=== design 1 ===
### Placement density heat map, design 1

9 x 8 tiles, from black (low) to pale yellow (high), 0 to 100% covered.
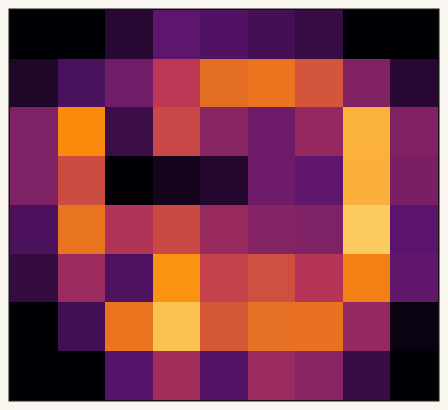

<file path="src/rtl/mem_stage_pkg.sv">
// Shared opcodes, run-state value and FSM encoding for the memory stage.
// Imported by mem_stage, mem_wait_timer and the testbench.
package mem_stage_pkg;

    localparam logic [4:0] OP_NOP   = 5'b00000;
    localparam logic [4:0] OP_LOAD  = 5'b00010;
    localparam logic [4:0] OP_STORE = 5'b00011;
    localparam logic [4:0] OP_ADD   = 5'b00100;

    localparam logic        EXEC = 1'b1;
    localparam logic [15:0] NOP  = 16'h0000;
    localparam logic [15:0] ERR_DATA = 16'hFFFF;

    typedef enum logic {
        IDLE = 1'b0,
        WAIT = 1'b1
    } mem_fsm_e;

    function automatic logic is_load(input logic [15:0] ir);
        return ir[15:11] == OP_LOAD;
    endfunction

endpackage

</file>
<file path="src/rtl/mem_stage_if.sv">
// Data-memory request/ready bus between the memory stage and data memory.
// master = pipeline stage, slave = memory.
interface mem_stage_if #(
    parameter int ADDR_W = 8
);

    logic              d_req;
    logic              d_we;
    logic [ADDR_W-1:0] d_addr;
    logic [15:0]       d_dataout;
    logic [15:0]       d_datain;
    logic              d_ready;

    modport master (
        output d_req,
        output d_we,
        output d_addr,
        output d_dataout,
        input  d_datain,
        input  d_ready
    );

    modport slave (
        input  d_req,
        input  d_we,
        input  d_addr,
        input  d_dataout,
        output d_datain,
        output d_ready
    );

endinterface

</file>
<file path="src/rtl/mem_stage_wait_timer.sv">
// Wait-cycle counter for the memory stage; expired flags the last allowed
// wait cycle. Only built when MEM_TIMEOUT_EN is defined.
module mem_wait_timer
    import mem_stage_pkg::*;
#(
    parameter int unsigned TIMEOUT_CYC = 16
) (
    input  logic clock,
    input  logic reset,
    input  logic inc,
    input  logic clr,
    output logic expired
);

    localparam int unsigned CW =
        (TIMEOUT_CYC > 1) ? $clog2(TIMEOUT_CYC) : 1;

    logic [CW-1:0] cnt_q;
    logic [CW-1:0] cnt_d;

    always_comb begin
        cnt_d = cnt_q;
        if (clr) begin
            cnt_d = '0;
        end else if (inc) begin
            cnt_d = cnt_q + CW'(1);
        end
    end

    always_ff @(posedge clock or posedge reset) begin
        if (reset) begin
            cnt_q <= '0;
        end else begin
            cnt_q <= cnt_d;
        end
    end

    assign expired = (cnt_q == CW'(TIMEOUT_CYC - 1));

endmodule

</file>
<file path="src/rtl/mem_stage.sv">
// Memory-access pipeline stage: LOAD/STORE over a ready handshake, stall
// while outstanding. MEM_TIMEOUT_EN adds a wait-cycle abort with mem_err.
module mem_stage
    import mem_stage_pkg::*;
#(
    parameter int ADDR_W      = 8,
    parameter int TIMEOUT_CYC = 16
) (
    input  logic                clock,
    input  logic                reset,
    input  logic                state,
    input  logic [15:0]         mem_ir,
    input  logic [15:0]         reg_C,
    input  logic                dw,
    input  logic [15:0]         smdr1,
    mem_stage_if.master         dmem,
    output logic                stall,
    output logic [15:0]         wb_ir,
    output logic [15:0]         reg_C1,
    output logic                mem_err
);

    mem_fsm_e    fsm_q, fsm_d;
    logic [15:0] wb_ir_q, wb_ir_d;
    logic [15:0] reg_c1_q, reg_c1_d;

    logic run;
    logic access;
    logic tmr_inc;
    logic tmr_clr;
    logic tmo_hit;
    logic err_set;

    assign run    = (state == EXEC) & ~reset;
    assign access = is_load(mem_ir) | dw;

    assign dmem.d_req     = access & run;
    assign dmem.d_we      = dmem.d_req & dw;
    assign dmem.d_addr    = reg_C[ADDR_W-1:0];
    assign dmem.d_dataout = smdr1;
    assign stall          = dmem.d_req & ~dmem.d_ready;

    // Outside exec every register holds, so a WAIT is paused, not dropped.
    always_comb begin
        fsm_d    = fsm_q;
        wb_ir_d  = wb_ir_q;
        reg_c1_d = reg_c1_q;
        tmr_inc  = 1'b0;
        tmr_clr  = 1'b0;
        err_set  = 1'b0;
        if (state == EXEC) begin
            unique case (1'b1)
                !access: begin
                    wb_ir_d  = mem_ir;
                    reg_c1_d = reg_C;
                    fsm_d    = IDLE;
                end
                access && dmem.d_ready: begin
                    wb_ir_d  = mem_ir;
                    reg_c1_d = dw ? reg_C : dmem.d_datain;
                    fsm_d    = IDLE;
                    tmr_clr  = 1'b1;
                end
                access && !dmem.d_ready && (fsm_q == WAIT) && tmo_hit: begin
                    wb_ir_d  = NOP;
                    reg_c1_d = ERR_DATA;
                    fsm_d    = IDLE;
                    tmr_clr  = 1'b1;
                    err_set  = 1'b1;
                end
                default: begin
                    wb_ir_d = NOP;
                    fsm_d   = WAIT;
                    tmr_inc = (fsm_q == WAIT);
                end
            endcase
        end
    end

    always_ff @(posedge clock or posedge reset) begin
        if (reset) begin
            fsm_q    <= IDLE;
            wb_ir_q  <= NOP;
            reg_c1_q <= 16'h0000;
        end else begin
            fsm_q    <= fsm_d;
            wb_ir_q  <= wb_ir_d;
            reg_c1_q <= reg_c1_d;
        end
    end

    assign wb_ir  = wb_ir_q;
    assign reg_C1 = reg_c1_q;

`ifdef MEM_TIMEOUT_EN
    logic mem_err_q, mem_err_d;

    mem_wait_timer #(
        .TIMEOUT_CYC (TIMEOUT_CYC)
    ) u_wait_timer (
        .clock   (clock),
        .reset   (reset),
        .inc     (tmr_inc),
        .clr     (tmr_clr),
        .expired (tmo_hit)
    );

    always_comb begin
        mem_err_d = mem_err_q | err_set;
    end

    always_ff @(posedge clock or posedge reset) begin
        if (reset) begin
            mem_err_q <= 1'b0;
        end else begin
            mem_err_q <= mem_err_d;
        end
    end

    assign mem_err = mem_err_q;
`else
    // No timer: a wait never aborts and the error flag never rises.
    assign tmo_hit = 1'b0;
    assign mem_err = 1'b0;

    logic unused_tmo;
    assign unused_tmo = ^{tmr_inc, tmr_clr, err_set, TIMEOUT_CYC[0]};
`endif

endmodule

</file>
<file path="src/flat_wrapper.sv">
// flat-port wrapper written by rule: the top's interface ports become plain ports
module mem_stage_flat import mem_stage_pkg::*;
#(
    parameter int ADDR_W      = 8,
    parameter int TIMEOUT_CYC = 16
)
  (clock, reset, state, mem_ir, reg_C, dw, smdr1, stall, wb_ir, reg_C1, mem_err, dmem_d_req, dmem_d_we, dmem_d_addr, dmem_d_dataout, dmem_d_datain, dmem_d_ready);
  mem_stage_if #(.ADDR_W(ADDR_W)) dmem_i ();
  input  logic clock;
  input  logic reset;
  input  logic state;
  input  logic [15:0] mem_ir;
  input  logic [15:0] reg_C;
  input  logic dw;
  input  logic [15:0] smdr1;
  output logic stall;
  output logic [15:0] wb_ir;
  output logic [15:0] reg_C1;
  output logic mem_err;
  output wire logic [$bits(dmem_i.d_req)-1:0] dmem_d_req;
  output wire logic [$bits(dmem_i.d_we)-1:0] dmem_d_we;
  output wire logic [$bits(dmem_i.d_addr)-1:0] dmem_d_addr;
  output wire logic [$bits(dmem_i.d_dataout)-1:0] dmem_d_dataout;
  input wire logic [$bits(dmem_i.d_datain)-1:0] dmem_d_datain;
  input wire logic [$bits(dmem_i.d_ready)-1:0] dmem_d_ready;
  assign dmem_d_req = dmem_i.d_req;
  assign dmem_d_we = dmem_i.d_we;
  assign dmem_d_addr = dmem_i.d_addr;
  assign dmem_d_dataout = dmem_i.d_dataout;
  assign dmem_i.d_datain = dmem_d_datain;
  assign dmem_i.d_ready = dmem_d_ready;
  mem_stage #(.ADDR_W(ADDR_W), .TIMEOUT_CYC(TIMEOUT_CYC)) u_core (.clock(clock), .reset(reset), .state(state), .mem_ir(mem_ir), .reg_C(reg_C), .dw(dw), .smdr1(smdr1), .dmem(dmem_i), .stall(stall), .wb_ir(wb_ir), .reg_C1(reg_C1), .mem_err(mem_err));
endmodule
</file>
<file path="config.mk">
export PLATFORM = sky130hd
export DESIGN_NAME = mem_stage_flat
export DESIGN_NICKNAME = d
export VERILOG_FILES = /design/src/rtl/mem_stage_pkg.sv /design/src/rtl/mem_stage_if.sv /design/src/rtl/mem_stage_wait_timer.sv /design/src/rtl/mem_stage.sv /design/src/flat_wrapper.sv
export SDC_FILE = /design/constraint.sdc
export NUM_CORES = 1
export LEC_CHECK = 0
export CAP_MARGIN = 20
export CORE_ASPECT_RATIO = 0.9
export CORE_MARGIN = 5
export CORE_UTILIZATION = 29
export CTS_CLUSTER_DIAMETER = 30
export DETAILED_ROUTE_END_ITERATION = 8
export PLACE_DENSITY = 0.76
export SYNTH_ARGS = -nofsm -noshare
export SYNTH_HDL_FRONTEND = slang
export SYNTH_SLANG_ARGS = --single-unit
</file>
<file path="constraint.sdc">
create_clock -name clock -period 2.1 [get_ports clock]
set_clock_uncertainty 0.05 [all_clocks]
set_input_delay 0.63 -clock clock [delete_from_list [all_inputs] [get_ports clock]]
set_output_delay 0.63 -clock clock [all_outputs]
set_load 0.01 [all_outputs]
</file>
=== design 2 ===
**config.mk**
```make
export PLATFORM = sky130hd
export DESIGN_NAME = egress_drain_arbiter
export DESIGN_NICKNAME = d
export VERILOG_FILES = /design/src/rtl/egress_drain_arbiter.sv
export SDC_FILE = /design/constraint.sdc
export NUM_CORES = 1
export LEC_CHECK = 0
export CORE_MARGIN = 5
export CORE_UTILIZATION = 35
export DETAILED_ROUTE_END_ITERATION = 8
export SLEW_MARGIN = 20
export SYNTH_ARGS = -nofsm -noshare
export SYNTH_HDL_FRONTEND = slang
export SYNTH_SLANG_ARGS = --single-unit
```
**constraint.sdc**
```tcl
create_clock -name clk -period 3.9 [get_ports clk]
set_input_delay 0.39 -clock clk [delete_from_list [all_inputs] [get_ports clk]]
set_output_delay 0.39 -clock clk [all_outputs]
set_load 0.01 [all_outputs]
```
**src/rtl/egress_drain_arbiter.sv**
```systemverilog
// Reader side of the four destination FIFOs: weighted round-robin pops, absorbs the 1-cycle
// FIFO read latency and presents one word per cycle to the sink through a 2-entry buffer.
module egress_drain_arbiter #(
  parameter int unsigned W0 = 4,
  parameter int unsigned W1 = 3,
  parameter int unsigned W2 = 2,
  parameter int unsigned W3 = 1
) (
  input  logic        clk,
  input  logic        reset_L,
  input  logic [3:0]  state,
  input  logic        empty_0,
  input  logic        empty_1,
  input  logic        empty_2,
  input  logic        empty_3,
  input  logic [11:0] data_0,
  input  logic [11:0] data_1,
  input  logic [11:0] data_2,
  input  logic [11:0] data_3,
  input  logic        sink_ready,
  output logic        pop_0,
  output logic        pop_1,
  output logic        pop_2,
  output logic        pop_3,
  output logic        valid_out,
  output logic [11:0] data_out,
  output logic [1:0]  src_out,
  output logic        idle
);

  localparam logic [3:0] StReset  = 4'b0001;
  localparam logic [3:0] StIdle   = 4'b0100;
  localparam logic [3:0] StActive = 4'b1000;

  logic [1:0]  ptr_q, ptr_d;
  logic [3:0]  burst_q, burst_d;
  logic        inflight_q, inflight_d;
  logic [1:0]  inflight_src_q, inflight_src_d;
  logic [13:0] head_q, head_d;
  logic [13:0] tail_q, tail_d;
  logic [1:0]  occ_q, occ_d;

  logic        sync_clr;
  logic        arb_en;
  logic [3:0]  empty_vec;
  logic        accept;
  logic [2:0]  load;
  logic        credit;
  logic        found;
  logic [1:0]  chosen;
  logic [1:0]  cand;
  logic [3:0]  w_sel;
  logic [3:0]  base_cnt;
  logic [3:0]  next_cnt;
  logic        do_pop;
  logic [3:0]  pop_vec;
  logic [11:0] cap_data;
  logic [13:0] cap_word;

  assign sync_clr  = (state == StReset);
  assign arb_en    = (state == StIdle) || (state == StActive);
  assign empty_vec = {empty_3, empty_2, empty_1, empty_0};

  assign valid_out = (occ_q != 2'd0);
  assign accept    = valid_out & sink_ready;

  // Slots already committed: buffered words plus the word still coming back from a FIFO.
  assign load   = {1'b0, occ_q} + {2'b00, inflight_q};
  assign credit = (load < 3'd2) || ((load == 3'd2) && accept);

  always_comb begin
    found  = 1'b0;
    chosen = ptr_q;
    cand   = ptr_q;
    for (int k = 0; k < 4; k++) begin
      cand = ptr_q + 2'(k);
      if (!found && !empty_vec[cand]) begin
        found  = 1'b1;
        chosen = cand;
      end
    end
  end

  always_comb begin
    w_sel = 4'(W0);
    unique case (chosen)
      2'd0: w_sel = 4'(W0);
      2'd1: w_sel = 4'(W1);
      2'd2: w_sel = 4'(W2);
      2'd3: w_sel = 4'(W3);
      default: w_sel = 4'(W0);
    endcase
  end

  assign do_pop  = reset_L & arb_en & credit & found;
  assign pop_vec = do_pop ? (4'b0001 << chosen) : 4'b0000;
  assign pop_0   = pop_vec[0];
  assign pop_1   = pop_vec[1];
  assign pop_2   = pop_vec[2];
  assign pop_3   = pop_vec[3];

  // Switching to a new FIFO starts its burst count from zero.
  assign base_cnt = (chosen == ptr_q) ? burst_q : 4'd0;
  assign next_cnt = base_cnt + 4'd1;

  always_comb begin
    ptr_d   = ptr_q;
    burst_d = burst_q;
    if (do_pop) begin
      if (next_cnt >= w_sel) begin
        ptr_d   = chosen + 2'd1;
        burst_d = 4'd0;
      end else begin
        ptr_d   = chosen;
        burst_d = next_cnt;
      end
    end
    if (sync_clr) begin
      ptr_d   = 2'd0;
      burst_d = 4'd0;
    end
  end

  always_comb begin
    cap_data = data_0;
    unique case (inflight_src_q)
      2'd0: cap_data = data_0;
      2'd1: cap_data = data_1;
      2'd2: cap_data = data_2;
      2'd3: cap_data = data_3;
      default: cap_data = data_0;
    endcase
  end

  assign cap_word = {inflight_src_q, cap_data};

  always_comb begin
    inflight_d     = do_pop;
    inflight_src_d = do_pop ? chosen : inflight_src_q;
    head_d         = head_q;
    tail_d         = tail_q;
    occ_d          = occ_q;
    case ({accept, inflight_q})
      2'b11: begin
        if (occ_q == 2'd1) begin
          head_d = cap_word;
        end else begin
          head_d = tail_q;
          tail_d = cap_word;
        end
      end
      2'b10: begin
        head_d = tail_q;
        occ_d  = occ_q - 2'd1;
      end
      2'b01: begin
        if (occ_q == 2'd0) begin
          head_d = cap_word;
        end else begin
          tail_d = cap_word;
        end
        occ_d = occ_q + 2'd1;
      end
      default: ;
    endcase
    if (sync_clr) begin
      inflight_d     = 1'b0;
      inflight_src_d = 2'd0;
      head_d         = '0;
      tail_d         = '0;
      occ_d          = 2'd0;
    end
  end

  always_ff @(posedge clk or negedge reset_L) begin
    if (!reset_L) begin
      ptr_q          <= 2'd0;
      burst_q        <= 4'd0;
      inflight_q     <= 1'b0;
      inflight_src_q <= 2'd0;
      head_q         <= '0;
      tail_q         <= '0;
      occ_q          <= 2'd0;
    end else begin
      ptr_q          <= ptr_d;
      burst_q        <= burst_d;
      inflight_q     <= inflight_d;
      inflight_src_q <= inflight_src_d;
      head_q         <= head_d;
      tail_q         <= tail_d;
      occ_q          <= occ_d;
    end
  end

  assign data_out = valid_out ? head_q[11:0] : 12'd0;
  assign src_out  = valid_out ? head_q[13:12] : 2'd0;
  assign idle     = ~reset_L | ((&empty_vec) & ~inflight_q & (occ_q == 2'd0));

endmodule
```
### M3 wires, design 1

Bar = 20 microns.
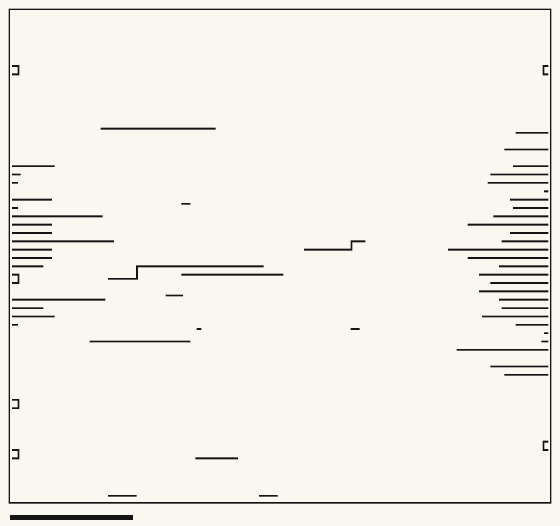
The wires run mostly horizontal. The layer holds 10% of the routed length. 55 nets have wire on it. The longest straight run is 20.5 microns.

### I/O nets highlighted, design 1

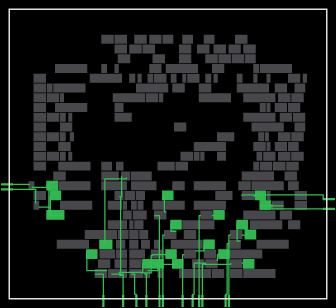
Key: `mem_ir` = green [bits 16, direction input, edge 12 south, 2 west, 2 east, end cells 18, buffers 17, wire 380 microns]
number of I/O pins: 129
PortBufs: 95

## Picture notes: 'Placement density heat map' of design 1
6.9% of the tiles are over 75% full. The densest ninth of the die: south. The mean over all tiles is 35%.

==> summary.txt, design 1 <==
flow finished, numbers: Hold Path Class flip-flop to flip-flop, ys async rst share 1.00, Post-Synthesis Cells 142, clk pwr 0.476 mW, Post-Route WL 4260 microns, FF-to-FF End u_core.wb_ir[1]$_DFFE_PP0P_, yosys cell count 142, Post-DRT Antenna Nets 0, Max Freq 474 MHz, failing checks setup timing, Power Density 632 nW/um^2, status complete, but fails checks, Final WS setup -8.39 ps, post-synth top area cell dfrtp_1, Critical Path Fanout Max 3, # setup viols final 1, register area between 800 and 900 sq um, first-pass GRT wire length about 6700 microns, Critical Path End stall, total gr overflow 0, OpenROAD warning count 29
-- design 1: kinds of logic (layout without fill, tap and decap cells) --
group                  count (synthesis)  after routing
other                                  1              1
DFF                                   32             32
muxes                                 16             16
buffers and inverters                 35            117
AOI/OAI and AO/OA                     35             35
and+or+nand+nor                       23             23
-- design 1: registers in the layout, indices dropped and copies added, names as in the netlist --
name	cells
u_core.reg_C1	16
u_core.wb_ir	16
-- design 1: per-layer routing --
| layer | vias to the layer above | global-route usage | routed length, microns |
|---|---|---|---|
| li1 | 632 | - | - |
| met1 | 633 | 0.137 | 1590 |
| met2 | 60 | 0.211 | 2140 |
| met3 | 9 | 0.0421 | 442 |
| met4 | 0 | 0.0491 | 84 |
| met5 | - | 0 | 0 |
-- design 1: stage by stage --
stage	utilization	std cells	TNS, ps	hold WS [ps]
CTS	0.486	290	-11.8	443
global route	0.488	291	-67.0	465
detailed placement	0.468	280	-7870	425
finish	0.488	291	-8.39	435
global placement	0.468	280	-6920	410
floorplan	-	142	-1.58	464
-- design 1: timing repair --
item                                    4_1_cts  5_1_grt
pin swaps                                     3        4
endpoints found under the setup margin       11        3
gates resized                                46       11
buffers inserted                              2        1
### Placement density heat map, design 2

10 x 10 tiles, from black (low) to pale yellow (high), 0 to 100% covered.
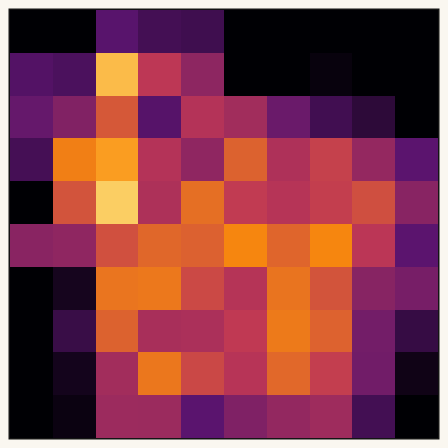
The emptiest ninth of the die: north-east. The densest ninth of the die: centre. The mean over all tiles is 36%. The fullest tile reaches 89%. 18% of the tiles are nearly empty.

==> summary.txt, design 2 <==
flow finished, numbers: status complete, no violations, Post-Route WL 7720 microns, FF-to-FF End head_q[3]$_DFFE_PN0P_, number of synthesized flops with an enable pin 0, Comb gate area 1700 sq um, clock latency (worst-skew pair) 290 ps, Critical Path End pop_3, Fin Setup TNS 0 ps, DRT met1 WL 3430 microns, worst r2r src occ_q[1]$_DFFE_PN0P_, final worst path period need 3370 ps, PortBufs 78, Worst Setup SP occ_q[0]$_DFFE_PN0P_, Power Density 592 nW/um^2, Largest cells by area dfrtp_1 33%, ha_1 7.3%, mux2i_1 6.2%, CP Capture Type primary output, crit path DRT 3510 ps, drt drc 0, fp util 0.356, Comb/total area 0.451, share of cells above drive strength 1 0.124, GRT Total Usage 0.155, #FFs+latches synth 39, Critical-path top delay cell clkdlybuf4s50_1, Slew headroom 0.373, total power 2.24 mW, buffering overhead 0.221, max_cap viols 0, Bufs and invs on worst path 4, met3 wire length about 300 microns, clock buffers 7, H-tree Lvls 2, Comb. pwr 1.27 mW, Commonest Layout Cell clkdlybuf4s50_1, Sw Ratio 0.391, Yosys chip area 2910 sq um, Die Height slightly above 100 microns, total gr overflow 0
design 2: Yosys cell counts, types with 2 or more instances:
library cell / n
nand2b_1: 2
o221ai_1: 2
nor2b_1: 14
mux4_1: 6
nor3_1: 13
nand3_1: 5
dfrtp_1: 39
o22ai_1: 12
inv_1: 14
xnor2_1: 3
o21ai_0: 6
nand2_1: 16
o31ai_1: 2
and2_1: 5
xor2_1: 2
buf_2: 2
mux2_2: 13
nor2_1: 25
clkbuf_1: 6
a221oi_1: 14
ha_1: 17
clkbuf_8: 9
nand4_1: 2
mux2i_1: 18
mux4_2: 7
design 2: kinds of logic after synthesis:
group | after synthesis | share of synthesized area
mux | 44 | 0.220
flops | 39 | 0.335
xor+xnor | 5 | 0.0150
compound gates | 47 | 0.125
simple gates | 88 | 0.149
buf+inv | 33 | 0.0824
fa+ha+maj | 17 | 0.0730
design 2: registers in the layout, summed over array words and instances (netlist names):
register and flops:
ptr_q 2, inflight_src_q 2, tail_q 14, burst_q 4, inflight_q 1, occ_q 2, head_q 14
design 2: metal layers:
metal / vias up / GRT usage
met5: - / 0
met4: 0 / 0.0419
met3: 4 / 0.0248
met2: 42 / 0.270
met1: 1200 / 0.198
li1: 1160 / -

=== design 3 ===
### src/rtl/bit_count_seq.sv
// -----------------------------------------------------------------------------
// bit_count_seq
//
// Multi-cycle bit counter. One DATA_W-bit word is accepted over a valid/ready
// handshake and scanned CHUNK_W bits per clock for exactly N = DATA_W/CHUNK_W
// clocks. The count reported depends on the mode captured with the word:
//   00 : number of zero bits
//   01 : number of one bits
//   10 : leading zeros (counted from the MSB)
//   11 : trailing zeros (counted from the LSB)
// Latency is fixed: out_valid rises N clocks after the accepting edge. The
// result is held until the consumer takes it; only then does the block
// return to IDLE, so throughput is at best one word per N+2 clocks.
//
// Parameters:
//   DATA_W  - input word width (>= 1)
//   CHUNK_W - bits examined per clock; must divide DATA_W
//
// Ports:
//   clk       in   rising-edge clock
//   rst       in   asynchronous, active-high reset
//   in_valid  in   producer offers a word
//   in_ready  out  block can accept (high only in IDLE)
//   in_data   in   DATA_W word to scan
//   in_mode   in   2-bit count selector (see above)
//   out_valid out  result available
//   out_ready in   consumer takes the result
//   out_count out  $clog2(DATA_W+1)-bit result count
//   out_zero  out  captured word was all zeros
// -----------------------------------------------------------------------------
module bit_count_seq #(
    parameter int DATA_W  = 32,
    parameter int CHUNK_W = 8
) (
    input  logic                          clk,
    input  logic                          rst,
    input  logic                          in_valid,
    output logic                          in_ready,
    input  logic [DATA_W-1:0]             in_data,
    input  logic [1:0]                    in_mode,
    output logic                          out_valid,
    input  logic                          out_ready,
    output logic [$clog2(DATA_W+1)-1:0]   out_count,
    output logic                          out_zero
);

    localparam int CNT_W = $clog2(DATA_W + 1);
    localparam int N     = DATA_W / CHUNK_W;
    // A single-chunk configuration still needs a 1-bit index register.
    localparam int IDX_W = (N > 1) ? $clog2(N) : 1;

    localparam logic [IDX_W-1:0] LAST_IDX = IDX_W'(N - 1);

    localparam logic [1:0] MODE_ZEROS = 2'b00;
    localparam logic [1:0] MODE_ONES  = 2'b01;
    localparam logic [1:0] MODE_LZ    = 2'b10;
    localparam logic [1:0] MODE_TZ    = 2'b11;

    // Reject configurations the chunked scan cannot cover exactly.
    if (DATA_W < 1 || CHUNK_W < 1 || CHUNK_W > DATA_W || (DATA_W % CHUNK_W) != 0) begin : g_bad_param
        $error("bit_count_seq: CHUNK_W must be >= 1 and divide DATA_W (>= 1)");
    end

    typedef enum logic [1:0] {
        S_IDLE,
        S_BUSY,
        S_DONE
    } state_t;

    // -------------------------------------------------------------------------
    // Per-chunk counting helpers. CHUNK_W <= DATA_W, so every per-chunk count
    // fits in CNT_W bits.
    // -------------------------------------------------------------------------
    function automatic logic [CNT_W-1:0] chunk_ones(input logic [CHUNK_W-1:0] c);
        logic [CNT_W-1:0] n;
        n = '0;
        for (int i = 0; i < CHUNK_W; i++) begin
            n = n + CNT_W'(c[i]);
        end
        return n;
    endfunction

    function automatic logic [CNT_W-1:0] chunk_zeros(input logic [CHUNK_W-1:0] c);
        return CNT_W'(CHUNK_W) - chunk_ones(c);
    endfunction

    // Zeros above the highest set bit of the chunk.
    function automatic logic [CNT_W-1:0] chunk_lead_zeros(input logic [CHUNK_W-1:0] c);
        logic [CNT_W-1:0] n;
        logic             hit;
        n   = '0;
        hit = 1'b0;
        for (int i = CHUNK_W - 1; i >= 0; i--) begin
            if (c[i]) begin
                hit = 1'b1;
            end else if (!hit) begin
                n = n + CNT_W'(1);
            end
        end
        return n;
    endfunction

    // Zeros below the lowest set bit of the chunk.
    function automatic logic [CNT_W-1:0] chunk_trail_zeros(input logic [CHUNK_W-1:0] c);
        logic [CNT_W-1:0] n;
        logic             hit;
        n   = '0;
        hit = 1'b0;
        for (int i = 0; i < CHUNK_W; i++) begin
            if (c[i]) begin
                hit = 1'b1;
            end else if (!hit) begin
                n = n + CNT_W'(1);
            end
        end
        return n;
    endfunction

    // -------------------------------------------------------------------------
    // Registers
    // -------------------------------------------------------------------------
    // Control and result state (asynchronously reset)
    state_t             state_q,     state_d;
    logic [IDX_W-1:0]   idx_q,       idx_d;
    logic [CNT_W-1:0]   acc_q,       acc_d;
    logic               stop_q,      stop_d;
    logic               out_valid_q, out_valid_d;
    logic [CNT_W-1:0]   out_count_q, out_count_d;
    logic               out_zero_q,  out_zero_d;

    // Captured operand (loaded on accept, no reset needed)
    logic [DATA_W-1:0]  word_q,      word_d;
    logic [1:0]         mode_q,      mode_d;
    logic               zero_q,      zero_d;

    // -------------------------------------------------------------------------
    // Chunk selection. The working copy of the word is shifted one chunk per
    // clock so the chunk under inspection always sits at a fixed position:
    // the top CHUNK_W bits for leading-zero mode, the bottom bits otherwise.
    // -------------------------------------------------------------------------
    logic [CHUNK_W-1:0] chunk;
    logic               chunk_has_one;
    logic [CNT_W-1:0]   chunk_inc;
    logic [DATA_W-1:0]  word_shifted;

    if (N > 1) begin : g_shift
        assign word_shifted = (mode_q == MODE_LZ)
                            ? {word_q[DATA_W-CHUNK_W-1:0], {CHUNK_W{1'b0}}}
                            : {{CHUNK_W{1'b0}}, word_q[DATA_W-1:CHUNK_W]};
    end else begin : g_no_shift
        // The single chunk is the whole word; nothing left to shift in.
        assign word_shifted = word_q;
    end

    always_comb begin
        chunk = (mode_q == MODE_LZ) ? word_q[DATA_W-1 -: CHUNK_W] : word_q[CHUNK_W-1:0];
        chunk_has_one = |chunk;
        chunk_inc = '0;
        case (mode_q)
            MODE_ZEROS: chunk_inc = chunk_zeros(chunk);
            MODE_ONES:  chunk_inc = chunk_ones(chunk);
            // Once a 1 has been seen the leading/trailing run is over, so later
            // chunks contribute nothing.
            MODE_LZ:    chunk_inc = stop_q ? '0 : chunk_lead_zeros(chunk);
            MODE_TZ:    chunk_inc = stop_q ? '0 : chunk_trail_zeros(chunk);
            default:    chunk_inc = '0;
        endcase
    end

    // -------------------------------------------------------------------------
    // Next-state logic
    // -------------------------------------------------------------------------
    always_comb begin
        state_d     = state_q;
        idx_d       = idx_q;
        acc_d       = acc_q;
        stop_d      = stop_q;
        out_valid_d = out_valid_q;
        out_count_d = out_count_q;
        out_zero_d  = out_zero_q;
        word_d      = word_q;
        mode_d      = mode_q;
        zero_d      = zero_q;

        case (state_q)
            S_IDLE: begin
                if (in_valid) begin
                    word_d  = in_data;
                    mode_d  = in_mode;
                    zero_d  = (in_data == '0);
                    acc_d   = '0;
                    stop_d  = 1'b0;
                    idx_d   = '0;
                    state_d = S_BUSY;
                end
            end

            S_BUSY: begin
                // Always run all N chunks so the latency does not depend on data.
                acc_d  = acc_q + chunk_inc;
                word_d = word_shifted;
                if (mode_q == MODE_LZ || mode_q == MODE_TZ) begin
                    stop_d = stop_q | chunk_has_one;
                end
                if (idx_q == LAST_IDX) begin
                    idx_d       = '0;
                    out_count_d = acc_q + chunk_inc;
                    out_zero_d  = zero_q;
                    out_valid_d = 1'b1;
                    state_d     = S_DONE;
                end else begin
                    idx_d = idx_q + IDX_W'(1);
                end
            end

            S_DONE: begin
                // Result is held until taken; a new word is only accepted once
                // back in IDLE, never in the handoff cycle itself.
                if (out_ready) begin
                    out_valid_d = 1'b0;
                    state_d     = S_IDLE;
                end
            end

            default: begin
                state_d     = S_IDLE;
                out_valid_d = 1'b0;
            end
        endcase
    end

    // -------------------------------------------------------------------------
    // Control / result registers
    // -------------------------------------------------------------------------
    always_ff @(posedge clk or posedge rst) begin
        if (rst) begin
            state_q     <= S_IDLE;
            idx_q       <= '0;
            acc_q       <= '0;
            stop_q      <= 1'b0;
            out_valid_q <= 1'b0;
            out_count_q <= '0;
            out_zero_q  <= 1'b0;
        end else begin
            state_q     <= state_d;
            idx_q       <= idx_d;
            acc_q       <= acc_d;
            stop_q      <= stop_d;
            out_valid_q <= out_valid_d;
            out_count_q <= out_count_d;
            out_zero_q  <= out_zero_d;
        end
    end

    // -------------------------------------------------------------------------
    // Operand registers
    // -------------------------------------------------------------------------
    always_ff @(posedge clk) begin
        word_q <= word_d;
        mode_q <= mode_d;
        zero_q <= zero_d;
    end

    assign in_ready  = (state_q == S_IDLE);
    assign out_valid = out_valid_q;
    assign out_count = out_count_q;
    assign out_zero  = out_zero_q;

endmodule

### config.mk
export PLATFORM = sky130hd
export DESIGN_NAME = bit_count_seq
export DESIGN_NICKNAME = d
export VERILOG_FILES = /design/src/rtl/bit_count_seq.sv
export SDC_FILE = /design/constraint.sdc
export NUM_CORES = 1
export LEC_CHECK = 0
export CORE_ASPECT_RATIO = 2
export CORE_MARGIN = 3
export CORE_UTILIZATION = 60
export DETAILED_ROUTE_END_ITERATION = 10
export GPL_TIMING_DRIVEN = 0
export HOLD_SLACK_MARGIN = 0.15
export PLACE_DENSITY = 0.95
export SYNTH_ARGS = -nofsm -noshare
export SYNTH_HDL_FRONTEND = slang
export SYNTH_SLANG_ARGS = --single-unit
export TNS_END_PERCENT = 10
### constraint.sdc
create_clock -name clk -period 12.82 [get_ports clk]
set_clock_uncertainty 0.1 [all_clocks]
set_input_delay 2.564 -clock clk [delete_from_list [all_inputs] [get_ports clk]]
set_output_delay 2.564 -clock clk [all_outputs]
set_load 0.01 [all_outputs]
=== design 4 ===
File: src/rtl/chaos_pkg.sv
// Shared defaults and output-coding helper for the chaotic-oscillator DAC stage.
package chaos_pkg;

   localparam int W_DEF      = 14;
   localparam int DIV_DEF    = 4;
   localparam int CONV_MAX_W = 32;

   typedef enum logic {
      FMT_TWOS   = 1'b0,
      FMT_OFFSET = 1'b1
   } fmt_e;

   // Offset binary is two's complement with the sign bit flipped; w must not exceed CONV_MAX_W.
   function automatic logic [CONV_MAX_W-1:0] conv(input logic [CONV_MAX_W-1:0] s,
                                                  input int unsigned           w,
                                                  input fmt_e                  f);
      logic [CONV_MAX_W-1:0] msb;
      msb = CONV_MAX_W'(1) << (w - 1);
      return (f == FMT_OFFSET) ? (s ^ msb) : s;
   endfunction

endpackage

File: src/rtl/chaos_dac_pack_if.sv
// Frame input handshake: one NCH-channel frame per in_valid && in_ready.
interface chaos_dac_pack_if
   import chaos_pkg::*;
#(
   parameter int NCH = 3,
   parameter int W   = W_DEF
);
   logic [NCH*W-1:0] in_data;
   logic             in_valid;
   logic             in_ready;

   modport master (output in_data, output in_valid, input in_ready);
   modport slave  (input in_data, input in_valid, output in_ready);
endinterface

File: src/rtl/chaos_dac_lane.sv
// One dual-channel interleaved DAC lane: A/B word select, output coding and
// registered data/ws/daclk, all driven by the shared phase strobes.
module chaos_dac_lane
   import chaos_pkg::*;
#(
   parameter int W = W_DEF
) (
   input  logic         clk,
   input  logic         rst,
   input  logic         load_a,
   input  logic         load_b,
   input  logic         fmt,
   input  logic [W-1:0] a_in,
   input  logic [W-1:0] b_in,
   input  logic         ws_nxt,
   input  logic         daclk_nxt,
   output logic [W-1:0] dac_data,
   output logic         ws,
   output logic         daclk
);

   logic [W-1:0] data_q, data_d;
   logic         ws_q, ws_d;
   logic         daclk_q, daclk_d;

   always_comb begin
      data_d  = data_q;
      ws_d    = ws_nxt;
      daclk_d = daclk_nxt;
      if (load_a) begin
         data_d = W'(conv(CONV_MAX_W'(a_in), W, fmt_e'(fmt)));
      end else if (load_b) begin
         data_d = W'(conv(CONV_MAX_W'(b_in), W, fmt_e'(fmt)));
      end
   end

   always_ff @(posedge clk or negedge rst) begin
      if (!rst) begin
         data_q  <= '0;
         ws_q    <= 1'b0;
         daclk_q <= 1'b0;
      end else begin
         data_q  <= data_d;
         ws_q    <= ws_d;
         daclk_q <= daclk_d;
      end
   end

   assign dac_data = data_q;
   assign ws       = ws_q;
   assign daclk    = daclk_q;

endmodule

File: src/rtl/chaos_dac_pack.sv
// chaos_dac_pack: double-buffered frame input time-multiplexed onto NDAC
// dual-channel interleaved DAC lanes, with underrun counting and enable gating.
module chaos_dac_pack
   import chaos_pkg::*;
#(
   parameter  int NCH  = 3,
   parameter  int W    = W_DEF,
   parameter  int DIV  = DIV_DEF,
   localparam int NDAC = (NCH + 1) / 2
) (
   input  logic              clk,
   input  logic              rst,
   input  logic              en,
   input  logic              fmt,
   chaos_dac_pack_if.slave   in_if,
   output logic [NDAC*W-1:0] dac_data,
   output logic [NDAC-1:0]   daclk,
   output logic [NDAC-1:0]   ws,
   output logic [15:0]       underrun_cnt
);

   localparam int PH_W = $clog2(2 * DIV);
   localparam logic [PH_W-1:0] PH_LAST  = PH_W'(2 * DIV - 1);
   localparam logic [PH_W-1:0] PH_B_PRE = PH_W'(DIV - 1);
   localparam logic [PH_W-1:0] PH_HALF  = PH_W'(DIV);
   localparam logic [PH_W-1:0] PH_QTR   = PH_W'(DIV / 2);

   logic [PH_W-1:0]  ph_q, ph_d, ph_in_half;
   logic [NCH*W-1:0] pend_q, pend_d, act_q, act_d;
   logic             pend_v_q, pend_v_d, primed_q, primed_d;
   logic [15:0]      urun_q, urun_d;
   logic             wrap, in_ready_w, accept;
   logic             load_a, load_b, ws_nxt, daclk_nxt;

   assign wrap           = en && (ph_q == PH_LAST);
   assign in_ready_w     = rst && (!pend_v_q || wrap);
   assign accept         = in_if.in_valid && in_ready_w;
   assign in_if.in_ready = in_ready_w;

   // A wrap consumes pending before an accept on the same edge refills it.
   always_comb begin
      ph_d     = ph_q;
      pend_d   = pend_q;
      pend_v_d = pend_v_q;
      act_d    = act_q;
      primed_d = primed_q;
      urun_d   = urun_q;

      if (!en) begin
         ph_d = PH_LAST;
      end else if (wrap) begin
         ph_d = '0;
      end else begin
         ph_d = ph_q + PH_W'(1);
      end

      if (wrap && pend_v_q) begin
         act_d    = pend_q;
         primed_d = 1'b1;
         pend_v_d = 1'b0;
      end else if (wrap && primed_q && (urun_q != 16'hFFFF)) begin
         urun_d = urun_q + 16'd1;
      end

      if (accept) begin
         pend_d   = in_if.in_data;
         pend_v_d = 1'b1;
      end

      load_a     = wrap && primed_d;
      load_b     = en && (ph_q == PH_B_PRE) && primed_q;
      ph_in_half = (ph_d >= PH_HALF) ? (ph_d - PH_HALF) : ph_d;
      ws_nxt     = en && (ph_d >= PH_HALF);
      daclk_nxt  = en && (ph_in_half >= PH_QTR);
   end

   // Phase rests at its last value while disabled so the first enabled cycle wraps.
   always_ff @(posedge clk or negedge rst) begin
      if (!rst) begin
         ph_q     <= PH_LAST;
         pend_q   <= '0;
         pend_v_q <= 1'b0;
         act_q    <= '0;
         primed_q <= 1'b0;
         urun_q   <= '0;
      end else begin
         ph_q     <= ph_d;
         pend_q   <= pend_d;
         pend_v_q <= pend_v_d;
         act_q    <= act_d;
         primed_q <= primed_d;
         urun_q   <= urun_d;
      end
   end

   assign underrun_cnt = urun_q;

   for (genvar j = 0; j < NDAC; j++) begin : g_lane
      logic [W-1:0] a_w, b_w;
      assign a_w = act_d[2*j*W +: W];
      if (2 * j + 1 < NCH) begin : g_b
         assign b_w = act_d[(2*j+1)*W +: W];
      end else begin : g_zero
         assign b_w = '0;
      end

      chaos_dac_lane #(.W(W)) u_lane (
         .clk       (clk),
         .rst       (rst),
         .load_a    (load_a),
         .load_b    (load_b),
         .fmt       (fmt),
         .a_in      (a_w),
         .b_in      (b_w),
         .ws_nxt    (ws_nxt),
         .daclk_nxt (daclk_nxt),
         .dac_data  (dac_data[j*W +: W]),
         .ws        (ws[j]),
         .daclk     (daclk[j])
      );
   end

endmodule

File: src/flat_wrapper.sv
// flat-port wrapper written by rule: the top's interface ports become plain ports
module chaos_dac_pack_flat import chaos_pkg::*;
#(
   parameter  int NCH  = 3,
   parameter  int W    = W_DEF,
   parameter  int DIV  = DIV_DEF,
   localparam int NDAC = (NCH + 1) / 2
)
  (clk, rst, en, fmt, dac_data, daclk, ws, underrun_cnt, in_if_in_data, in_if_in_valid, in_if_in_ready);
  chaos_dac_pack_if #(.NCH(NCH), .W(W)) in_if_i ();
  input  logic clk;
  input  logic rst;
  input  logic en;
  input  logic fmt;
  output logic [NDAC*W-1:0] dac_data;
  output logic [NDAC-1:0] daclk;
  output logic [NDAC-1:0] ws;
  output logic [15:0] underrun_cnt;
  input wire logic [$bits(in_if_i.in_data)-1:0] in_if_in_data;
  input wire logic [$bits(in_if_i.in_valid)-1:0] in_if_in_valid;
  output wire logic [$bits(in_if_i.in_ready)-1:0] in_if_in_ready;
  assign in_if_i.in_data = in_if_in_data;
  assign in_if_i.in_valid = in_if_in_valid;
  assign in_if_in_ready = in_if_i.in_ready;
  chaos_dac_pack #(.NCH(NCH), .W(W), .DIV(DIV)) u_core (.clk(clk), .rst(rst), .en(en), .fmt(fmt), .in_if(in_if_i), .dac_data(dac_data), .daclk(daclk), .ws(ws), .underrun_cnt(underrun_cnt));
endmodule
File: config.mk
export PLATFORM = sky130hd
export DESIGN_NAME = chaos_dac_pack_flat
export DESIGN_NICKNAME = d
export VERILOG_FILES = /design/src/rtl/chaos_pkg.sv /design/src/rtl/chaos_dac_pack_if.sv /design/src/rtl/chaos_dac_lane.sv /design/src/rtl/chaos_dac_pack.sv /design/src/flat_wrapper.sv
export SDC_FILE = /design/constraint.sdc
export NUM_CORES = 1
export LEC_CHECK = 0
export CORE_ASPECT_RATIO = 0.9
export CORE_MARGIN = 3
export CORE_UTILIZATION = 50
export CTS_BUF_LIST = sky130_fd_sc_hd__clkbuf_4 sky130_fd_sc_hd__clkbuf_8
export CTS_CLUSTER_DIAMETER = 40
export DETAILED_ROUTE_END_ITERATION = 7
export GPL_TIMING_DRIVEN = 1
export PLACE_DENSITY_LB_ADDON = 0.3
export RECOVER_POWER = 50
export SLEW_MARGIN = 20
export SYNTH_ARGS = -nofsm -noshare
export SYNTH_HDL_FRONTEND = slang
export SYNTH_SLANG_ARGS = --single-unit
export TNS_END_PERCENT = 100
File: constraint.sdc
create_clock -name clk -period 2.3 [get_ports clk]
set_input_delay 0.46 -clock clk [delete_from_list [all_inputs] [get_ports clk]]
set_output_delay 0.46 -clock clk [all_outputs]
set_load 0.02 [all_outputs]
=== design 5 ===
### src/rtl/array_ctrl_seq.sv
// rtl/array_ctrl_seq.sv - run-length-bounded sequencer driving the sparse PE array enables
// Moore strobes are registered from the next state, so they track state_o cycle for cycle.
module array_ctrl_seq #(
  parameter int N           = 3,
  parameter int NUM_ADDERS  = 2,
  parameter int RUN_W       = 16,
  parameter int ADDRS_WIDTH = $clog2(N-1),
  parameter int SEL_WIDTH   = $clog2(N)
) (
  input  logic                   clk_i,
  input  logic                   f_sel_rst,
  input  logic                   soft_clr_i,
  input  logic                   load_i,
  input  logic                   ready_i,
  input  logic                   start_op_i,
  input  logic                   pause_i,
  input  logic [SEL_WIDTH-1:0]   column_num_i,
  input  logic [SEL_WIDTH-1:0]   f_sel_i,
  input  logic [NUM_ADDERS-1:0]  en_adder_i,
  input  logic [RUN_W-1:0]       run_len_i,
  output logic [2:0]             state_o,
  output logic                   wreg_wr_en_o,
  output logic                   cfg_ld_o,
  output logic                   freg_ld_o,
  output logic                   mreg_wr_en_o,
  output logic                   node_ld_o,
  output logic [NUM_ADDERS-1:0]  oreg_ld_o,
  output logic [SEL_WIDTH-1:0]   column_num_o,
  output logic [SEL_WIDTH-1:0]   f_sel_o,
  output logic [NUM_ADDERS-1:0]  en_adder_o,
  output logic [ADDRS_WIDTH-1:0] mreg_wr_addrs_o,
  output logic [ADDRS_WIDTH-1:0] mreg_rd_addrs_o,
  output logic [RUN_W-1:0]       cycle_cnt_o,
  output logic                   done_o
);

  typedef enum logic [2:0] {
    S_IDLE  = 3'd0,
    S_LOAD  = 3'd1,
    S_READY = 3'd2,
    S_RUN   = 3'd3,
    S_PAUSE = 3'd4,
    S_DONE  = 3'd5
  } state_t;

  localparam logic [ADDRS_WIDTH-1:0] L_WR_TOP = ADDRS_WIDTH'(N-2);
  localparam logic [SEL_WIDTH:0]     L_N      = (SEL_WIDTH+1)'(N);

  state_t                  r_state;
  state_t                  w_next;
  logic                    r_wreg;
  logic                    r_cfg;
  logic                    r_freg;
  logic                    r_mreg;
  logic                    r_node;
  logic                    r_done;
  logic [NUM_ADDERS-1:0]   r_oreg;
  logic [SEL_WIDTH-1:0]    r_col;
  logic [SEL_WIDTH-1:0]    r_fsel;
  logic [NUM_ADDERS-1:0]   r_en;
  logic [RUN_W-1:0]        r_run_len;
  logic [ADDRS_WIDTH-1:0]  r_wr;
  logic [RUN_W-1:0]        r_cnt;
  logic                    w_tc;
  logic                    w_run_entry;
  logic [ADDRS_WIDTH-1:0]  w_wr_init;
  logic [ADDRS_WIDTH-1:0]  w_wr_step;

  // A column count of 0 or >= N starts the write pointer at slot 0.
  assign w_wr_init = ((r_col != '0) && ({1'b0, r_col} < L_N)) ?
                     ADDRS_WIDTH'(r_col - SEL_WIDTH'(1)) : '0;
  assign w_wr_step = (r_wr == '0) ? L_WR_TOP : r_wr - ADDRS_WIDTH'(1);

  // >= rather than == so a pause taken on the terminal cycle still ends the run on resume.
  assign w_tc = (r_run_len != '0) && (r_cnt >= r_run_len - RUN_W'(1));

  assign w_run_entry = (w_next == S_RUN) && ((r_state == S_READY) || (r_state == S_DONE));

  always_comb begin
    w_next = r_state;
    if (soft_clr_i) begin
      w_next = S_IDLE;
    end else begin
      case (r_state)
        S_IDLE:  if (load_i) w_next = S_LOAD;
        S_LOAD:  if (ready_i && !load_i) w_next = S_READY;
        S_READY: if (start_op_i && !ready_i) w_next = S_RUN;
        S_RUN: begin
          if (pause_i)   w_next = S_PAUSE;
          else if (w_tc) w_next = S_DONE;
        end
        S_PAUSE: if (!pause_i) w_next = S_RUN;
        S_DONE: begin
          if (start_op_i)  w_next = S_RUN;
          else if (load_i) w_next = S_LOAD;
        end
        default: w_next = S_IDLE;
      endcase
    end
  end

  always_ff @(posedge clk_i or posedge f_sel_rst) begin
    if (f_sel_rst) begin
      r_state   <= S_IDLE;
      r_wreg    <= 1'b0;
      r_cfg     <= 1'b0;
      r_freg    <= 1'b0;
      r_mreg    <= 1'b0;
      r_node    <= 1'b0;
      r_done    <= 1'b0;
      r_oreg    <= '0;
      r_col     <= '0;
      r_fsel    <= '0;
      r_en      <= '0;
      r_run_len <= '0;
      r_wr      <= '0;
      r_cnt     <= '0;
    end else begin
      r_state <= w_next;
      r_wreg  <= (w_next == S_LOAD);
      r_cfg   <= (w_next == S_LOAD);
      r_freg  <= (w_next == S_READY) || (w_next == S_RUN);
      r_mreg  <= (w_next == S_RUN);
      r_node  <= (w_next == S_RUN);
      r_done  <= (w_next == S_DONE);
      r_oreg  <= (w_next == S_RUN) ? r_en : '0;
      if (soft_clr_i) begin
        r_wr  <= '0;
        r_cnt <= '0;
      end else begin
        if (r_state == S_LOAD) begin
          r_col     <= column_num_i;
          r_fsel    <= f_sel_i;
          r_en      <= en_adder_i;
          r_run_len <= run_len_i;
        end
        // The RUN cycle that hands over to PAUSE still counts as an elapsed RUN cycle.
        if (w_run_entry) begin
          r_wr  <= w_wr_init;
          r_cnt <= '0;
        end else if (r_state == S_RUN) begin
          r_wr  <= w_wr_step;
          r_cnt <= r_cnt + RUN_W'(1);
        end
      end
    end
  end

  assign state_o         = r_state;
  assign wreg_wr_en_o    = r_wreg;
  assign cfg_ld_o        = r_cfg;
  assign freg_ld_o       = r_freg;
  assign mreg_wr_en_o    = r_mreg;
  assign node_ld_o       = r_node;
  assign oreg_ld_o       = r_oreg;
  assign done_o          = r_done;
  assign column_num_o    = r_col;
  assign f_sel_o         = r_fsel;
  assign en_adder_o      = r_en;
  assign mreg_wr_addrs_o = r_wr;
  assign mreg_rd_addrs_o = (r_wr == L_WR_TOP) ? '0 : r_wr + ADDRS_WIDTH'(1);
  assign cycle_cnt_o     = r_cnt;

endmodule

### config.mk
export PLATFORM = sky130hd
export DESIGN_NAME = array_ctrl_seq
export DESIGN_NICKNAME = d
export VERILOG_FILES = /design/src/rtl/array_ctrl_seq.sv
export SDC_FILE = /design/constraint.sdc
export NUM_CORES = 1
export LEC_CHECK = 0
export ABC_CLOCK_PERIOD_IN_PS = 4700
export CAP_MARGIN = 20
export CORE_UTILIZATION = 51
export DETAILED_ROUTE_END_ITERATION = 12
export PLACE_DENSITY = 0.8
export RECOVER_POWER = 50
export SETUP_SLACK_MARGIN = 0.05
export SLEW_MARGIN = 20
export SYNTH_ARGS = -nofsm -noshare
export SYNTH_HDL_FRONTEND = slang
export SYNTH_SLANG_ARGS = --single-unit
export TNS_END_PERCENT = 100
### constraint.sdc
create_clock -name clk_i -period 4.7 [get_ports clk_i]
set_input_delay 0.705 -clock clk_i [delete_from_list [all_inputs] [get_ports clk_i]]
set_output_delay 0.705 -clock clk_i [all_outputs]
set_load 0.005 [all_outputs]
### I/O nets highlighted, design 3

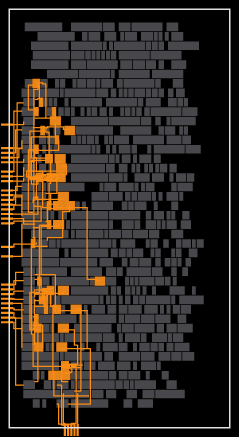
Key: `in_data` = orange [bits 32, direction input, edge 27 west, 5 south, end cells 40, buffers 32, wire 1,070 microns]

### Placement view, design 3

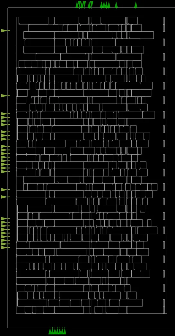
Post-Layout Cell Count: 562
Seq/total area: 0.327
Layout fillers: 442

==> summary.txt, design 3 <==
flow finished, numbers: CTS Hold Bufs 0, number of synthesized flops with an enable pin 35, Reg with most FFs word_q, first-pass GRT wire length 18,800 microns, CP Class flip-flop to flip-flop, Critical-path top delay cell edfxtp_1, Buffers excl. clock 65, Cell Area, Synth approximately 4000 sq um, Worst-path clk slew 70 ps, Ys Warns 0, met2 usage 0.590, register area 1530 sq um, DR WL/cell 20.8 microns, status complete, no violations, total gr overflow 0, largest class multi-input combinational cells, Die Width approximately 63 microns, GRT Max-Usage Layer met2, Via density 6.58, Max Freq 142 MHz, total number of vias 3,699, Slew Viols, Final 0, RSZ-0062 raised after global routing no, utilization of the core after routing 0.740, Comb gate area 2220 sq um, Critical Path End acc_q[5]$_DFFE_PP0P_, post-synth top area cell edfxtp_1, antenna fix cells 0, CTS tree built, fin area 4670 sq um, worst slack, placed 6000 ps, Die Height 120 microns, Final HPWL DP 9020 microns, clock latency (worst-skew pair) 300 ps, cells on worst reg2reg path 28, hold_ws 386 ps, max reg flops 32, Initial DRC Count about 290
-- design 3: kinds of logic (layout without fill, tap and decap cells) --
group,after synthesis,count (layout),synth area share
and+or+nand+nor,156,156,0.203
buffers and inverters,46,100,0.0468
AOI/OAI and AO/OA,112,112,0.200
muxes,15,15,0.0401
xor gates and xnor gates,14,14,0.0350
adders and majority gates,25,25,0.0872
DFF,54,54,0.388
-- design 3: synthesized netlist by cell type (all sizes together), types with 2 or more instances --
library cell	number
a2111oi	2
a21boi	3
a21o	4
a21oi	18
a221o	2
a22o	17
a31oi	16
and2	3
and3b	2
buf	8
clkbuf	11
dfrtp	19
edfxtp	35
fa	4
ha	21
inv	27
mux2	6
mux2i	9
nand2	60
nand2b	3
nand3	13
nand3b	4
nand4	4
nand4bb	2
nor2	41
nor2b	3
nor3	4
nor4	10
o211ai	3
o21a	2
o21ai	24
o21bai	2
o22ai	3
o311a	3
o31a	4
o31ai	3
or3	2
or4b	3
xnor2	5
xor2	8
-- design 3: per-layer routing --
layer  vias up  part of all wire
met5         -                 0
met1      1723              0.32
met2       231              0.53
met4         0             0.090
met3        79             0.054
li1       1666                 -
### M3 wires, design 5

Bar = 20 microns.
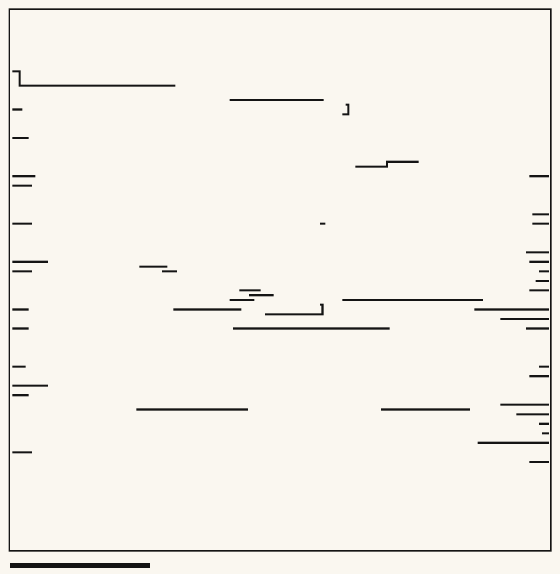
44 nets have wire on it. The layer holds 4.5% of the routed length.
Post-Route WL: 5660 microns
total number of vias: 2,171
met3 Use GR: 0.0452

### Placement density heat map, design 5

8 x 8 tiles, from black (low) to pale yellow (high), 0 to 100% covered.
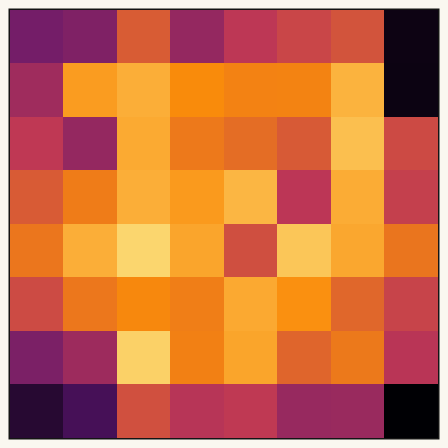
The fullest tile reaches 91%. The mean over all tiles is 60%. 28% of the tiles are over 75% full.

==> summary.txt, design 5 <==
flow finished, numbers: Via density 5.36, yosys xor share 0.0913, worst slack, placed 852 ps, Worst-path clk slew 90 ps, CTS tree built, critical-path cell list nor4_4, nand2_1, or4b_1, nor3_1, xnor2_1, ha_1, nand4_1, o21bai_1, nor4_1, nand3_1, a211oi_4, buf_4, nor3_1, Final HPWL DP 4390 microns, CP Capture Type flip-flop, hold_ws 499 ps, Comb gate area 1570 sq um, GRT Max-Usage Layer met2, list of most frequent post-synthesis cells 48 x dfrtp_1, 23 x nor3_1, 20 x mux2_2, 20 x nand2_1, 19 x ha_1, H-tree Lvls 2, Die Width ~77 microns, Hold Crit Start en_adder_o[0]$_DFFE_PP0P_, number of I/O pins 64, Final Skew between 7 and 8 ps, most frequent cells in the layout 48 x dfrtp_1, 45 x clkdlybuf4s50_1, 23 x nor3_1, max_cap viols 1, synthesized area per cell ~11 sq um, vias in the first global route 2,046, Slew Viols, Final 49, fp util 0.546, # clock sinks roughly 48, RSZ-0062 raised after global routing no, cycle use final 0.825, cells on worst reg2reg path 13, Critical Path Max Stage Delay 580 ps, status complete, but fails checks, yosys adder share 0.0826, Core Region 5270 sq um, crit path DRT 4850 ps, Cell Area, Synth 2880 sq um, Die Height just under 80 microns, num rows 26, clock latency (worst-skew pair) 310 ps, failing checks capacitance limit, slew limit, ys async rst share 1.00, aoi share 0.0696, utilization of the core after routing 0.693, hold endpoint oreg_ld_o[0]$_DFF_PP0_, clock buffer count from CTS 5, dpl cells 397, register share after synthesis 0.418, Commonest Layout Cell dfrtp_1, total gr overflow 0, PortBufs 63, Largest cells by area dfrtp_1 42%, ha_1 8.3%, mux2_2 7.8%, antenna fix cells 0, # setup viols final 0, DR WL/cell 14.0 microns, Final WS setup 822 ps, met2 usage 0.329, register area between 1000 and 1500 sq um
design 5: metal layers:
metal	wire [microns]	share of wire
met4	49	0.0087
met2	2640	0.47
met5	0	0
met1	2720	0.48
met3	254	0.045
design 5: flip-flops by register name, summed over array words and instances (netlist names):
signal           flops
cfg_ld_o             1
column_num_o         2
cycle_cnt_o         16
done_o               1
en_adder_o           2
f_sel_o              2
freg_ld_o            1
mreg_wr_addrs_o      1
node_ld_o            1
oreg_ld_o            2
r_run_len           16
state_o              3
design 5: cells by family (layout without fill, tap and decap cells):
kind of cell	count (synthesis)	after routing
mux	22	22
fa+ha+maj	19	19
buf+inv	18	81
xor+xnor	30	30
simple gates	107	107
flops	48	48
compound gates	28	28
design 5: final cells by class:
cell class,instances,area share
clock buffers,5,0.0188
clock inverters,3,0.0127
inverters,8,0.00857
multi-input cells,206,0.430
flip-flops and latches,48,0.329
well taps,70,0.0240
repair buffers,65,0.177
### I/O nets highlighted, design 4

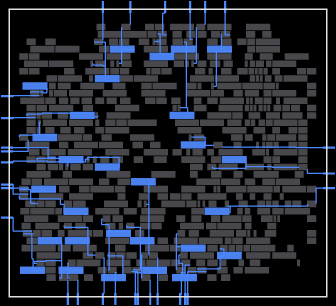
Key: `dac_data` = blue [bits 28, direction output, edge 11 south, 8 west, 6 north, 3 east, end cells 28, buffers 28, wire 962 microns]

==> summary.txt, design 4 <==
flow finished, numbers: # setup viols final 0, max_cap viols 1, total gr overflow 0, most used cell, CP ha_1, fp util 0.526, first drt pass iteration count 4, CTS tree built, OpenROAD warning count 30, top sig layer met4, Die Width 117 microns, largest net degree at the start of global routing 136, Commonest flop dfrtp_1, crit start category flip-flop, routability-driven placement congestion ratio roughly 0.8, met3 wire length 536 microns, CP Capture Type primary output, Post-Route WL 10,700 microns, Max Freq between 400 and 500 MHz, number of I/O pins 96, ys async rst share 1.00, cycle use final 0.950, Via density 5.37, Synthesized Nets 435, Cell Area, Synth approximately 5500 sq um, Critical Path Max Stage Delay 550 ps, Final WS setup ~110 ps, NumNets Final 537, most frequent cells in the layout 132 x dfrtp_1, 93 x clkdlybuf4s50_1, 85 x mux2_2, post-synth top area cell dfrtp_1, Die Height 106 microns, Die Size between 10,000 and 15,000 sq um, Yosys chip area 5510 sq um, Post-CTS Setup Inserts 0, top area contributor share 0.600, arrival time of the worst setup path 1730 ps, Slew Viols, Final 136, PortBufs 95, Ys Warns 0, Fin Setup TNS 0 ps, Hold Path Class flip-flop to flip-flop, clock latency (worst-skew pair) roughly 430 ps, dpl cells 595, critical-path cell list ha_1, ha_1, nand2_1, a21boi_2, buf_4, DR WL/cell roughly 17 microns, failing checks capacitance limit, slew limit, total number of vias 3,371, status complete, but fails checks
[design 4: critical path, delay by kind of cell (launching register included)]
kind	cells	cell delay [ps]
buf+inv	1	160
compound gates	1	150
flops	1	550
fa+ha+maj	2	350
simple gates	1	100
[design 4: per-layer routing]
layer,vias up,track usage
met5,-,0
met4,0,0.0541
met3,14,0.0620
met2,77,0.309
met1,1710,0.239
li1,1570,-
[design 4: cell families (layout without fill, tap and decap cells)]
family,count (synthesis),after routing,synth area share
xor gates and xnor gates,13,13,0.0207
DFF,135,135,0.614
adders and majority gates,4,4,0.00909
buffers and inverters,27,142,0.0257
muxes,100,100,0.202
AOI/OAI and AO/OA,40,40,0.0525
and+or+nand+nor,65,65,0.0757
[design 4: layout make-up]
type	instances	area [sq um]
sequential	135	3380
clock buffer	18	241
tap	129	161
fill	763	3440
timing repair buffer	106	1070
inverter	4	15.0
multi-input combinational	222	2000
clock inverter	14	151

=== design 6 ===
### Placement density heat map, design 6

10 x 10 tiles, from black (low) to pale yellow (high), 0 to 100% covered.
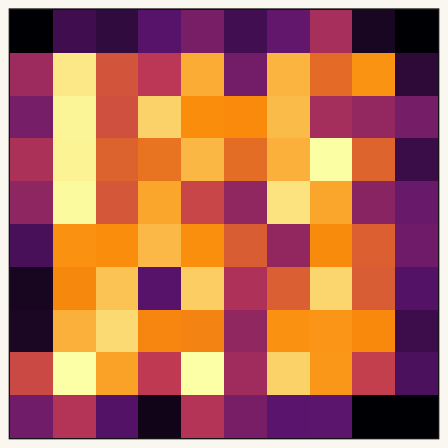

$ cat src/rtl/uart_rx_sequencer.sv
`default_nettype none
// ============================================================================
// Module   : uart_rx_sequencer
// Purpose  : UART receive controller. Finds the start bit on the serial line,
//            times mid-bit sample points from an oversampling baud tick and
//            strobes an external shift register once per data bit. After the
//            stop bit the shift register's parallel output is captured into a
//            holding register and offered through a valid/ready handshake.
// Ports    : clk        - system clock, rising edge
//            reset      - asynchronous active-high reset
//            baud_tick  - 1-clk strobe at OVERSAMPLE x baud rate
//            rx         - raw serial line, idle high, asynchronous
//            par_in     - shift register parallel output
//            latch      - shift register strobe, low for one clk per data bit
//            stream     - sampled bit value fed to the shift register
//            rx_data    - received word, held while rx_valid is high
//            rx_valid   - rx_data holds an unconsumed word
//            rx_ready   - consumer accepts rx_data when rx_valid & rx_ready
//            frame_err  - 1-clk pulse: stop bit sampled low
//            overrun    - 1-clk pulse: frame dropped, holding register full
//            busy       - receiver is not idle
// Revision : 1.0 - initial release
// ============================================================================
module uart_rx_sequencer #(
    parameter int OVERSAMPLE = 16,
    parameter int DATA_BITS  = 8
) (
    input  logic                 clk,
    input  logic                 reset,
    input  logic                 baud_tick,
    input  logic                 rx,
    input  logic [DATA_BITS-1:0] par_in,
    output logic                 latch,
    output logic                 stream,
    output logic [DATA_BITS-1:0] rx_data,
    output logic                 rx_valid,
    input  logic                 rx_ready,
    output logic                 frame_err,
    output logic                 overrun,
    output logic                 busy
);

    localparam int c_TICK_W = (OVERSAMPLE > 1) ? $clog2(OVERSAMPLE) : 1;
    localparam int c_BIT_W  = $clog2(DATA_BITS + 1);

    // START waits half a bit so that every later sample lands mid-bit.
    localparam logic [c_TICK_W-1:0] c_TICK_HALF = c_TICK_W'(OVERSAMPLE / 2 - 1);
    localparam logic [c_TICK_W-1:0] c_TICK_LAST = c_TICK_W'(OVERSAMPLE - 1);
    localparam logic [c_BIT_W-1:0]  c_BIT_LAST  = c_BIT_W'(DATA_BITS - 1);

    localparam logic [1:0] c_IDLE  = 2'd0;
    localparam logic [1:0] c_START = 2'd1;
    localparam logic [1:0] c_DATA  = 2'd2;
    localparam logic [1:0] c_STOP  = 2'd3;

    logic                r_rx_meta;
    logic                r_rx_s;
    logic [1:0]          r_state;
    logic [c_TICK_W-1:0] r_tick_cnt;
    logic [c_BIT_W-1:0]  r_bit_cnt;

    logic w_tick_last;
    logic w_stop_sample;
    logic w_load;
    logic w_overrun;
    logic w_frame_err;

    // Two-flop synchronizer; reset to the idle line level so that reset
    // release never looks like a start bit.
    always_ff @(posedge clk or posedge reset) begin
        if (reset) begin
            r_rx_meta <= 1'b1;
            r_rx_s    <= 1'b1;
        end else begin
            r_rx_meta <= rx;
            r_rx_s    <= r_rx_meta;
        end
    end

    assign w_tick_last   = (r_tick_cnt == c_TICK_LAST);
    assign w_stop_sample = (r_state == c_STOP) && baud_tick && w_tick_last;

    // A good stop bit loads when the holding register is free or is being
    // emptied on this very edge; otherwise the new frame is dropped.
    assign w_load      = w_stop_sample && r_rx_s && (!rx_valid || rx_ready);
    assign w_overrun   = w_stop_sample && r_rx_s && rx_valid && !rx_ready;
    assign w_frame_err = w_stop_sample && !r_rx_s;

    assign busy = (r_state != c_IDLE);

    always_ff @(posedge clk or posedge reset) begin
        if (reset) begin
            r_state    <= c_IDLE;
            r_tick_cnt <= '0;
            r_bit_cnt  <= '0;
            latch      <= 1'b1;
            stream     <= 1'b1;
            rx_data    <= '0;
            rx_valid   <= 1'b0;
            frame_err  <= 1'b0;
            overrun    <= 1'b0;
        end else begin
            // Strobe and status pulses last exactly one clock.
            latch     <= 1'b1;
            frame_err <= w_frame_err;
            overrun   <= w_overrun;

            // A load on the same edge as an accept takes priority.
            if (w_load) begin
                rx_data  <= par_in;
                rx_valid <= 1'b1;
            end else if (rx_valid && rx_ready) begin
                rx_valid <= 1'b0;
            end

            case (r_state)
                c_IDLE: begin
                    if (!r_rx_s) begin
                        r_state    <= c_START;
                        r_tick_cnt <= '0;
                    end
                end

                c_START: begin
                    if (baud_tick) begin
                        if (r_tick_cnt == c_TICK_HALF) begin
                            r_tick_cnt <= '0;
                            if (!r_rx_s) begin
                                r_state   <= c_DATA;
                                r_bit_cnt <= '0;
                            end else begin
                                // Line went back high: treat as a glitch.
                                r_state <= c_IDLE;
                            end
                        end else begin
                            r_tick_cnt <= r_tick_cnt + c_TICK_W'(1);
                        end
                    end
                end

                c_DATA: begin
                    if (baud_tick) begin
                        if (w_tick_last) begin
                            stream     <= r_rx_s;
                            latch      <= 1'b0;
                            r_tick_cnt <= '0;
                            r_bit_cnt  <= r_bit_cnt + c_BIT_W'(1);
                            if (r_bit_cnt == c_BIT_LAST) begin
                                r_state <= c_STOP;
                            end
                        end else begin
                            r_tick_cnt <= r_tick_cnt + c_TICK_W'(1);
                        end
                    end
                end

                c_STOP: begin
                    if (baud_tick) begin
                        if (w_tick_last) begin
                            r_state    <= c_IDLE;
                            r_tick_cnt <= '0;
                        end else begin
                            r_tick_cnt <= r_tick_cnt + c_TICK_W'(1);
                        end
                    end
                end

                default: begin
                    r_state <= c_IDLE;
                end
            endcase
        end
    end

endmodule
`default_nettype wire

$ cat config.mk
export PLATFORM = sky130hd
export DESIGN_NAME = uart_rx_sequencer
export DESIGN_NICKNAME = d
export VERILOG_FILES = /design/src/rtl/uart_rx_sequencer.sv
export SDC_FILE = /design/constraint.sdc
export NUM_CORES = 1
export LEC_CHECK = 0
export CAP_MARGIN = 10
export CORE_MARGIN = 1.5
export CORE_UTILIZATION = 48
export DETAILED_ROUTE_END_ITERATION = 8
export MAX_ROUTING_LAYER = met4
export PLACE_DENSITY_LB_ADDON = 0.08
export REMOVE_ABC_BUFFERS = 1
export SETUP_SLACK_MARGIN = 0.02
export SYNTH_ARGS = -nofsm -noshare
export SYNTH_HDL_FRONTEND = slang
export SYNTH_SLANG_ARGS = --single-unit
$ cat constraint.sdc
create_clock -name clk -period 2.1 [get_ports clk]
set_clock_uncertainty 0.15 [all_clocks]
set_input_delay 0.315 -clock clk [delete_from_list [all_inputs] [get_ports clk]]
set_output_delay 0.315 -clock clk [all_outputs]
set_load 0.02 [all_outputs]
=== design 7 ===
### src/rtl/park_event_tx.sv
// Parking-lot event serializer: arbitrates entry/exit requests, tracks occupancy and
// frames each accepted event onto x. Define PARK_TX_PARITY_EN to add an even-parity bit.
//
// state   | meaning
// S_IDLE  | line idle; arbitrates requests unless the frame just ended
// S_START | start bit (1)
// S_EVT   | event bit (1 entry, 0 exit)
// S_SLOT  | slot_id bits, MSB first
// S_PAR   | even parity over EVT+SLOT (PARK_TX_PARITY_EN only)
// S_STOP  | stop bit (0)
module park_event_tx #(
  parameter int SLOT_W     = 3,
  parameter int CAPACITY   = 7,
  parameter int CNT_W      = 3,
  parameter int BIT_CYCLES = 1
) (
  input  logic              CLK,
  input  logic              RESET,
  input  logic              entry_req,
  input  logic              exit_req,
  input  logic [SLOT_W-1:0] slot_id,
  output logic              req_ack,
  output logic              req_rej,
  output logic              x,
  output logic              busy,
  output logic [CNT_W-1:0]  count,
  output logic              full,
  output logic              empty
);

  localparam int TMR_W = (BIT_CYCLES > 1) ? $clog2(BIT_CYCLES) : 1;
  localparam int IDX_W = (SLOT_W > 1) ? $clog2(SLOT_W) : 1;
  localparam logic [TMR_W-1:0] TMR_LOAD = TMR_W'(BIT_CYCLES - 1);
  localparam logic [IDX_W-1:0] IDX_MSB  = IDX_W'(SLOT_W - 1);
  localparam logic [CNT_W-1:0] CNT_MAX  = CNT_W'(CAPACITY);
  localparam logic [CNT_W-1:0] CNT_ONE  = CNT_W'(1);

  typedef enum logic [2:0] {
    S_IDLE, S_START, S_EVT, S_SLOT, S_PAR, S_STOP
  } state_t;

  state_t            r_state;
  logic [TMR_W-1:0]  r_tmr;
  logic [IDX_W-1:0]  r_idx;
  logic              r_evt;
  logic [SLOT_W-1:0] r_slot;
  logic              r_x;
  logic              r_busy;
  logic              r_ack;
  logic              r_rej;
  logic [CNT_W-1:0]  r_count;
  logic              r_full;
  logic              r_empty;

  logic w_bit;
  logic w_tc;

  // x is registered from the current state, so the line lags the state by one cycle
  always_comb begin
    w_bit = 1'b0;
    case (r_state)
      S_START: w_bit = 1'b1;
      S_EVT:   w_bit = r_evt;
      S_SLOT:  w_bit = r_slot[r_idx];
      S_PAR:   w_bit = ^{r_evt, r_slot};
      default: w_bit = 1'b0;
    endcase
  end

  assign w_tc = (r_tmr == '0);

  always_ff @(posedge CLK) begin
    if (!RESET) begin
      r_state <= S_IDLE;
      r_tmr   <= '0;
      r_idx   <= '0;
      r_evt   <= 1'b0;
      r_slot  <= '0;
      r_x     <= 1'b0;
      r_busy  <= 1'b0;
      r_ack   <= 1'b0;
      r_rej   <= 1'b0;
      r_count <= '0;
      r_full  <= 1'b0;
      r_empty <= 1'b1;
    end else begin
      r_ack <= 1'b0;
      r_rej <= 1'b0;
      r_x   <= w_bit;
      case (r_state)
        S_IDLE: begin
          // busy still high here means STOP just finished: forced idle cycle
          if (r_busy) begin
            r_busy <= 1'b0;
          end else if (entry_req && !r_full) begin
            r_state <= S_START;
            r_tmr   <= TMR_LOAD;
            r_evt   <= 1'b1;
            r_slot  <= slot_id;
            r_ack   <= 1'b1;
            r_busy  <= 1'b1;
            r_count <= r_count + CNT_ONE;
            r_full  <= (r_count + CNT_ONE == CNT_MAX);
            r_empty <= 1'b0;
          end else if (exit_req && !r_empty) begin
            r_state <= S_START;
            r_tmr   <= TMR_LOAD;
            r_evt   <= 1'b0;
            r_slot  <= slot_id;
            r_ack   <= 1'b1;
            r_busy  <= 1'b1;
            r_count <= r_count - CNT_ONE;
            r_full  <= 1'b0;
            r_empty <= (r_count == CNT_ONE);
          end else if (entry_req || exit_req) begin
            r_rej <= 1'b1;
          end
        end
        default: begin
          if (w_tc) begin
            r_tmr <= TMR_LOAD;
            case (r_state)
              S_START: r_state <= S_EVT;
              S_EVT: begin
                r_state <= S_SLOT;
                r_idx   <= IDX_MSB;
              end
              S_SLOT: begin
                if (r_idx == '0) begin
`ifdef PARK_TX_PARITY_EN
                  r_state <= S_PAR;
`else
                  r_state <= S_STOP;
`endif
                end else begin
                  r_idx <= r_idx - 1'b1;
                end
              end
              S_PAR:   r_state <= S_STOP;
              default: r_state <= S_IDLE;
            endcase
          end else begin
            r_tmr <= r_tmr - 1'b1;
          end
        end
      endcase
    end
  end

  assign req_ack = r_ack;
  assign req_rej = r_rej;
  assign x       = r_x;
  assign busy    = r_busy;
  assign count   = r_count;
  assign full    = r_full;
  assign empty   = r_empty;

endmodule

### config.mk
export PLATFORM = sky130hd
export DESIGN_NAME = park_event_tx
export DESIGN_NICKNAME = d
export VERILOG_FILES = /design/src/rtl/park_event_tx.sv
export SDC_FILE = /design/constraint.sdc
export NUM_CORES = 1
export LEC_CHECK = 0
export CAP_MARGIN = 40
export CORE_MARGIN = 3
export CORE_UTILIZATION = 40
export DETAILED_ROUTE_END_ITERATION = 10
export GPL_TIMING_DRIVEN = 0
export PLACE_DENSITY = 0.63
export REMOVE_ABC_BUFFERS = 1
export SETUP_SLACK_MARGIN = 0.4
export SYNTH_ARGS = -nofsm -noshare
export SYNTH_HDL_FRONTEND = slang
export SYNTH_SLANG_ARGS = --single-unit
### constraint.sdc
create_clock -name CLK -period 1.95 [get_ports CLK]
set_clock_uncertainty 0.05 [all_clocks]
set_input_delay 0.195 -clock CLK [delete_from_list [all_inputs] [get_ports CLK]]
set_output_delay 0.195 -clock CLK [all_outputs]
set_load 0.01 [all_outputs]
=== design 8 ===
$ cat src/rtl/lcd_seq_pkg.sv
// Shared types and constants for the HD44780 LCD bus sequencer.
package lcd_seq_pkg;

    typedef enum logic [2:0] {
        ST_POWERUP,
        ST_INIT,
        ST_IDLE,
        ST_SETUP,
        ST_PULSE,
        ST_HOLD,
        ST_EXEC
    } state_e;

    // FIFO entry: RS above the 8-bit DB byte
    typedef struct packed {
        logic       rs;
        logic [7:0] db;
    } lcd_entry_t;

    localparam int unsigned ENTRY_W = 9;

    // out_port bit map
    localparam int unsigned BUS_W  = 11;
    localparam int unsigned DB_LSB = 0;
    localparam int unsigned DB_W   = 8;
    localparam int unsigned RS_BIT = 8;
    localparam int unsigned RW_BIT = 9;
    localparam int unsigned E_BIT  = 10;

    localparam logic [1:0] ADDR_DATA   = 2'd0;
    localparam logic [1:0] ADDR_STATUS = 2'd1;

    localparam int unsigned STAT_BUSY_BIT  = 0;
    localparam int unsigned STAT_FULL_BIT  = 1;
    localparam int unsigned STAT_EMPTY_BIT = 2;
    localparam int unsigned STAT_INIT_BIT  = 3;
    localparam int unsigned STAT_OVF_BIT   = 4;
    localparam int unsigned STAT_LVL_LSB   = 8;
    localparam int unsigned STAT_LVL_W     = 4;

    // Power-on init: function set x3, display on, clear, entry mode
    localparam int unsigned INIT_LEN = 6;
    localparam logic [7:0] INIT_ROM [INIT_LEN] = '{8'h38, 8'h38, 8'h38, 8'h0C, 8'h01, 8'h06};

    function automatic int unsigned max_u(input int unsigned a, input int unsigned b);
        return (a > b) ? a : b;
    endfunction

endpackage

$ cat src/rtl/lcd_cmd_fifo.sv
// Synchronous command FIFO of RS/DB entries; read data is the head entry, unregistered.
module lcd_cmd_fifo
    import lcd_seq_pkg::*;
#(
    parameter int unsigned DEPTH = 8,
    localparam int unsigned PTR_W = $clog2(DEPTH),
    localparam int unsigned LVL_W = $clog2(DEPTH) + 1
) (
    input  logic             clk,
    input  logic             reset,
    input  logic             push_i,
    input  lcd_entry_t       wdata_i,
    input  logic             pop_i,
    output lcd_entry_t       rdata_o,
    output logic             full_o,
    output logic             empty_o,
    output logic [LVL_W-1:0] level_o
);

    lcd_entry_t       mem [DEPTH];
    logic [PTR_W-1:0] wr_ptr_q, wr_ptr_d;
    logic [PTR_W-1:0] rd_ptr_q, rd_ptr_d;
    logic [LVL_W-1:0] level_q, level_d;
    logic             push_ok;
    logic             pop_ok;

    assign full_o  = (level_q == LVL_W'(DEPTH));
    assign empty_o = (level_q == '0);
    assign level_o = level_q;
    assign rdata_o = mem[rd_ptr_q];

    // Full is judged on the pre-edge level, so a same-cycle pop never rescues a push at full
    assign push_ok = push_i && !full_o;
    assign pop_ok  = pop_i && !empty_o;

    always_comb begin
        wr_ptr_d = wr_ptr_q;
        rd_ptr_d = rd_ptr_q;
        level_d  = level_q;
        if (push_ok) wr_ptr_d = wr_ptr_q + 1'b1;
        if (pop_ok)  rd_ptr_d = rd_ptr_q + 1'b1;
        if (push_ok && !pop_ok) level_d = level_q + 1'b1;
        if (pop_ok && !push_ok) level_d = level_q - 1'b1;
    end

    always_ff @(posedge clk) begin
        if (reset) begin
            wr_ptr_q <= '0;
            rd_ptr_q <= '0;
            level_q  <= '0;
        end else begin
            wr_ptr_q <= wr_ptr_d;
            rd_ptr_q <= rd_ptr_d;
            level_q  <= level_d;
        end
    end

    always_ff @(posedge clk) begin
        if (push_ok) mem[wr_ptr_q] <= wdata_i;
    end

endmodule

$ cat src/rtl/lcd_hd44780_sequencer.sv
// Avalon-MM HD44780 bus sequencer: FIFO'd commands are played out with RS/E timing and exec waits.
// Define LCD_AUTO_INIT_EN to build the power-up delay and init command sequence into the FSM.
module lcd_hd44780_sequencer
    import lcd_seq_pkg::*;
#(
    parameter int unsigned FIFO_DEPTH     = 8,
    parameter int unsigned SETUP_CYCLES   = 4,
    parameter int unsigned PULSE_CYCLES   = 25,
    parameter int unsigned HOLD_CYCLES    = 2,
    parameter int unsigned EXEC_CYCLES    = 2500,
    parameter int unsigned CLEAR_CYCLES   = 82000,
    parameter int unsigned POWERUP_CYCLES = 750000
) (
    input  logic              clk,
    input  logic              reset,
    input  logic [1:0]        address,
    input  logic              chipselect,
    input  logic              write_n,
    input  logic [31:0]       writedata,
    output logic [31:0]       readdata,
    output logic [BUS_W-1:0]  out_port
);

    localparam int unsigned MAX_CYC = max_u(max_u(max_u(SETUP_CYCLES, PULSE_CYCLES),
                                                  max_u(HOLD_CYCLES, EXEC_CYCLES)),
                                            max_u(CLEAR_CYCLES, POWERUP_CYCLES));
    localparam int unsigned CNT_W = $clog2(MAX_CYC) + 1;
    localparam int unsigned LVL_W = $clog2(FIFO_DEPTH) + 1;

    localparam logic [CNT_W-1:0] SETUP_LD = CNT_W'(SETUP_CYCLES - 1);
    localparam logic [CNT_W-1:0] PULSE_LD = CNT_W'(PULSE_CYCLES - 1);
    localparam logic [CNT_W-1:0] HOLD_LD  = CNT_W'(HOLD_CYCLES - 1);
    localparam logic [CNT_W-1:0] EXEC_LD  = CNT_W'(EXEC_CYCLES - 1);
    localparam logic [CNT_W-1:0] CLEAR_LD = CNT_W'(CLEAR_CYCLES - 1);

    state_e           state_q, state_d;
    logic [CNT_W-1:0] cnt_q, cnt_d;
    logic [7:0]       db_q, db_d;
    logic             rs_q, rs_d;
    logic             e_q, e_d;
    lcd_entry_t       last_q, last_d;
    logic             ovf_q, ovf_d;

    logic             wr_c;
    logic             push_c;
    logic             pop_c;
    logic             busy_c;
    logic             is_clear_c;
    logic             init_done_c;
    lcd_entry_t       fifo_head;
    logic             fifo_full;
    logic             fifo_empty;
    logic [LVL_W-1:0] fifo_level;
    logic             unused_wdata;

`ifdef LCD_AUTO_INIT_EN
    logic [2:0]       init_idx_q, init_idx_d;
    logic             in_init_q, in_init_d;
    logic             init_done_q, init_done_d;
    assign init_done_c = init_done_q;
`else
    assign init_done_c = 1'b1;
`endif

    assign unused_wdata = ^writedata[31:9];

    assign wr_c       = chipselect && !write_n;
    assign push_c     = wr_c && (address == ADDR_DATA);
    assign busy_c     = (state_q != ST_IDLE) || !fifo_empty;
    assign is_clear_c = !rs_q && (db_q[7:2] == 6'd0) && (db_q[1:0] != 2'd0);

    lcd_cmd_fifo #(
        .DEPTH   (FIFO_DEPTH)
    ) u_fifo (
        .clk     (clk),
        .reset   (reset),
        .push_i  (push_c),
        .wdata_i (lcd_entry_t'(writedata[ENTRY_W-1:0])),
        .pop_i   (pop_c),
        .rdata_o (fifo_head),
        .full_o  (fifo_full),
        .empty_o (fifo_empty),
        .level_o (fifo_level)
    );

    // Register file: last accepted entry and sticky overflow
    always_comb begin
        last_d = last_q;
        ovf_d  = ovf_q;
        if (push_c && !fifo_full) last_d = lcd_entry_t'(writedata[ENTRY_W-1:0]);
        if (push_c && fifo_full)  ovf_d  = 1'b1;
        if (wr_c && (address == ADDR_STATUS) && writedata[STAT_OVF_BIT]) ovf_d = 1'b0;
    end

    // Bus sequencing FSM; one down-counter times every state
    always_comb begin
        state_d = state_q;
        cnt_d   = cnt_q;
        db_d    = db_q;
        rs_d    = rs_q;
        e_d     = e_q;
        pop_c   = 1'b0;
`ifdef LCD_AUTO_INIT_EN
        init_idx_d  = init_idx_q;
        in_init_d   = in_init_q;
        init_done_d = init_done_q;
`endif
        case (state_q)
`ifdef LCD_AUTO_INIT_EN
            ST_POWERUP: begin
                if (cnt_q == '0) state_d = ST_INIT;
                else             cnt_d   = cnt_q - 1'b1;
            end
            ST_INIT: begin
                db_d       = INIT_ROM[init_idx_q];
                rs_d       = 1'b0;
                init_idx_d = init_idx_q + 1'b1;
                in_init_d  = 1'b1;
                cnt_d      = SETUP_LD;
                state_d    = ST_SETUP;
            end
`endif
            ST_IDLE: begin
                if (!fifo_empty) begin
                    pop_c   = 1'b1;
                    db_d    = fifo_head.db;
                    rs_d    = fifo_head.rs;
                    cnt_d   = SETUP_LD;
                    state_d = ST_SETUP;
                end
            end
            ST_SETUP: begin
                if (cnt_q == '0) begin
                    e_d     = 1'b1;
                    cnt_d   = PULSE_LD;
                    state_d = ST_PULSE;
                end else begin
                    cnt_d = cnt_q - 1'b1;
                end
            end
            ST_PULSE: begin
                if (cnt_q == '0) begin
                    e_d     = 1'b0;
                    cnt_d   = HOLD_LD;
                    state_d = ST_HOLD;
                end else begin
                    cnt_d = cnt_q - 1'b1;
                end
            end
            ST_HOLD: begin
                if (cnt_q == '0) begin
                    cnt_d   = is_clear_c ? CLEAR_LD : EXEC_LD;
                    state_d = ST_EXEC;
                end else begin
                    cnt_d = cnt_q - 1'b1;
                end
            end
            ST_EXEC: begin
                if (cnt_q == '0) begin
                    state_d = ST_IDLE;
`ifdef LCD_AUTO_INIT_EN
                    if (in_init_q) begin
                        if (init_idx_q == 3'(INIT_LEN)) begin
                            in_init_d   = 1'b0;
                            init_done_d = 1'b1;
                        end else begin
                            state_d = ST_INIT;
                        end
                    end
`endif
                end else begin
                    cnt_d = cnt_q - 1'b1;
                end
            end
            default: state_d = ST_IDLE;
        endcase
    end

    always_ff @(posedge clk) begin
        if (reset) begin
`ifdef LCD_AUTO_INIT_EN
            state_q     <= ST_POWERUP;
            cnt_q       <= CNT_W'(POWERUP_CYCLES - 1);
            init_idx_q  <= '0;
            in_init_q   <= 1'b0;
            init_done_q <= 1'b0;
`else
            state_q     <= ST_IDLE;
            cnt_q       <= '0;
`endif
            db_q        <= '0;
            rs_q        <= 1'b0;
            e_q         <= 1'b0;
            last_q      <= '0;
            ovf_q       <= 1'b0;
        end else begin
`ifdef LCD_AUTO_INIT_EN
            init_idx_q  <= init_idx_d;
            in_init_q   <= in_init_d;
            init_done_q <= init_done_d;
`endif
            state_q     <= state_d;
            cnt_q       <= cnt_d;
            db_q        <= db_d;
            rs_q        <= rs_d;
            e_q         <= e_d;
            last_q      <= last_d;
            ovf_q       <= ovf_d;
        end
    end

    always_comb begin
        out_port                      = '0;
        out_port[DB_LSB +: DB_W]      = db_q;
        out_port[RS_BIT]              = rs_q;
        out_port[RW_BIT]              = 1'b0;
        out_port[E_BIT]               = e_q;
    end

    // Zero-wait-state read mux
    always_comb begin
        readdata = '0;
        case (address)
            ADDR_DATA: readdata = 32'(last_q);
            ADDR_STATUS: begin
                readdata[STAT_BUSY_BIT]                = busy_c;
                readdata[STAT_FULL_BIT]                = fifo_full;
                readdata[STAT_EMPTY_BIT]               = fifo_empty;
                readdata[STAT_INIT_BIT]                = init_done_c;
                readdata[STAT_OVF_BIT]                 = ovf_q;
                readdata[STAT_LVL_LSB +: STAT_LVL_W]   = STAT_LVL_W'(fifo_level);
            end
            default: readdata = '0;
        endcase
    end

endmodule

$ cat config.mk
export PLATFORM = sky130hd
export DESIGN_NAME = lcd_hd44780_sequencer
export DESIGN_NICKNAME = d
export VERILOG_FILES = /design/src/rtl/lcd_seq_pkg.sv /design/src/rtl/lcd_cmd_fifo.sv /design/src/rtl/lcd_hd44780_sequencer.sv
export SDC_FILE = /design/constraint.sdc
export NUM_CORES = 1
export LEC_CHECK = 0
export ABC_CLOCK_PERIOD_IN_PS = 5100
export CORE_ASPECT_RATIO = 0.75
export CORE_MARGIN = 3
export CORE_UTILIZATION = 23
export DETAILED_ROUTE_END_ITERATION = 16
export SLEW_MARGIN = 40
export SYNTH_ARGS = -nofsm -noshare
export SYNTH_HDL_FRONTEND = slang
export SYNTH_SLANG_ARGS = --single-unit
$ cat constraint.sdc
create_clock -name clk -period 5.1 [get_ports clk]
set_input_delay 0.51 -clock clk [delete_from_list [all_inputs] [get_ports clk]]
set_output_delay 0.51 -clock clk [all_outputs]
set_load 0.05 [all_outputs]
=== design 9 ===
<file path="src/rtl/dbus_bridge.sv">
// dbus_bridge: turns one core load/store into one valid/ready bus transaction.
//
// Ports
//   clk, rstn      rising-edge clock, asynchronous active-low reset
//   core_req       load/store present this cycle
//   core_we        1=store, 0=load
//   core_func      funct3 (B/H/W/BU/HU)
//   core_addr      byte address
//   core_wdata     LSB-aligned store data
//   core_rdata     extended load data, non-zero only in DONE
//   core_stall     hold PC / suppress regfile write
//   core_fault     one-cycle fault pulse in DONE
//   bus_valid      request valid (BUS state)
//   bus_ready      target accepts/completes this cycle
//   bus_we         write enable
//   bus_addr       word-aligned address
//   bus_wstrb      byte strobes (0000 on reads)
//   bus_wdata      lane-shifted store data
//   bus_rdata      read data, sampled on handshake
//   bus_err        error response, qualified by bus_ready
//
// Flow: IDLE -> BUS (wait states) -> DONE (1 cycle) -> IDLE.
// Misaligned or illegal funct3 go IDLE -> DONE with fault and no bus cycle.
module dbus_bridge #(
  parameter int TIMEOUT_CYCLES = 255,
  parameter int TO_W           = 8
) (
  input  logic        clk,
  input  logic        rstn,
  input  logic        core_req,
  input  logic        core_we,
  input  logic [2:0]  core_func,
  input  logic [31:0] core_addr,
  input  logic [31:0] core_wdata,
  output logic [31:0] core_rdata,
  output logic        core_stall,
  output logic        core_fault,
  output logic        bus_valid,
  input  logic        bus_ready,
  output logic        bus_we,
  output logic [31:0] bus_addr,
  output logic [3:0]  bus_wstrb,
  output logic [31:0] bus_wdata,
  input  logic [31:0] bus_rdata,
  input  logic        bus_err
);

  typedef enum logic [1:0] {IDLE, BUS, DONE} state_t;

  localparam logic [TO_W-1:0] TO_LAST = TO_W'(TIMEOUT_CYCLES - 1);

  state_t          state, state_nxt;
  logic [TO_W-1:0] cnt;
  logic [31:0]     addr_q, wdata_q, rdata_q;
  logic [3:0]      wstrb_q;
  logic [2:0]      func_q;
  logic [1:0]      off_q;
  logic            we_q, fault_q;

  logic [1:0]      off;
  logic            aligned;
  logic [3:0]      wstrb_c;
  logic [31:0]     rd_sh, rd_fmt;
  logic            timeout;

  assign off     = core_addr[1:0];
  assign timeout = (cnt == TO_LAST);

  // Illegal funct3 encodings fall into the default and fault like misalignment.
  always_comb begin
    aligned = 1'b0;
    case (core_func)
      3'b000, 3'b100: aligned = 1'b1;
      3'b001, 3'b101: aligned = ~off[0];
      3'b010:         aligned = (off == 2'b00);
      default:        aligned = 1'b0;
    endcase
  end

  always_comb begin
    wstrb_c = 4'b0000;
    if (core_we) begin
      case (core_func[1:0])
        2'b00:   wstrb_c = 4'b0001 << off;
        2'b01:   wstrb_c = 4'b0011 << off;
        default: wstrb_c = 4'b1111;
      endcase
    end
  end

  // Bring the addressed byte/halfword down to bit 0, then extend.
  assign rd_sh = bus_rdata >> {off_q, 3'b000};

  always_comb begin
    rd_fmt = bus_rdata;
    case (func_q)
      3'b000:  rd_fmt = {{24{rd_sh[7]}}, rd_sh[7:0]};
      3'b001:  rd_fmt = {{16{rd_sh[15]}}, rd_sh[15:0]};
      3'b100:  rd_fmt = {24'h0, rd_sh[7:0]};
      3'b101:  rd_fmt = {16'h0, rd_sh[15:0]};
      default: rd_fmt = bus_rdata;
    endcase
  end

  always_comb begin
    state_nxt = state;
    case (state)
      IDLE:    if (core_req) state_nxt = aligned ? BUS : DONE;
      BUS:     if (bus_ready || timeout) state_nxt = DONE;
      DONE:    state_nxt = IDLE;
      default: state_nxt = IDLE;
    endcase
  end

  always_ff @(posedge clk or negedge rstn) begin
    if (!rstn) begin
      state   <= IDLE;
      cnt     <= '0;
      addr_q  <= '0;
      wdata_q <= '0;
      wstrb_q <= '0;
      we_q    <= 1'b0;
      func_q  <= '0;
      off_q   <= '0;
      rdata_q <= '0;
      fault_q <= 1'b0;
    end else begin
      state <= state_nxt;
      case (state)
        IDLE: begin
          cnt <= '0;
          if (core_req) begin
            rdata_q <= '0;
            fault_q <= ~aligned;
            if (aligned) begin
              addr_q  <= {core_addr[31:2], 2'b00};
              off_q   <= off;
              we_q    <= core_we;
              func_q  <= core_func;
              wstrb_q <= wstrb_c;
              wdata_q <= core_wdata << {off, 3'b000};
            end
          end
        end
        BUS: begin
          if (bus_ready) begin
            // Errored reads and all writes report zero data.
            rdata_q <= (we_q || bus_err) ? 32'h0 : rd_fmt;
            fault_q <= bus_err;
          end else if (timeout) begin
            rdata_q <= '0;
            fault_q <= 1'b1;
          end else begin
            cnt <= cnt + 1'b1;
          end
        end
        default: cnt <= '0;
      endcase
    end
  end

  assign bus_valid  = (state == BUS);
  assign bus_we     = we_q;
  assign bus_addr   = addr_q;
  assign bus_wstrb  = wstrb_q;
  assign bus_wdata  = wdata_q;

  // rstn gates the IDLE pass-through so stall also drops the instant reset asserts.
  assign core_stall = rstn & ((state == BUS) | ((state == IDLE) & core_req));
  assign core_rdata = (state == DONE) ? rdata_q : 32'h0;
  assign core_fault = (state == DONE) & fault_q;

endmodule

</file>
<file path="config.mk">
export PLATFORM = sky130hd
export DESIGN_NAME = dbus_bridge
export DESIGN_NICKNAME = d
export VERILOG_FILES = /design/src/rtl/dbus_bridge.sv
export SDC_FILE = /design/constraint.sdc
export NUM_CORES = 1
export LEC_CHECK = 0
export CAP_MARGIN = 20
export CORE_ASPECT_RATIO = 0.7
export CORE_MARGIN = 5
export CORE_UTILIZATION = 45
export DETAILED_ROUTE_END_ITERATION = 16
export GPL_ROUTABILITY_DRIVEN = 0
export PLACE_DENSITY = 0.93
export SYNTH_ARGS = -nofsm -noshare
export SYNTH_HDL_FRONTEND = slang
export SYNTH_SLANG_ARGS = --single-unit
</file>
<file path="constraint.sdc">
create_clock -name clk -period 2.5 [get_ports clk]
set_input_delay 0.25 -clock clk [delete_from_list [all_inputs] [get_ports clk]]
set_output_delay 0.25 -clock clk [all_outputs]
set_load 0.05 [all_outputs]
</file>
### Placement view, design 6

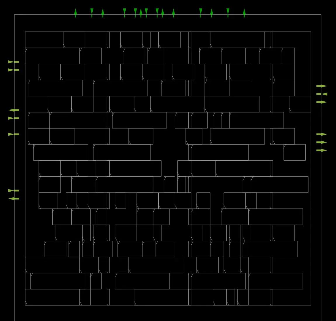
Layout fillers: 195
utilization of the core after routing: 0.663
Post-Layout Cell Count: 151
Seq/total area: 0.426
Core Region: 2230 sq um

About 'Placement density heat map' of design 6:
32% of the tiles are over 75% full. The mean over all tiles is 54%. 4.0% of the tiles are nearly empty. The fullest tile reaches 100%.
fp util: 0.513

==> summary.txt, design 6 <==
flow finished, numbers: number of synthesized flops with an enable pin 0, largest class flip-flops and latches, # clock sinks 25, Initial DRC Count 3, met2 usage 0.285, Hold Path Class primary input to async pin, CTS Hold Bufs 0, internal cell power 0.774 mW, H-tree Lvls 1, status complete, no violations, clock latency (worst-skew pair) 310 ps, yosys cell count around 90, drt drc 0, routability-driven placement congestion ratio 0.727, # resized after CTS 1, Root Driver clkbuf_4, met3 Use GR 0.0259, ys async rst share 1.00, Max Freq 504 MHz, Post-DRT Antenna Nets 0, Reg with most FFs rx_data, dpl cells 147, peak supply drop 0.644 mV, # setup viols final 0, Power Density 761 nW/um^2, first-pass GRT wire length 3260 microns, share of cells above drive strength 1 0.285, Tap Cells 28, Post-Route WL 1930 microns, Via density 5.13
[design 6: final timing paths]
path,startpoint,to,slack (ps),cells after the start
hold / removal,reset,rx_data[6]$_DFFE_PP0P_,170,3
setup reg to reg,r_tick_cnt[0]$_DFFE_PP0P_,rx_data[2]$_DFFE_PP0P_,260,6
min in group clk,r_rx_meta$_DFF_PP1_,r_rx_s$_DFF_PP1_,220,0
max in group asynchronous,reset,latch$_DFF_PP1_,1340,3
setup / recovery,flip-flop,busy,120,2
hold reg to reg,r_rx_meta$_DFF_PP1_,r_rx_s$_DFF_PP1_,220,0
[design 6: Yosys cell counts, types with 2 or more instances]
library cell | count | area [sq um]
ha_1 | 2 | 25.0
a21oi_2 | 2 | 17.5
inv_1 | 3 | 11.3
buf_6 | 2 | 22.5
nand2_1 | 5 | 18.8
dfstp_2 | 4 | 105
o21ai_0 | 4 | 20.0
nand3_1 | 8 | 40.0
dfrtp_1 | 21 | 526
nor2_1 | 2 | 7.51
mux2_2 | 10 | 113
and2b_2 | 2 | 17.5
buf_4 | 2 | 15.0
nand3b_1 | 2 | 15.0
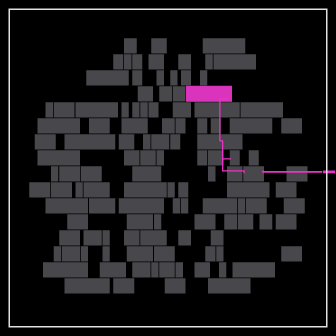
*I/O nets highlighted, design 7*
Key: `busy` = magenta [bits 1, direction output, edge east, end cells 1, buffers 1, wire 29.5 microns]

==> summary.txt, design 7 <==
flow finished, numbers: Via density approximately 5, status complete, no violations, Slew Viols, Final 0, # clock sinks 18, initial antenna violation count 0, total number of vias 726, Fin Setup TNS 0 ps, Placed Instance Area between 1000 and 1500 sq um, hold_ws 440 ps, Post-DRT Antenna Nets 0, comb area leader simple AND/OR/NAND/NOR gates, utilization of the core after routing 0.550, # resized after CTS 2, cells on worst reg2reg path 4, Non-CTS inverters 6, post-synth top area cell dfxtp_1, RSZ-0062 raised after global routing no
## design 7: worst max-delay path by stage
stage,start,endpoint,slack (ps),cells past startpoint
finish,r_state[0]$_SDFFE_PN0P_,count[2]$_SDFFE_PN0P_,440,4
floorplan,busy$_SDFFE_PN0N_,count[2]$_SDFFE_PN0P_,520,4
CTS,r_state[0]$_SDFFE_PN0P_,count[2]$_SDFFE_PN0P_,410,4
global placement,entry_req,count[2]$_SDFFE_PN0P_,310,5
global route,full$_SDFFE_PN0P_,full,400,1
detailed placement,entry_req,count[2]$_SDFFE_PN0P_,300,5
## design 7: power breakdown
part / switching, mW / internal, mW / total [mW]
sequential: 0.0782 / 0.445 / 0.523
clock: 0.120 / 0.114 / 0.234
combinational: 0.226 / 0.267 / 0.493
## design 7: worst reg2reg max path, stage by stage, from the launching register on
cell and delay [ps]:
dfxtp_2 390, nor4_4 390, a21bo_4 320, o211ai_2 180, o31ai_2 80
## design 7: routing by layer
layer	share of wire	GRT usage	up-vias
li1	-	-	381
met1	0.48	0.179	325
met2	0.45	0.220	15
met3	0.049	0.0360	5
met4	0.024	0.0851	0
met5	0	0	-
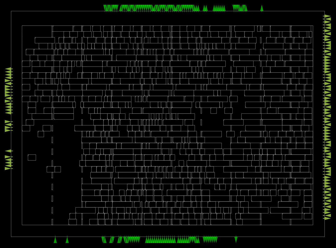
*Placement view, design 9*
Post-Layout Cell Count: 907
Layout fillers: 887
num rows: 34
Seq/total area: 0.338

### Placement density heat map, design 9

15 x 10 tiles, from black (low) to pale yellow (high), 0 to 100% covered.
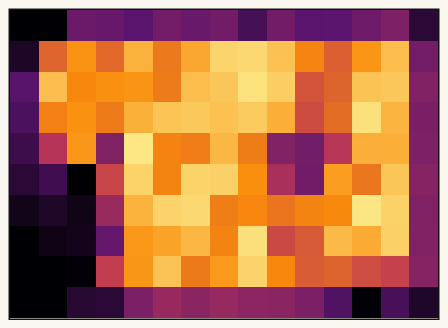
The mean over all tiles is 55%. The emptiest ninth of the die: south-west. The fullest tile reaches 95%.

==> summary.txt, design 9 <==
flow finished, numbers: most used cell, CP buf_4, utilization of the core after routing 0.682, largest class flip-flops and latches, CP Capture Type primary output, critical-path cell list inv_1, buf_4, and3_1, buf_4, H-tree Lvls 4, Ys Warns 0, total power 8.78 mW, Critical-path top delay cell dfrtp_1, Top power group combinational logic, Die Width around 150 microns, Critical Path Fanout Max 33, register area 2880 sq um, Via density 5.74, Clock buf/inv share 0.0681, switching power about 3.6 mW, share of cells above drive strength 1 0.187, fin area around 8500 sq um, Sw Ratio 0.409, Worst-path clk slew 60 ps, PortBufs 206, Initial DRC Count about 400, worst r2r src cnt[0]$_DFFE_PN0P_, Comb power frac 0.425, FF-to-FF End rdata_q[30]$_DFFE_PN0P_, Yosys chip area 5760 sq um, Post-Route WL approximately 19,000 microns, largest net degree at the start of global routing 57, first drt pass iteration count 5, clock group share of total power 0.269, Final HPWL DP roughly 14,000 microns, final worst path period need 2030 ps, Post-CTS Setup Inserts 0, Pleak 3.85 nW, cells on worst reg2reg path 6, crit start category flip-flop, Final Hold Viols 0, CTS tree built, Final Skew 9.07 ps, # clock sinks 115, fp util 0.462, area grow syn2layout 47.6%, Sequential Power Share 0.306, RSZ-0062 raised after global routing no, top sig layer met5, CTS Hold Bufs 1, Final WS setup 474 ps, drt drc 0, buffering overhead 0.251, max_cap viols 0, arrival time of the worst setup path 1780 ps, number of I/O pins 209, total number of vias 5,207, Comb gate area 2680 sq um, Worst Setup SP state[0]$_DFFE_PN0P_, Post-Synthesis Cells 533, post-synth cell types approximately 55, first-pass GRT wire length roughly 30,000 microns, peak supply drop 0.909 mV, post-synth top area cell dfrtp_1, Critical Path End core_rdata[27], Slew Viols, Final 0, met3 Use GR 0.0744, status complete, no violations, antenna fix cells 0, sequential logic power 2.68 mW, clock latency (worst-skew pair) between 400 and 500 ps, Largest cells by area dfrtp_1 50%, mux2_2 9.0%, mux2i_1 4.5%, Max Freq around 490 MHz, seq_cells roughly 120
[design 9: cell families after synthesis]
kind of cell	after synthesis	synth area share
XOR/XNOR	4	0.00608
AND-OR/OR-AND	137	0.180
multiplexers	72	0.135
other	1	0.000651
AND/OR/NAND/NOR	150	0.136
buffers and inverters	52	0.0393
flip-flops	115	0.499
adder cells (fa/ha/maj)	2	0.00434
[design 9: layout by cell type (no fill, tap or decap), types with 12 or more instances in the layout]
cell             synthesis  routed
buf_4                    2      48
a2bb2oi_1               13      13
a221o_1                 17      17
mux2i_1                 26      26
nor2b_1                 12      12
mux2_2                  46      46
o21ai_0                 31      31
clkdlybuf4s50_1          0     170
nor2_1                  40      40
clkbuf_16                0      17
dfrtp_1                115     115
and3_1                  34      34
a21oi_1                 22      22
nand2_1                 43      43
[design 9: worst max-delay path, delay by kind of cell (launching register included)]
kind / cells / cell delay, ps
buf+inv: 3 / 670
flops: 1 / 460
simple gates: 1 / 220
### Placement density heat map, design 8

19 x 14 tiles, from black (low) to pale yellow (high), 0 to 100% covered.
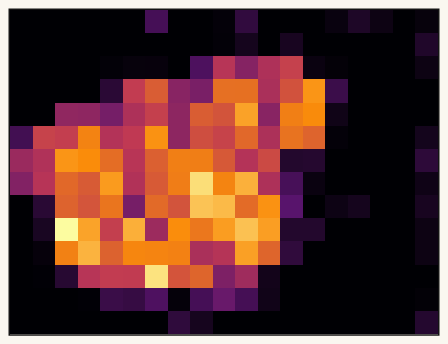
7.5% of the tiles are over 75% full. The densest ninth of the die: centre. The emptiest ninth of the die: south-east. The fullest tile reaches 99%.
fp util: 0.235
Core Region: 25,100 sq um
utilization of the core after routing: 0.287

==> summary.txt, design 8 <==
flow finished, numbers: clock buffer count from CTS 17, first drt pass iteration count 5, Ys Warns 0, status complete, no violations, Seq/total area 0.449, critical-path cell list clkdlybuf4s50_1, nor2_1, and3b_1, buf_4, inv_1, ha_1, ha_1, a21o_1, a21oi_1, xnor2_1, or3_1, a21oi_1, number of I/O pins 81, Final HPWL DP 9770 microns, max_cap viols 0, Bufs and invs on worst path 3, Post-DRT Antenna Nets 0, most frequent cells in the layout 72 x edfxtp_1, 53 x dfxtp_1, 42 x nor2_1, antenna fix cells 0, routability-driven placement congestion ratio slightly above 0.9, Layout fillers 2,555, fin area 7230 sq um, Largest cells by area edfxtp_1 37%, dfxtp_1 18%, mux4_2 6.9%, yosys adder share 0.0182, CP Capture Type flip-flop, cells on worst reg2reg path 11, NumNets Final 594, Reg with most FFs u_fifo.mem, worst slack, placed 1450 ps, Initial DRC Count 421, area fraction in and, or, nand and nor cells 0.143, WHS Path Cells 2, FF-to-FF End u_fifo.level_o[3]$_SDFFE_PP0P_
==> design 8: metal layers <==
| metal | share of wire | GRT usage |
|---|---|---|
| met5 | 0 | 0 |
| met4 | 0.022 | 0.0390 |
| met3 | 0.070 | 0.0320 |
| met2 | 0.41 | 0.147 |
| met1 | 0.50 | 0.157 |
==> design 8: where the power goes <==
| group | internal [mW] | switching (mW) |
|---|---|---|
| Combinational | 0.614 | 1.06 |
| Clock | 0.752 | 0.485 |
| Sequential | 1.18 | 0.163 |
| Total | 2.54 | 1.70 |
==> design 8: how the worst max path moves through the flow <==
stage	cells after the start	end	slack [ps]
6_report	12	u_fifo.level_o[3]$_SDFFE_PP0P_	1880
5_1_grt	12	u_fifo.level_o[3]$_SDFFE_PP0P_	1620
4_1_cts	4	readdata[2]	1880
3_5_place_dp	12	u_fifo.level_o[3]$_SDFFE_PP0P_	1450
3_3_place_gp	12	u_fifo.level_o[3]$_SDFFE_PP0P_	1480
2_1_floorplan	13	u_fifo.level_o[3]$_SDFFE_PP0P_	2080

=== design 10 ===
### Placement density heat map, design 10

10 x 10 tiles, from black (low) to pale yellow (high), 0 to 100% covered.
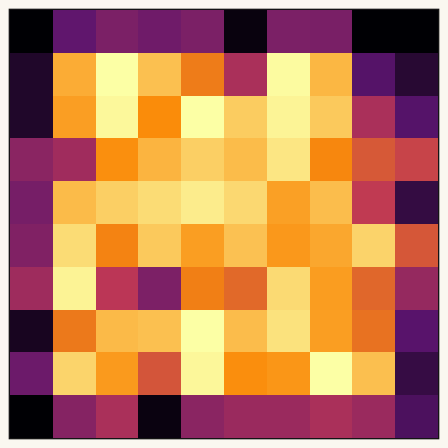

### config.mk
export PLATFORM = sky130hd
export DESIGN_NAME = bikelight_array
export DESIGN_NICKNAME = d
export VERILOG_FILES = /design/src/rtl/bikelight_array.sv
export SDC_FILE = /design/constraint.sdc
export NUM_CORES = 1
export LEC_CHECK = 0
export CAP_MARGIN = 25
export CORE_UTILIZATION = 59
export CTS_CLUSTER_DIAMETER = 50
export DETAILED_ROUTE_END_ITERATION = 12
export PLACE_DENSITY = 0.84
export SETUP_SLACK_MARGIN = 0.2
export SLEW_MARGIN = 20
export SYNTH_ARGS = -nofsm -noshare
export SYNTH_HDL_FRONTEND = slang
export SYNTH_SLANG_ARGS = --single-unit
### constraint.sdc
create_clock -name clk -period 3.35 [get_ports clk]
set_clock_uncertainty 0.1 [all_clocks]
set_input_delay 0.335 -clock clk [delete_from_list [all_inputs] [get_ports clk]]
set_output_delay 0.335 -clock clk [all_outputs]
set_load 0.01 [all_outputs]
### src/rtl/bikelight_array.sv
// N_CH-channel bike light: per-channel 2-flop sync, debounce and 4-mode FSM sharing blink/PWM timebases.
// Mode advances DEBOUNCE_CYC+2 edges after a clean button rise; LED follows one cycle later; no backpressure.
module bikelight_array #(
   parameter int N_CH         = 2,
   parameter int DEBOUNCE_CYC = 16,
   parameter int BLINK_HALF   = 8,
   parameter int PWM_BITS     = 4,
   parameter int DIM_DUTY     = 4
) (
   input  logic              clk,
   input  logic              reset,
   input  logic [N_CH-1:0]   btn,
   output logic [N_CH-1:0]   led,
   output logic [2*N_CH-1:0] mode,
   output logic [N_CH-1:0]   press
);

   localparam int CNT_W = $clog2(DEBOUNCE_CYC + 1);
   localparam int BLK_W = (BLINK_HALF > 1) ? $clog2(BLINK_HALF) : 1;
   localparam logic [CNT_W-1:0]  CNT_LAST = CNT_W'(DEBOUNCE_CYC - 1);
   localparam logic [BLK_W-1:0]  BLK_LAST = BLK_W'(BLINK_HALF - 1);
   localparam logic [PWM_BITS:0] DUTY     = (PWM_BITS + 1)'(DIM_DUTY);

   typedef enum logic [1:0] {
      M_OFF   = 2'b00,
      M_ON    = 2'b01,
      M_BLINK = 2'b10,
      M_DIM   = 2'b11
   } mode_t;

   logic [BLK_W-1:0]    r_blink_cnt;
   logic                r_blink_phase;
   logic [PWM_BITS-1:0] r_pwm_cnt;
   logic                w_pwm_on;

   // Shared timebases run freely from reset; mode changes never restart them.
   always_ff @(posedge clk or posedge reset) begin
      if (reset) begin
         r_blink_cnt   <= '0;
         r_blink_phase <= 1'b1;
         r_pwm_cnt     <= '0;
      end else begin
         if (r_blink_cnt == BLK_LAST) begin
            r_blink_cnt   <= '0;
            r_blink_phase <= ~r_blink_phase;
         end else begin
            r_blink_cnt <= r_blink_cnt + BLK_W'(1);
         end
         r_pwm_cnt <= r_pwm_cnt + PWM_BITS'(1);
      end
   end

   // Extra MSB lets DIM_DUTY == 2**PWM_BITS mean always on.
   assign w_pwm_on = ({1'b0, r_pwm_cnt} < DUTY);

   for (genvar g = 0; g < N_CH; g++) begin : g_ch
      logic             r_sync_a;
      logic             r_sync_b;
      logic             r_stable;
      logic             r_stable_d;
      logic [CNT_W-1:0] r_cnt;
      logic             r_press;
      logic             r_led;
      mode_t            r_mode;
      mode_t            w_mode_nxt;
      logic             w_rise;
      logic             w_led_nxt;

      always_ff @(posedge clk or posedge reset) begin
         if (reset) begin
            r_sync_a   <= 1'b0;
            r_sync_b   <= 1'b0;
            r_stable   <= 1'b0;
            r_stable_d <= 1'b0;
            r_cnt      <= '0;
         end else begin
            r_sync_a   <= btn[g];
            r_sync_b   <= r_sync_a;
            r_stable_d <= r_stable;
            if (r_sync_b == r_stable) begin
               r_cnt <= '0;
            end else if (r_cnt == CNT_LAST) begin
               r_stable <= r_sync_b;
               r_cnt    <= '0;
            end else begin
               r_cnt <= r_cnt + CNT_W'(1);
            end
         end
      end

      assign w_rise = r_stable & ~r_stable_d;

      always_ff @(posedge clk or posedge reset) begin
         if (reset) begin
            r_mode  <= M_OFF;
            r_press <= 1'b0;
            r_led   <= 1'b0;
         end else begin
            r_mode  <= w_mode_nxt;
            r_press <= w_rise;
            r_led   <= w_led_nxt;
         end
      end

      always_comb begin
         w_mode_nxt = r_mode;
         w_led_nxt  = 1'b0;
         if (w_rise) begin
            case (r_mode)
               M_OFF:   w_mode_nxt = M_ON;
               M_ON:    w_mode_nxt = M_BLINK;
               M_BLINK: w_mode_nxt = M_DIM;
               M_DIM:   w_mode_nxt = M_OFF;
               default: w_mode_nxt = M_OFF;
            endcase
         end
         case (r_mode)
            M_OFF:   w_led_nxt = 1'b0;
            M_ON:    w_led_nxt = 1'b1;
            M_BLINK: w_led_nxt = r_blink_phase;
            M_DIM:   w_led_nxt = w_pwm_on;
            default: w_led_nxt = 1'b0;
         endcase
      end

      assign led[g]        = r_led;
      assign press[g]      = r_press;
      assign mode[2*g +: 2] = r_mode;
   end

endmodule

=== design 11 ===
`config.mk`:
```
export PLATFORM = sky130hd
export DESIGN_NAME = cpm_fifo_mc_flat
export DESIGN_NICKNAME = d
export VERILOG_FILES = /design/src/rtl/cpm_fifo_mc_if.sv /design/src/rtl/cpm_fifo_mc.sv /design/src/flat_wrapper.sv
export SDC_FILE = /design/constraint.sdc
export NUM_CORES = 2
export LEC_CHECK = 0
export CORE_AREA = 4 4 460 371
export DETAILED_ROUTE_END_ITERATION = 10
export DIE_AREA = 0 0 464 375
export GPL_ROUTABILITY_DRIVEN = 0
export PLACE_DENSITY = 0.75
export SYNTH_ARGS = -nofsm -noshare
export SYNTH_HDL_FRONTEND = slang
export SYNTH_SLANG_ARGS = --single-unit
```
`constraint.sdc`:
```
create_clock -name clk -period 7.19 [get_ports clk]
set_input_delay 1.438 -clock clk [delete_from_list [all_inputs] [get_ports clk]]
set_output_delay 1.438 -clock clk [all_outputs]
set_load 0.005 [all_outputs]
```
`src/rtl/cpm_fifo_mc_if.sv`:
```
// Handshake and status bundle for the multi-channel FIFO.
// Channel c occupies slice c of every vector.
interface cpm_fifo_mc_if #(
    parameter int DATA_WIDTH = 64,
    parameter int ADDR_WIDTH = 4,
    parameter int NUM_CH     = 2
);
    logic [NUM_CH-1:0]                  ch_clr;
    logic [NUM_CH-1:0]                  push;
    logic [NUM_CH-1:0]                  pop;
    logic [NUM_CH*DATA_WIDTH-1:0]       data_in;
    logic [NUM_CH*DATA_WIDTH-1:0]       data_out;
    logic [NUM_CH-1:0]                  empty;
    logic [NUM_CH-1:0]                  full;
    logic [NUM_CH-1:0]                  almost_empty;
    logic [NUM_CH-1:0]                  almost_full;
    logic [NUM_CH*(ADDR_WIDTH+1)-1:0]   fifo_count;
    logic [NUM_CH*(ADDR_WIDTH+1)-1:0]   fifo_count_empty;
    logic [NUM_CH-1:0]                  overflow;
    logic [NUM_CH-1:0]                  underflow;

    modport master (
        output ch_clr, push, pop, data_in,
        input  data_out, empty, full, almost_empty, almost_full,
        input  fifo_count, fifo_count_empty, overflow, underflow
    );

    modport slave (
        input  ch_clr, push, pop, data_in,
        output data_out, empty, full, almost_empty, almost_full,
        output fifo_count, fifo_count_empty, overflow, underflow
    );
endinterface

```
`src/rtl/cpm_fifo_mc.sv`:
```
// NUM_CH independent synchronous FIFOs sharing one clock, with per-channel
// status flags, sticky error flags and optional registered read data.
module cpm_fifo_mc #(
    parameter int DATA_WIDTH = 64,
    parameter int ADDR_WIDTH = 4,
    parameter int NUM_CH     = 2,
    parameter int REG_OUT    = 0,
    parameter int AF_LEVEL   = (2 ** ADDR_WIDTH) - 2,
    parameter int AE_LEVEL   = 2
) (
    input  logic          clk,
    input  logic          rst_n,
    input  logic          Reset,
    cpm_fifo_mc_if.slave  bus
);
    localparam int RAM_DEPTH = 2 ** ADDR_WIDTH;
    localparam int CW        = ADDR_WIDTH + 1;
    localparam logic [CW-1:0] DEPTH_C = CW'(RAM_DEPTH);
    localparam logic [CW-1:0] ZERO_C  = {CW{1'b0}};

    function automatic logic at_or_above(input logic [CW-1:0] cnt, input int lvl);
        return int'(cnt) >= lvl;
    endfunction

    function automatic logic at_or_below(input logic [CW-1:0] cnt, input int lvl);
        return int'(cnt) <= lvl;
    endfunction

    logic [NUM_CH-1:0][DATA_WIDTH-1:0] dout_s;
    logic [NUM_CH-1:0][CW-1:0]         count_s;
    logic [NUM_CH-1:0][CW-1:0]         free_s;
    logic [NUM_CH-1:0]                 empty_s;
    logic [NUM_CH-1:0]                 full_s;
    logic [NUM_CH-1:0]                 ae_s;
    logic [NUM_CH-1:0]                 af_s;
    logic [NUM_CH-1:0]                 ovf_s;
    logic [NUM_CH-1:0]                 udf_s;

    for (genvar c = 0; c < NUM_CH; c++) begin : g_ch
        logic [DATA_WIDTH-1:0] mem_r [RAM_DEPTH];
        logic [ADDR_WIDTH-1:0] wr_ptr_r;
        logic [ADDR_WIDTH-1:0] rd_ptr_r;
        logic [CW-1:0]         count_r;
        logic [CW-1:0]         free_r;
        logic [CW-1:0]         count_next_s;
        logic                  empty_r;
        logic                  full_r;
        logic                  ae_r;
        logic                  af_r;
        logic                  ovf_r;
        logic                  udf_r;
        logic                  clr_s;
        logic                  push_ok_s;
        logic                  pop_ok_s;
        logic [DATA_WIDTH-1:0] din_s;
        logic [DATA_WIDTH-1:0] head_s;

        assign din_s  = bus.data_in[c*DATA_WIDTH +: DATA_WIDTH];
        assign head_s = mem_r[rd_ptr_r];

        // Accept decode; a pop frees the slot a full-FIFO push needs.
        always_comb begin
            clr_s        = Reset | bus.ch_clr[c];
            push_ok_s    = bus.push[c] & (~full_r | bus.pop[c]);
            pop_ok_s     = bus.pop[c] & ~empty_r;
            count_next_s = count_r;
            if (clr_s) begin
                count_next_s = ZERO_C;
            end else if (push_ok_s && !pop_ok_s) begin
                count_next_s = count_r + CW'(1);
            end else if (pop_ok_s && !push_ok_s) begin
                count_next_s = count_r - CW'(1);
            end else begin
                count_next_s = count_r;
            end
        end

        // Pointers, count, status flags (pre-decoded from next count) and error flags.
        always_ff @(posedge clk or negedge rst_n) begin
            if (!rst_n) begin
                wr_ptr_r <= {ADDR_WIDTH{1'b0}};
                rd_ptr_r <= {ADDR_WIDTH{1'b0}};
                count_r  <= ZERO_C;
                free_r   <= DEPTH_C;
                empty_r  <= 1'b1;
                full_r   <= 1'b0;
                ae_r     <= 1'b1;
                af_r     <= 1'b0;
                ovf_r    <= 1'b0;
                udf_r    <= 1'b0;
            end else begin
                count_r <= count_next_s;
                free_r  <= DEPTH_C - count_next_s;
                empty_r <= (count_next_s == ZERO_C);
                full_r  <= (count_next_s == DEPTH_C);
                ae_r    <= at_or_below(count_next_s, AE_LEVEL);
                af_r    <= at_or_above(count_next_s, AF_LEVEL);
                if (clr_s) begin
                    wr_ptr_r <= {ADDR_WIDTH{1'b0}};
                    rd_ptr_r <= {ADDR_WIDTH{1'b0}};
                    ovf_r    <= 1'b0;
                    udf_r    <= 1'b0;
                end else begin
                    if (push_ok_s) wr_ptr_r <= wr_ptr_r + ADDR_WIDTH'(1);
                    if (pop_ok_s)  rd_ptr_r <= rd_ptr_r + ADDR_WIDTH'(1);
                    if (bus.push[c] && !push_ok_s) ovf_r <= 1'b1;
                    if (bus.pop[c] && !pop_ok_s)   udf_r <= 1'b1;
                end
            end
        end

        // Storage; only the power-on reset wipes it, a clear leaves contents stale.
        always_ff @(posedge clk or negedge rst_n) begin
            if (!rst_n) begin
                for (int i = 0; i < RAM_DEPTH; i++) mem_r[i] <= {DATA_WIDTH{1'b0}};
            end else if (push_ok_s && !clr_s) begin
                mem_r[wr_ptr_r] <= din_s;
            end
        end

        if (REG_OUT != 0) begin : g_reg_out
            logic [DATA_WIDTH-1:0] dout_r;

            // Capture the head word as it is popped.
            always_ff @(posedge clk or negedge rst_n) begin
                if (!rst_n) begin
                    dout_r <= {DATA_WIDTH{1'b0}};
                end else if (pop_ok_s && !clr_s) begin
                    dout_r <= head_s;
                end
            end
            assign dout_s[c] = dout_r;
        end else begin : g_comb_out
            assign dout_s[c] = head_s;
        end

        assign count_s[c] = count_r;
        assign free_s[c]  = free_r;
        assign empty_s[c] = empty_r;
        assign full_s[c]  = full_r;
        assign ae_s[c]    = ae_r;
        assign af_s[c]    = af_r;
        assign ovf_s[c]   = ovf_r;
        assign udf_s[c]   = udf_r;
    end

    assign bus.data_out         = dout_s;
    assign bus.fifo_count       = count_s;
    assign bus.fifo_count_empty = free_s;
    assign bus.empty            = empty_s;
    assign bus.full             = full_s;
    assign bus.almost_empty     = ae_s;
    assign bus.almost_full      = af_s;
    assign bus.overflow         = ovf_s;
    assign bus.underflow        = udf_s;
endmodule

```
`src/flat_wrapper.sv`:
```
// flat-port wrapper written by rule: the top's interface ports become plain ports
module cpm_fifo_mc_flat 
#(
    parameter int DATA_WIDTH = 64,
    parameter int ADDR_WIDTH = 4,
    parameter int NUM_CH     = 2,
    parameter int REG_OUT    = 0,
    parameter int AF_LEVEL   = (2 ** ADDR_WIDTH) - 2,
    parameter int AE_LEVEL   = 2
)
  (clk, rst_n, Reset, bus_ch_clr, bus_push, bus_pop, bus_data_in, bus_data_out, bus_empty, bus_full, bus_almost_empty, bus_almost_full, bus_fifo_count, bus_fifo_count_empty, bus_overflow, bus_underflow);
  cpm_fifo_mc_if #(.DATA_WIDTH(DATA_WIDTH), .ADDR_WIDTH(ADDR_WIDTH), .NUM_CH(NUM_CH)) bus_i ();
  input  logic clk;
  input  logic rst_n;
  input  logic Reset;
  input wire logic [$bits(bus_i.ch_clr)-1:0] bus_ch_clr;
  input wire logic [$bits(bus_i.push)-1:0] bus_push;
  input wire logic [$bits(bus_i.pop)-1:0] bus_pop;
  input wire logic [$bits(bus_i.data_in)-1:0] bus_data_in;
  output wire logic [$bits(bus_i.data_out)-1:0] bus_data_out;
  output wire logic [$bits(bus_i.empty)-1:0] bus_empty;
  output wire logic [$bits(bus_i.full)-1:0] bus_full;
  output wire logic [$bits(bus_i.almost_empty)-1:0] bus_almost_empty;
  output wire logic [$bits(bus_i.almost_full)-1:0] bus_almost_full;
  output wire logic [$bits(bus_i.fifo_count)-1:0] bus_fifo_count;
  output wire logic [$bits(bus_i.fifo_count_empty)-1:0] bus_fifo_count_empty;
  output wire logic [$bits(bus_i.overflow)-1:0] bus_overflow;
  output wire logic [$bits(bus_i.underflow)-1:0] bus_underflow;
  assign bus_i.ch_clr = bus_ch_clr;
  assign bus_i.push = bus_push;
  assign bus_i.pop = bus_pop;
  assign bus_i.data_in = bus_data_in;
  assign bus_data_out = bus_i.data_out;
  assign bus_empty = bus_i.empty;
  assign bus_full = bus_i.full;
  assign bus_almost_empty = bus_i.almost_empty;
  assign bus_almost_full = bus_i.almost_full;
  assign bus_fifo_count = bus_i.fifo_count;
  assign bus_fifo_count_empty = bus_i.fifo_count_empty;
  assign bus_overflow = bus_i.overflow;
  assign bus_underflow = bus_i.underflow;
  cpm_fifo_mc #(.DATA_WIDTH(DATA_WIDTH), .ADDR_WIDTH(ADDR_WIDTH), .NUM_CH(NUM_CH), .REG_OUT(REG_OUT), .AF_LEVEL(AF_LEVEL), .AE_LEVEL(AE_LEVEL)) u_core (.clk(clk), .rst_n(rst_n), .Reset(Reset), .bus(bus_i));
endmodule
```
=== design 12 ===
<file path="src/rtl/uart_rx_cfg.sv">
// Oversampled UART receiver with glitch-filtered start detection, parity/framing checks
// and a valid/ready output holding register with overrun reporting.
`timescale 1ns/1ps
module uart_rx_cfg #(
    parameter int unsigned DATA_BITS   = 8,
    parameter int unsigned OVERSAMPLE  = 16,
    parameter int unsigned PARITY_MODE = 0,
    parameter int unsigned STOP_BITS   = 1,
    parameter int unsigned SYNC_STAGES = 2
) (
    input  logic                 clk,
    input  logic                 rst,
    input  logic                 rx,
    input  logic                 tick,
    output logic [DATA_BITS-1:0] dout,
    output logic                 dout_valid,
    input  logic                 dout_ready,
    output logic                 frame_err,
    output logic                 parity_err,
    output logic                 overrun,
    output logic                 busy
);

    localparam int unsigned CntW = $clog2(OVERSAMPLE);
    localparam int unsigned IdxW = $clog2(DATA_BITS);
    localparam logic [CntW-1:0] CntMid  = CntW'(OVERSAMPLE / 2 - 1);
    localparam logic [CntW-1:0] CntMax  = CntW'(OVERSAMPLE - 1);
    localparam logic [IdxW-1:0] IdxLast = IdxW'(DATA_BITS - 1);
    localparam logic            StopLast = 1'(STOP_BITS - 1);

    typedef enum logic [2:0] {StIdle, StStart, StData, StParity, StStop} state_e;

    state_e                 state_q, state_d;
    logic [SYNC_STAGES-1:0] sync_q;
    logic                   rx_s;
    logic [CntW-1:0]        cnt_q, cnt_d;
    logic [IdxW-1:0]        idx_q, idx_d;
    logic                   stop_idx_q, stop_idx_d;
    logic [DATA_BITS-1:0]   shreg_q, shreg_d;
    logic                   fe_q, fe_d;
    logic                   pe_q, pe_d;
    logic                   frame_done;
    logic                   frame_fe;

    logic [DATA_BITS-1:0]   dout_q, dout_d;
    logic                   valid_q, valid_d;
    logic                   frame_err_q, frame_err_d;
    logic                   parity_err_q, parity_err_d;
    logic                   overrun_q, overrun_d;

    always_ff @(posedge clk or negedge rst) begin
        if (!rst) begin
            sync_q <= '1;
        end else begin
            sync_q <= {sync_q[SYNC_STAGES-2:0], rx};
        end
    end

    assign rx_s = sync_q[SYNC_STAGES-1];

    // State register
    always_ff @(posedge clk or negedge rst) begin
        if (!rst) begin
            state_q    <= StIdle;
            cnt_q      <= '0;
            idx_q      <= '0;
            stop_idx_q <= 1'b0;
            shreg_q    <= '0;
            fe_q       <= 1'b0;
            pe_q       <= 1'b0;
        end else begin
            state_q    <= state_d;
            cnt_q      <= cnt_d;
            idx_q      <= idx_d;
            stop_idx_q <= stop_idx_d;
            shreg_q    <= shreg_d;
            fe_q       <= fe_d;
            pe_q       <= pe_d;
        end
    end

    // Next-state logic; everything here advances only on tick
    always_comb begin
        state_d    = state_q;
        cnt_d      = cnt_q;
        idx_d      = idx_q;
        stop_idx_d = stop_idx_q;
        shreg_d    = shreg_q;
        fe_d       = fe_q;
        pe_d       = pe_q;
        if (tick) begin
            case (state_q)
                StIdle: begin
                    if (!rx_s) begin
                        state_d = StStart;
                        cnt_d   = '0;
                        fe_d    = 1'b0;
                        pe_d    = 1'b0;
                    end
                end
                StStart: begin
                    if (cnt_q == CntMid) begin
                        cnt_d   = '0;
                        state_d = rx_s ? StIdle : StData;
                    end else begin
                        cnt_d = cnt_q + 1'b1;
                    end
                end
                StData: begin
                    if (cnt_q == CntMax) begin
                        cnt_d   = '0;
                        shreg_d = {rx_s, shreg_q[DATA_BITS-1:1]};
                        if (idx_q == IdxLast) begin
                            idx_d   = '0;
                            state_d = (PARITY_MODE != 0) ? StParity : StStop;
                        end else begin
                            idx_d = idx_q + 1'b1;
                        end
                    end else begin
                        cnt_d = cnt_q + 1'b1;
                    end
                end
                StParity: begin
                    if (cnt_q == CntMax) begin
                        cnt_d   = '0;
                        pe_d    = (PARITY_MODE == 2) ? ~(^shreg_q ^ rx_s) : (^shreg_q ^ rx_s);
                        state_d = StStop;
                    end else begin
                        cnt_d = cnt_q + 1'b1;
                    end
                end
                StStop: begin
                    if (cnt_q == CntMax) begin
                        cnt_d = '0;
                        if (!rx_s) begin
                            fe_d = 1'b1;
                        end
                        // Leave at the last stop midpoint so an early next start is caught
                        if (stop_idx_q == StopLast) begin
                            stop_idx_d = 1'b0;
                            state_d    = StIdle;
                        end else begin
                            stop_idx_d = 1'b1;
                        end
                    end else begin
                        cnt_d = cnt_q + 1'b1;
                    end
                end
                default: state_d = StIdle;
            endcase
        end
    end

    // FSM outputs
    always_comb begin
        busy       = (state_q != StIdle);
        frame_done = tick && (state_q == StStop) && (cnt_q == CntMax) &&
                     (stop_idx_q == StopLast);
        frame_fe   = fe_q | ~rx_s;
    end

    always_comb begin
        dout_d       = dout_q;
        valid_d      = valid_q;
        frame_err_d  = frame_err_q;
        parity_err_d = parity_err_q;
        overrun_d    = 1'b0;
        if (dout_ready) begin
            valid_d = 1'b0;
        end
        if (frame_done) begin
            if (!valid_q || dout_ready) begin
                dout_d       = shreg_q;
                frame_err_d  = frame_fe;
                parity_err_d = pe_q;
                valid_d      = 1'b1;
            end else begin
                overrun_d = 1'b1;
            end
        end
    end

    always_ff @(posedge clk or negedge rst) begin
        if (!rst) begin
            dout_q       <= '0;
            valid_q      <= 1'b0;
            frame_err_q  <= 1'b0;
            parity_err_q <= 1'b0;
            overrun_q    <= 1'b0;
        end else begin
            dout_q       <= dout_d;
            valid_q      <= valid_d;
            frame_err_q  <= frame_err_d;
            parity_err_q <= parity_err_d;
            overrun_q    <= overrun_d;
        end
    end

    assign dout       = dout_q;
    assign dout_valid = valid_q;
    assign frame_err  = frame_err_q;
    assign parity_err = parity_err_q;
    assign overrun    = overrun_q;

endmodule

</file>
<file path="config.mk">
export PLATFORM = sky130hd
export DESIGN_NAME = uart_rx_cfg
export DESIGN_NICKNAME = d
export VERILOG_FILES = /design/src/rtl/uart_rx_cfg.sv
export SDC_FILE = /design/constraint.sdc
export NUM_CORES = 1
export LEC_CHECK = 0
export CELL_PAD_IN_SITES_DETAIL_PLACEMENT = 0
export CELL_PAD_IN_SITES_GLOBAL_PLACEMENT = 1
export CORE_UTILIZATION = 40
export DETAILED_ROUTE_END_ITERATION = 7
export PLACE_DENSITY_LB_ADDON = 0.1
export SETUP_SLACK_MARGIN = 0.3
export SLEW_MARGIN = 25
export SYNTH_ARGS = -nofsm -noshare
export SYNTH_HDL_FRONTEND = slang
export SYNTH_SLANG_ARGS = --single-unit
</file>
<file path="constraint.sdc">
create_clock -name clk -period 1.63 [get_ports clk]
set_input_delay 0.326 -clock clk [delete_from_list [all_inputs] [get_ports clk]]
set_output_delay 0.326 -clock clk [all_outputs]
set_load 0.005 [all_outputs]
</file>
### Gate families picked out, design 10

Bar = 10 microns.
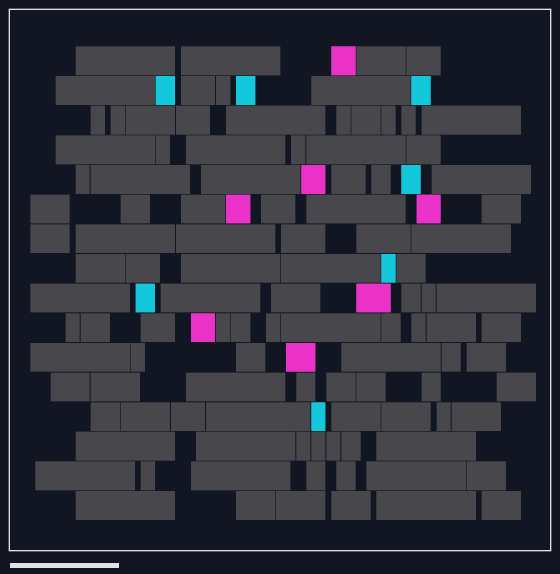
Key: NAND gates = cyan [cells 7]; AND and OR gates = magenta [cells 7]

About 'Placement density heat map' of design 10:
The fullest tile reaches 100%. The mean over all tiles is 60%. The densest ninth of the die: centre. 4.0% of the tiles are nearly empty. 47% of the tiles are over 75% full.
utilization of the core after routing: 0.741
fp util: 0.653
Core Region: 2040 sq um

==> summary.txt, design 10 <==
flow finished, numbers: total power 0.682 mW, Commonest Layout Cell dfrtp_1, Post-Layout Cell Count 147, share of cells above drive strength 1 0.0750, Synthesized Nets roughly 120, number of synthesized flops with an enable pin 0, Sw Ratio 0.214, Largest cells by area dfrtp_1 62%, ha_1 10%, xor2_1 5.3%, vias in the first global route 763, max_cap viols 0, antenna fix cells 0, yosys adder share 0.103, GRT Total Usage 0.194, post-synth cell types 19, cells on worst reg2reg path 4, top sig layer met4, register area 852 sq um, Top power group registers, Final Hold Viols 0, # setup viols final 0, Die Size 2450 sq um, Worst-Margin Slew 409 ps, Critical-path top delay cell clkdlybuf4s50_1, internal cell power around 0.54 mW, clk pwr 0.227 mW, WHS Path Cells 0, Power Density 450 nW/um^2, Post-DRT Antenna Nets 0, yosys cell count ~100, number of I/O pins 12, #FFs+latches synth 34, Comb power frac 0.043, arrival time of the worst setup path between 1000 and 1500 ps, status complete, no violations
-- design 10: worst max path at each step --
stage | from | endpoint | slack (ps) | cells after the start
2_1_floorplan | g_ch[0].r_cnt[0]$_DFF_PP0_ | g_ch[0].r_stable$_DFFE_PP0P_ | 2090 | 4
3_3_place_gp | g_ch[0].r_mode[1]$_DFFE_PP0P_ | mode[1] | 1970 | 1
3_5_place_dp | g_ch[0].r_mode[1]$_DFFE_PP0P_ | mode[1] | 1920 | 1
4_1_cts | g_ch[0].r_mode[1]$_DFFE_PP0P_ | mode[1] | 1570 | 1
5_1_grt | g_ch[1].r_mode[1]$_DFFE_PP0P_ | mode[3] | 1520 | 1
6_report | g_ch[0].r_mode[1]$_DFFE_PP0P_ | mode[1] | 1580 | 1
-- design 10: flip-flops by register name (all words and copies together) (netlist names) --
signal / cells
g_ch.r_cnt: 10
g_ch.r_led: 2
g_ch.r_mode: 4
g_ch.r_press: 2
g_ch.r_stable: 2
g_ch.r_stable_d: 2
g_ch.r_sync_a: 2
g_ch.r_sync_b: 2
r_blink_cnt: 3
r_blink_phase: 1
r_pwm_cnt: 4
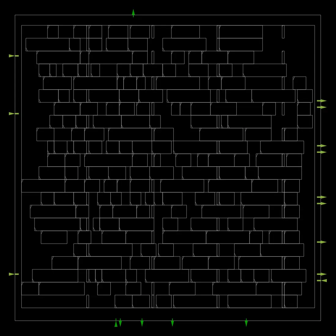
*Placement view, design 12*
num rows: 22
Post-Layout Cell Count: 253
Seq/total area: 0.323
Layout fillers: 252
Tap Cells: 48

### Placement density heat map, design 12

6 x 6 tiles, from black (low) to pale yellow (high), 0 to 100% covered.
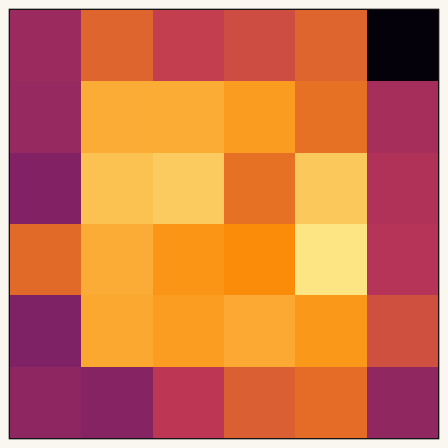
The mean over all tiles is 62%. The densest ninth of the die: centre. 36% of the tiles are over 75% full.

==> summary.txt, design 12 <==
flow finished, numbers: CP Class flip-flop to flip-flop, Comb. pwr 1.56 mW, Critical Path Max Stage Delay around 390 ps, failing checks setup timing, status complete, but fails checks, worst r2r src idx_q[1]$_DFFE_PN0P_, hold endpoint sync_q[1]$_DFF_PN1_, Hold Path Class flip-flop to flip-flop, Sequential Power Share 0.316, Cell Area, Synth about 1600 sq um, Critical Path Fanout Max 4, # setup viols final 4, initial antenna violation count 0, Worst Setup SP idx_q[1]$_DFFE_PN0P_, Final WS setup -99.8 ps, Worst-Margin Slew approximately 320 ps, NumNets Final around 210, clock buffer count from CTS 5, total gr overflow 0, area fraction in and, or, nand and nor cells 0.107, Placed Instance Area approximately 2100 sq um, clk pwr 0.628 mW, peak supply drop 0.762 mV, Core Region approximately 3700 sq um, Stages on worst setup path 6, internal cell power 2.14 mW, GRT Total Usage 0.206
==> design 12: state kept, by name, indices dropped and copies added (netlist names) <==
register and cells:
state_q 3, fe_q 1, idx_q 3, cnt_q 4
overrun 1, frame_err 1, shreg_q 8, dout 8
sync_q 2, dout_valid 1, parity_err 1, pe_q 1
==> design 12: synthesized netlist by cell type (all sizes together) (2+ instances only) <==
library cell	number	area, sq um
dfstp	2	52.6
o21ai	9	45.0
nor2	5	18.8
nand3	4	20.0
buf	6	30.0
nand4	2	12.5
mux2	21	236
nor4b	2	17.5
ha	3	37.5
dfrtp	32	801
nand2	6	22.5
inv	4	15.0
xnor2	5	43.8
nand2b	2	12.5
a31oi	2	12.5
nor3	2	15.0
==> design 12: layer usage <==
metal,global-route usage,share of wire
met1,0.243,0.43
met2,0.352,0.52
met3,0.0493,0.029
met4,0.0917,0.015
met5,0,0
==> design 12: cell type report <==
class | count | share of cell area
clock inverter | 1 | 0.00189
multi-input combinational | 83 | 0.361
inverter | 4 | 0.00567
clock buffer | 7 | 0.0326
tap | 48 | 0.0227
timing repair buffer | 76 | 0.254
sequential | 34 | 0.323
### M3 wires, design 11

Bar = 100 microns.
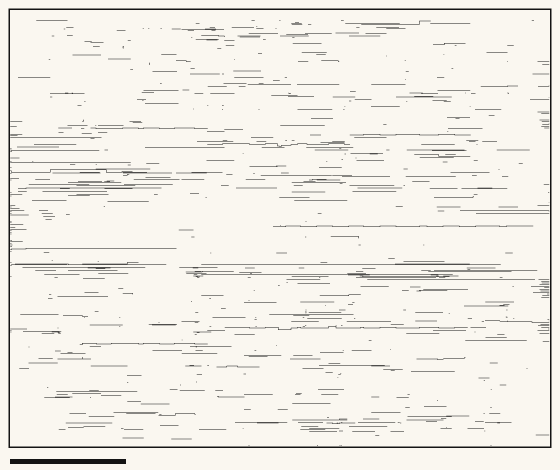
The layer carries 11,400 microns of wire. 323 nets have wire on it.
Post-Route WL: 220,000 microns
total number of vias: 50,100
met3 Use GR: 0.0503

==> summary.txt, design 11 <==
flow finished, numbers: utilization of the core after routing 0.633, worst r2r src u_core.g_ch[1].full_r$_DFF_PN0_, Pleak 49.4 nW, Layout fillers about 12,000, Root Driver clkbuf_16, # clock sinks about 2,100, Fin Setup TNS 0 ps, final worst path period need 5480 ps, number of I/O pins ~300, status complete, no violations, CP top delay family multiplexers, top sig layer met5, number of logic gates 2,888, FF-to-FF End u_core.g_ch[1].mem_r[545]$_DFFE_PN0P_, Reg with most FFs u_core.g_ch.mem_r, Ys Warns 0, CTS Hold Bufs 0, Final Hold Viols 0, #FFs+latches synth 2,094, antenna fix cells 13, Post-CTS Setup Inserts 0, registers with the most flip-flops u_core.g_ch.mem_r (2048), u_core.g_ch.count_r (10), critical-path cell list buf_4, mux4_2, mux4_2, clkdlybuf4s50_1, internal cell power between 15 and 20 mW, Comb gate area 39,000 sq um, PortBufs 296, Critical-path top delay cell dfrtp_4, CP Class flip-flop to primary output, seq_cells ~2,100
## design 11: worst reg2reg max path: cells and delay by family, from the launching register on
| kind | cells | cell delay, ps |
|---|---|---|
| mux | 1 | 400 |
| buf+inv | 1 | 570 |
| flops | 1 | 420 |
| simple gates | 5 | 1820 |
## design 11: cell usage after synthesis (3+ instances only)
| cell | instances |
|---|---|
| mux2_1 | 22 |
| nand2b_1 | 4 |
| inv_1 | 24 |
| buf_6 | 70 |
| dfrtp_1 | 2088 |
| nand2_1 | 19 |
| o21ai_0 | 6 |
| nand4_1 | 5 |
| ha_1 | 20 |
| and4_1 | 3 |
| buf_2 | 113 |
| clkbuf_1 | 215 |
| buf_1 | 14 |
| nor3b_1 | 4 |
| nand2_4 | 4 |
| and2_1 | 17 |
| mux4_2 | 640 |
| nor3_1 | 6 |
| nor2_1 | 28 |
| and3_1 | 4 |
| a21oi_1 | 10 |
| xnor2_1 | 10 |
| mux2_2 | 2026 |
| buf_4 | 90 |
| xor2_1 | 11 |
| nand3_1 | 6 |
| dfstp_2 | 6 |
| nand2_2 | 12 |

==> notes/layouts.md <==
Pictures saved along the way, in no particular order.

I/O nets highlighted.
Plate I
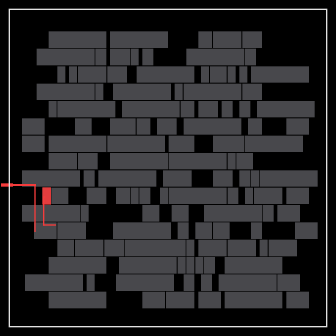
Plate II
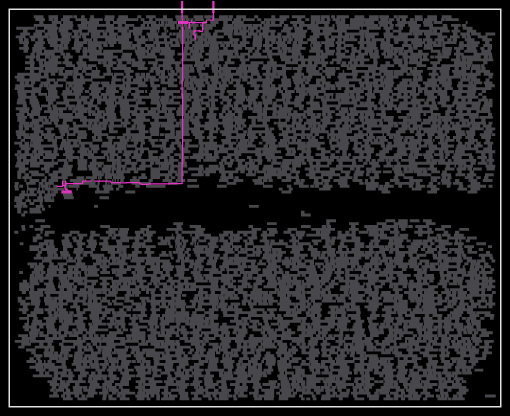
Plate III
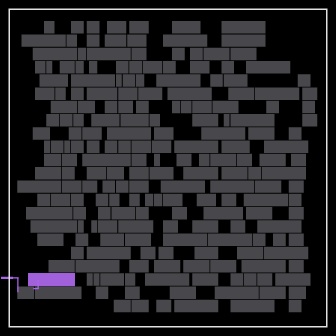
- design 10 = Plate I
- design 12 = Plate III
- design 11 = Plate II

Key to Plate III:
Key: `rx` = purple [bits 1, direction input, edge west, end cells 1, buffers 1, wire 6.70 microns]


=== design 13 ===
### Placement view, design 13

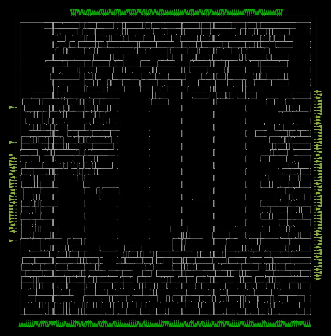

File: src/rtl/dcache_arbiter.sv
// Two-lane (p0/p1) front end for the single dcache request/response port.
// Fixed priority to p0 with a p1 starvation escape; in-order ID FIFO steers responses.
module dcache_arbiter #(
  parameter int MAX_OUTSTANDING = 4,
  parameter int STARVE_LIMIT    = 3
) (
  input  logic        clk,
  input  logic        reset,

  input  logic        p0_req,
  input  logic        p0_we,
  input  logic [1:0]  p0_size,
  input  logic [3:0]  p0_wstrb,
  input  logic [31:0] p0_addr,
  input  logic [31:0] p0_wdata,
  input  logic        p0_uncached,
  output logic        p0_addr_ok,
  output logic        p0_data_ok,
  output logic [31:0] p0_rdata,

  input  logic        p1_req,
  input  logic        p1_we,
  input  logic [1:0]  p1_size,
  input  logic [3:0]  p1_wstrb,
  input  logic [31:0] p1_addr,
  input  logic [31:0] p1_wdata,
  input  logic        p1_uncached,
  output logic        p1_addr_ok,
  output logic        p1_data_ok,
  output logic [31:0] p1_rdata,

  output logic        dcache_req,
  output logic        dcache_wr,
  output logic [1:0]  dcache_size,
  output logic [3:0]  dcache_wstrb,
  output logic [31:0] dcache_addr,
  output logic [31:0] dcache_wdata,
  output logic        dcache_uncached,
  input  logic        dcache_addr_ok,
  input  logic        dcache_data_ok,
  input  logic [31:0] dcache_rdata
);

  localparam int PW = $clog2(MAX_OUTSTANDING);
  localparam int CW = PW + 1;
  localparam logic [CW-1:0] FULL_COUNT = CW'(MAX_OUTSTANDING);
  localparam logic [3:0]    STARVE_MAX = 4'(STARVE_LIMIT);

  logic                       reset_q;
  logic [MAX_OUTSTANDING-1:0] id_mem;
  logic [PW-1:0]              wr_ptr;
  logic [PW-1:0]              rd_ptr;
  logic [CW-1:0]              count;
  logic [3:0]                 starve_cnt;

  logic quiet;
  logic fifo_full;
  logic fifo_empty;
  logic grant_valid;
  logic grant_p1;
  logic accept;
  logic pop;
  logic head_id;

  // Handshakes stay silent while reset is high and for one cycle after it.
  assign quiet      = reset | reset_q;
  assign fifo_full  = (count == FULL_COUNT);
  assign fifo_empty = (count == {CW{1'b0}});

  always_comb begin
    grant_valid = 1'b0;
    grant_p1    = 1'b0;
    if (quiet || fifo_full) begin
      grant_valid = 1'b0;
      grant_p1    = 1'b0;
    end else if ((starve_cnt == STARVE_MAX) && p1_req) begin
      grant_valid = 1'b1;
      grant_p1    = 1'b1;
    end else if (p0_req) begin
      grant_valid = 1'b1;
      grant_p1    = 1'b0;
    end else if (p1_req) begin
      grant_valid = 1'b1;
      grant_p1    = 1'b1;
    end else begin
      grant_valid = 1'b0;
      grant_p1    = 1'b0;
    end
  end

  always_comb begin
    dcache_wr       = p0_we;
    dcache_size     = p0_size;
    dcache_wstrb    = p0_wstrb;
    dcache_addr     = p0_addr;
    dcache_wdata    = p0_wdata;
    dcache_uncached = p0_uncached;
    if (grant_p1) begin
      dcache_wr       = p1_we;
      dcache_size     = p1_size;
      dcache_wstrb    = p1_wstrb;
      dcache_addr     = p1_addr;
      dcache_wdata    = p1_wdata;
      dcache_uncached = p1_uncached;
    end else begin
      dcache_wr       = p0_we;
      dcache_size     = p0_size;
      dcache_wstrb    = p0_wstrb;
      dcache_addr     = p0_addr;
      dcache_wdata    = p0_wdata;
      dcache_uncached = p0_uncached;
    end
  end

  assign dcache_req = grant_valid;
  assign accept     = grant_valid & dcache_addr_ok;
  assign p0_addr_ok = accept & ~grant_p1;
  assign p1_addr_ok = accept & grant_p1;

  // An empty FIFO means the response has no owner; it is dropped.
  assign pop     = dcache_data_ok & ~fifo_empty & ~quiet;
  assign head_id = id_mem[rd_ptr];

  always_comb begin
    p0_data_ok = 1'b0;
    p1_data_ok = 1'b0;
    p0_rdata   = 32'h0000_0000;
    p1_rdata   = 32'h0000_0000;
    if (pop && head_id) begin
      p1_data_ok = 1'b1;
      p1_rdata   = dcache_rdata;
    end else if (pop) begin
      p0_data_ok = 1'b1;
      p0_rdata   = dcache_rdata;
    end else begin
      p0_data_ok = 1'b0;
      p1_data_ok = 1'b0;
    end
  end

  always_ff @(posedge clk) begin
    if (reset) begin
      reset_q <= 1'b1;
    end else begin
      reset_q <= 1'b0;
    end
  end

  // Outstanding-ID FIFO: push on accept, pop on response; full blocks accept upstream.
  always_ff @(posedge clk) begin
    if (reset) begin
      id_mem <= {MAX_OUTSTANDING{1'b0}};
      wr_ptr <= {PW{1'b0}};
      rd_ptr <= {PW{1'b0}};
      count  <= {CW{1'b0}};
    end else begin
      if (accept) begin
        id_mem[wr_ptr] <= grant_p1;
        wr_ptr         <= wr_ptr + PW'(1);
      end
      if (pop) begin
        rd_ptr <= rd_ptr + PW'(1);
      end
      case ({accept, pop})
        2'b10:   count <= count + CW'(1);
        2'b01:   count <= count - CW'(1);
        default: count <= count;
      endcase
    end
  end

  always_ff @(posedge clk) begin
    if (reset) begin
      starve_cnt <= 4'd0;
    end else if (!p1_req || p1_addr_ok) begin
      starve_cnt <= 4'd0;
    end else if (fifo_full || quiet) begin
      starve_cnt <= starve_cnt;
    end else if (starve_cnt < STARVE_MAX) begin
      starve_cnt <= starve_cnt + 4'd1;
    end else begin
      starve_cnt <= starve_cnt;
    end
  end

endmodule

File: config.mk
export PLATFORM = sky130hd
export DESIGN_NAME = dcache_arbiter
export DESIGN_NICKNAME = d
export VERILOG_FILES = /design/src/rtl/dcache_arbiter.sv
export SDC_FILE = /design/constraint.sdc
export NUM_CORES = 1
export LEC_CHECK = 0
export ABC_AREA = 1
export CORE_AREA = 2 2 127 129
export CTS_CLUSTER_DIAMETER = 150
export DETAILED_ROUTE_END_ITERATION = 16
export DIE_AREA = 0 0 129 131
export PLACE_DENSITY = 0.63
export SYNTH_ARGS = -nofsm -noshare
export SYNTH_HDL_FRONTEND = slang
export SYNTH_SLANG_ARGS = --single-unit
File: constraint.sdc
create_clock -name clk -period 2.67 [get_ports clk]
set_input_delay 0.267 -clock clk [delete_from_list [all_inputs] [get_ports clk]]
set_output_delay 0.267 -clock clk [all_outputs]
set_load 0.1 [all_outputs]
=== design 14 ===
==> src/rtl/cp0_pkg.sv <==
// rtl/cp0_pkg.sv - CP0 register indices, field positions, masks and vectors
// Purpose: constants shared by the CP0 register file and its timer.
// Ports: none (package).
package cp0_pkg;

  // flat CP0 indices as produced by the register-number decoder
  localparam logic [5:0] CP0_BADVADDR = 6'd8;
  localparam logic [5:0] CP0_COUNT    = 6'd9;
  localparam logic [5:0] CP0_COMPARE  = 6'd11;
  localparam logic [5:0] CP0_STATUS   = 6'd15;
  localparam logic [5:0] CP0_CAUSE    = 6'd16;
  localparam logic [5:0] CP0_EPC      = 6'd17;
  localparam logic [5:0] CP0_PRID     = 6'd19;
  localparam logic [5:0] CP0_CONFIG   = 6'd23;
  localparam logic [5:0] CP0_ERROREPC = 6'd37;

  // Status bit positions
  localparam int ST_IE  = 0;
  localparam int ST_EXL = 1;
  localparam int ST_ERL = 2;
  localparam int ST_IM  = 8;
  localparam int ST_BEV = 22;

  typedef enum logic [4:0] {
    EXC_INT  = 5'd0,
    EXC_ADEL = 5'd4,
    EXC_ADES = 5'd5,
    EXC_SYS  = 5'd8,
    EXC_BP   = 5'd9,
    EXC_RI   = 5'd10,
    EXC_OV   = 5'd12
  } exc_code_e;

  localparam logic [31:0] STATUS_WMASK = 32'h0040_FF07;
  localparam logic [31:0] STATUS_RESET = 32'h0040_0004;
  localparam logic [31:0] VEC_BOOT     = 32'hBFC0_0380;
  localparam logic [31:0] VEC_NORMAL   = 32'h8000_0180;

endpackage

==> src/rtl/cp0_timer.sv <==
// rtl/cp0_timer.sv - CP0 Count/Compare timer with prescaler and sticky TI
// Purpose: Count advances once every 2**COUNT_SHIFT cycles; TI is set when
//          Count steps onto Compare and cleared by a Compare write.
// Ports: clk, rst (sync active-high), count_we/compare_we load strobes,
//        wdata load value, count/compare register values, ti timer flag.
module cp0_timer #(
  parameter int COUNT_SHIFT = 1
) (
  input  logic        clk,
  input  logic        rst,
  input  logic        count_we,
  input  logic        compare_we,
  input  logic [31:0] wdata,
  output logic [31:0] count,
  output logic [31:0] compare,
  output logic        ti
);

  localparam int PW = (COUNT_SHIFT > 0) ? COUNT_SHIFT : 1;

  logic [PW-1:0] presc;
  logic          step;
  logic [31:0]   count_inc;

  // increment on the cycle the prescaler wraps
  assign step      = (COUNT_SHIFT == 0) ? 1'b1 : (presc == {PW{1'b1}});
  assign count_inc = count + 32'd1;

  always_ff @(posedge clk) begin
    if (rst) begin
      presc   <= '0;
      count   <= '0;
      compare <= '0;
      ti      <= 1'b0;
    end else begin
      if (count_we) begin
        // the written value wins over the increment in the same cycle
        count <= wdata;
        presc <= '0;
      end else begin
        presc <= presc + PW'(1);
        if (step) count <= count_inc;
      end
      if (compare_we) begin
        compare <= wdata;
        ti      <= 1'b0;
      end else if (!count_we && step && (count_inc == compare)) begin
        ti <= 1'b1;
      end
    end
  end

endmodule

==> src/rtl/cp0_regfile.sv <==
// rtl/cp0_regfile.sv - CP0 register storage, timer, exception and eret control
// Purpose: mfc0/mtc0 access by flat index, trap entry/eret state, interrupt pending.
// Ports: clk, rst (sync active-high); reg_num/rdata/we/wdata register access;
//        hw_int interrupt lines; exc_* exception entry; eret; irq_pending,
//        exc_vector, eret_target to the pipeline.
module cp0_regfile
  import cp0_pkg::*;
#(
  parameter logic [31:0] PRID        = 32'h0001_8000,
  parameter logic [31:0] CONFIG0     = 32'h8000_0000,
  parameter int          COUNT_SHIFT = 1
) (
  input  logic        clk,
  input  logic        rst,
  input  logic [5:0]  reg_num,
  output logic [31:0] rdata,
  input  logic        we,
  input  logic [31:0] wdata,
  input  logic [5:0]  hw_int,
  input  logic        exc_valid,
  input  logic [4:0]  exc_code,
  input  logic [31:0] exc_pc,
  input  logic        exc_bd,
  input  logic [31:0] exc_badvaddr,
  input  logic        badvaddr_we,
  input  logic        eret,
  output logic        irq_pending,
  output logic [31:0] exc_vector,
  output logic [31:0] eret_target
);

  logic [31:0] status, epc, errorepc, badvaddr, cause;
  logic [31:0] count, compare;
  logic        cause_bd, ti;
  logic [5:0]  ip_hw;     // IP[7:2]
  logic [1:0]  ip_sw;     // IP[1:0]
  logic [4:0]  cause_code;
  logic        exl, erl;
  logic        wr;

  assign exl = status[ST_EXL];
  assign erl = status[ST_ERL];

  // mtc0 loses to a same-cycle exception or eret
  assign wr = we & ~exc_valid & ~eret;

  cp0_timer #(.COUNT_SHIFT(COUNT_SHIFT)) u_timer (
    .clk        (clk),
    .rst        (rst),
    .count_we   (wr && (reg_num == CP0_COUNT)),
    .compare_we (wr && (reg_num == CP0_COMPARE)),
    .wdata      (wdata),
    .count      (count),
    .compare    (compare),
    .ti         (ti)
  );

  assign cause = {cause_bd, ti, 14'd0, ip_hw, ip_sw, 1'b0, cause_code, 2'b00};

  always_ff @(posedge clk) begin
    if (rst) begin
      status     <= STATUS_RESET;
      epc        <= '0;
      errorepc   <= '0;
      badvaddr   <= '0;
      cause_bd   <= 1'b0;
      ip_hw      <= '0;
      ip_sw      <= '0;
      cause_code <= '0;
    end else begin
      // IP7 carries the timer alongside hw_int[5]
      ip_hw <= {hw_int[5] | ti, hw_int[4:0]};
      if (exc_valid) begin
        cause_code     <= exc_code;
        status[ST_EXL] <= 1'b1;
        // nested exceptions keep the original return point
        if (!exl) begin
          epc      <= exc_bd ? (exc_pc - 32'd4) : exc_pc;
          cause_bd <= exc_bd;
        end
        if (badvaddr_we) badvaddr <= exc_badvaddr;
      end else if (eret) begin
        if (erl) status[ST_ERL] <= 1'b0;
        else     status[ST_EXL] <= 1'b0;
      end else if (we) begin
        case (reg_num)
          CP0_STATUS:   status   <= (status & ~STATUS_WMASK) | (wdata & STATUS_WMASK);
          CP0_CAUSE:    ip_sw    <= wdata[9:8];
          CP0_EPC:      epc      <= wdata;
          CP0_ERROREPC: errorepc <= wdata;
          default: ;
        endcase
      end
    end
  end

  always_comb begin
    rdata = '0;
    case (reg_num)
      CP0_BADVADDR: rdata = badvaddr;
      CP0_COUNT:    rdata = count;
      CP0_COMPARE:  rdata = compare;
      CP0_STATUS:   rdata = status;
      CP0_CAUSE:    rdata = cause;
      CP0_EPC:      rdata = epc;
      CP0_PRID:     rdata = PRID;
      CP0_CONFIG:   rdata = CONFIG0;
      CP0_ERROREPC: rdata = errorepc;
      default:      rdata = '0;
    endcase
  end

  assign irq_pending = status[ST_IE] & ~exl & ~erl & (|({ip_hw, ip_sw} & status[ST_IM +: 8]));
  assign exc_vector  = status[ST_BEV] ? VEC_BOOT : VEC_NORMAL;
  assign eret_target = erl ? errorepc : epc;

endmodule

==> config.mk <==
export PLATFORM = sky130hd
export DESIGN_NAME = cp0_regfile
export DESIGN_NICKNAME = d
export VERILOG_FILES = /design/src/rtl/cp0_pkg.sv /design/src/rtl/cp0_timer.sv /design/src/rtl/cp0_regfile.sv
export SDC_FILE = /design/constraint.sdc
export NUM_CORES = 1
export LEC_CHECK = 0
export CAP_MARGIN = 20
export CORE_MARGIN = 3
export CORE_UTILIZATION = 53
export CTS_CLUSTER_SIZE = 8
export DETAILED_ROUTE_END_ITERATION = 6
export PLACE_DENSITY = 0.82
export SLEW_MARGIN = 10
export SYNTH_ARGS = -nofsm -noshare
export SYNTH_HDL_FRONTEND = slang
export SYNTH_SLANG_ARGS = --single-unit
==> constraint.sdc <==
create_clock -name clk -period 3.2 [get_ports clk]
set_clock_uncertainty 0.15 [all_clocks]
set_input_delay 0.32 -clock clk [delete_from_list [all_inputs] [get_ports clk]]
set_output_delay 0.32 -clock clk [all_outputs]
set_load 0.02 [all_outputs]
=== design 15 ===
[src/rtl/traffic_signal_controller_param_pkg.sv]
// Shared types and light decode for the parametrised traffic signal controller.
package traffic_signal_controller_param_pkg;

   // Phase codes double as the debug phase output.
   typedef enum logic [2:0] {
      StHg = 3'd0,
      StHy = 3'd1,
      StAr = 3'd2,
      StCg = 3'd3,
      StCy = 3'd4,
      StFl = 3'd5
   } state_e;

   typedef logic [1:0] light_t;

   localparam light_t LightRed    = 2'd0;
   localparam light_t LightYellow = 2'd1;
   localparam light_t LightGreen  = 2'd2;
   localparam light_t LightOff    = 2'd3;

   typedef struct packed {
      light_t hwy;
      light_t country;
   } lights_t;

   // Light pair shown for a registered state; unknown codes show the reset pair.
   function automatic lights_t decode_lights(state_e st, logic blink);
      lights_t l;
      case (st)
         StHg:    l = '{hwy: LightGreen,  country: LightRed};
         StHy:    l = '{hwy: LightYellow, country: LightRed};
         StAr:    l = '{hwy: LightRed,    country: LightRed};
         StCg:    l = '{hwy: LightRed,    country: LightGreen};
         StCy:    l = '{hwy: LightRed,    country: LightYellow};
         StFl:    l = blink ? '{hwy: LightOff,    country: LightOff}
                            : '{hwy: LightYellow, country: LightRed};
         default: l = '{hwy: LightGreen,  country: LightRed};
      endcase
      return l;
   endfunction

endpackage

[src/rtl/traffic_signal_controller_param_phase_timer.sv]
// Saturating phase timer: counts cycles spent in the current phase.
module traffic_signal_controller_param_phase_timer #(
   parameter int unsigned CNT_W = 8
) (
   input  logic             clk,
   input  logic             reset,
   input  logic             clr,
   output logic [CNT_W-1:0] cnt
);

   logic [CNT_W-1:0] cnt_q, cnt_d;

   // Clear wins; otherwise count up and hold at all-ones so long phases never wrap.
   always_comb begin
      cnt_d = cnt_q;
      if (clr) begin
         cnt_d = '0;
      end else if (cnt_q != '1) begin
         cnt_d = cnt_q + CNT_W'(1);
      end
   end

   // Counter register.
   always_ff @(posedge clk or posedge reset) begin
      if (reset) begin
         cnt_q <= '0;
      end else begin
         cnt_q <= cnt_d;
      end
   end

   assign cnt = cnt_q;

endmodule

[src/rtl/traffic_signal_controller_param.sv]
// Highway / country-road signal controller with programmable timing and night flash.
module traffic_signal_controller_param
   import traffic_signal_controller_param_pkg::*;
#(
   parameter int unsigned CNT_W          = 8,
   parameter int unsigned HWY_MIN_GREEN  = 8,
   parameter int unsigned Y2R_CYCLES     = 3,
   parameter int unsigned R2G_CYCLES     = 2,
   parameter int unsigned CTRY_MAX_GREEN = 10,
   parameter int unsigned FLASH_HALF     = 4
) (
   input  logic       clk,
   input  logic       reset,
   input  logic       x,
   input  logic       flash_mode,
   output logic [1:0] hwy,
   output logic [1:0] country,
   output logic [2:0] phase
);

   // Last timer value of each timed phase.
   localparam logic [CNT_W-1:0] HwyLast   = CNT_W'(HWY_MIN_GREEN - 1);
   localparam logic [CNT_W-1:0] Y2rLast   = CNT_W'(Y2R_CYCLES - 1);
   localparam logic [CNT_W-1:0] R2gLast   = CNT_W'(R2G_CYCLES - 1);
   localparam logic [CNT_W-1:0] CtryLast  = CNT_W'(CTRY_MAX_GREEN - 1);
   localparam logic [CNT_W-1:0] FlashLast = CNT_W'(FLASH_HALF - 1);

   state_e           state_q, state_d;
   logic             blink_q, blink_d;
   logic             ret_hg_q, ret_hg_d;
   logic             tmr_clr;
   logic [CNT_W-1:0] tmr;
   lights_t          lights;

   traffic_signal_controller_param_phase_timer #(
      .CNT_W (CNT_W)
   ) u_phase_timer (
      .clk   (clk),
      .reset (reset),
      .clr   (tmr_clr),
      .cnt   (tmr)
   );

   // State, blink phase and return-to-highway flag registers.
   always_ff @(posedge clk or posedge reset) begin
      if (reset) begin
         state_q  <= StHg;
         blink_q  <= 1'b0;
         ret_hg_q <= 1'b0;
      end else begin
         state_q  <= state_d;
         blink_q  <= blink_d;
         ret_hg_q <= ret_hg_d;
      end
   end

   // Next-state logic; the timer restarts on every transition and each flash half-period.
   always_comb begin
      state_d  = state_q;
      blink_d  = blink_q;
      ret_hg_d = ret_hg_q;
      tmr_clr  = 1'b0;
      case (state_q)
         StHg: begin
            // Flash requests bypass the highway minimum green.
            if (flash_mode || (x && (tmr >= HwyLast))) begin
               state_d = StHy;
            end
         end
         StHy: begin
            if (tmr == Y2rLast) begin
               state_d = flash_mode ? StFl : StAr;
            end
         end
         StAr: begin
            if (tmr == R2gLast) begin
               if (ret_hg_q) begin
                  state_d  = StHg;
                  ret_hg_d = 1'b0;
               end else begin
                  state_d = StCg;
               end
            end
         end
         StCg: begin
            if (!x || flash_mode || (tmr == CtryLast)) begin
               state_d = StCy;
            end
         end
         StCy: begin
            if (tmr == Y2rLast) begin
               state_d = flash_mode ? StFl : StHg;
            end
         end
         StFl: begin
            if (tmr == FlashLast) begin
               tmr_clr = 1'b1;
               if (!flash_mode) begin
                  // Leaving flash clears the junction, then hands back to the highway.
                  state_d  = StAr;
                  ret_hg_d = 1'b1;
                  blink_d  = 1'b0;
               end else begin
                  blink_d = ~blink_q;
               end
            end
         end
         default: begin
            state_d  = StHg;
            blink_d  = 1'b0;
            ret_hg_d = 1'b0;
         end
      endcase
      if (state_d != state_q) begin
         tmr_clr = 1'b1;
      end
   end

   // Moore outputs decoded from registered state only.
   always_comb begin
      lights  = decode_lights(state_q, blink_q);
      hwy     = lights.hwy;
      country = lights.country;
      phase   = state_q;
   end

endmodule
[config.mk]
export PLATFORM = sky130hd
export DESIGN_NAME = traffic_signal_controller_param
export DESIGN_NICKNAME = d
export VERILOG_FILES = /design/src/rtl/traffic_signal_controller_param_pkg.sv /design/src/rtl/traffic_signal_controller_param_phase_timer.sv /design/src/rtl/traffic_signal_controller_param.sv
export SDC_FILE = /design/constraint.sdc
export NUM_CORES = 1
export LEC_CHECK = 0
export ABC_CLOCK_PERIOD_IN_PS = 3000
export CAP_MARGIN = 30
export CORE_UTILIZATION = 53
export CTS_BUF_LIST = sky130_fd_sc_hd__clkbuf_16
export DETAILED_ROUTE_END_ITERATION = 6
export PLACE_DENSITY = 0.76
export SLEW_MARGIN = 5
export SYNTH_ARGS = -nofsm -noshare
export SYNTH_HDL_FRONTEND = slang
export SYNTH_HIERARCHICAL = 1
export SYNTH_SLANG_ARGS = --single-unit
[constraint.sdc]
create_clock -name clk -period 3 [get_ports clk]
set_input_delay 0.45 -clock clk [delete_from_list [all_inputs] [get_ports clk]]
set_output_delay 0.45 -clock clk [all_outputs]
set_load 0.02 [all_outputs]
### Gate families picked out, design 15

Bar = 10 microns.
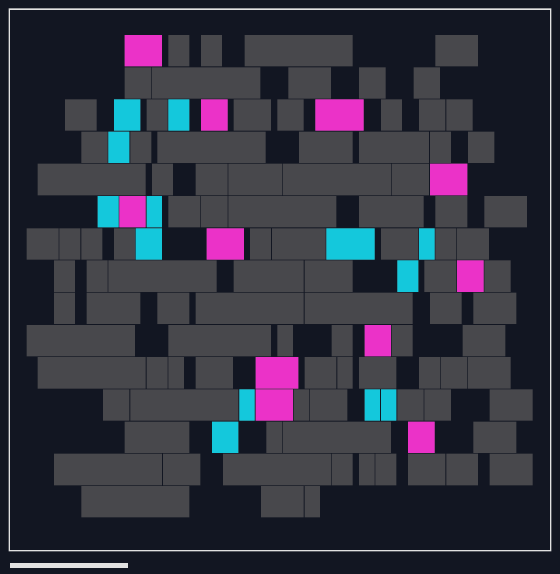
Key: AND and OR gates = magenta [cells 11]; NAND gates = cyan [cells 13]
Comb/total area: 0.531
Commonest Layout Cell: dfrtp_1
Post-Layout Cell Count: 146

==> summary.txt, design 15 <==
flow finished, numbers: crit path DRT 3160 ps, internal cell power 0.644 mW, fp util 0.577, aoi share 0.253, hold_ws 438 ps, # setup viols final 0, Die Width around 46 microns, list of most frequent post-synthesis cells 13 x dfrtp_1, 8 x nor3_1, 7 x nor2b_1, Commonest flop dfrtp_1, vias in the first global route 867, arrival time of the worst setup path 2800 ps, met2 routed WL around 1200 microns, clock buffers 3, Critical Path Max Stage Delay about 600 ps, top sig layer met4, first-pass GRT wire length between 4000 and 5000 microns, Synthesized Nets 114, share of cells above drive strength 1 0.140, Non-CTS inverters 4, GRT Total Usage 0.277, clock group share of total power 0.238, final worst path period need about 2600 ps, number of synthesized flops with an enable pin 0, DR WL/cell 16.3 microns, yosys adder share 0.0124, Max Buffers Root-to-Sink 2, Hold Path Class primary input to async pin, CP top delay family AND-OR/OR-AND gates, dpl cells 142, Final Hold Viols 0, Post-Synthesis Cells 109, Largest cells by area dfrtp_1 32%, nor2b_1 4.3%, nor3_1 4.0%, Slew Viols, Final 0, GRT Max-Usage Layer met2, Sw Ratio 0.396, top area contributor share 0.323, #FFs+latches synth 13, status complete, no violations, Max Freq about 380 MHz, Worst-Margin Slew a little over 500 ps, CP Class flip-flop to flip-flop, crit start category flip-flop, Fin Setup TNS 0 ps, fin area 1210 sq um, post-synth top area cell dfrtp_1, PortBufs 10, Cell Area, Synth just over 1000 sq um, CP Capture Type flip-flop, # resized after CTS 0
[design 15: power groups by stage]
stage                     combinational [mW]  sequential [mW]  clock [mW]
after floorplan                        0.391            0.277           0
after global placement                 0.498            0.300           0
after detailed placement               0.507            0.303           0
after CTS                              0.512            0.301       0.256
after global routing                   0.560            0.314       0.264
final                                  0.511            0.301       0.253
[design 15: worst max-delay path by stage]
stage                                          start                          endpoint  slack [ps]  cells after the start
global placement                          flash_mode  u_phase_timer/cnt[4]$_DFFE_PP0P_         390                      9
finish              u_phase_timer/cnt[4]$_DFFE_PP0P_  u_phase_timer/cnt[4]$_DFFE_PP0P_         350                      8
CTS                 u_phase_timer/cnt[4]$_DFFE_PP0P_  u_phase_timer/cnt[4]$_DFFE_PP0P_         360                      8
floorplan           u_phase_timer/cnt[5]$_DFFE_PP0P_  u_phase_timer/cnt[2]$_DFFE_PP0P_         620                      8
global route        u_phase_timer/cnt[1]$_DFFE_PP0P_  u_phase_timer/cnt[4]$_DFFE_PP0P_         180                      8
detailed placement                        flash_mode  u_phase_timer/cnt[4]$_DFFE_PP0P_         350                      9
[design 15: flip-flops by register name, summed over array words and instances (netlist names)]
signal	flops
ret_hg_q	1
u_phase_timer/cnt	8
phase	3
blink_q	1
### I/O nets highlighted, design 14

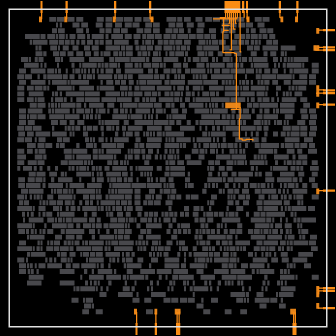
Key: `exc_vector` = orange [bits 32, direction output, edge 16 north, 10 east, 6 south, end cells 24, buffers 9, wire 280 microns]
number of I/O pins: 217
PortBufs: 193

==> summary.txt, design 14 <==
flow finished, numbers: status complete, but fails checks, failing checks DRC, Stages on worst setup path 7, slack of the worst reg-to-reg path 310 ps, H-tree Lvls 4, arrival time of the worst setup path 2650 ps, Cell Area, Synth 11,000 sq um, OpenROAD warning count 26, cells on worst reg2reg path 7, count leader, synth nand2_1, hold endpoint epc[14]$_SDFFE_PP0P_, dpl cells 1,819, Initial DRC Count 994, hold_ws 237 ps, utilization of the core after routing 0.676, Final WS setup 75.2 ps, most used cell, CP clkdlybuf4s50_1, RSZ-0062 raised after global routing no, Worst Setup SP reg_num[2], #FFs+latches synth 188, Final HPWL DP ~27,000 microns, Via density 6.04, yosys xor share 0.0774, initial antenna violation count 0, Pleak 5.17 nW, crit path DRT 2730 ps, Max Buffers Root-to-Sink 2, CTS Hold Bufs 0, Final Hold Viols 0, Post-Layout Cell Count between 1,500 and 2,000, Hold Path Class primary input to flip-flop, # setup viols final 0, total number of vias 11,200, max_cap viols 0, clock group share of total power 0.392, sequential logic power 2.46 mW, Post-Synthesis Cells 1,434, Commonest Layout Cell nand2_1, ys async rst share 0, vias in the first global route 10,400, WHS Path Cells 2, Bufs and invs on worst path 3, largest net degree at the start of global routing 82, Slew headroom 0.408, Core Region slightly above 20,000 sq um, peak supply drop 0.370 mV, drt drc 3
-- design 14: routing by layer --
metal	GRT usage	vias to the layer above
li1	-	5236
met1	0.395	5280
met2	0.519	572
met3	0.0494	104
met4	0.145	0
met5	0	-
-- design 14: flip-flops by register name, summed over array words and instances, names as in the netlist --
name / cells
epc: 32
ip_sw: 2
u_timer.compare: 32
errorepc: 32
ip_hw: 6
u_timer.ti: 1
u_timer.presc: 1
cause_code: 5
badvaddr: 32
cause_bd: 1
status: 12
u_timer.count: 32
-- design 14: cell type report --
class	count	area, sq um
Timing Repair Buffer	247	2450
Fill cell	1687	6570
Inverter	9	33.8
Sequential cell	188	3760
Clock inverter	13	116
Clock buffer	19	433
Tap cell	270	338
Multi-Input combinational cell	1106	6590
-- design 14: worst register-to-register path, delay by kind of cell (launching register included) --
family,cells,cell delay (ps)
compound gates,2,460
simple gates,4,1500
flops,1,490
xor+xnor,1,200
-- design 14: timing repair --
| action | 4_1_cts | 5_1_grt |
|---|---|---|
| resized | 9 | 17 |
| setup endpoints to repair | 23 | 20 |
| endpoints found under the hold margin | 0 | 0 |
### M3 wires, design 13

Bar = 50 microns.
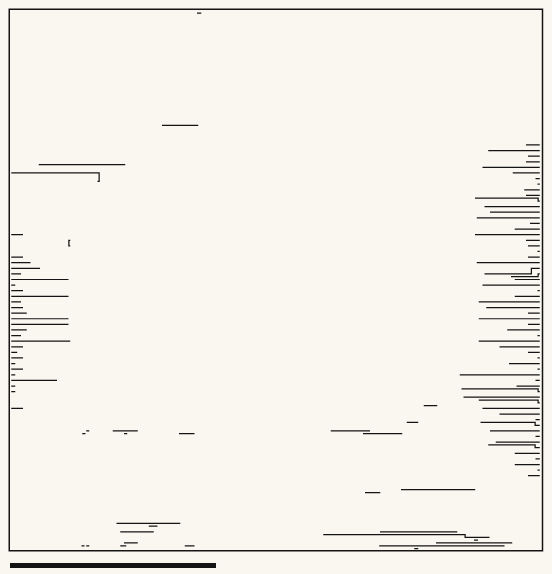
107 nets have wire on it. The layer carries 831 microns of wire. The longest straight run is 34.3 microns. The layer holds 6.7% of the routed length.
total number of vias: 3,680
Post-Route WL: 12,500 microns
met3 Use GR: 0.0334

## Picture notes: 'Placement view' of design 13
Post-Layout Cell Count: 984
seq_cells: 16

==> summary.txt, design 13 <==
flow finished, numbers: Hold Crit Start starve_cnt[3]$_SDFFE_PP0P_, NumNets Final 958, comb area leader simple AND/OR/NAND/NOR gates, cycle use final 0.877, #FFs+latches synth 16, fp util 0.138, Final Skew 1.42 ps, Ys Warns 0, Critical-path top delay cell clkdlybuf4s50_1, Stages on worst setup path 10, num rows 46, Die Height ~130 microns, initial antenna violation count 0, CP Capture Type primary output, Non-CTS inverters 56, Bufs and invs on worst path 5, routability-driven placement congestion ratio approximately 0.82, PortBufs approximately 320, CP Class primary input to primary output, worst r2r src count[0]$_SDFFE_PP0P_, share of cells above drive strength 1 0.249, registers with the most flip-flops id_mem (4), starve_cnt (4), count (3), Max Buffers Root-to-Sink 2, Core Region 15,600 sq um, hold_ws approximately 450 ps, Comb gate area 1570 sq um, peak supply drop 0.403 mV, Fin Setup TNS 0 ps, Tap Cells 216, utilization of the core after routing 0.463, slack of the worst reg-to-reg path approximately 550 ps, Top power group combinational logic, Seq/total area 0.0444, Post-DRT Antenna Nets 0, Sw Ratio 0.470, switching power 0.956 mW, Initial DRC Count 108, crit start category primary input, max_cap viols 0, RSZ-0062 raised after global routing no, total power 2.03 mW, Synthesized Nets 644, Post-CTS Setup Inserts 0, yosys adder share 0.0442, first-pass GRT wire length 18,300 microns, CTS tree built, yosys xor share 0.00407, Comb. pwr 1.46 mW, Sequential Power Share 0.124, dpl cells 980, antenna fix cells 0, Final HPWL DP 10,700 microns, first drt pass iteration count 4, Max Freq 427 MHz, # clock sinks 16, status complete, no violations, clk pwr 0.320 mW, Die Width between 100 and 150 microns, register share after synthesis 0.149
## design 13: metal layers
metal / global-route usage / vias to the layer above / share of wire / wire, microns
li1: - / 1953 / - / -
met1: 0.158 / 1581 / 0.38 / 4750
met2: 0.248 / 126 / 0.53 / 6660
met3: 0.0334 / 20 / 0.067 / 831
met4: 0.0326 / 0 / 0.020 / 252
met5: 0 / - / 0 / 0
## design 13: cell usage after synthesis
| cell | number | area [sq um] |
|---|---|---|
| o21bai_1 | 4 | 30.0 |
| nor2_1 | 81 | 304 |
| ha_1 | 6 | 75.1 |
| dfxtp_1 | 16 | 320 |
| o21ai_0 | 6 | 30.0 |
| nand2_1 | 240 | 901 |
| nand2_2 | 1 | 6.26 |
| buf_6 | 1 | 11.3 |
| inv_2 | 2 | 7.51 |
| fa_1 | 1 | 20.0 |
| nand4_1 | 1 | 6.26 |
| inv_1 | 54 | 203 |
| clkbuf_1 | 2 | 7.51 |
| a21oi_2 | 1 | 8.76 |
| nand3_1 | 11 | 55.1 |
| a21oi_1 | 7 | 35.0 |
| xor2_1 | 1 | 8.76 |
| nor3_1 | 1 | 5.00 |
| buf_4 | 8 | 60.1 |
| buf_2 | 11 | 55.1 |

=== design 16 ===
### Gate families picked out, design 16

Bar = 20 microns.
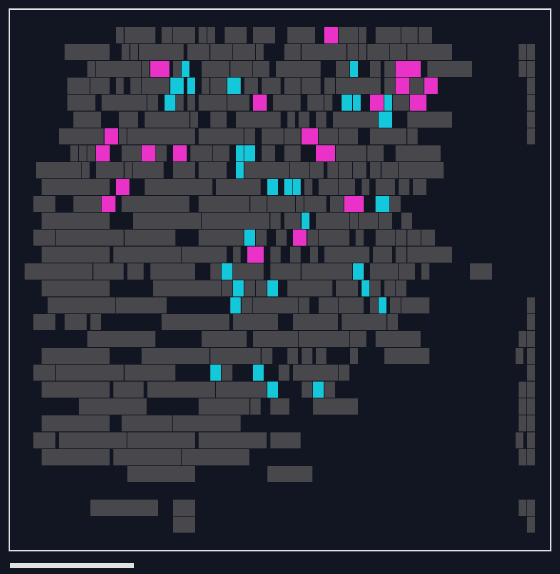

## config.mk

```make
export PLATFORM = sky130hd
export DESIGN_NAME = uart_tx_periph
export DESIGN_NICKNAME = d
export VERILOG_FILES = /design/src/rtl/uart_tx_periph.sv
export SDC_FILE = /design/constraint.sdc
export NUM_CORES = 1
export LEC_CHECK = 0
export ABC_CLOCK_PERIOD_IN_PS = 5300
export CORE_MARGIN = 2
export CORE_UTILIZATION = 50
export CTS_CLUSTER_SIZE = 16
export DETAILED_ROUTE_END_ITERATION = 16
export GPL_ROUTABILITY_DRIVEN = 0
export PLACE_DENSITY = 0.95
export SETUP_SLACK_MARGIN = 0.05
export SLEW_MARGIN = 10
export SYNTH_ARGS = -nofsm -noshare
export SYNTH_HDL_FRONTEND = slang
export SYNTH_SLANG_ARGS = --single-unit
```

## constraint.sdc

```tcl
create_clock -name clk_i -period 5.3 [get_ports clk_i]
set_input_delay 0.795 -clock clk_i [delete_from_list [all_inputs] [get_ports clk_i]]
set_output_delay 0.795 -clock clk_i [all_outputs]
set_load 0.01 [all_outputs]
```

## src/rtl/uart_tx_periph.sv

```systemverilog
// uart_tx_periph: memory-mapped UART transmitter sitting on the data-side bus.
// Stores to TXDATA queue bytes into a small FIFO; a bit-timing FSM pops them
// and shifts them out LSB first as 8N1 frames (8E1 with UART_TX_PARITY_EN).
//
// Build option:
//   UART_TX_PARITY_EN  adds an even-parity bit between data bit 7 and stop.
//
// Ports:
//   clk_i    core clock
//   rst_i    synchronous active-high reset
//   we       store strobe
//   cs       chip select, active-low
//   addr_i   byte address, [3:2] selects TXDATA/STATUS/CTRL/reserved
//   wdata_i  store data
//   rdata_o  read data (0 when not selected)
//   tx_o     serial line, idle high, driven from a flop
//
// state  | meaning
// S_IDLE | line idle (high), waiting for en and a queued byte
// S_START| start bit (low)
// S_DATA | data bit bit_idx, LSB first
// S_PARITY| even parity bit (parity build only)
// S_STOP | stop bit (high); may chain straight into the next START
module uart_tx_periph #(
   parameter int DW           = 32,
   parameter int CLKS_PER_BIT = 868,
   parameter int FIFO_DEPTH   = 4
) (
   input  logic          clk_i,
   input  logic          rst_i,
   input  logic          we,
   input  logic          cs,
   input  logic [DW-1:0] addr_i,
   input  logic [DW-1:0] wdata_i,
   output logic [DW-1:0] rdata_o,
   output logic          tx_o
);

   localparam int AW = $clog2(FIFO_DEPTH);
   localparam int BW = $clog2(CLKS_PER_BIT);
   localparam logic [BW-1:0] BAUD_RELOAD = BW'(CLKS_PER_BIT - 1);
   localparam logic [AW:0]   FIFO_FULL   = (AW+1)'(FIFO_DEPTH);

   typedef enum logic [2:0] {
      S_IDLE,
      S_START,
      S_DATA,
      S_PARITY,
      S_STOP
   } state_t;

   logic [7:0]    fifo_mem [FIFO_DEPTH];
   logic [AW-1:0] wr_ptr;
   logic [AW-1:0] rd_ptr;
   logic [AW:0]   fifo_cnt;
   logic          ovf;
   logic          en;
   state_t        state;
   logic [BW-1:0] baud_cnt;
   logic [2:0]    bit_idx;
   logic [2:0]    next_idx;
   logic [7:0]    data_reg;

   logic sel;
   logic wr_txdata;
   logic wr_status;
   logic wr_ctrl;
   logic fifo_empty;
   logic fifo_full;
   logic push;
   logic pop;
   logic baud_tc;
   logic busy;
   logic unused_bits;

   assign sel        = ~cs;
   assign wr_txdata  = sel & we & (addr_i[3:2] == 2'd0);
   assign wr_status  = sel & we & (addr_i[3:2] == 2'd1);
   assign wr_ctrl    = sel & we & (addr_i[3:2] == 2'd2);
   assign fifo_empty = (fifo_cnt == '0);
   assign fifo_full  = (fifo_cnt == FIFO_FULL);
   assign baud_tc    = (baud_cnt == '0);
   assign busy       = (state != S_IDLE);
   assign next_idx   = bit_idx + 3'd1;

   // Fullness is judged on the count before the edge, so a pop on the same
   // edge never frees a slot for the incoming write.
   assign push = wr_txdata & ~fifo_full;
   // A frame is launched from idle, or chained from the last cycle of STOP.
   assign pop  = en & ~fifo_empty &
                 ((state == S_IDLE) | ((state == S_STOP) & baud_tc));

   assign unused_bits = ^{addr_i[DW-1:4], addr_i[1:0], wdata_i[DW-1:8]};

   always_ff @(posedge clk_i) begin
      if (rst_i) begin
         wr_ptr   <= '0;
         rd_ptr   <= '0;
         fifo_cnt <= '0;
      end else begin
         if (push) begin
            fifo_mem[wr_ptr] <= wdata_i[7:0];
            wr_ptr           <= wr_ptr + 1'b1;
         end
         if (pop) begin
            rd_ptr <= rd_ptr + 1'b1;
         end
         case ({push, pop})
            2'b10:   fifo_cnt <= fifo_cnt + 1'b1;
            2'b01:   fifo_cnt <= fifo_cnt - 1'b1;
            default: ;
         endcase
      end
   end

   always_ff @(posedge clk_i) begin
      if (rst_i) begin
         ovf <= 1'b0;
         en  <= 1'b1;
      end else begin
         if (wr_txdata & fifo_full) begin
            ovf <= 1'b1;
         end else if (wr_status) begin
            ovf <= 1'b0;
         end
         if (wr_ctrl) begin
            en <= wdata_i[0];
         end
      end
   end

   always_ff @(posedge clk_i) begin
      if (rst_i) begin
         state    <= S_IDLE;
         tx_o     <= 1'b1;
         baud_cnt <= '0;
         bit_idx  <= '0;
         data_reg <= '0;
      end else begin
         // Down-count toward terminal count; every transition below reloads.
         if (!baud_tc) begin
            baud_cnt <= baud_cnt - 1'b1;
         end
         case (state)
            S_IDLE: begin
               tx_o <= 1'b1;
               if (pop) begin
                  state    <= S_START;
                  tx_o     <= 1'b0;
                  baud_cnt <= BAUD_RELOAD;
                  data_reg <= fifo_mem[rd_ptr];
               end
            end
            S_START: begin
               if (baud_tc) begin
                  state    <= S_DATA;
                  bit_idx  <= '0;
                  tx_o     <= data_reg[0];
                  baud_cnt <= BAUD_RELOAD;
               end
            end
            S_DATA: begin
               if (baud_tc) begin
                  baud_cnt <= BAUD_RELOAD;
                  if (bit_idx == 3'd7) begin
`ifdef UART_TX_PARITY_EN
                     state <= S_PARITY;
                     tx_o  <= ^data_reg;
`else
                     state <= S_STOP;
                     tx_o  <= 1'b1;
`endif
                  end else begin
                     bit_idx <= next_idx;
                     tx_o    <= data_reg[next_idx];
                  end
               end
            end
`ifdef UART_TX_PARITY_EN
            S_PARITY: begin
               if (baud_tc) begin
                  state    <= S_STOP;
                  tx_o     <= 1'b1;
                  baud_cnt <= BAUD_RELOAD;
               end
            end
`endif
            S_STOP: begin
               if (baud_tc) begin
                  if (pop) begin
                     state    <= S_START;
                     tx_o     <= 1'b0;
                     baud_cnt <= BAUD_RELOAD;
                     data_reg <= fifo_mem[rd_ptr];
                  end else begin
                     state <= S_IDLE;
                     tx_o  <= 1'b1;
                  end
               end
            end
            default: begin
               state <= S_IDLE;
               tx_o  <= 1'b1;
            end
         endcase
      end
   end

   always_comb begin
      rdata_o = '0;
      if (sel) begin
         case (addr_i[3:2])
            2'd1:    rdata_o[3:0] = {ovf, fifo_empty, fifo_full, busy};
            2'd2:    rdata_o[0]   = en;
            default: ;
         endcase
      end
   end

endmodule

```

=== design 17 ===
### config.mk
export PLATFORM = sky130hd
export DESIGN_NAME = systolic_output_collector
export DESIGN_NICKNAME = d
export VERILOG_FILES = /design/src/rtl/systolic_output_collector.sv
export SDC_FILE = /design/constraint.sdc
export NUM_CORES = 1
export LEC_CHECK = 0
export ABC_AREA = 1
export CORE_ASPECT_RATIO = 0.6
export CORE_MARGIN = 5
export CORE_UTILIZATION = 40
export CTS_CLUSTER_DIAMETER = 50
export DETAILED_ROUTE_END_ITERATION = 12
export SLEW_MARGIN = 40
export SYNTH_ARGS = -nofsm -noshare
export SYNTH_HDL_FRONTEND = slang
export SYNTH_SLANG_ARGS = --single-unit
### constraint.sdc
create_clock -name clk -period 4.1 [get_ports clk]
set_input_delay 0.82 -clock clk [delete_from_list [all_inputs] [get_ports clk]]
set_output_delay 0.82 -clock clk [all_outputs]
set_load 0.005 [all_outputs]
### src/rtl/systolic_output_collector.sv
// Collects N consecutive bottom-edge psum rows from the systolic array after a
// programmable fill latency, then drains them row by row over a valid/ready port.
module systolic_output_collector #(
    parameter int N      = 4,
    parameter int PSUM_W = 24,
    parameter int LAT_W  = 8,
    localparam int ROW_W = (N > 1) ? $clog2(N) : 1
) (
    input  logic                clk,
    input  logic                rst,
    input  logic                start,
    input  logic [LAT_W-1:0]    cfg_latency,
    input  logic [N*PSUM_W-1:0] pe_output,
    output logic                out_valid,
    input  logic                out_ready,
    output logic [N*PSUM_W-1:0] out_data,
    output logic [ROW_W-1:0]    out_row,
    output logic                out_last,
    output logic                busy,
    output logic                done,
    output logic [1:0]          state_dbg
);

    // Handshake: a row transfers on a cycle where out_valid && out_ready. While
    // out_valid is high and out_ready low, out_data/out_row/out_last hold steady,
    // and out_valid only falls after the last row's transfer (or on reset).

    typedef enum logic [1:0] {
        S_IDLE    = 2'd0,
        S_WAIT    = 2'd1,
        S_CAPTURE = 2'd2,
        S_DRAIN   = 2'd3
    } state_t;

    localparam logic [ROW_W-1:0] LAST_ROW = ROW_W'(N - 1);

    state_t              state_q, state_d;
    logic [LAT_W-1:0]    lat_cnt_q, lat_cnt_d;
    logic [ROW_W-1:0]    row_cnt_q, row_cnt_d;
    logic [N*PSUM_W-1:0] row_buf_q [N];
    logic [N*PSUM_W-1:0] row_buf_d [N];
    logic                row_is_last;

    assign row_is_last = (row_cnt_q == LAST_ROW);
    assign state_dbg   = state_q;

    always_comb begin
        state_d   = state_q;
        lat_cnt_d = lat_cnt_q;
        row_cnt_d = row_cnt_q;
        row_buf_d = row_buf_q;
        out_valid = 1'b0;
        out_data  = '0;
        out_row   = '0;
        out_last  = 1'b0;
        done      = 1'b0;
        busy      = (state_q != S_IDLE);

        case (state_q)
            S_IDLE: begin
                if (start) begin
                    row_cnt_d = '0;
                    // lat_cnt holds the WAIT cycles still to spend; latencies 0 and 1
                    // both capture in the cycle right after start.
                    if (cfg_latency > LAT_W'(1)) begin
                        lat_cnt_d = cfg_latency - LAT_W'(1);
                        state_d   = S_WAIT;
                    end else begin
                        lat_cnt_d = '0;
                        state_d   = S_CAPTURE;
                    end
                end
            end
            S_WAIT: begin
                lat_cnt_d = lat_cnt_q - LAT_W'(1);
                if (lat_cnt_q == LAT_W'(1)) begin
                    state_d = S_CAPTURE;
                end
            end
            S_CAPTURE: begin
                row_buf_d[row_cnt_q] = pe_output;
                if (row_is_last) begin
                    row_cnt_d = '0;
                    state_d   = S_DRAIN;
                end else begin
                    row_cnt_d = row_cnt_q + ROW_W'(1);
                end
            end
            S_DRAIN: begin
                out_valid = 1'b1;
                out_data  = row_buf_q[row_cnt_q];
                out_row   = row_cnt_q;
                out_last  = row_is_last;
                if (out_ready) begin
                    if (row_is_last) begin
                        done      = 1'b1;
                        row_cnt_d = '0;
                        state_d   = S_IDLE;
                    end else begin
                        row_cnt_d = row_cnt_q + ROW_W'(1);
                    end
                end
            end
            default: begin
                state_d = S_IDLE;
            end
        endcase
    end

    always_ff @(posedge clk) begin
        if (rst) begin
            state_q   <= S_IDLE;
            lat_cnt_q <= '0;
            row_cnt_q <= '0;
        end else begin
            state_q   <= state_d;
            lat_cnt_q <= lat_cnt_d;
            row_cnt_q <= row_cnt_d;
        end
    end

    // Buffer contents are only read after a full capture, so they carry no reset.
    always_ff @(posedge clk) begin
        row_buf_q <= row_buf_d;
    end

endmodule

=== design 18 ===
===== config.mk =====
export PLATFORM = sky130hd
export DESIGN_NAME = find_top_bottom
export DESIGN_NICKNAME = d
export VERILOG_FILES = /design/src/rtl/find_top_bottom.sv
export SDC_FILE = /design/constraint.sdc
export NUM_CORES = 1
export LEC_CHECK = 0
export CAP_MARGIN = 40
export CORE_UTILIZATION = 55
export CTS_CLUSTER_DIAMETER = 120
export DETAILED_ROUTE_END_ITERATION = 12
export PLACE_DENSITY = 0.8
export RECOVER_POWER = 25
export REMOVE_ABC_BUFFERS = 1
export SLEW_MARGIN = 5
export SYNTH_ARGS = -nofsm -noshare
export SYNTH_HDL_FRONTEND = slang
export SYNTH_SLANG_ARGS = --single-unit

===== constraint.sdc =====
create_clock -name clk -period 3.15 [get_ports clk]
set_input_delay 0.4725 -clock clk [delete_from_list [all_inputs] [get_ports clk]]
set_output_delay 0.4725 -clock clk [all_outputs]
set_load 0.01 [all_outputs]

===== src/rtl/find_top_bottom.sv =====
// Raster-scans the pixel RAM and reports the top row, bottom row and horizontal midpoint of the shape.
// Optional early termination after the first empty row below the shape: define FIND_TB_EARLY_EXIT_EN.
module find_top_bottom #(
   parameter int X_SZ      = 3,
   parameter int Y_SZ      = 3,
   parameter int ADDR_SZ   = 6,
   parameter int COL_SZ    = 3,
   parameter int WIDTH     = 6,
   parameter int HEIGHT    = 6,
   parameter int THRESHOLD = 0
) (
   input  logic               clk,
   input  logic               resetn,
   input  logic               start,
   output logic [ADDR_SZ-1:0] mem_address,
   input  logic [COL_SZ-1:0]  pix_val,
   output logic               busy,
   output logic [Y_SZ-1:0]    most_top,
   output logic [Y_SZ-1:0]    most_bottom,
   output logic [X_SZ-1:0]    mid_pix,
   output logic               shape_found,
   output logic               top_and_bottom_found,
   output logic [1:0]         fsm_state
);

   typedef enum logic [1:0] {IDLE, SCAN, DRAIN, DONE} state_t;

   state_t          state;
   logic [X_SZ-1:0] x;
   logic [Y_SZ-1:0] y;
   logic [X_SZ-1:0] min_x;
   logic [X_SZ-1:0] max_x;

   // Coordinate of the address issued last cycle; its pixel is on pix_val now.
   logic            p_valid;
   logic [X_SZ-1:0] p_x;
   logic [Y_SZ-1:0] p_y;

   logic            hit;
   logic            first_hit;
   logic            row_end;
   logic [X_SZ-1:0] min_nxt;
   logic [X_SZ-1:0] max_nxt;
   logic [X_SZ:0]   mid_sum;

`ifdef FIND_TB_EARLY_EXIT_EN
   logic            row_hit;
   logic            empty_row_end;
`endif

   assign fsm_state = state;

   assign mem_address = (state == SCAN) ?
                        (ADDR_SZ'(y) * ADDR_SZ'(WIDTH) + ADDR_SZ'(x)) : '0;

   always_comb begin
      hit       = p_valid && (pix_val != COL_SZ'(THRESHOLD));
      first_hit = hit && !shape_found;
      row_end   = p_valid && (p_x == X_SZ'(WIDTH - 1));
      min_nxt   = min_x;
      max_nxt   = max_x;
      if (first_hit) begin
         min_nxt = p_x;
         max_nxt = p_x;
      end else if (hit) begin
         if (p_x < min_x) min_nxt = p_x;
         if (p_x > max_x) max_nxt = p_x;
      end
      // Midpoint includes the pixel being evaluated this cycle (matters in DRAIN).
      mid_sum = {1'b0, min_nxt} + {1'b0, max_nxt};
   end

`ifdef FIND_TB_EARLY_EXIT_EN
   assign empty_row_end = row_end && shape_found && !row_hit && !hit;
`endif

   always_ff @(posedge clk or negedge resetn) begin
      if (!resetn) begin
         state                <= IDLE;
         x                    <= '0;
         y                    <= '0;
         min_x                <= '0;
         max_x                <= '0;
         p_valid              <= 1'b0;
         p_x                  <= '0;
         p_y                  <= '0;
         busy                 <= 1'b0;
         most_top             <= '0;
         most_bottom          <= '0;
         mid_pix              <= '0;
         shape_found          <= 1'b0;
         top_and_bottom_found <= 1'b0;
`ifdef FIND_TB_EARLY_EXIT_EN
         row_hit              <= 1'b0;
`endif
      end else begin
         top_and_bottom_found <= 1'b0;

         if (hit) begin
            most_bottom <= p_y;
            min_x       <= min_nxt;
            max_x       <= max_nxt;
            if (first_hit) begin
               most_top    <= p_y;
               shape_found <= 1'b1;
            end
         end

`ifdef FIND_TB_EARLY_EXIT_EN
         if (row_end)  row_hit <= 1'b0;
         else if (hit) row_hit <= 1'b1;
`endif

         case (state)
            IDLE: begin
               p_valid <= 1'b0;
               if (start) begin
                  state       <= SCAN;
                  busy        <= 1'b1;
                  x           <= '0;
                  y           <= '0;
                  shape_found <= 1'b0;
                  most_top    <= '0;
                  most_bottom <= '0;
                  mid_pix     <= '0;
                  min_x       <= '0;
                  max_x       <= '0;
`ifdef FIND_TB_EARLY_EXIT_EN
                  row_hit     <= 1'b0;
`endif
               end
            end
            SCAN: begin
               p_valid <= 1'b1;
               p_x     <= x;
               p_y     <= y;
               if (x == X_SZ'(WIDTH - 1)) begin
                  x <= '0;
                  if (y == Y_SZ'(HEIGHT - 1)) begin
                     y     <= '0;
                     state <= DRAIN;
                  end else begin
                     y <= y + 1'b1;
                  end
               end else begin
                  x <= x + 1'b1;
               end
`ifdef FIND_TB_EARLY_EXIT_EN
               if (empty_row_end) begin
                  p_valid <= 1'b0;
                  x       <= '0;
                  y       <= '0;
                  state   <= DRAIN;
               end
`endif
            end
            DRAIN: begin
               p_valid              <= 1'b0;
               mid_pix              <= mid_sum[X_SZ:1];
               top_and_bottom_found <= 1'b1;
               state                <= DONE;
            end
            DONE: begin
               busy  <= 1'b0;
               state <= IDLE;
            end
            default: state <= IDLE;
         endcase
      end
   end

endmodule


### I/O nets highlighted, design 18

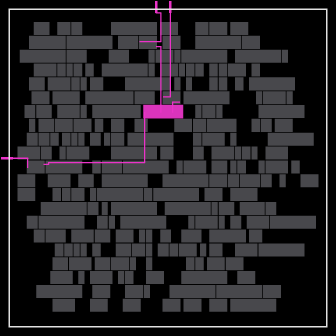
Key: `pix_val` = magenta [bits 3, direction input, edge 2 north, 1 west, end cells 1, buffers 3, wire 81.3 microns]
PortBufs: 25
number of I/O pins: 26

==> summary.txt, design 18 <==
flow finished, numbers: status complete, but fails checks, Tap Cells 46, max_cap viols 1, seq_cells 33, ys async rst share 1.00, CTS Hold Bufs 0, peak supply drop 0.487 mV, Slew Viols, Final 34, Die Width 62.1 microns, failing checks capacitance limit, slew limit, initial antenna violation count 0, Max Buffers Root-to-Sink 2, Sw Ratio 0.415, Via density 5.42, Critical-path top delay cell clkdlybuf4s50_1
[design 18: final timing paths]
| path | startpoint | end | slack (ps) | depth (start not counted) |
|---|---|---|---|---|
| setup / recovery | y[1]$_DFFE_PN0P_ | mem_address[3] | 300 | 6 |
| hold / removal | mid_pix[0]$_DFFE_PN0P_ | mid_pix[0]$_DFFE_PN0P_ | 520 | 1 |
| setup reg to reg | p_x[2]$_DFFE_PN0P_ | mid_pix[1]$_DFFE_PN0P_ | 420 | 8 |
| hold reg to reg | mid_pix[0]$_DFFE_PN0P_ | mid_pix[0]$_DFFE_PN0P_ | 520 | 1 |
| max in group asynchronous | resetn | y[1]$_DFFE_PN0P_ | 900 | 2 |
| min in group asynchronous | resetn | p_valid$_DFFE_PN0P_ | 1120 | 2 |
[design 18: stage by stage]
step / instance area (sq um) / hold WS (ps) / setup slack, ps / cells / util
finish: 2350 / 518 / 296 / 267 / 0.694
global placement: 2280 / 482 / 366 / 257 / 0.672
CTS: 2340 / 522 / 17.4 / 265 / 0.690
floorplan: 1950 / 177 / 687 / 183 / -
detailed placement: 2280 / 502 / 279 / 257 / 0.672
global route: 2350 / 543 / 147 / 267 / 0.694
### I/O nets highlighted, design 16

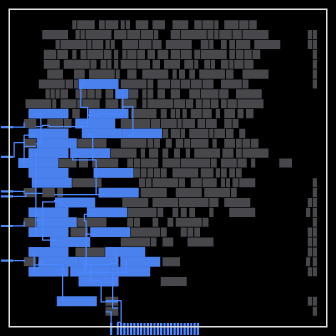
Key: `wdata_i` = blue [bits 32, direction input, edge 26 south, 6 west, end cells 33, buffers 8, wire 337 microns]
number of I/O pins: 101
PortBufs: 18

## Picture notes: 'Gate families picked out' of design 16
Key: AND and OR gates = magenta [cells 19]; NAND gates = cyan [cells 30]
Post-Layout Cell Count: 417
Commonest Layout Cell: dfxtp_1
Comb/total area: 0.407

==> summary.txt, design 16 <==
flow finished, numbers: DR WL/cell 16.2 microns, Max Buffers Root-to-Sink 2, critical-path cell list inv_1, ha_1, or3b_1, o31ai_1, buf_4, nand2_1, inv_1, ha_1, inv_1, fa_1, xor2_1, or3_1, a21oi_1, Critical Path Max Stage Delay about 500 ps, post-synth top area cell edfxtp_1, Sw Ratio 0.385, # clock sinks 68, yosys adder share 0.0530, initial antenna violation count 0, status complete, no violations, Pleak approximately 1.3 nW, hold_ws 470 ps, antenna fix cells 0, OpenROAD warning count 86, Sequential Power Share 0.412, Critical-path top delay cell or3b_1, CTS Hold Bufs 0, #FFs+latches synth roughly 68, yosys cell count 319, Die Height 87.0 microns, clock latency (worst-skew pair) 350 ps, num rows 30, Worst-path clk slew around 80 ps
==> design 16: metal layers <==
layer / GRT usage / wire (microns)
met2: 0.313 / 3520
met4: 0.0852 / 116
met3: 0.0360 / 515
met5: 0 / 0
met1: 0.239 / 2620
==> design 16: cells in the final DEF, fill, tap and decap left out, drive strengths merged, types with 3 or more instances in the layout <==
master         instances
nand3                 14
or4                    4
edfxtp                32
o31ai                  8
a211oi                 3
a21oi                 21
nor3b                  3
clkdlybuf4s50         18
clkinv                 6
xor2                   4
or3                    6
mux4                  10
nand2                 12
conb                  28
nor4                   3
nor2                  17
inv                   17
nand2b                 3
dfxtp                 36
a31oi                  7
nor3                   7
o21ai                 18
ha                    13
clkbuf                 9
and2                   4
==> design 16: final cells by class <==
| class | count | area, sq um | area share |
|---|---|---|---|
| multi-input combinational | 216 | 1520 | 0.407 |
| inverter | 17 | 66.3 | 0.0178 |
| sequential | 68 | 1680 | 0.451 |
| tap | 80 | 100 | 0.0269 |
| clock buffer | 9 | 124 | 0.0332 |
| timing repair buffer | 20 | 195 | 0.0524 |
| clock inverter | 7 | 43.8 | 0.0117 |
### I/O nets highlighted, design 17

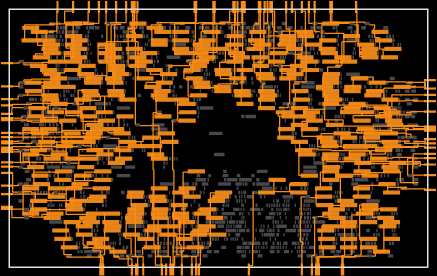
Key: `pe_output` = orange [bits 96, direction input, edge 35 north, 24 south, 21 west, 16 east, end cells 384, buffers 96, wire 6,800 microns]
number of I/O pins: 212
PortBufs: 211

==> summary.txt, design 17 <==
flow finished, numbers: Worst-Margin Slew 727 ps, Commonest Layout Cell nor2_1, Final Hold Viols 0, clk pwr approximately 3.4 mW, yosys xor share 0.00164, area grow syn2layout 23.6%, Largest cells by area edfxtp_1 72%, nor2_1 9.7%, o21ai_0 6.5%, peak supply drop 0.424 mV, post-synth top area cell edfxtp_1, Worst Setup SP state_dbg[0]$_SDFFE_PP0P_, Fin Setup TNS 0 ps, synthesized area per cell 12.1 sq um, vias in the first global route 10,400, Post-Synthesis Cells roughly 1,300, CTS tree built, largest net degree at the start of global routing 100, cycle use final 0.871, Sequential Power Share 0.435, Final WS setup 530 ps, crit start category flip-flop, Cell Area, Synth 16,000 sq um, switching power approximately 3.7 mW, # setup viols final 0, post-synth cell types 26, yosys cell count 1,330, top sig layer met5, Die Size roughly 44,000 sq um, critical-path cell list ha_1, clkinv_2, buf_4, a21oi_1, clkdlybuf4s50_1, Final Skew a little under 9 ps, status complete, no violations, Commonest flop edfxtp_1, ys async rst share 0, register share after synthesis 0.734, Critical Path Fanout Max 37, Final HPWL DP 23,100 microns, top area contributor share 0.719, Slew Viols, Final 0, CTS Hold Bufs 0, drt drc 0, initial antenna violation count 1, Top power group registers, share of cells above drive strength 1 0.0553, Slew headroom 0.515, Comb. pwr 3.19 mW, Post-DRT Antenna Nets 0, met2 usage 0.279, first-pass GRT wire length 60,600 microns
design 17: worst paths after layout:
kind                                to  slack, ps  cells after the start
min reg2reg  state_dbg[0]$_SDFFE_PP0P_        560                      2
max                       out_data[49]        530                      5
min          state_dbg[0]$_SDFFE_PP0P_        560                      2
max reg2reg   row_buf_q[200]$_DFFE_PP_       1570                      5
design 17: flip-flops by register name (all words and copies together), names as in the netlist:
signal	flops
row_buf_q	384
state_dbg	2
row_cnt_q	2
lat_cnt_q	8
design 17: stage by stage:
stage	utilization	instances	area, sq um	hold WS [ps]
floorplan	-	1330	16000	515
global placement	0.474	2012	18600	531
detailed placement	0.474	2012	18600	550
CTS	0.504	2078	19800	564
global route	0.504	2078	19800	603
finish	0.504	2078	19800	564
design 17: cell families (layout without fill, tap and decap cells):
kind of cell | after synthesis | count (layout)
flops | 396 | 396
buf+inv | 121 | 347
fa+ha+maj | 13 | 13
simple gates | 481 | 481
compound gates | 316 | 316
xor+xnor | 3 | 3
design 17: final cells by class:
class                           count  area [sq um]
Tap cell                          522           653
Inverter                           44           180
Sequential cell                   396         11800
Fill cell                        3408         19500
Timing Repair Buffer              237          2410
Clock inverter                     13          90.1
Clock buffer                       53          1090
Multi-Input combinational cell    813          3620

==> layout pictures side by side <==
M3 wires.
shot_01.png
Bar = 20 microns.
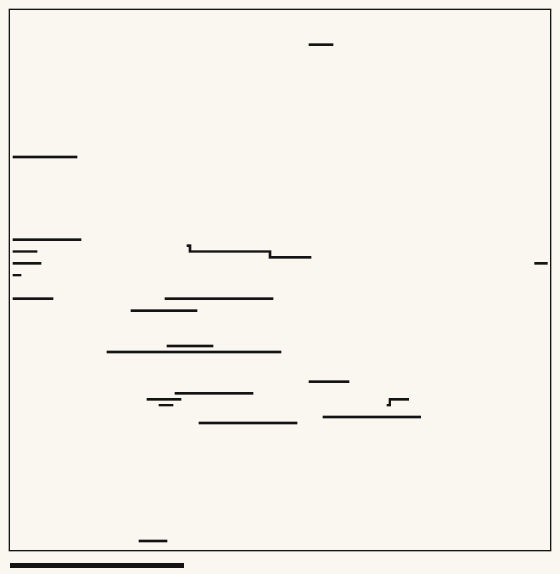
shot_02.png
Bar = 20 microns.
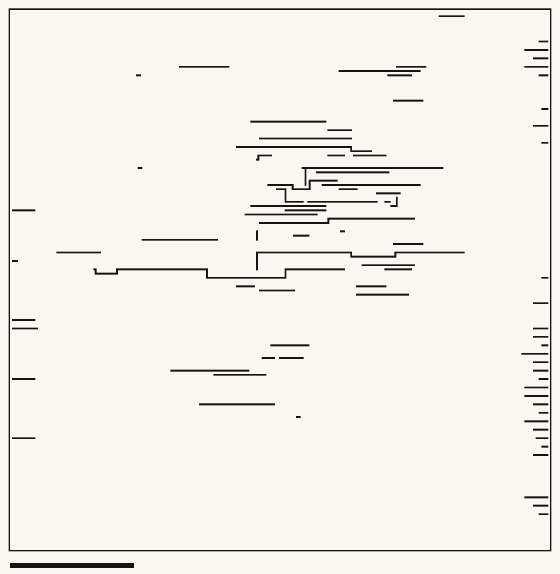
shot_03.png
Bar = 100 microns.
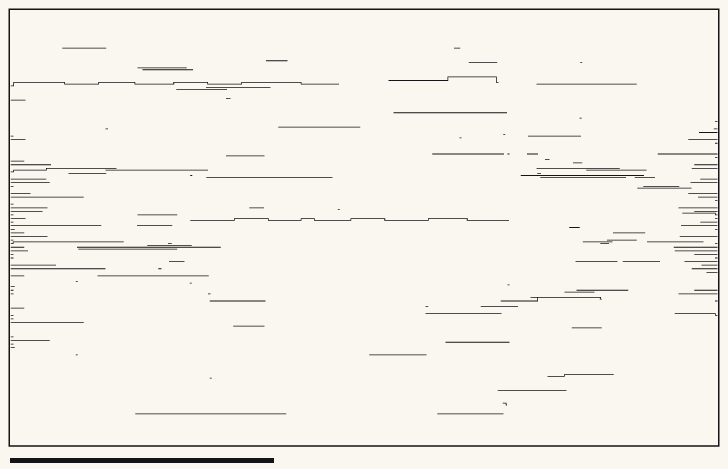
The one with the largest die is shot_03.png.
shot_02.png: design 16
shot_03.png: design 17
shot_01.png: design 18


=== design 19 ===
### Placement density heat map, design 19

29 x 29 tiles, from black (low) to pale yellow (high), 0 to 100% covered.
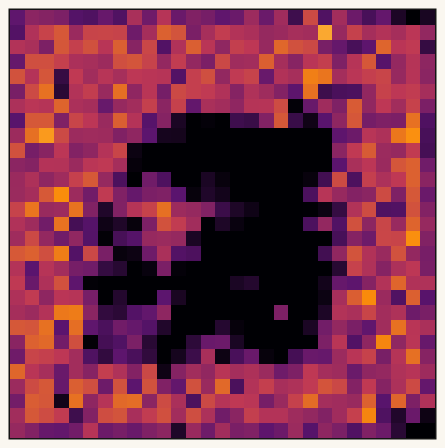

**src/rtl/mem_arbiter.sv**
```systemverilog
// Round-robin arbiter sharing one main-memory port between the instruction and data caches.
// One transaction at a time: grant, capture, drive memory, register the line, pulse ready to the winner.
module mem_arbiter #(
    parameter int LINE_W  = 128,
    parameter int ADDR_W  = 32,
    parameter int TIMEOUT = 16
) (
    input  logic              clk,
    input  logic              rst,
    input  logic              ic_req,
    input  logic [ADDR_W-1:0] ic_addr,
    output logic              ic_rdy,
    output logic [LINE_W-1:0] ic_rdata,
    input  logic              dc_req,
    input  logic              dc_we,
    input  logic [ADDR_W-1:0] dc_addr,
    input  logic [LINE_W-1:0] dc_wdata,
    output logic              dc_rdy,
    output logic [LINE_W-1:0] dc_rdata,
    output logic              mem_req,
    output logic              mem_we,
    output logic [ADDR_W-1:0] mem_addr,
    output logic [LINE_W-1:0] mem_wdata,
    input  logic              mem_rdy,
    input  logic [LINE_W-1:0] mem_rdata,
    output logic              timeout
);

    typedef enum logic [1:0] {
        IDLE    = 2'd0,
        BUSY_IC = 2'd1,
        BUSY_DC = 2'd2,
        RESP    = 2'd3
    } state_t;

    localparam logic [7:0] TIMER_LAST = 8'(TIMEOUT - 1);

    state_t            state_r;
    logic              prio_dc_r;
    logic [7:0]        timer_r;
    logic [LINE_W-1:0] resp_line_s;
    logic              timer_exp_s;

    // Line handed back to the winner: memory data on a read completion, zero for writes and aborts
    always_comb begin
        resp_line_s = {LINE_W{1'b0}};
        timer_exp_s = (timer_r == TIMER_LAST);
        if (mem_rdy && !mem_we) begin
            resp_line_s = mem_rdata;
        end else begin
            resp_line_s = {LINE_W{1'b0}};
        end
    end

    // Arbitration FSM with capture registers and registered requester/memory outputs
    always_ff @(posedge clk or posedge rst) begin
        if (rst) begin
            state_r   <= IDLE;
            prio_dc_r <= 1'b0;
            timer_r   <= 8'd0;
            ic_rdy    <= 1'b0;
            ic_rdata  <= {LINE_W{1'b0}};
            dc_rdy    <= 1'b0;
            dc_rdata  <= {LINE_W{1'b0}};
            mem_req   <= 1'b0;
            mem_we    <= 1'b0;
            mem_addr  <= {ADDR_W{1'b0}};
            mem_wdata <= {LINE_W{1'b0}};
            timeout   <= 1'b0;
        end else begin
            case (state_r)
                IDLE: begin
                    // IC wins when alone or when it holds priority
                    if (ic_req && (!dc_req || !prio_dc_r)) begin
                        state_r   <= BUSY_IC;
                        prio_dc_r <= 1'b1;
                        timer_r   <= 8'd0;
                        mem_req   <= 1'b1;
                        mem_we    <= 1'b0;
                        mem_addr  <= ic_addr;
                        mem_wdata <= {LINE_W{1'b0}};
                    end else if (dc_req) begin
                        state_r   <= BUSY_DC;
                        prio_dc_r <= 1'b0;
                        timer_r   <= 8'd0;
                        mem_req   <= 1'b1;
                        mem_we    <= dc_we;
                        mem_addr  <= dc_addr;
                        mem_wdata <= dc_wdata;
                    end else begin
                        state_r <= IDLE;
                    end
                end
                BUSY_IC, BUSY_DC: begin
                    timer_r <= timer_r + 8'd1;
                    if (mem_rdy || timer_exp_s) begin
                        state_r  <= RESP;
                        mem_req  <= 1'b0;
                        ic_rdy   <= (state_r == BUSY_IC);
                        dc_rdy   <= (state_r == BUSY_DC);
                        ic_rdata <= (state_r == BUSY_IC) ? resp_line_s : {LINE_W{1'b0}};
                        dc_rdata <= (state_r == BUSY_DC) ? resp_line_s : {LINE_W{1'b0}};
                        timeout  <= !mem_rdy;
                    end else begin
                        state_r <= state_r;
                    end
                end
                RESP: begin
                    state_r  <= IDLE;
                    ic_rdy   <= 1'b0;
                    ic_rdata <= {LINE_W{1'b0}};
                    dc_rdy   <= 1'b0;
                    dc_rdata <= {LINE_W{1'b0}};
                    timeout  <= 1'b0;
                end
                default: begin
                    state_r <= IDLE;
                end
            endcase
        end
    end

endmodule

```
**config.mk**
```make
export PLATFORM = sky130hd
export DESIGN_NAME = mem_arbiter
export DESIGN_NICKNAME = d
export VERILOG_FILES = /design/src/rtl/mem_arbiter.sv
export SDC_FILE = /design/constraint.sdc
export NUM_CORES = 1
export LEC_CHECK = 0
export ABC_AREA = 1
export CORE_AREA = 2 2 287 289
export CTS_CLUSTER_SIZE = 24
export DETAILED_ROUTE_END_ITERATION = 6
export DIE_AREA = 0 0 289 291
export PLACE_DENSITY = 0.48
export SYNTH_ARGS = -nofsm -noshare
export SYNTH_HDL_FRONTEND = slang
export SYNTH_SLANG_ARGS = --single-unit
```
**constraint.sdc**
```tcl
create_clock -name clk -period 30.1 [get_ports clk]
set_clock_uncertainty 0.05 [all_clocks]
set_input_delay 6.02 -clock clk [delete_from_list [all_inputs] [get_ports clk]]
set_output_delay 6.02 -clock clk [all_outputs]
set_load 0.01 [all_outputs]
```
=== design 20 ===
File: src/rtl/issue_pkg.sv
// rtl/issue_pkg.sv - shared opcodes, register address and FIFO entry types for the issue controller
package issue_pkg;

    localparam int ENTRY_XLEN = 32;

    localparam logic [6:0] OP_SYSTEM = 7'b1110011;
    localparam logic [6:0] OP_FENCE  = 7'b0001111;

    typedef logic [4:0] regaddr_t;

    typedef struct packed {
        logic [ENTRY_XLEN-1:0] instr;
        logic [ENTRY_XLEN-1:0] pc;
    } fifo_entry_t;

endpackage

File: src/rtl/issue_ctrl_if.sv
// rtl/issue_ctrl_if.sv - fetch, decoder, issue and writeback signals of the issue controller
interface issue_ctrl_if
    import issue_pkg::*;
#(
    parameter int XLEN = 32
);
    logic            fetch_valid;
    logic            fetch_ready;
    logic [XLEN-1:0] fetch_instr;
    logic [XLEN-1:0] fetch_pc;

    logic [XLEN-1:0] dec_instr;
    logic [6:0]      dec_op;
    regaddr_t        dec_rs1;
    regaddr_t        dec_rs2;
    regaddr_t        dec_rd;

    logic            iss_valid;
    logic            iss_ready;
    logic [XLEN-1:0] iss_instr;
    logic [XLEN-1:0] iss_pc;

    logic            wb_valid;
    regaddr_t        wb_rd;

    modport slave (
        input  fetch_valid, fetch_instr, fetch_pc,
        input  dec_op, dec_rs1, dec_rs2, dec_rd,
        input  iss_ready, wb_valid, wb_rd,
        output fetch_ready, dec_instr, iss_valid, iss_instr, iss_pc
    );

    modport master (
        output fetch_valid, fetch_instr, fetch_pc,
        output dec_op, dec_rs1, dec_rs2, dec_rd,
        output iss_ready, wb_valid, wb_rd,
        input  fetch_ready, dec_instr, iss_valid, iss_instr, iss_pc
    );

endinterface

File: src/rtl/issue_scoreboard.sv
// rtl/issue_scoreboard.sv - 32-entry register busy scoreboard and hazard detect; ISSUE_BYPASS_EN masks the writeback register
module issue_scoreboard
    import issue_pkg::*;
(
    input  logic        clk,
    input  logic        reset,
    input  logic        set_en,
    input  regaddr_t    set_rd,
    input  logic        clr_en,
    input  regaddr_t    clr_rd,
    input  logic [6:0]  op,
    input  regaddr_t    rs1,
    input  regaddr_t    rs2,
    input  regaddr_t    rd,
    output logic [31:0] busy,
    output logic        hazard
);
    logic [31:0] set_mask;
    logic [31:0] clr_mask;
    logic [31:0] check;
    logic        drain;

    always_comb begin
        set_mask = '0;
        clr_mask = '0;
        if (set_en && set_rd != 5'd0) set_mask[set_rd] = 1'b1;
        if (clr_en) clr_mask[clr_rd] = 1'b1;
    end

`ifdef ISSUE_BYPASS_EN
    assign check = busy & ~clr_mask;
`else
    assign check = busy;
`endif

    assign drain  = ((op == OP_SYSTEM) || (op == OP_FENCE)) && (|check);
    assign hazard = check[rs1] | check[rs2] | check[rd] | drain;

    // set is applied after clear so a same-cycle issue keeps the register pending
    always_ff @(posedge clk or posedge reset) begin
        if (reset) begin
            busy <= '0;
        end else begin
            busy <= ((busy & ~clr_mask) | set_mask) & ~32'd1;
        end
    end

endmodule

File: src/rtl/issue_ctrl.sv
// rtl/issue_ctrl.sv - in-order issue controller: fetch FIFO, scoreboard hazard hold, flush; option ISSUE_BYPASS_EN
module issue_ctrl
    import issue_pkg::*;
#(
    parameter int DEPTH = 2,
    parameter int XLEN  = ENTRY_XLEN
)(
    input  logic         clk,
    input  logic         reset,
    issue_ctrl_if.slave  bus,
    input  logic         flush,
    output logic [31:0]  sb_busy,
    output logic [15:0]  stall_cnt
);
    localparam int PW = (DEPTH > 1) ? $clog2(DEPTH) : 1;
    localparam int CW = PW + 1;

    fifo_entry_t    mem [DEPTH];
    logic [PW-1:0]  rptr;
    logic [PW-1:0]  wptr;
    logic [CW-1:0]  count;
    fifo_entry_t    head;

    logic not_empty;
    logic hazard;
    logic enq;
    logic fire;

    assign head            = mem[rptr];
    assign not_empty       = (count != '0);
    assign bus.fetch_ready = (count < CW'(DEPTH));
    assign enq             = bus.fetch_valid & bus.fetch_ready & ~flush;
    assign bus.iss_valid   = not_empty & ~hazard & ~flush;
    assign fire            = bus.iss_valid & bus.iss_ready;

    assign bus.dec_instr = head.instr;
    assign bus.iss_instr = head.instr;
    assign bus.iss_pc    = head.pc;

    issue_scoreboard u_sb (
        .clk    (clk),
        .reset  (reset),
        .set_en (fire),
        .set_rd (bus.dec_rd),
        .clr_en (bus.wb_valid),
        .clr_rd (bus.wb_rd),
        .op     (bus.dec_op),
        .rs1    (bus.dec_rs1),
        .rs2    (bus.dec_rs2),
        .rd     (bus.dec_rd),
        .busy   (sb_busy),
        .hazard (hazard)
    );

    // storage needs no reset; count qualifies every read
    always_ff @(posedge clk) begin
        if (enq) mem[wptr] <= '{instr: bus.fetch_instr, pc: bus.fetch_pc};
    end

    always_ff @(posedge clk or posedge reset) begin
        if (reset) begin
            rptr  <= '0;
            wptr  <= '0;
            count <= '0;
        end else if (flush) begin
            rptr  <= '0;
            wptr  <= '0;
            count <= '0;
        end else begin
            if (enq)  wptr <= wptr + PW'(1);
            if (fire) rptr <= rptr + PW'(1);
            case ({enq, fire})
                2'b10:   count <= count + CW'(1);
                2'b01:   count <= count - CW'(1);
                default: count <= count;
            endcase
        end
    end

    always_ff @(posedge clk or posedge reset) begin
        if (reset) begin
            stall_cnt <= '0;
        end else if (not_empty && hazard && !flush && stall_cnt != 16'hFFFF) begin
            stall_cnt <= stall_cnt + 16'd1;
        end
    end

endmodule

File: src/flat_wrapper.sv
// flat-port wrapper written by rule: the top's interface ports become plain ports
module issue_ctrl_flat import issue_pkg::*;
#(
    parameter int DEPTH = 2,
    parameter int XLEN  = ENTRY_XLEN
)
  (clk, reset, flush, sb_busy, stall_cnt, bus_fetch_valid, bus_fetch_instr, bus_fetch_pc, bus_dec_op, bus_dec_rs1, bus_dec_rs2, bus_dec_rd, bus_iss_ready, bus_wb_valid, bus_wb_rd, bus_fetch_ready, bus_dec_instr, bus_iss_valid, bus_iss_instr, bus_iss_pc);
  issue_ctrl_if #(.XLEN(XLEN)) bus_i ();
  input  logic clk;
  input  logic reset;
  input  logic flush;
  output logic [31:0] sb_busy;
  output logic [15:0] stall_cnt;
  input wire logic [$bits(bus_i.fetch_valid)-1:0] bus_fetch_valid;
  input wire logic [$bits(bus_i.fetch_instr)-1:0] bus_fetch_instr;
  input wire logic [$bits(bus_i.fetch_pc)-1:0] bus_fetch_pc;
  input wire logic [$bits(bus_i.dec_op)-1:0] bus_dec_op;
  input wire logic [$bits(bus_i.dec_rs1)-1:0] bus_dec_rs1;
  input wire logic [$bits(bus_i.dec_rs2)-1:0] bus_dec_rs2;
  input wire logic [$bits(bus_i.dec_rd)-1:0] bus_dec_rd;
  input wire logic [$bits(bus_i.iss_ready)-1:0] bus_iss_ready;
  input wire logic [$bits(bus_i.wb_valid)-1:0] bus_wb_valid;
  input wire logic [$bits(bus_i.wb_rd)-1:0] bus_wb_rd;
  output wire logic [$bits(bus_i.fetch_ready)-1:0] bus_fetch_ready;
  output wire logic [$bits(bus_i.dec_instr)-1:0] bus_dec_instr;
  output wire logic [$bits(bus_i.iss_valid)-1:0] bus_iss_valid;
  output wire logic [$bits(bus_i.iss_instr)-1:0] bus_iss_instr;
  output wire logic [$bits(bus_i.iss_pc)-1:0] bus_iss_pc;
  assign bus_i.fetch_valid = bus_fetch_valid;
  assign bus_i.fetch_instr = bus_fetch_instr;
  assign bus_i.fetch_pc = bus_fetch_pc;
  assign bus_i.dec_op = bus_dec_op;
  assign bus_i.dec_rs1 = bus_dec_rs1;
  assign bus_i.dec_rs2 = bus_dec_rs2;
  assign bus_i.dec_rd = bus_dec_rd;
  assign bus_i.iss_ready = bus_iss_ready;
  assign bus_i.wb_valid = bus_wb_valid;
  assign bus_i.wb_rd = bus_wb_rd;
  assign bus_fetch_ready = bus_i.fetch_ready;
  assign bus_dec_instr = bus_i.dec_instr;
  assign bus_iss_valid = bus_i.iss_valid;
  assign bus_iss_instr = bus_i.iss_instr;
  assign bus_iss_pc = bus_i.iss_pc;
  issue_ctrl #(.DEPTH(DEPTH), .XLEN(XLEN)) u_core (.clk(clk), .reset(reset), .bus(bus_i), .flush(flush), .sb_busy(sb_busy), .stall_cnt(stall_cnt));
endmodule
File: config.mk
export PLATFORM = sky130hd
export DESIGN_NAME = issue_ctrl_flat
export DESIGN_NICKNAME = d
export VERILOG_FILES = /design/src/rtl/issue_pkg.sv /design/src/rtl/issue_ctrl_if.sv /design/src/rtl/issue_scoreboard.sv /design/src/rtl/issue_ctrl.sv /design/src/flat_wrapper.sv
export SDC_FILE = /design/constraint.sdc
export NUM_CORES = 1
export LEC_CHECK = 0
export CORE_ASPECT_RATIO = 0.7
export CORE_MARGIN = 2
export CORE_UTILIZATION = 51
export CTS_CLUSTER_SIZE = 14
export DETAILED_ROUTE_END_ITERATION = 8
export PLACE_DENSITY = 0.85
export SLEW_MARGIN = 20
export SYNTH_ARGS = -nofsm -noshare
export SYNTH_HDL_FRONTEND = slang
export SYNTH_SLANG_ARGS = --single-unit
export TNS_END_PERCENT = 1
File: constraint.sdc
create_clock -name clk -period 11.9 [get_ports clk]
set_input_delay 3.57 -clock clk [delete_from_list [all_inputs] [get_ports clk]]
set_output_delay 3.57 -clock clk [all_outputs]
set_load 0.05 [all_outputs]

==> gallery <==
Placement view.
image #1
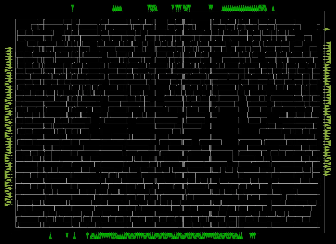
image #2
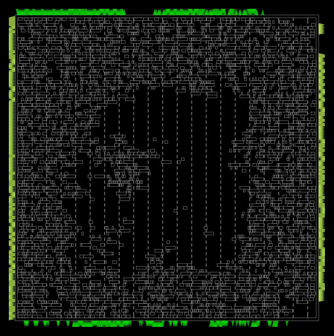
Design 19 is image #2.
Design 20 is image #1.
- most cells: image #2
- most sequential cells: image #2

### M3 wires, design 20

Bar = 50 microns.
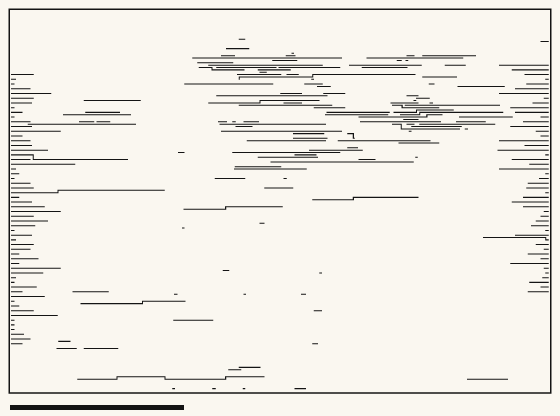
The layer carries 2,080 microns of wire. The longest straight run is 42.8 microns. 184 nets have wire on it.

==> summary.txt, design 20 <==
flow finished, numbers: Hold Path Class flip-flop to flip-flop, CTS Hold Bufs 0, first-pass GRT wire length 32,000 microns, number of I/O pins 243, Max Freq 93.8 MHz, largest class flip-flops and latches, GRT Total Usage 0.248, vias in the first global route 5,834, WHS Path Cells 1, routability-driven placement congestion ratio 0.958, Largest cells by area edfxtp_1 47%, dfrtp_1 16%, mux2_2 9.1%, comb area leader multiplexers, status complete, no violations, Commonest Layout Cell clkdlybuf4s50_1, utilization of the core after routing 0.715, Critical Path Max Stage Delay slightly below 1000 ps, CP Capture Type primary output, Critical-path top delay cell clkdlybuf4s50_1, register share after synthesis 0.625, total power 1.78 mW, crit path DRT 8330 ps, Critical Path Fanout Max 19, cells on worst reg2reg path 7, aoi share 0.0704, Comb/total area 0.242, clock latency (worst-skew pair) 420 ps, crit start category primary input, synthesized area per cell between 10 and 15 sq um, DR WL/cell 21.5 microns, # resized after CTS 0, #FFs+latches synth 179, Max Buffers Root-to-Sink 2, switching power 0.609 mW, yosys xor share 0.0182, clock buffer count from CTS 17, OpenROAD warning count 26, Post-Route WL 21,200 microns, CTS tree built, Die Size 17,100 sq um, Post-DRT Antenna Nets 0
-- design 20: power by group through the flow --
stage	logic, mW	registers [mW]	clock network (mW)
floorplan	0.263	0.808	0
CTS	0.470	0.753	0.568
global placement	0.459	0.763	0
finish	0.467	0.755	0.558
global route	0.488	0.758	0.595
detailed placement	0.467	0.766	0
-- design 20: routing by layer --
metal | part of all wire | track usage | vias to the layer above
li1 | - | - | 2572
met1 | 0.42 | 0.336 | 2875
met2 | 0.46 | 0.380 | 332
met3 | 0.098 | 0.0704 | 44
met4 | 0.025 | 0.104 | 0
met5 | 0 | 0 | -
-- design 20: cells in the mapped netlist, drive strengths merged, types with 12 or more instances --
master and n:
buf 44, clkbuf 12, dfrtp 51, edfxtp 128, mux2 69, mux2i 17
mux4 15, nand2 24, nand3 13, nor3 13, o21ai 33, o31ai 32
xnor2 15
-- design 20: flip-flops by register name, indices dropped and copies added (netlist names) --
name              flops
u_core.stall_cnt     16
u_core.wptr           1
u_core.u_sb.busy     31
u_core.mem          128
u_core.count          2
u_core.rptr           1
### I/O nets highlighted, design 19

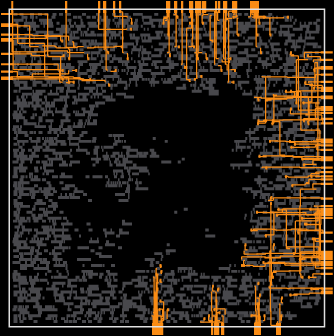
Key: `mem_rdata` = orange [bits 128, direction input, edge 54 east, 37 north, 26 south, 11 west, end cells 128, buffers 128, wire 6,190 microns]

About 'Placement density heat map' of design 19:
18% of the tiles are nearly empty. The mean over all tiles is 33%. The fullest tile reaches 81%. The emptiest ninth of the die: centre.
Core Region: 81,200 sq um
fp util: 0.234
utilization of the core after routing: 0.355

==> summary.txt, design 19 <==
flow finished, numbers: DR WL/cell 20.1 microns, Initial DRC Count 1,172, CTS tree built, Root Driver clkbuf_16, number of I/O pins between 700 and 800, Max Freq 111 MHz, Worst-path clk slew 60 ps, # setup viols final 0, area fraction in and, or, nand and nor cells 0.358, CP top delay family buffers and inverters, Critical Path Fanout Max 108, Post-Layout Cell Count 4,145, peak supply drop 0.0747 mV, DRT met1 WL 32,700 microns, H-tree Lvls 2, crit path DRT 30,660 ps, Worst-Margin Slew 1120 ps, registers with the most flip-flops dc_rdata (128), ic_rdata (128), mem_wdata (128), status complete, no violations, antenna fix cells 6, post-synth cell types 17
[design 19: where the power goes]
part	internal, mW	switching, mW	total [mW]
sequential	0.777	0.117	0.894
clock	0.345	0.260	0.605
combinational	0.507	0.869	1.38
total	1.63	1.25	2.87
[design 19: how the worst max path moves through the flow]
stage,start,end,depth (start not counted)
finish,rst,dc_rdata[27]$_DFFE_PP0P_,5
global route,rst,ic_rdata[37]$_DFFE_PP0P_,5
CTS,rst,dc_rdata[32]$_DFFE_PP0P_,5
detailed placement,rst,ic_rdata[26]$_DFFE_PP0P_,5
global placement,rst,dc_rdata[33]$_DFFE_PP0P_,5
floorplan,rst,dc_rdata[0]$_DFFE_PP0P_,1
[design 19: cell usage after synthesis, drive strengths merged]
cell type / n / area [sq um]
nand4: 1 / 6.26
nand3: 398 / 1990
dfrtp: 432 / 10800
clkbuf: 89 / 334
nand2: 976 / 3670
nor2: 304 / 1140
a21oi: 4 / 20.0
o21ai: 71 / 359
ha: 8 / 100
buf: 96 / 517
inv: 17 / 63.8
[design 19: routing by layer]
layer  track usage  vias to the layer above
met2         0.321                      602
met4        0.0537                       34
met5             0                        -
met3        0.0763                      141
met1         0.228                     8681
li1              -                     8859

=== design 21 ===
### Placement view, design 21

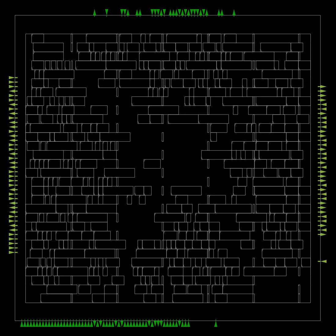

## src/rtl/sram16_port.sv

```systemverilog
// sram16_port: bridges a single-beat bus request to an asynchronous 16-bit SRAM.
//
// A request (cyc_i & stb_i) sampled in IDLE is latched and held on the SRAM
// pins for WAIT_STATES+1 cycles (ACCESS). The access then completes with a
// one-cycle ack_o (ACK), followed by a one-cycle bus turnaround (TURN).
// Dropping cyc_i during ACCESS aborts the access without an ack.
//
// Ports
//   clk_i, reset_i        clock, asynchronous active-low reset
//   adr_i[63:0]           byte address (bits ADR_BITS-1:0 used)
//   cyc_i, stb_i, we_i    bus cycle, strobe, write enable
//   siz_i                 0 = byte, 1 = halfword
//   dat_i[15:0]           write data
//   ack_o, dat_o[15:0]    transfer complete, read data (held until next read)
//   sram_a_o              halfword address (adr bits ADR_BITS-1:1)
//   sram_d_i, sram_d_o    SRAM data in / out
//   sram_d_oe_o           SRAM data bus drive enable
//   sram_*_n_o            active-low chip/output/write enable, byte lanes
module sram16_port #(
    parameter int ADR_BITS    = 20,
    parameter int WAIT_STATES = 2
) (
    input  logic                clk_i,
    input  logic                reset_i,
    input  logic [63:0]         adr_i,
    input  logic                cyc_i,
    input  logic                stb_i,
    input  logic                we_i,
    input  logic                siz_i,
    input  logic [15:0]         dat_i,
    output logic                ack_o,
    output logic [15:0]         dat_o,
    output logic [ADR_BITS-2:0] sram_a_o,
    input  logic [15:0]         sram_d_i,
    output logic [15:0]         sram_d_o,
    output logic                sram_d_oe_o,
    output logic                sram_ce_n_o,
    output logic                sram_oe_n_o,
    output logic                sram_we_n_o,
    output logic                sram_lb_n_o,
    output logic                sram_ub_n_o
);

    typedef enum logic [1:0] {
        IDLE,
        ACCESS,
        ACK,
        TURN
    } state_t;

    state_t              state_q, state_d;
    logic [3:0]          wait_q, wait_d;
    logic [ADR_BITS-1:0] adr_q, adr_d;
    logic                we_q, we_d;
    logic                siz_q, siz_d;
    logic [15:0]         dat_q, dat_d;
    logic [15:0]         rdat_q, rdat_d;

    // Address bits above the SRAM range are ignored.
    generate
        if (ADR_BITS < 64) begin : g_adr_hi
            logic unused_adr_hi;
            assign unused_adr_hi = ^adr_i[63:ADR_BITS];
        end
    endgenerate

    always_ff @(posedge clk_i or negedge reset_i) begin
        if (!reset_i) begin
            state_q <= IDLE;
            wait_q  <= '0;
            adr_q   <= '0;
            we_q    <= 1'b0;
            siz_q   <= 1'b0;
            dat_q   <= '0;
            rdat_q  <= '0;
        end else begin
            state_q <= state_d;
            wait_q  <= wait_d;
            adr_q   <= adr_d;
            we_q    <= we_d;
            siz_q   <= siz_d;
            dat_q   <= dat_d;
            rdat_q  <= rdat_d;
        end
    end

    always_comb begin
        state_d = state_q;
        wait_d  = wait_q;
        adr_d   = adr_q;
        we_d    = we_q;
        siz_d   = siz_q;
        dat_d   = dat_q;
        rdat_d  = rdat_q;
        case (state_q)
            IDLE: begin
                if (cyc_i && stb_i) begin
                    state_d = ACCESS;
                    wait_d  = 4'(WAIT_STATES);
                    adr_d   = adr_i[ADR_BITS-1:0];
                    we_d    = we_i;
                    siz_d   = siz_i;
                    dat_d   = dat_i;
                end
            end
            ACCESS: begin
                // Abort wins over completion, even on the last ACCESS cycle.
                if (!cyc_i) begin
                    state_d = TURN;
                    wait_d  = '0;
                end else if (wait_q == 4'd0) begin
                    state_d = ACK;
                    if (!we_q) begin
                        // Byte reads are right-justified and zero-extended.
                        if (siz_q)
                            rdat_d = sram_d_i;
                        else if (adr_q[0])
                            rdat_d = {8'h00, sram_d_i[15:8]};
                        else
                            rdat_d = {8'h00, sram_d_i[7:0]};
                    end
                end else begin
                    wait_d = wait_q - 4'd1;
                end
            end
            ACK:     state_d = TURN;
            TURN:    state_d = IDLE;
            default: state_d = IDLE;
        endcase
    end

    // Strobes decode from the state flops so reset releases the bus at once.
    logic in_access;
    assign in_access = (state_q == ACCESS);

    always_comb begin
        ack_o       = (state_q == ACK);
        sram_ce_n_o = !in_access;
        sram_oe_n_o = !(in_access && !we_q);
        sram_we_n_o = !(in_access && we_q);
        sram_lb_n_o = !(in_access && (siz_q || !adr_q[0]));
        sram_ub_n_o = !(in_access && (siz_q || adr_q[0]));
        // Write data stays driven through ACK for hold time after we_n rises.
        sram_d_oe_o = we_q && (in_access || state_q == ACK);
    end

    assign sram_a_o = adr_q[ADR_BITS-1:1];
    assign sram_d_o = siz_q ? dat_q : {dat_q[7:0], dat_q[7:0]};
    assign dat_o    = rdat_q;

endmodule

```

## config.mk

```make
export PLATFORM = sky130hd
export DESIGN_NAME = sram16_port
export DESIGN_NICKNAME = d
export VERILOG_FILES = /design/src/rtl/sram16_port.sv
export SDC_FILE = /design/constraint.sdc
export NUM_CORES = 1
export LEC_CHECK = 0
export ABC_CLOCK_PERIOD_IN_PS = 3500
export CORE_MARGIN = 3
export CORE_UTILIZATION = 40
export DETAILED_ROUTE_END_ITERATION = 10
export HOLD_SLACK_MARGIN = 0.15
export PLACE_DENSITY = 0.87
export SLEW_MARGIN = 20
export SYNTH_ARGS = -nofsm -noshare
export SYNTH_HDL_FRONTEND = slang
export SYNTH_SLANG_ARGS = --single-unit
```

## constraint.sdc

```tcl
create_clock -name clk_i -period 3.5 [get_ports clk_i]
set_input_delay 0.7 -clock clk_i [delete_from_list [all_inputs] [get_ports clk_i]]
set_output_delay 0.7 -clock clk_i [all_outputs]
set_load 0.005 [all_outputs]
```

=== design 22 ===
==> config.mk <==
export PLATFORM = sky130hd
export DESIGN_NAME = decay_tone_sequencer
export DESIGN_NICKNAME = d
export VERILOG_FILES = /design/src/rtl/snd_pkg.sv /design/src/rtl/pwm_period_counter.sv /design/src/rtl/decay_tone_sequencer.sv
export SDC_FILE = /design/constraint.sdc
export NUM_CORES = 1
export LEC_CHECK = 0
export CORE_MARGIN = 1
export CORE_UTILIZATION = 25
export CTS_BUF_LIST = sky130_fd_sc_hd__clkbuf_4 sky130_fd_sc_hd__clkbuf_8
export DETAILED_ROUTE_END_ITERATION = 8
export PLACE_DENSITY_LB_ADDON = 0.05
export SLEW_MARGIN = 20
export SYNTH_ARGS = -nofsm -noshare
export SYNTH_HDL_FRONTEND = slang
export SYNTH_SLANG_ARGS = --single-unit
export TNS_END_PERCENT = 5
==> constraint.sdc <==
create_clock -name clk -period 6.41 [get_ports clk]
set_input_delay 1.282 -clock clk [delete_from_list [all_inputs] [get_ports clk]]
set_output_delay 1.282 -clock clk [all_outputs]
set_load 0.01 [all_outputs]
==> src/rtl/snd_pkg.sv <==
// Shared sound-effect definitions used by the tone players.
//   snd_state_t : sequencer state (IDLE, PLAY, DONE)
//   CLK_HZ      : default system clock the PERIOD defaults are derived from
//   duty_decay  : one geometric decay step with a floor clamp
package snd_pkg;

    typedef enum logic [1:0] {
        IDLE = 2'd0,
        PLAY = 2'd1,
        DONE = 2'd2
    } snd_state_t;

    localparam int unsigned CLK_HZ = 50_000_000;

    // duty - (duty >> shift) cannot underflow since the shifted term is
    // strictly smaller than duty for shift >= 1 and duty >= 1.
    function automatic logic [31:0] duty_decay(input logic [31:0] duty,
                                               input int unsigned shift,
                                               input logic [31:0] flr);
        logic [31:0] d;
        d = duty - (duty >> shift);
        return (d < flr) ? flr : d;
    endfunction

endpackage

==> src/rtl/pwm_period_counter.sv <==
// Period counter and PWM comparator for one tone.
//   clk, rst  : clock, synchronous active-high reset
//   adv       : count onward this cycle; when low the counter returns to 0
//   duty_nxt  : duty value that will be in force next cycle
//   wrap      : counter is on the last cycle of the period
//   pwm_nxt   : raw PWM level for next cycle (next counter < next duty)
module pwm_period_counter #(
    parameter int unsigned PERIOD = 200000,
    parameter int unsigned CW     = 18
) (
    input  logic          clk,
    input  logic          rst,
    input  logic          adv,
    input  logic [CW-1:0] duty_nxt,
    output logic          wrap,
    output logic          pwm_nxt
);

    logic [CW-1:0] cnt;
    logic [CW-1:0] cnt_nxt;

    assign wrap    = (cnt == CW'(PERIOD - 1));
    assign cnt_nxt = (adv && !wrap) ? cnt + 1'b1 : '0;
    // Comparing the next counter against the next duty lets the caller
    // register the tone bit in step with the counter itself.
    assign pwm_nxt = (cnt_nxt < duty_nxt);

    always_ff @(posedge clk) begin
        if (rst) cnt <= '0;
        else     cnt <= cnt_nxt;
    end

endmodule

==> src/rtl/decay_tone_sequencer.sv <==
// PWM square-tone player whose duty decays geometrically per stage,
// swept REPEATS times.
//   clk, rst  : clock, synchronous active-high reset
//   trigger   : start pulse (restarts during playback when RETRIGGER=1)
//   stop      : abort to IDLE, no done pulse; beats trigger
//   mute      : gates wave_out only
//   wave_out  : registered tone output
//   busy      : high while playing
//   done      : one-cycle pulse on natural completion
//   stage_idx : stage within the current pass
//   rep_idx   : current pass
module decay_tone_sequencer
    import snd_pkg::*;
#(
    parameter int unsigned PERIOD      = 200000,
    parameter int unsigned STAGES      = 16,
    parameter int unsigned REPEATS     = 2,
    parameter int unsigned DUTY_START  = 37878,
    parameter int unsigned DECAY_SHIFT = 3,
    parameter int unsigned MIN_DUTY    = 1,
    parameter bit          RETRIGGER   = 1'b1
) (
    input  logic clk,
    input  logic rst,
    input  logic trigger,
    input  logic stop,
    input  logic mute,
    output logic wave_out,
    output logic busy,
    output logic done,
    output logic [((STAGES  > 1) ? $clog2(STAGES)  : 1)-1:0] stage_idx,
    output logic [((REPEATS > 1) ? $clog2(REPEATS) : 1)-1:0] rep_idx
);

    // One extra bit of headroom so duty == PERIOD still fits when PERIOD
    // is a power of two.
    localparam int unsigned CW = $clog2(PERIOD + 1);
    localparam int unsigned SW = (STAGES  > 1) ? $clog2(STAGES)  : 1;
    localparam int unsigned RW = (REPEATS > 1) ? $clog2(REPEATS) : 1;

    localparam logic [CW-1:0] DUTY_INIT  = CW'(DUTY_START);
    localparam logic [SW-1:0] LAST_STAGE = SW'(STAGES - 1);
    localparam logic [RW-1:0] LAST_REP   = RW'(REPEATS - 1);

    if (PERIOD < 2 || STAGES < 1 || REPEATS < 1 ||
        DUTY_START < 1 || DUTY_START > PERIOD ||
        DECAY_SHIFT < 1 || MIN_DUTY < 1 || MIN_DUTY > DUTY_START) begin : g_param_chk
        $error("decay_tone_sequencer: illegal parameter set");
    end

    snd_state_t    state, state_nxt;
    logic [SW-1:0] stage_nxt;
    logic [RW-1:0] rep_nxt;
    logic [CW-1:0] duty, duty_nxt;
    logic          adv, start, wrap, pwm_nxt;

    pwm_period_counter #(
        .PERIOD (PERIOD),
        .CW     (CW)
    ) u_pwm (
        .clk      (clk),
        .rst      (rst),
        .adv      (adv),
        .duty_nxt (duty_nxt),
        .wrap     (wrap),
        .pwm_nxt  (pwm_nxt)
    );

    always_comb begin
        state_nxt = state;
        stage_nxt = stage_idx;
        rep_nxt   = rep_idx;
        duty_nxt  = duty;
        adv       = 1'b0;
        // DONE accepts a trigger as a back-to-back start.
        start     = trigger && ((state != PLAY) || RETRIGGER);

        if (stop) begin
            state_nxt = IDLE;
            stage_nxt = '0;
            rep_nxt   = '0;
            duty_nxt  = DUTY_INIT;
        end else if (start) begin
            // adv stays low so the counter restarts at 0.
            state_nxt = PLAY;
            stage_nxt = '0;
            rep_nxt   = '0;
            duty_nxt  = DUTY_INIT;
        end else begin
            case (state)
                PLAY: begin
                    adv = 1'b1;
                    if (wrap) begin
                        if (stage_idx == LAST_STAGE) begin
                            stage_nxt = '0;
                            duty_nxt  = DUTY_INIT;
                            if (rep_idx == LAST_REP) begin
                                state_nxt = DONE;
                                rep_nxt   = '0;
                            end else begin
                                rep_nxt = rep_idx + 1'b1;
                            end
                        end else begin
                            stage_nxt = stage_idx + 1'b1;
                            duty_nxt  = CW'(duty_decay(32'(duty), DECAY_SHIFT,
                                                       32'(MIN_DUTY)));
                        end
                    end
                end
                default: begin
                    // IDLE holds, DONE falls back to IDLE after one cycle.
                    state_nxt = IDLE;
                    stage_nxt = '0;
                    rep_nxt   = '0;
                    duty_nxt  = DUTY_INIT;
                end
            endcase
        end
    end

    always_ff @(posedge clk) begin
        if (rst) begin
            state     <= IDLE;
            stage_idx <= '0;
            rep_idx   <= '0;
            duty      <= DUTY_INIT;
            wave_out  <= 1'b0;
            busy      <= 1'b0;
            done      <= 1'b0;
        end else begin
            state     <= state_nxt;
            stage_idx <= stage_nxt;
            rep_idx   <= rep_nxt;
            duty      <= duty_nxt;
            wave_out  <= (state_nxt == PLAY) && pwm_nxt && !mute;
            busy      <= (state_nxt == PLAY);
            done      <= (state_nxt == DONE);
        end
    end

endmodule

### I/O nets highlighted, design 21

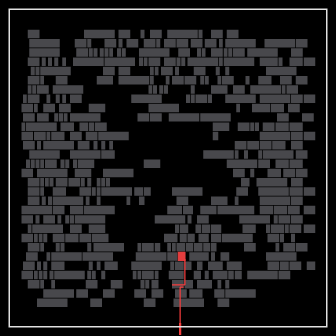
Key: `sram_d_oe_o` = red [bits 1, direction output, edge south, end cells 1, buffers 1, wire 23.1 microns]
PortBufs: 115
number of I/O pins: 160

### Gate families picked out, design 21

Bar = 20 microns.
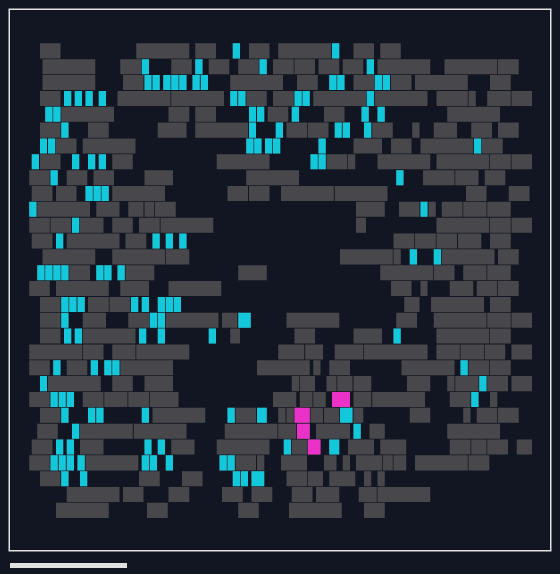
Key: AND and OR gates = magenta [cells 4, where south]; NAND gates = cyan [cells 132]
Commonest Layout Cell: nand2_1
Post-Layout Cell Count: 505
Comb/total area: 0.273

Notes on 'Placement view' of design 21 above:
Tap Cells: 96
seq_cells: 60
num rows: 30
Layout fillers: 628

==> summary.txt, design 21 <==
flow finished, numbers: status complete, no violations, Hold Path Class primary input to async pin, FF-to-FF End dat_o[4]$_DFFE_PN0P_, Max Freq 377 MHz, crit path DRT 2800 ps, cells on worst reg2reg path 5, total power 3.55 mW, Buffers excl. clock 121, Worst Setup SP state_q[1]$_DFFE_PN0P_, Non-CTS inverters 14, Worst-path clk slew approximately 70 ps, Final Hold Viols 0, top area contributor share 0.499, first drt pass iteration count 4, Cell Area, Synth 3010 sq um, total gr overflow 0, Initial DRC Count 83, H-tree Lvls 3, met3 Use GR 0.0634, Core Region slightly above 7000 sq um, RSZ-0062 raised after global routing no, Seq/total area 0.356, first-pass GRT wire length ~12,000 microns, Fin Setup TNS 0 ps, GRT Max-Usage Layer met2, CTS Hold Bufs 0, clock buffers 12, ys async rst share 1.00, CP top delay family buffers and inverters, NumNets Final 512
-- design 21: cells by family after synthesis --
group / share of synthesized area
and+or+nand+nor: 0.196
DFF: 0.499
muxes: 0.123
AOI/OAI and AO/OA: 0.0395
adders and majority gates: 0.0250
buffers and inverters: 0.118
-- design 21: placed cells by master (no fill, tap or decap), types with 3 or more instances in the layout --
| cell | synthesis | final |
|---|---|---|
| nand2_1 | 127 | 127 |
| clkdlybuf4s50_1 | 0 | 114 |
| dfrtp_1 | 60 | 60 |
| mux2_2 | 23 | 23 |
| inv_1 | 14 | 14 |
| clkbuf_8 | 0 | 11 |
| mux2i_1 | 8 | 8 |
| buf_4 | 27 | 7 |
| ha_1 | 6 | 6 |
| nand2b_1 | 3 | 3 |
-- design 21: layer usage --
layer  share of wire  routed length [microns]
met5               0                        0
met4           0.021                      152
met3           0.090                      640
met2            0.47                     3350
met1            0.42                     2940
-- design 21: flip-flops by register name, indices dropped and copies added (netlist names) --
signal / flops
siz_q: 1
we_q: 1
dat_o: 16
dat_q: 16
adr_q: 20
wait_q: 4
state_q: 2
### Placement density heat map, design 22

12 x 12 tiles, from black (low) to pale yellow (high), 0 to 100% covered.
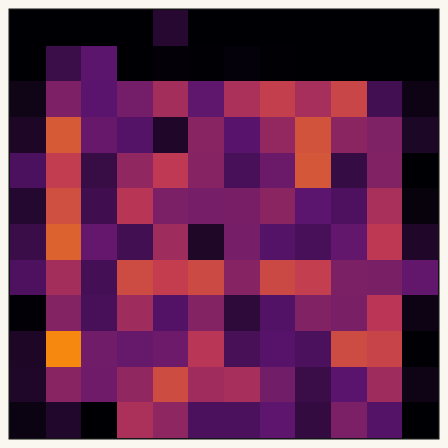
The mean over all tiles is 26%. The fullest tile reaches 74%. The densest ninth of the die: centre. 18% of the tiles are nearly empty.

### Placement view, design 22

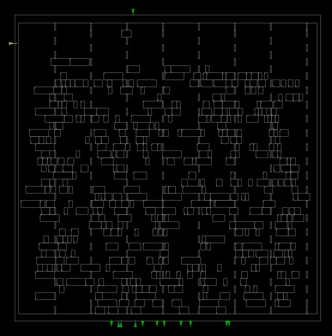
Layout fillers: 1,434
Core Region: 12,800 sq um
Post-Layout Cell Count: 613
utilization of the core after routing: 0.292

==> summary.txt, design 22 <==
flow finished, numbers: Sequential Power Share 0.586, fp util 0.260, dpl cells 605, mux frac, synth 0.00301, status complete, no violations, buffering overhead 0.0403, initial antenna violation count 0, Ys Warns 0, Critical Path Max Stage Delay around 500 ps, register share after synthesis 0.277, clock group share of total power 0.384, max_cap viols 0, total gr overflow 0, comb area leader simple AND/OR/NAND/NOR gates, worst slack, placed 1470 ps
design 22: flip-flops by register name (all words and copies together), names as in the netlist:
name,cells
busy,1
done,1
duty,18
rep_idx,1
stage_idx,4
state,2
u_pwm.cnt,18
wave_out,1
design 22: routing by layer:
| metal | share of wire | vias to the layer above | GRT usage |
|---|---|---|---|
| li1 | - | 1532 | - |
| met1 | 0.52 | 1328 | 0.200 |
| met2 | 0.45 | 32 | 0.230 |
| met3 | 0.024 | 6 | 0.0190 |
| met4 | 0.0084 | 0 | 0.0292 |
| met5 | 0 | - | 0 |
design 22: worst paths after layout:
path / startpoint / endpoint / slack (ps) / depth (start not counted)
worst max-delay path: stop / wave_out$_SDFF_PP0_ / 1880 / 13
worst min-delay path: stage_idx[1]$_SDFFE_PP0N_ / stage_idx[1]$_SDFFE_PP0N_ / 520 / 2
worst max register to register: duty[0]$_SDFF_PP0_ / wave_out$_SDFF_PP0_ / 2160 / 19
worst min register to register: stage_idx[1]$_SDFFE_PP0N_ / stage_idx[1]$_SDFFE_PP0N_ / 520 / 2

=== design 23 ===
<file path="src/rtl/pc_fetch_stage.sv">
// Instruction fetch stage: fetch PC sequencing, redirects and
// single-outstanding instruction-memory handshake feeding the IF/ID register.
module pc_fetch_stage #(
  parameter logic [31:0] BOOT_ADDR = 32'h0000_0000
) (
  input  logic        clk_in,
  input  logic        rst_in,
  input  logic [1:0]  pc_src_in,
  input  logic        flush_in,
  input  logic [31:0] trap_vector_in,
  input  logic [31:0] epc_in,
  input  logic        branch_taken_in,
  input  logic [31:0] branch_target_in,
  input  logic        stall_in,
  output logic        imem_req_out,
  output logic [31:0] imem_addr_out,
  input  logic        imem_ready_in,
  input  logic        imem_rvalid_in,
  input  logic [31:0] imem_rdata_in,
  output logic [31:0] instr_out,
  output logic [31:0] pc_out,
  output logic        instr_valid_out,
  output logic        misaligned_instr_out
);

  typedef enum logic [1:0] {
    S_BOOT,
    S_REQ,
    S_WAIT,
    S_FAULT
  } state_e;

  state_e      state_q, state_d;
  logic [31:0] fpc_q, fpc_d;
  logic [31:0] instr_q, instr_d;
  logic [31:0] pc_q, pc_d;
  logic        valid_q, valid_d;
  logic        kill_q, kill_d;

  logic        redirect;
  logic        out_free;
  logic        req;
  logic [31:0] target;

  // Redirects have no effect while the boot cycle is in progress
  assign redirect = (state_q != S_BOOT) &&
                    (flush_in || branch_taken_in);
  assign out_free = !valid_q || !stall_in;

  always_comb begin
    target = branch_target_in;
    if (flush_in) begin
      unique case (pc_src_in)
        2'b00: target = BOOT_ADDR;
        2'b01: target = fpc_q;
        2'b10: target = trap_vector_in;
        2'b11: target = epc_in;
      endcase
    end
  end

  always_comb begin
    state_d = state_q;
    fpc_d   = fpc_q;
    instr_d = instr_q;
    pc_d    = pc_q;
    valid_d = valid_q && stall_in;
    kill_d  = kill_q;
    req     = 1'b0;
    unique case (state_q)
      S_BOOT: begin
        fpc_d   = BOOT_ADDR;
        state_d = S_REQ;
      end
      S_REQ: begin
        if (fpc_q[1:0] != 2'b00) begin
          state_d = S_FAULT;
          valid_d = 1'b0;
        end else begin
          req = out_free;
          if (req && imem_ready_in) state_d = S_WAIT;
        end
      end
      S_WAIT: begin
        if (imem_rvalid_in) begin
          state_d = S_REQ;
          kill_d  = 1'b0;
          if (!kill_q && !redirect) begin
            instr_d = imem_rdata_in;
            pc_d    = fpc_q;
            valid_d = 1'b1;
            fpc_d   = fpc_q + 32'd4;
          end
        end
      end
      S_FAULT: begin
        valid_d = 1'b0;
      end
    endcase
    if (redirect) begin
      fpc_d   = target;
      valid_d = 1'b0;
      // A response is still owed: stay in WAIT and drop it on arrival
      if (state_q == S_WAIT && !imem_rvalid_in) begin
        kill_d = 1'b1;
      end else if (req && imem_ready_in) begin
        state_d = S_WAIT;
        kill_d  = 1'b1;
      end else begin
        state_d = S_REQ;
      end
    end
  end

  always_ff @(posedge clk_in or negedge rst_in) begin
    if (!rst_in) begin
      state_q <= S_BOOT;
      fpc_q   <= BOOT_ADDR;
      instr_q <= 32'h0;
      pc_q    <= 32'h0;
      valid_q <= 1'b0;
      kill_q  <= 1'b0;
    end else begin
      state_q <= state_d;
      fpc_q   <= fpc_d;
      instr_q <= instr_d;
      pc_q    <= pc_d;
      valid_q <= valid_d;
      kill_q  <= kill_d;
    end
  end

  assign imem_req_out         = req;
  assign imem_addr_out        = fpc_q;
  assign instr_out            = instr_q;
  assign pc_out               = pc_q;
  assign instr_valid_out      = valid_q;
  assign misaligned_instr_out = (state_q == S_FAULT);

endmodule

</file>
<file path="config.mk">
export PLATFORM = sky130hd
export DESIGN_NAME = pc_fetch_stage
export DESIGN_NICKNAME = d
export VERILOG_FILES = /design/src/rtl/pc_fetch_stage.sv
export SDC_FILE = /design/constraint.sdc
export NUM_CORES = 1
export LEC_CHECK = 0
export CAP_MARGIN = 25
export CORE_ASPECT_RATIO = 1.25
export CORE_MARGIN = 4
export CORE_UTILIZATION = 46
export DETAILED_ROUTE_END_ITERATION = 8
export GPL_TIMING_DRIVEN = 0
export HOLD_SLACK_MARGIN = 0.1
export PLACE_DENSITY = 0.91
export SLEW_MARGIN = 20
export SYNTH_ARGS = -nofsm -noshare
export SYNTH_HDL_FRONTEND = slang
export SYNTH_SLANG_ARGS = --single-unit
export TNS_END_PERCENT = 50
</file>
<file path="constraint.sdc">
create_clock -name clk_in -period 6.5 [get_ports clk_in]
set_clock_uncertainty 0.2 [all_clocks]
set_input_delay 0.65 -clock clk_in [delete_from_list [all_inputs] [get_ports clk_in]]
set_output_delay 0.65 -clock clk_in [all_outputs]
set_load 0.05 [all_outputs]
</file>
=== design 24 ===
File: config.mk
export PLATFORM = sky130hd
export DESIGN_NAME = pc_branch_unit
export DESIGN_NICKNAME = d
export VERILOG_FILES = /design/src/rtl/pcu_pkg.sv /design/src/rtl/pcu_ras.sv /design/src/rtl/pc_branch_unit.sv
export SDC_FILE = /design/constraint.sdc
export NUM_CORES = 1
export LEC_CHECK = 0
export ABC_AREA = 1
export CAP_MARGIN = 30
export CORE_AREA = 8 8 49 51
export DETAILED_ROUTE_END_ITERATION = 10
export DIE_AREA = 0 0 57 59
export PLACE_DENSITY = 0.75
export SLEW_MARGIN = 20
export SYNTH_ARGS = -nofsm -noshare
export SYNTH_HDL_FRONTEND = slang
export SYNTH_SLANG_ARGS = --single-unit
File: constraint.sdc
create_clock -name CLK -period 1.58 [get_ports CLK]
set_clock_uncertainty 0.05 [all_clocks]
set_input_delay 0.316 -clock CLK [delete_from_list [all_inputs] [get_ports CLK]]
set_output_delay 0.316 -clock CLK [all_outputs]
set_load 0.005 [all_outputs]
File: src/rtl/pcu_pkg.sv
// Shared definitions for the PC / branch unit: state encoding, branch-select
// encodings, default return-stack depth and the branch-condition helper.
package pcu_pkg;

  // Default number of return-address stack entries.
  localparam int unsigned PCU_RAS_DEPTH = 4;

  // Fetch FSM state encoding.
  typedef logic [0:0] pcu_state_t;
  localparam pcu_state_t FETCH  = 1'b0;
  localparam pcu_state_t BUBBLE = 1'b1;

  // Branch-select encodings.
  localparam logic [1:0] BS_NONE = 2'b00;
  localparam logic [1:0] BS_BZ   = 2'b01;
  localparam logic [1:0] BS_BNZ  = 2'b10;
  localparam logic [1:0] BS_JMP  = 2'b11;

  // A branch is taken only when not disabled and its condition holds.
  function automatic logic branch_taken(input logic [1:0] bs, input logic b_d, input logic z);
    logic cond;
    case (bs)
      BS_NONE: cond = 1'b0;
      BS_BZ:   cond = z;
      BS_BNZ:  cond = !z;
      BS_JMP:  cond = 1'b1;
      default: cond = 1'b0;
    endcase
    return !b_d && cond;
  endfunction

endpackage

File: src/rtl/pcu_ras.sv
// Circular return-address stack. A push when full overwrites the oldest entry;
// a pop when empty returns EMPTY_ADDR. Either case pulses o_err for one cycle.
module pcu_ras
  import pcu_pkg::*;
#(
  parameter int unsigned DEPTH      = PCU_RAS_DEPTH,
  parameter logic [7:0]  EMPTY_ADDR = 8'h00
) (
  input  logic       i_clk,
  input  logic       i_rst,
  input  logic       i_push,
  input  logic       i_pop,
  input  logic [7:0] i_push_addr,
  output logic [7:0] o_pop_addr,
  output logic       o_err
);

  localparam int unsigned PW = (DEPTH > 1) ? $clog2(DEPTH) : 1;
  localparam int unsigned CW = $clog2(DEPTH + 1);
  localparam logic [PW-1:0] LAST_IDX = PW'(DEPTH - 1);
  localparam logic [CW-1:0] FULL_CNT = CW'(DEPTH);

  logic [7:0]    r_mem [DEPTH];
  logic [PW-1:0] r_ptr;    // next slot to write; newest entry sits just below it
  logic [CW-1:0] r_count;
  logic          r_err;

  logic [PW-1:0] w_ptr_inc;
  logic [PW-1:0] w_ptr_dec;
  logic          w_full;
  logic          w_empty;

  // Circular pointer arithmetic and pop data selection.
  always_comb begin
    w_ptr_inc  = (r_ptr == LAST_IDX) ? '0 : r_ptr + PW'(1);
    w_ptr_dec  = (r_ptr == '0) ? LAST_IDX : r_ptr - PW'(1);
    w_full     = (r_count == FULL_CNT);
    w_empty    = (r_count == '0);
    o_pop_addr = w_empty ? EMPTY_ADDR : r_mem[w_ptr_dec];
  end

  // Stack storage; pop wins if both strobes are ever raised together.
  always_ff @(posedge i_clk) begin
    if (i_push && !i_pop) begin
      r_mem[r_ptr] <= i_push_addr;
    end
  end

  // Pointer, occupancy and one-cycle error pulse.
  always_ff @(posedge i_clk or posedge i_rst) begin
    if (i_rst) begin
      r_ptr   <= '0;
      r_count <= '0;
      r_err   <= 1'b0;
    end else begin
      r_err <= 1'b0;
      if (i_pop) begin
        if (w_empty) begin
          r_err <= 1'b1;
        end else begin
          r_ptr   <= w_ptr_dec;
          r_count <= r_count - CW'(1);
        end
      end else if (i_push) begin
        r_ptr <= w_ptr_inc;
        if (w_full) begin
          r_err <= 1'b1;
        end else begin
          r_count <= r_count + CW'(1);
        end
      end
    end
  end

  assign o_err = r_err;

endmodule

File: src/rtl/pc_branch_unit.sv
// Program counter with branch/jump/call/return redirect and a one-cycle fetch
// bubble after every redirect. Define PCU_RAS_EN to add the return-address
// stack (pcu_ras) and the RAS_ERR output; otherwise CALL is a plain jump and
// RET is ignored.
module pc_branch_unit
  import pcu_pkg::*;
#(
  parameter logic [7:0]  RESET_PC  = 8'h00,
  parameter int unsigned RAS_DEPTH = PCU_RAS_DEPTH
) (
  input  logic       CLK,
  input  logic       RST,
  input  logic       STALL,
  input  logic [1:0] BS,
  input  logic       B_D,
  input  logic       Z,
  input  logic [7:0] TGT,
  input  logic       CALL,
  input  logic       RET,
  output logic [7:0] PC,
  output logic       PC_VALID,
  output logic       FLUSH
`ifdef PCU_RAS_EN
  ,
  output logic       RAS_ERR
`endif
);

  pcu_state_t r_state;
  logic [7:0] r_pc;
  logic       r_pc_valid;
  logic       r_flush;

  logic       w_taken;
  logic       w_redirect;
  logic [7:0] w_target;

  assign w_taken = branch_taken(BS, B_D, Z);

`ifdef PCU_RAS_EN
  logic       w_fire;
  logic       w_push;
  logic       w_pop;
  logic [7:0] w_ret_addr;
  logic [7:0] w_pop_addr;

  // Stack only moves on a real, unstalled fetch; RET outranks CALL.
  assign w_fire     = (r_state == FETCH) && !STALL;
  assign w_pop      = w_fire && RET;
  assign w_push     = w_fire && CALL && !RET;
  assign w_ret_addr = r_pc + 8'd1;
  assign w_redirect = RET || CALL || w_taken;
  assign w_target   = RET ? w_pop_addr : TGT;

  pcu_ras #(
    .DEPTH      (RAS_DEPTH),
    .EMPTY_ADDR (RESET_PC)
  ) u_ras (
    .i_clk       (CLK),
    .i_rst       (RST),
    .i_push      (w_push),
    .i_pop       (w_pop),
    .i_push_addr (w_ret_addr),
    .o_pop_addr  (w_pop_addr),
    .o_err       (RAS_ERR)
  );
`else
  // No stack: RET and the depth parameter have no function in this build.
  logic w_unused_ret;
  localparam int unsigned lp_unused_ras_depth = RAS_DEPTH;

  assign w_unused_ret = RET;
  assign w_redirect   = CALL || w_taken;
  assign w_target     = TGT;
`endif

  // Fetch FSM: redirect from FETCH opens a one-cycle bubble; STALL freezes all.
  always_ff @(posedge CLK or posedge RST) begin
    if (RST) begin
      r_state    <= FETCH;
      r_pc       <= RESET_PC;
      r_pc_valid <= 1'b1;
      r_flush    <= 1'b0;
    end else if (!STALL) begin
      if (r_state == BUBBLE) begin
        r_state    <= FETCH;
        r_pc_valid <= 1'b1;
        r_flush    <= 1'b0;
      end else if (w_redirect) begin
        r_state    <= BUBBLE;
        r_pc       <= w_target;
        r_pc_valid <= 1'b0;
        r_flush    <= 1'b1;
      end else begin
        r_pc       <= r_pc + 8'd1;
        r_pc_valid <= 1'b1;
        r_flush    <= 1'b0;
      end
    end
  end

  assign PC       = r_pc;
  assign PC_VALID = r_pc_valid;
  assign FLUSH    = r_flush;

endmodule

### Gate families picked out, design 23

Bar = 20 microns.
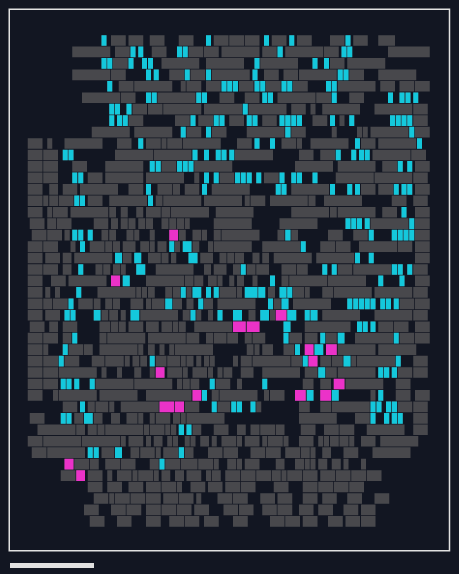
Key: AND and OR gates = magenta [cells 17]; NAND gates = cyan [cells 245]
Comb/total area: 0.308
Commonest Layout Cell: clkdlybuf4s50_1
Post-Layout Cell Count: 1,042

### Placement view, design 23

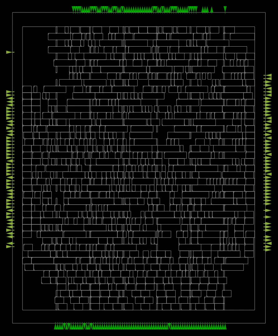
seq_cells: 100
Tap Cells: 135
Seq/total area: 0.306

==> summary.txt, design 23 <==
flow finished, numbers: max_cap viols 0, number of synthesized flops with an enable pin 0, Post-Route WL between 15,000 and 20,000 microns, Cell Area, Synth 5320 sq um, worst slack, placed 2940 ps, Critical Path Fanout Max 3, GRT Max-Usage Layer met2, comb area leader simple AND/OR/NAND/NOR gates, arrival time of the worst setup path 2710 ps, Initial DRC Count a little over 500, cycle use final 0.547, # setup viols final 0, Hold Path Class flip-flop to flip-flop, Buffers excl. clock 279, met2 usage 0.489, Power Density 309 nW/um^2, slack of the worst reg-to-reg path 3590 ps, synthesized area per cell 8.13 sq um, cells on worst reg2reg path 6, num rows ~43, Via density 5.62, Non-CTS inverters 35, clk pwr around 0.57 mW, Post-DRT Antenna Nets 0, initial antenna violation count 0, Worst-Margin Slew ~810 ps, top sig layer met4, Slew headroom 0.456, mux frac, synth 0.0642, WHS Path Cells 2, Ys Warns 0, crit start category primary input, Hold Crit Start instr_out[27]$_DFFE_PN0P_, hold_ws 276 ps, Comb gate area 2520 sq um, total power 2.53 mW, final worst path period need 3560 ps, ys async rst share 1.00, top area contributor share 0.470, Die Size approximately 13,000 sq um, status complete, no violations, OpenROAD warning count 26, Critical-path top delay cell clkdlybuf4s50_1, register area 2500 sq um, Layout fillers approximately 850, Final WS setup 2940 ps, DRT met1 WL 6700 microns, met3 Use GR 0.0675, total number of vias 5,861
==> design 23: synth_stat cells (all sizes together), types with 8 or more instances <==
cell type	count
buf	9
dfrtp	100
a22oi	8
nand2	218
o21ai	34
a21oi	17
nand4	9
clkbuf	34
inv	35
o22ai	34
mux2i	33
nor2	27
nand3	16
==> design 23: cell usage in the layout (no fill, tap or decap), drive strengths merged, types with 3 or more instances in the layout <==
master,instances
a22oi,8
inv,36
and2,3
clkdlybuf4s50,233
clkinv,3
or4,5
a31oi,7
or2,3
nor2b,5
dfrtp,100
a21oi,17
o22ai,34
o31a,3
nand2,218
o21ai,34
nor4,6
nor2,27
o211ai,4
nor3,7
nand4,9
mux2i,33
and3,3
nand3,16
buf,11
o31ai,3
clkbuf,44
a22o,3
o311ai,3
==> design 23: worst max path at each step <==
stage | startpoint | end | slack [ps] | cells after the start
final | stall_in | imem_req_out | 2940 | 4
after global routing | stall_in | imem_req_out | 2740 | 4
after CTS | stall_in | imem_req_out | 2930 | 4
after detailed placement | stall_in | imem_req_out | 2940 | 4
after global placement | rst_in | kill_q$_DFF_PN0_ | 820 | 1
after floorplan | instr_valid_out$_DFF_PN0_ | imem_req_out | 3970 | 2
### Gate families picked out, design 24

Bar = 20 microns.
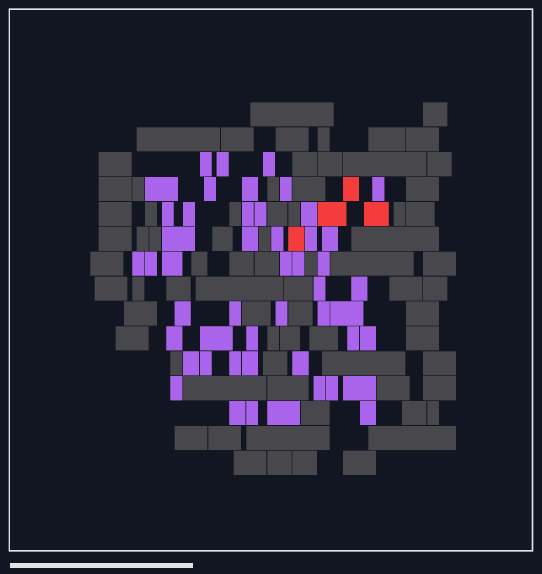
Key: NAND gates = purple [cells 49, where centre]; inverting AOI/OAI gates = red [cells 4]
Commonest Layout Cell: nand2_1
Post-Layout Cell Count: 143
Comb/total area: 0.333

==> summary.txt, design 24 <==
flow finished, numbers: status complete, no violations, met1 Use GR 0.115, cycle use final 0.966, NumNets Final 145, Fin Setup TNS 0 ps, final worst path period need 1530 ps, area grow syn2layout 57.3%, arrival time of the worst setup path 1160 ps, CTS tree built, top sig layer met4, Worst-Margin Slew 405 ps, CP top delay family buffers and inverters, post-synth cell types 20, routability-driven placement congestion ratio 0.722, total gr overflow 0
==> design 24: flip-flops by register name, indices dropped and copies added (netlist names) <==
name      cells
FLUSH         1
PC_VALID      1
PC            8
==> design 24: placed cells by master, fill, tap and decap left out <==
cell,netlist,final
a21oi_2,1,1
a22oi_1,1,1
buf_4,0,10
clkbuf_1,0,1
clkbuf_4,0,3
clkdlybuf4s50_1,0,24
clkinv_1,2,2
clkinv_2,1,1
dfrtp_1,9,7
dfrtp_2,0,2
dfstp_2,1,1
dlygate4sd2_1,0,1
ha_1,1,1
inv_1,9,9
inv_2,2,2
inv_4,1,1
nand2_1,29,29
nand2_2,1,1
nand3_1,13,13
nand3_2,6,6
nor2_1,1,1
nor2_2,2,2
nor2_4,1,1
o21ai_1,2,2
xnor2_1,2,2
xor2_1,2,2
==> design 24: repair_timing <==
| action | in CTS | in global routing |
|---|---|---|
| pin swaps | 0 | 0 |
| setup endpoints to repair | 8 | 1 |
| gates resized | 3 | 0 |
| setup buffers | 7 | 1 |
==> design 24: power by group <==
part	total [mW]	switching (mW)	internal, mW
Clock	0.193	0.0954	0.0979
Sequential	0.360	0.0370	0.323
Combinational	0.515	0.224	0.291

==> screenshots <==
I/O nets highlighted.
(a)
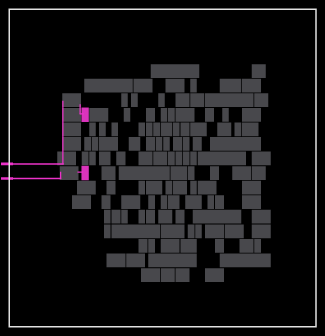
(b)
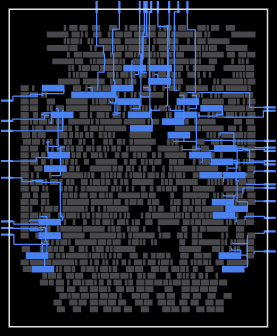
- (b) = design 23
- (a) = design 24
Of these, most cells: (b)

Key to (a):
Key: `BS` = magenta [bits 2, direction input, edge west, end cells 2, buffers 2, wire 34.6 microns]



## Gallery

Gate families picked out.
panel A
Bar = 20 microns.
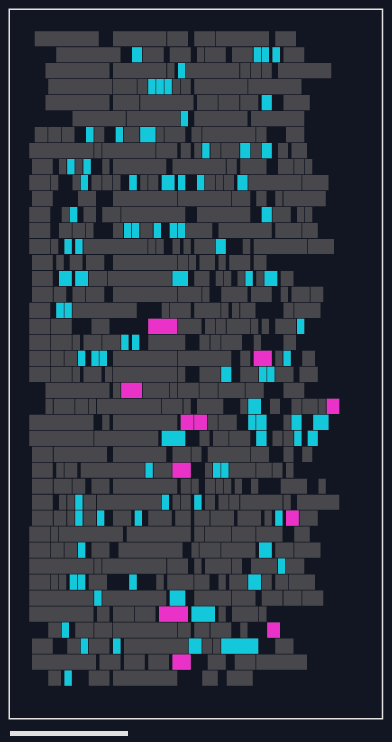
panel B
Bar = 20 microns.
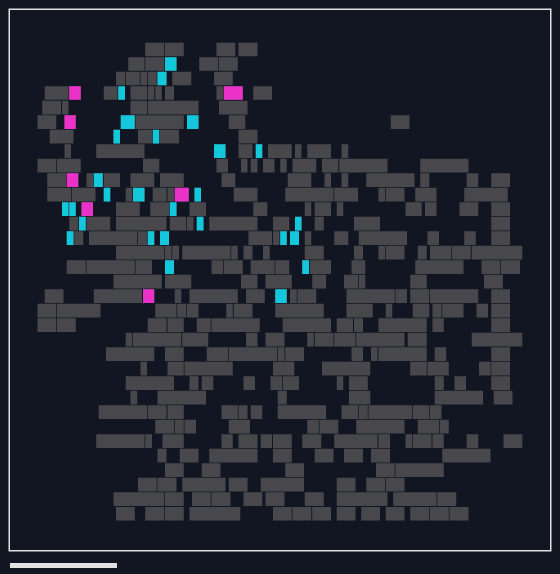
panel C
Bar = 20 microns.
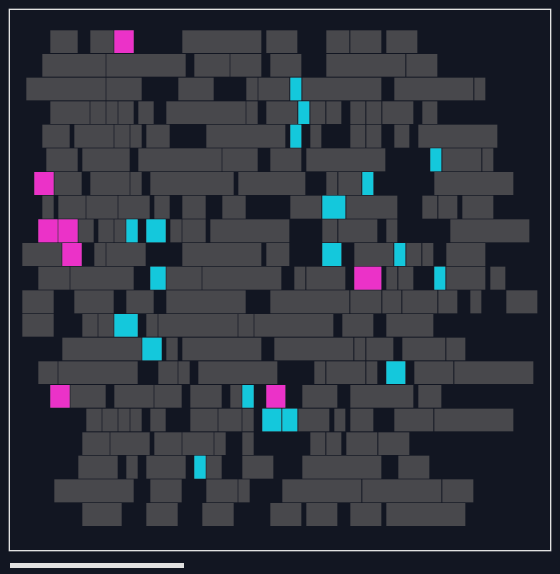
panel D
Bar = 20 microns.
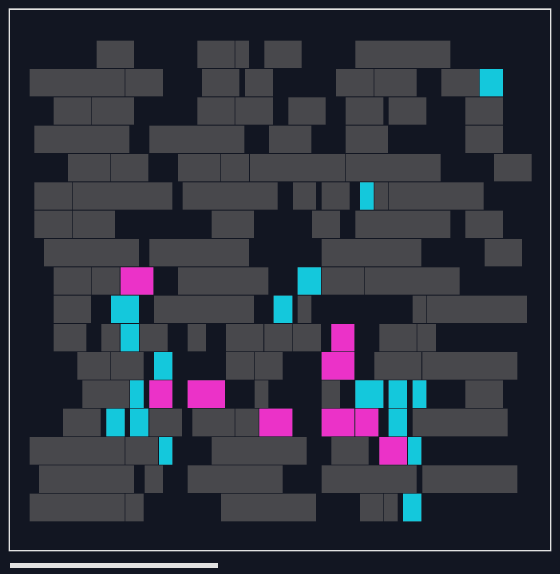
panel E
Bar = 50 microns.
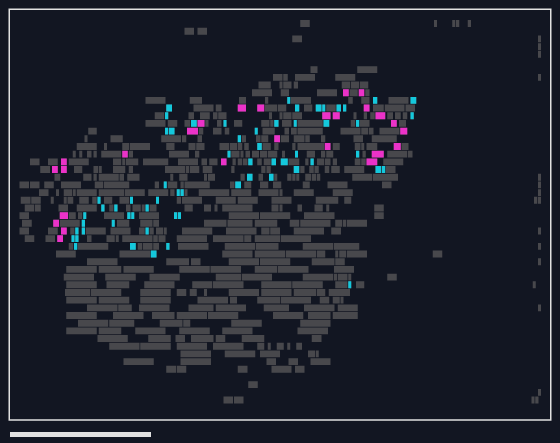
panel F
Bar = 50 microns.
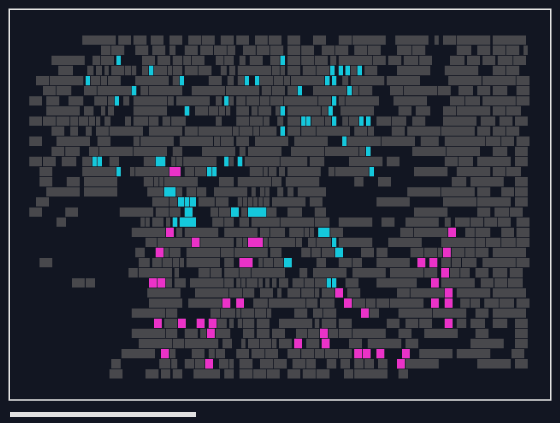
Of these, largest die: panel E
Of these, smallest die: panel D
- panel A = design 3
- panel D = design 6
- panel E = design 8
- panel B = design 2
- panel C = design 18
- panel F = design 9


==> notes/layouts.md <==
Pictures saved along the way, in no particular order.

I/O nets highlighted.
picture 1
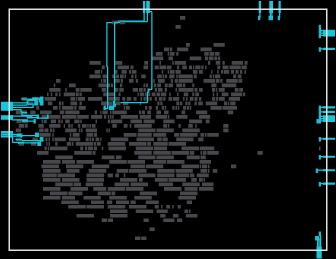
picture 2
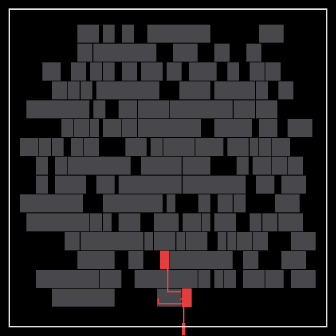
picture 3
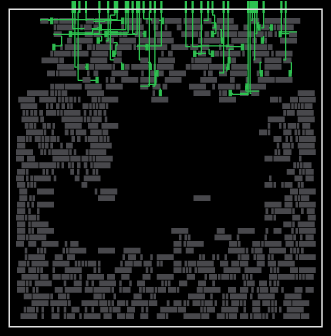
picture 4
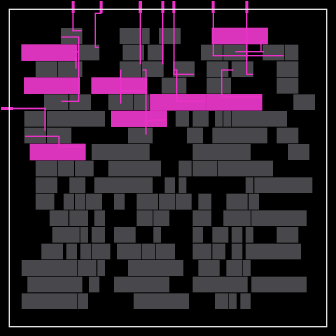
picture 5
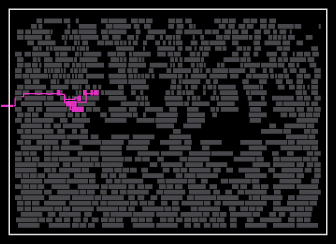
picture 6
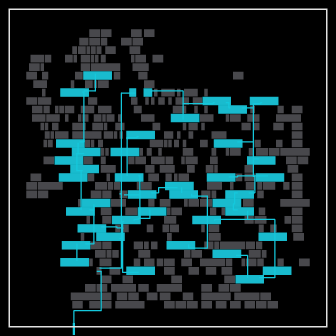
| from | picture |
|---|---|
| design 2 | picture 6 |
| design 15 | picture 2 |
| design 6 | picture 4 |
| design 8 | picture 1 |
| design 20 | picture 5 |
| design 13 | picture 3 |

Power and IR drop assume default switching activity.
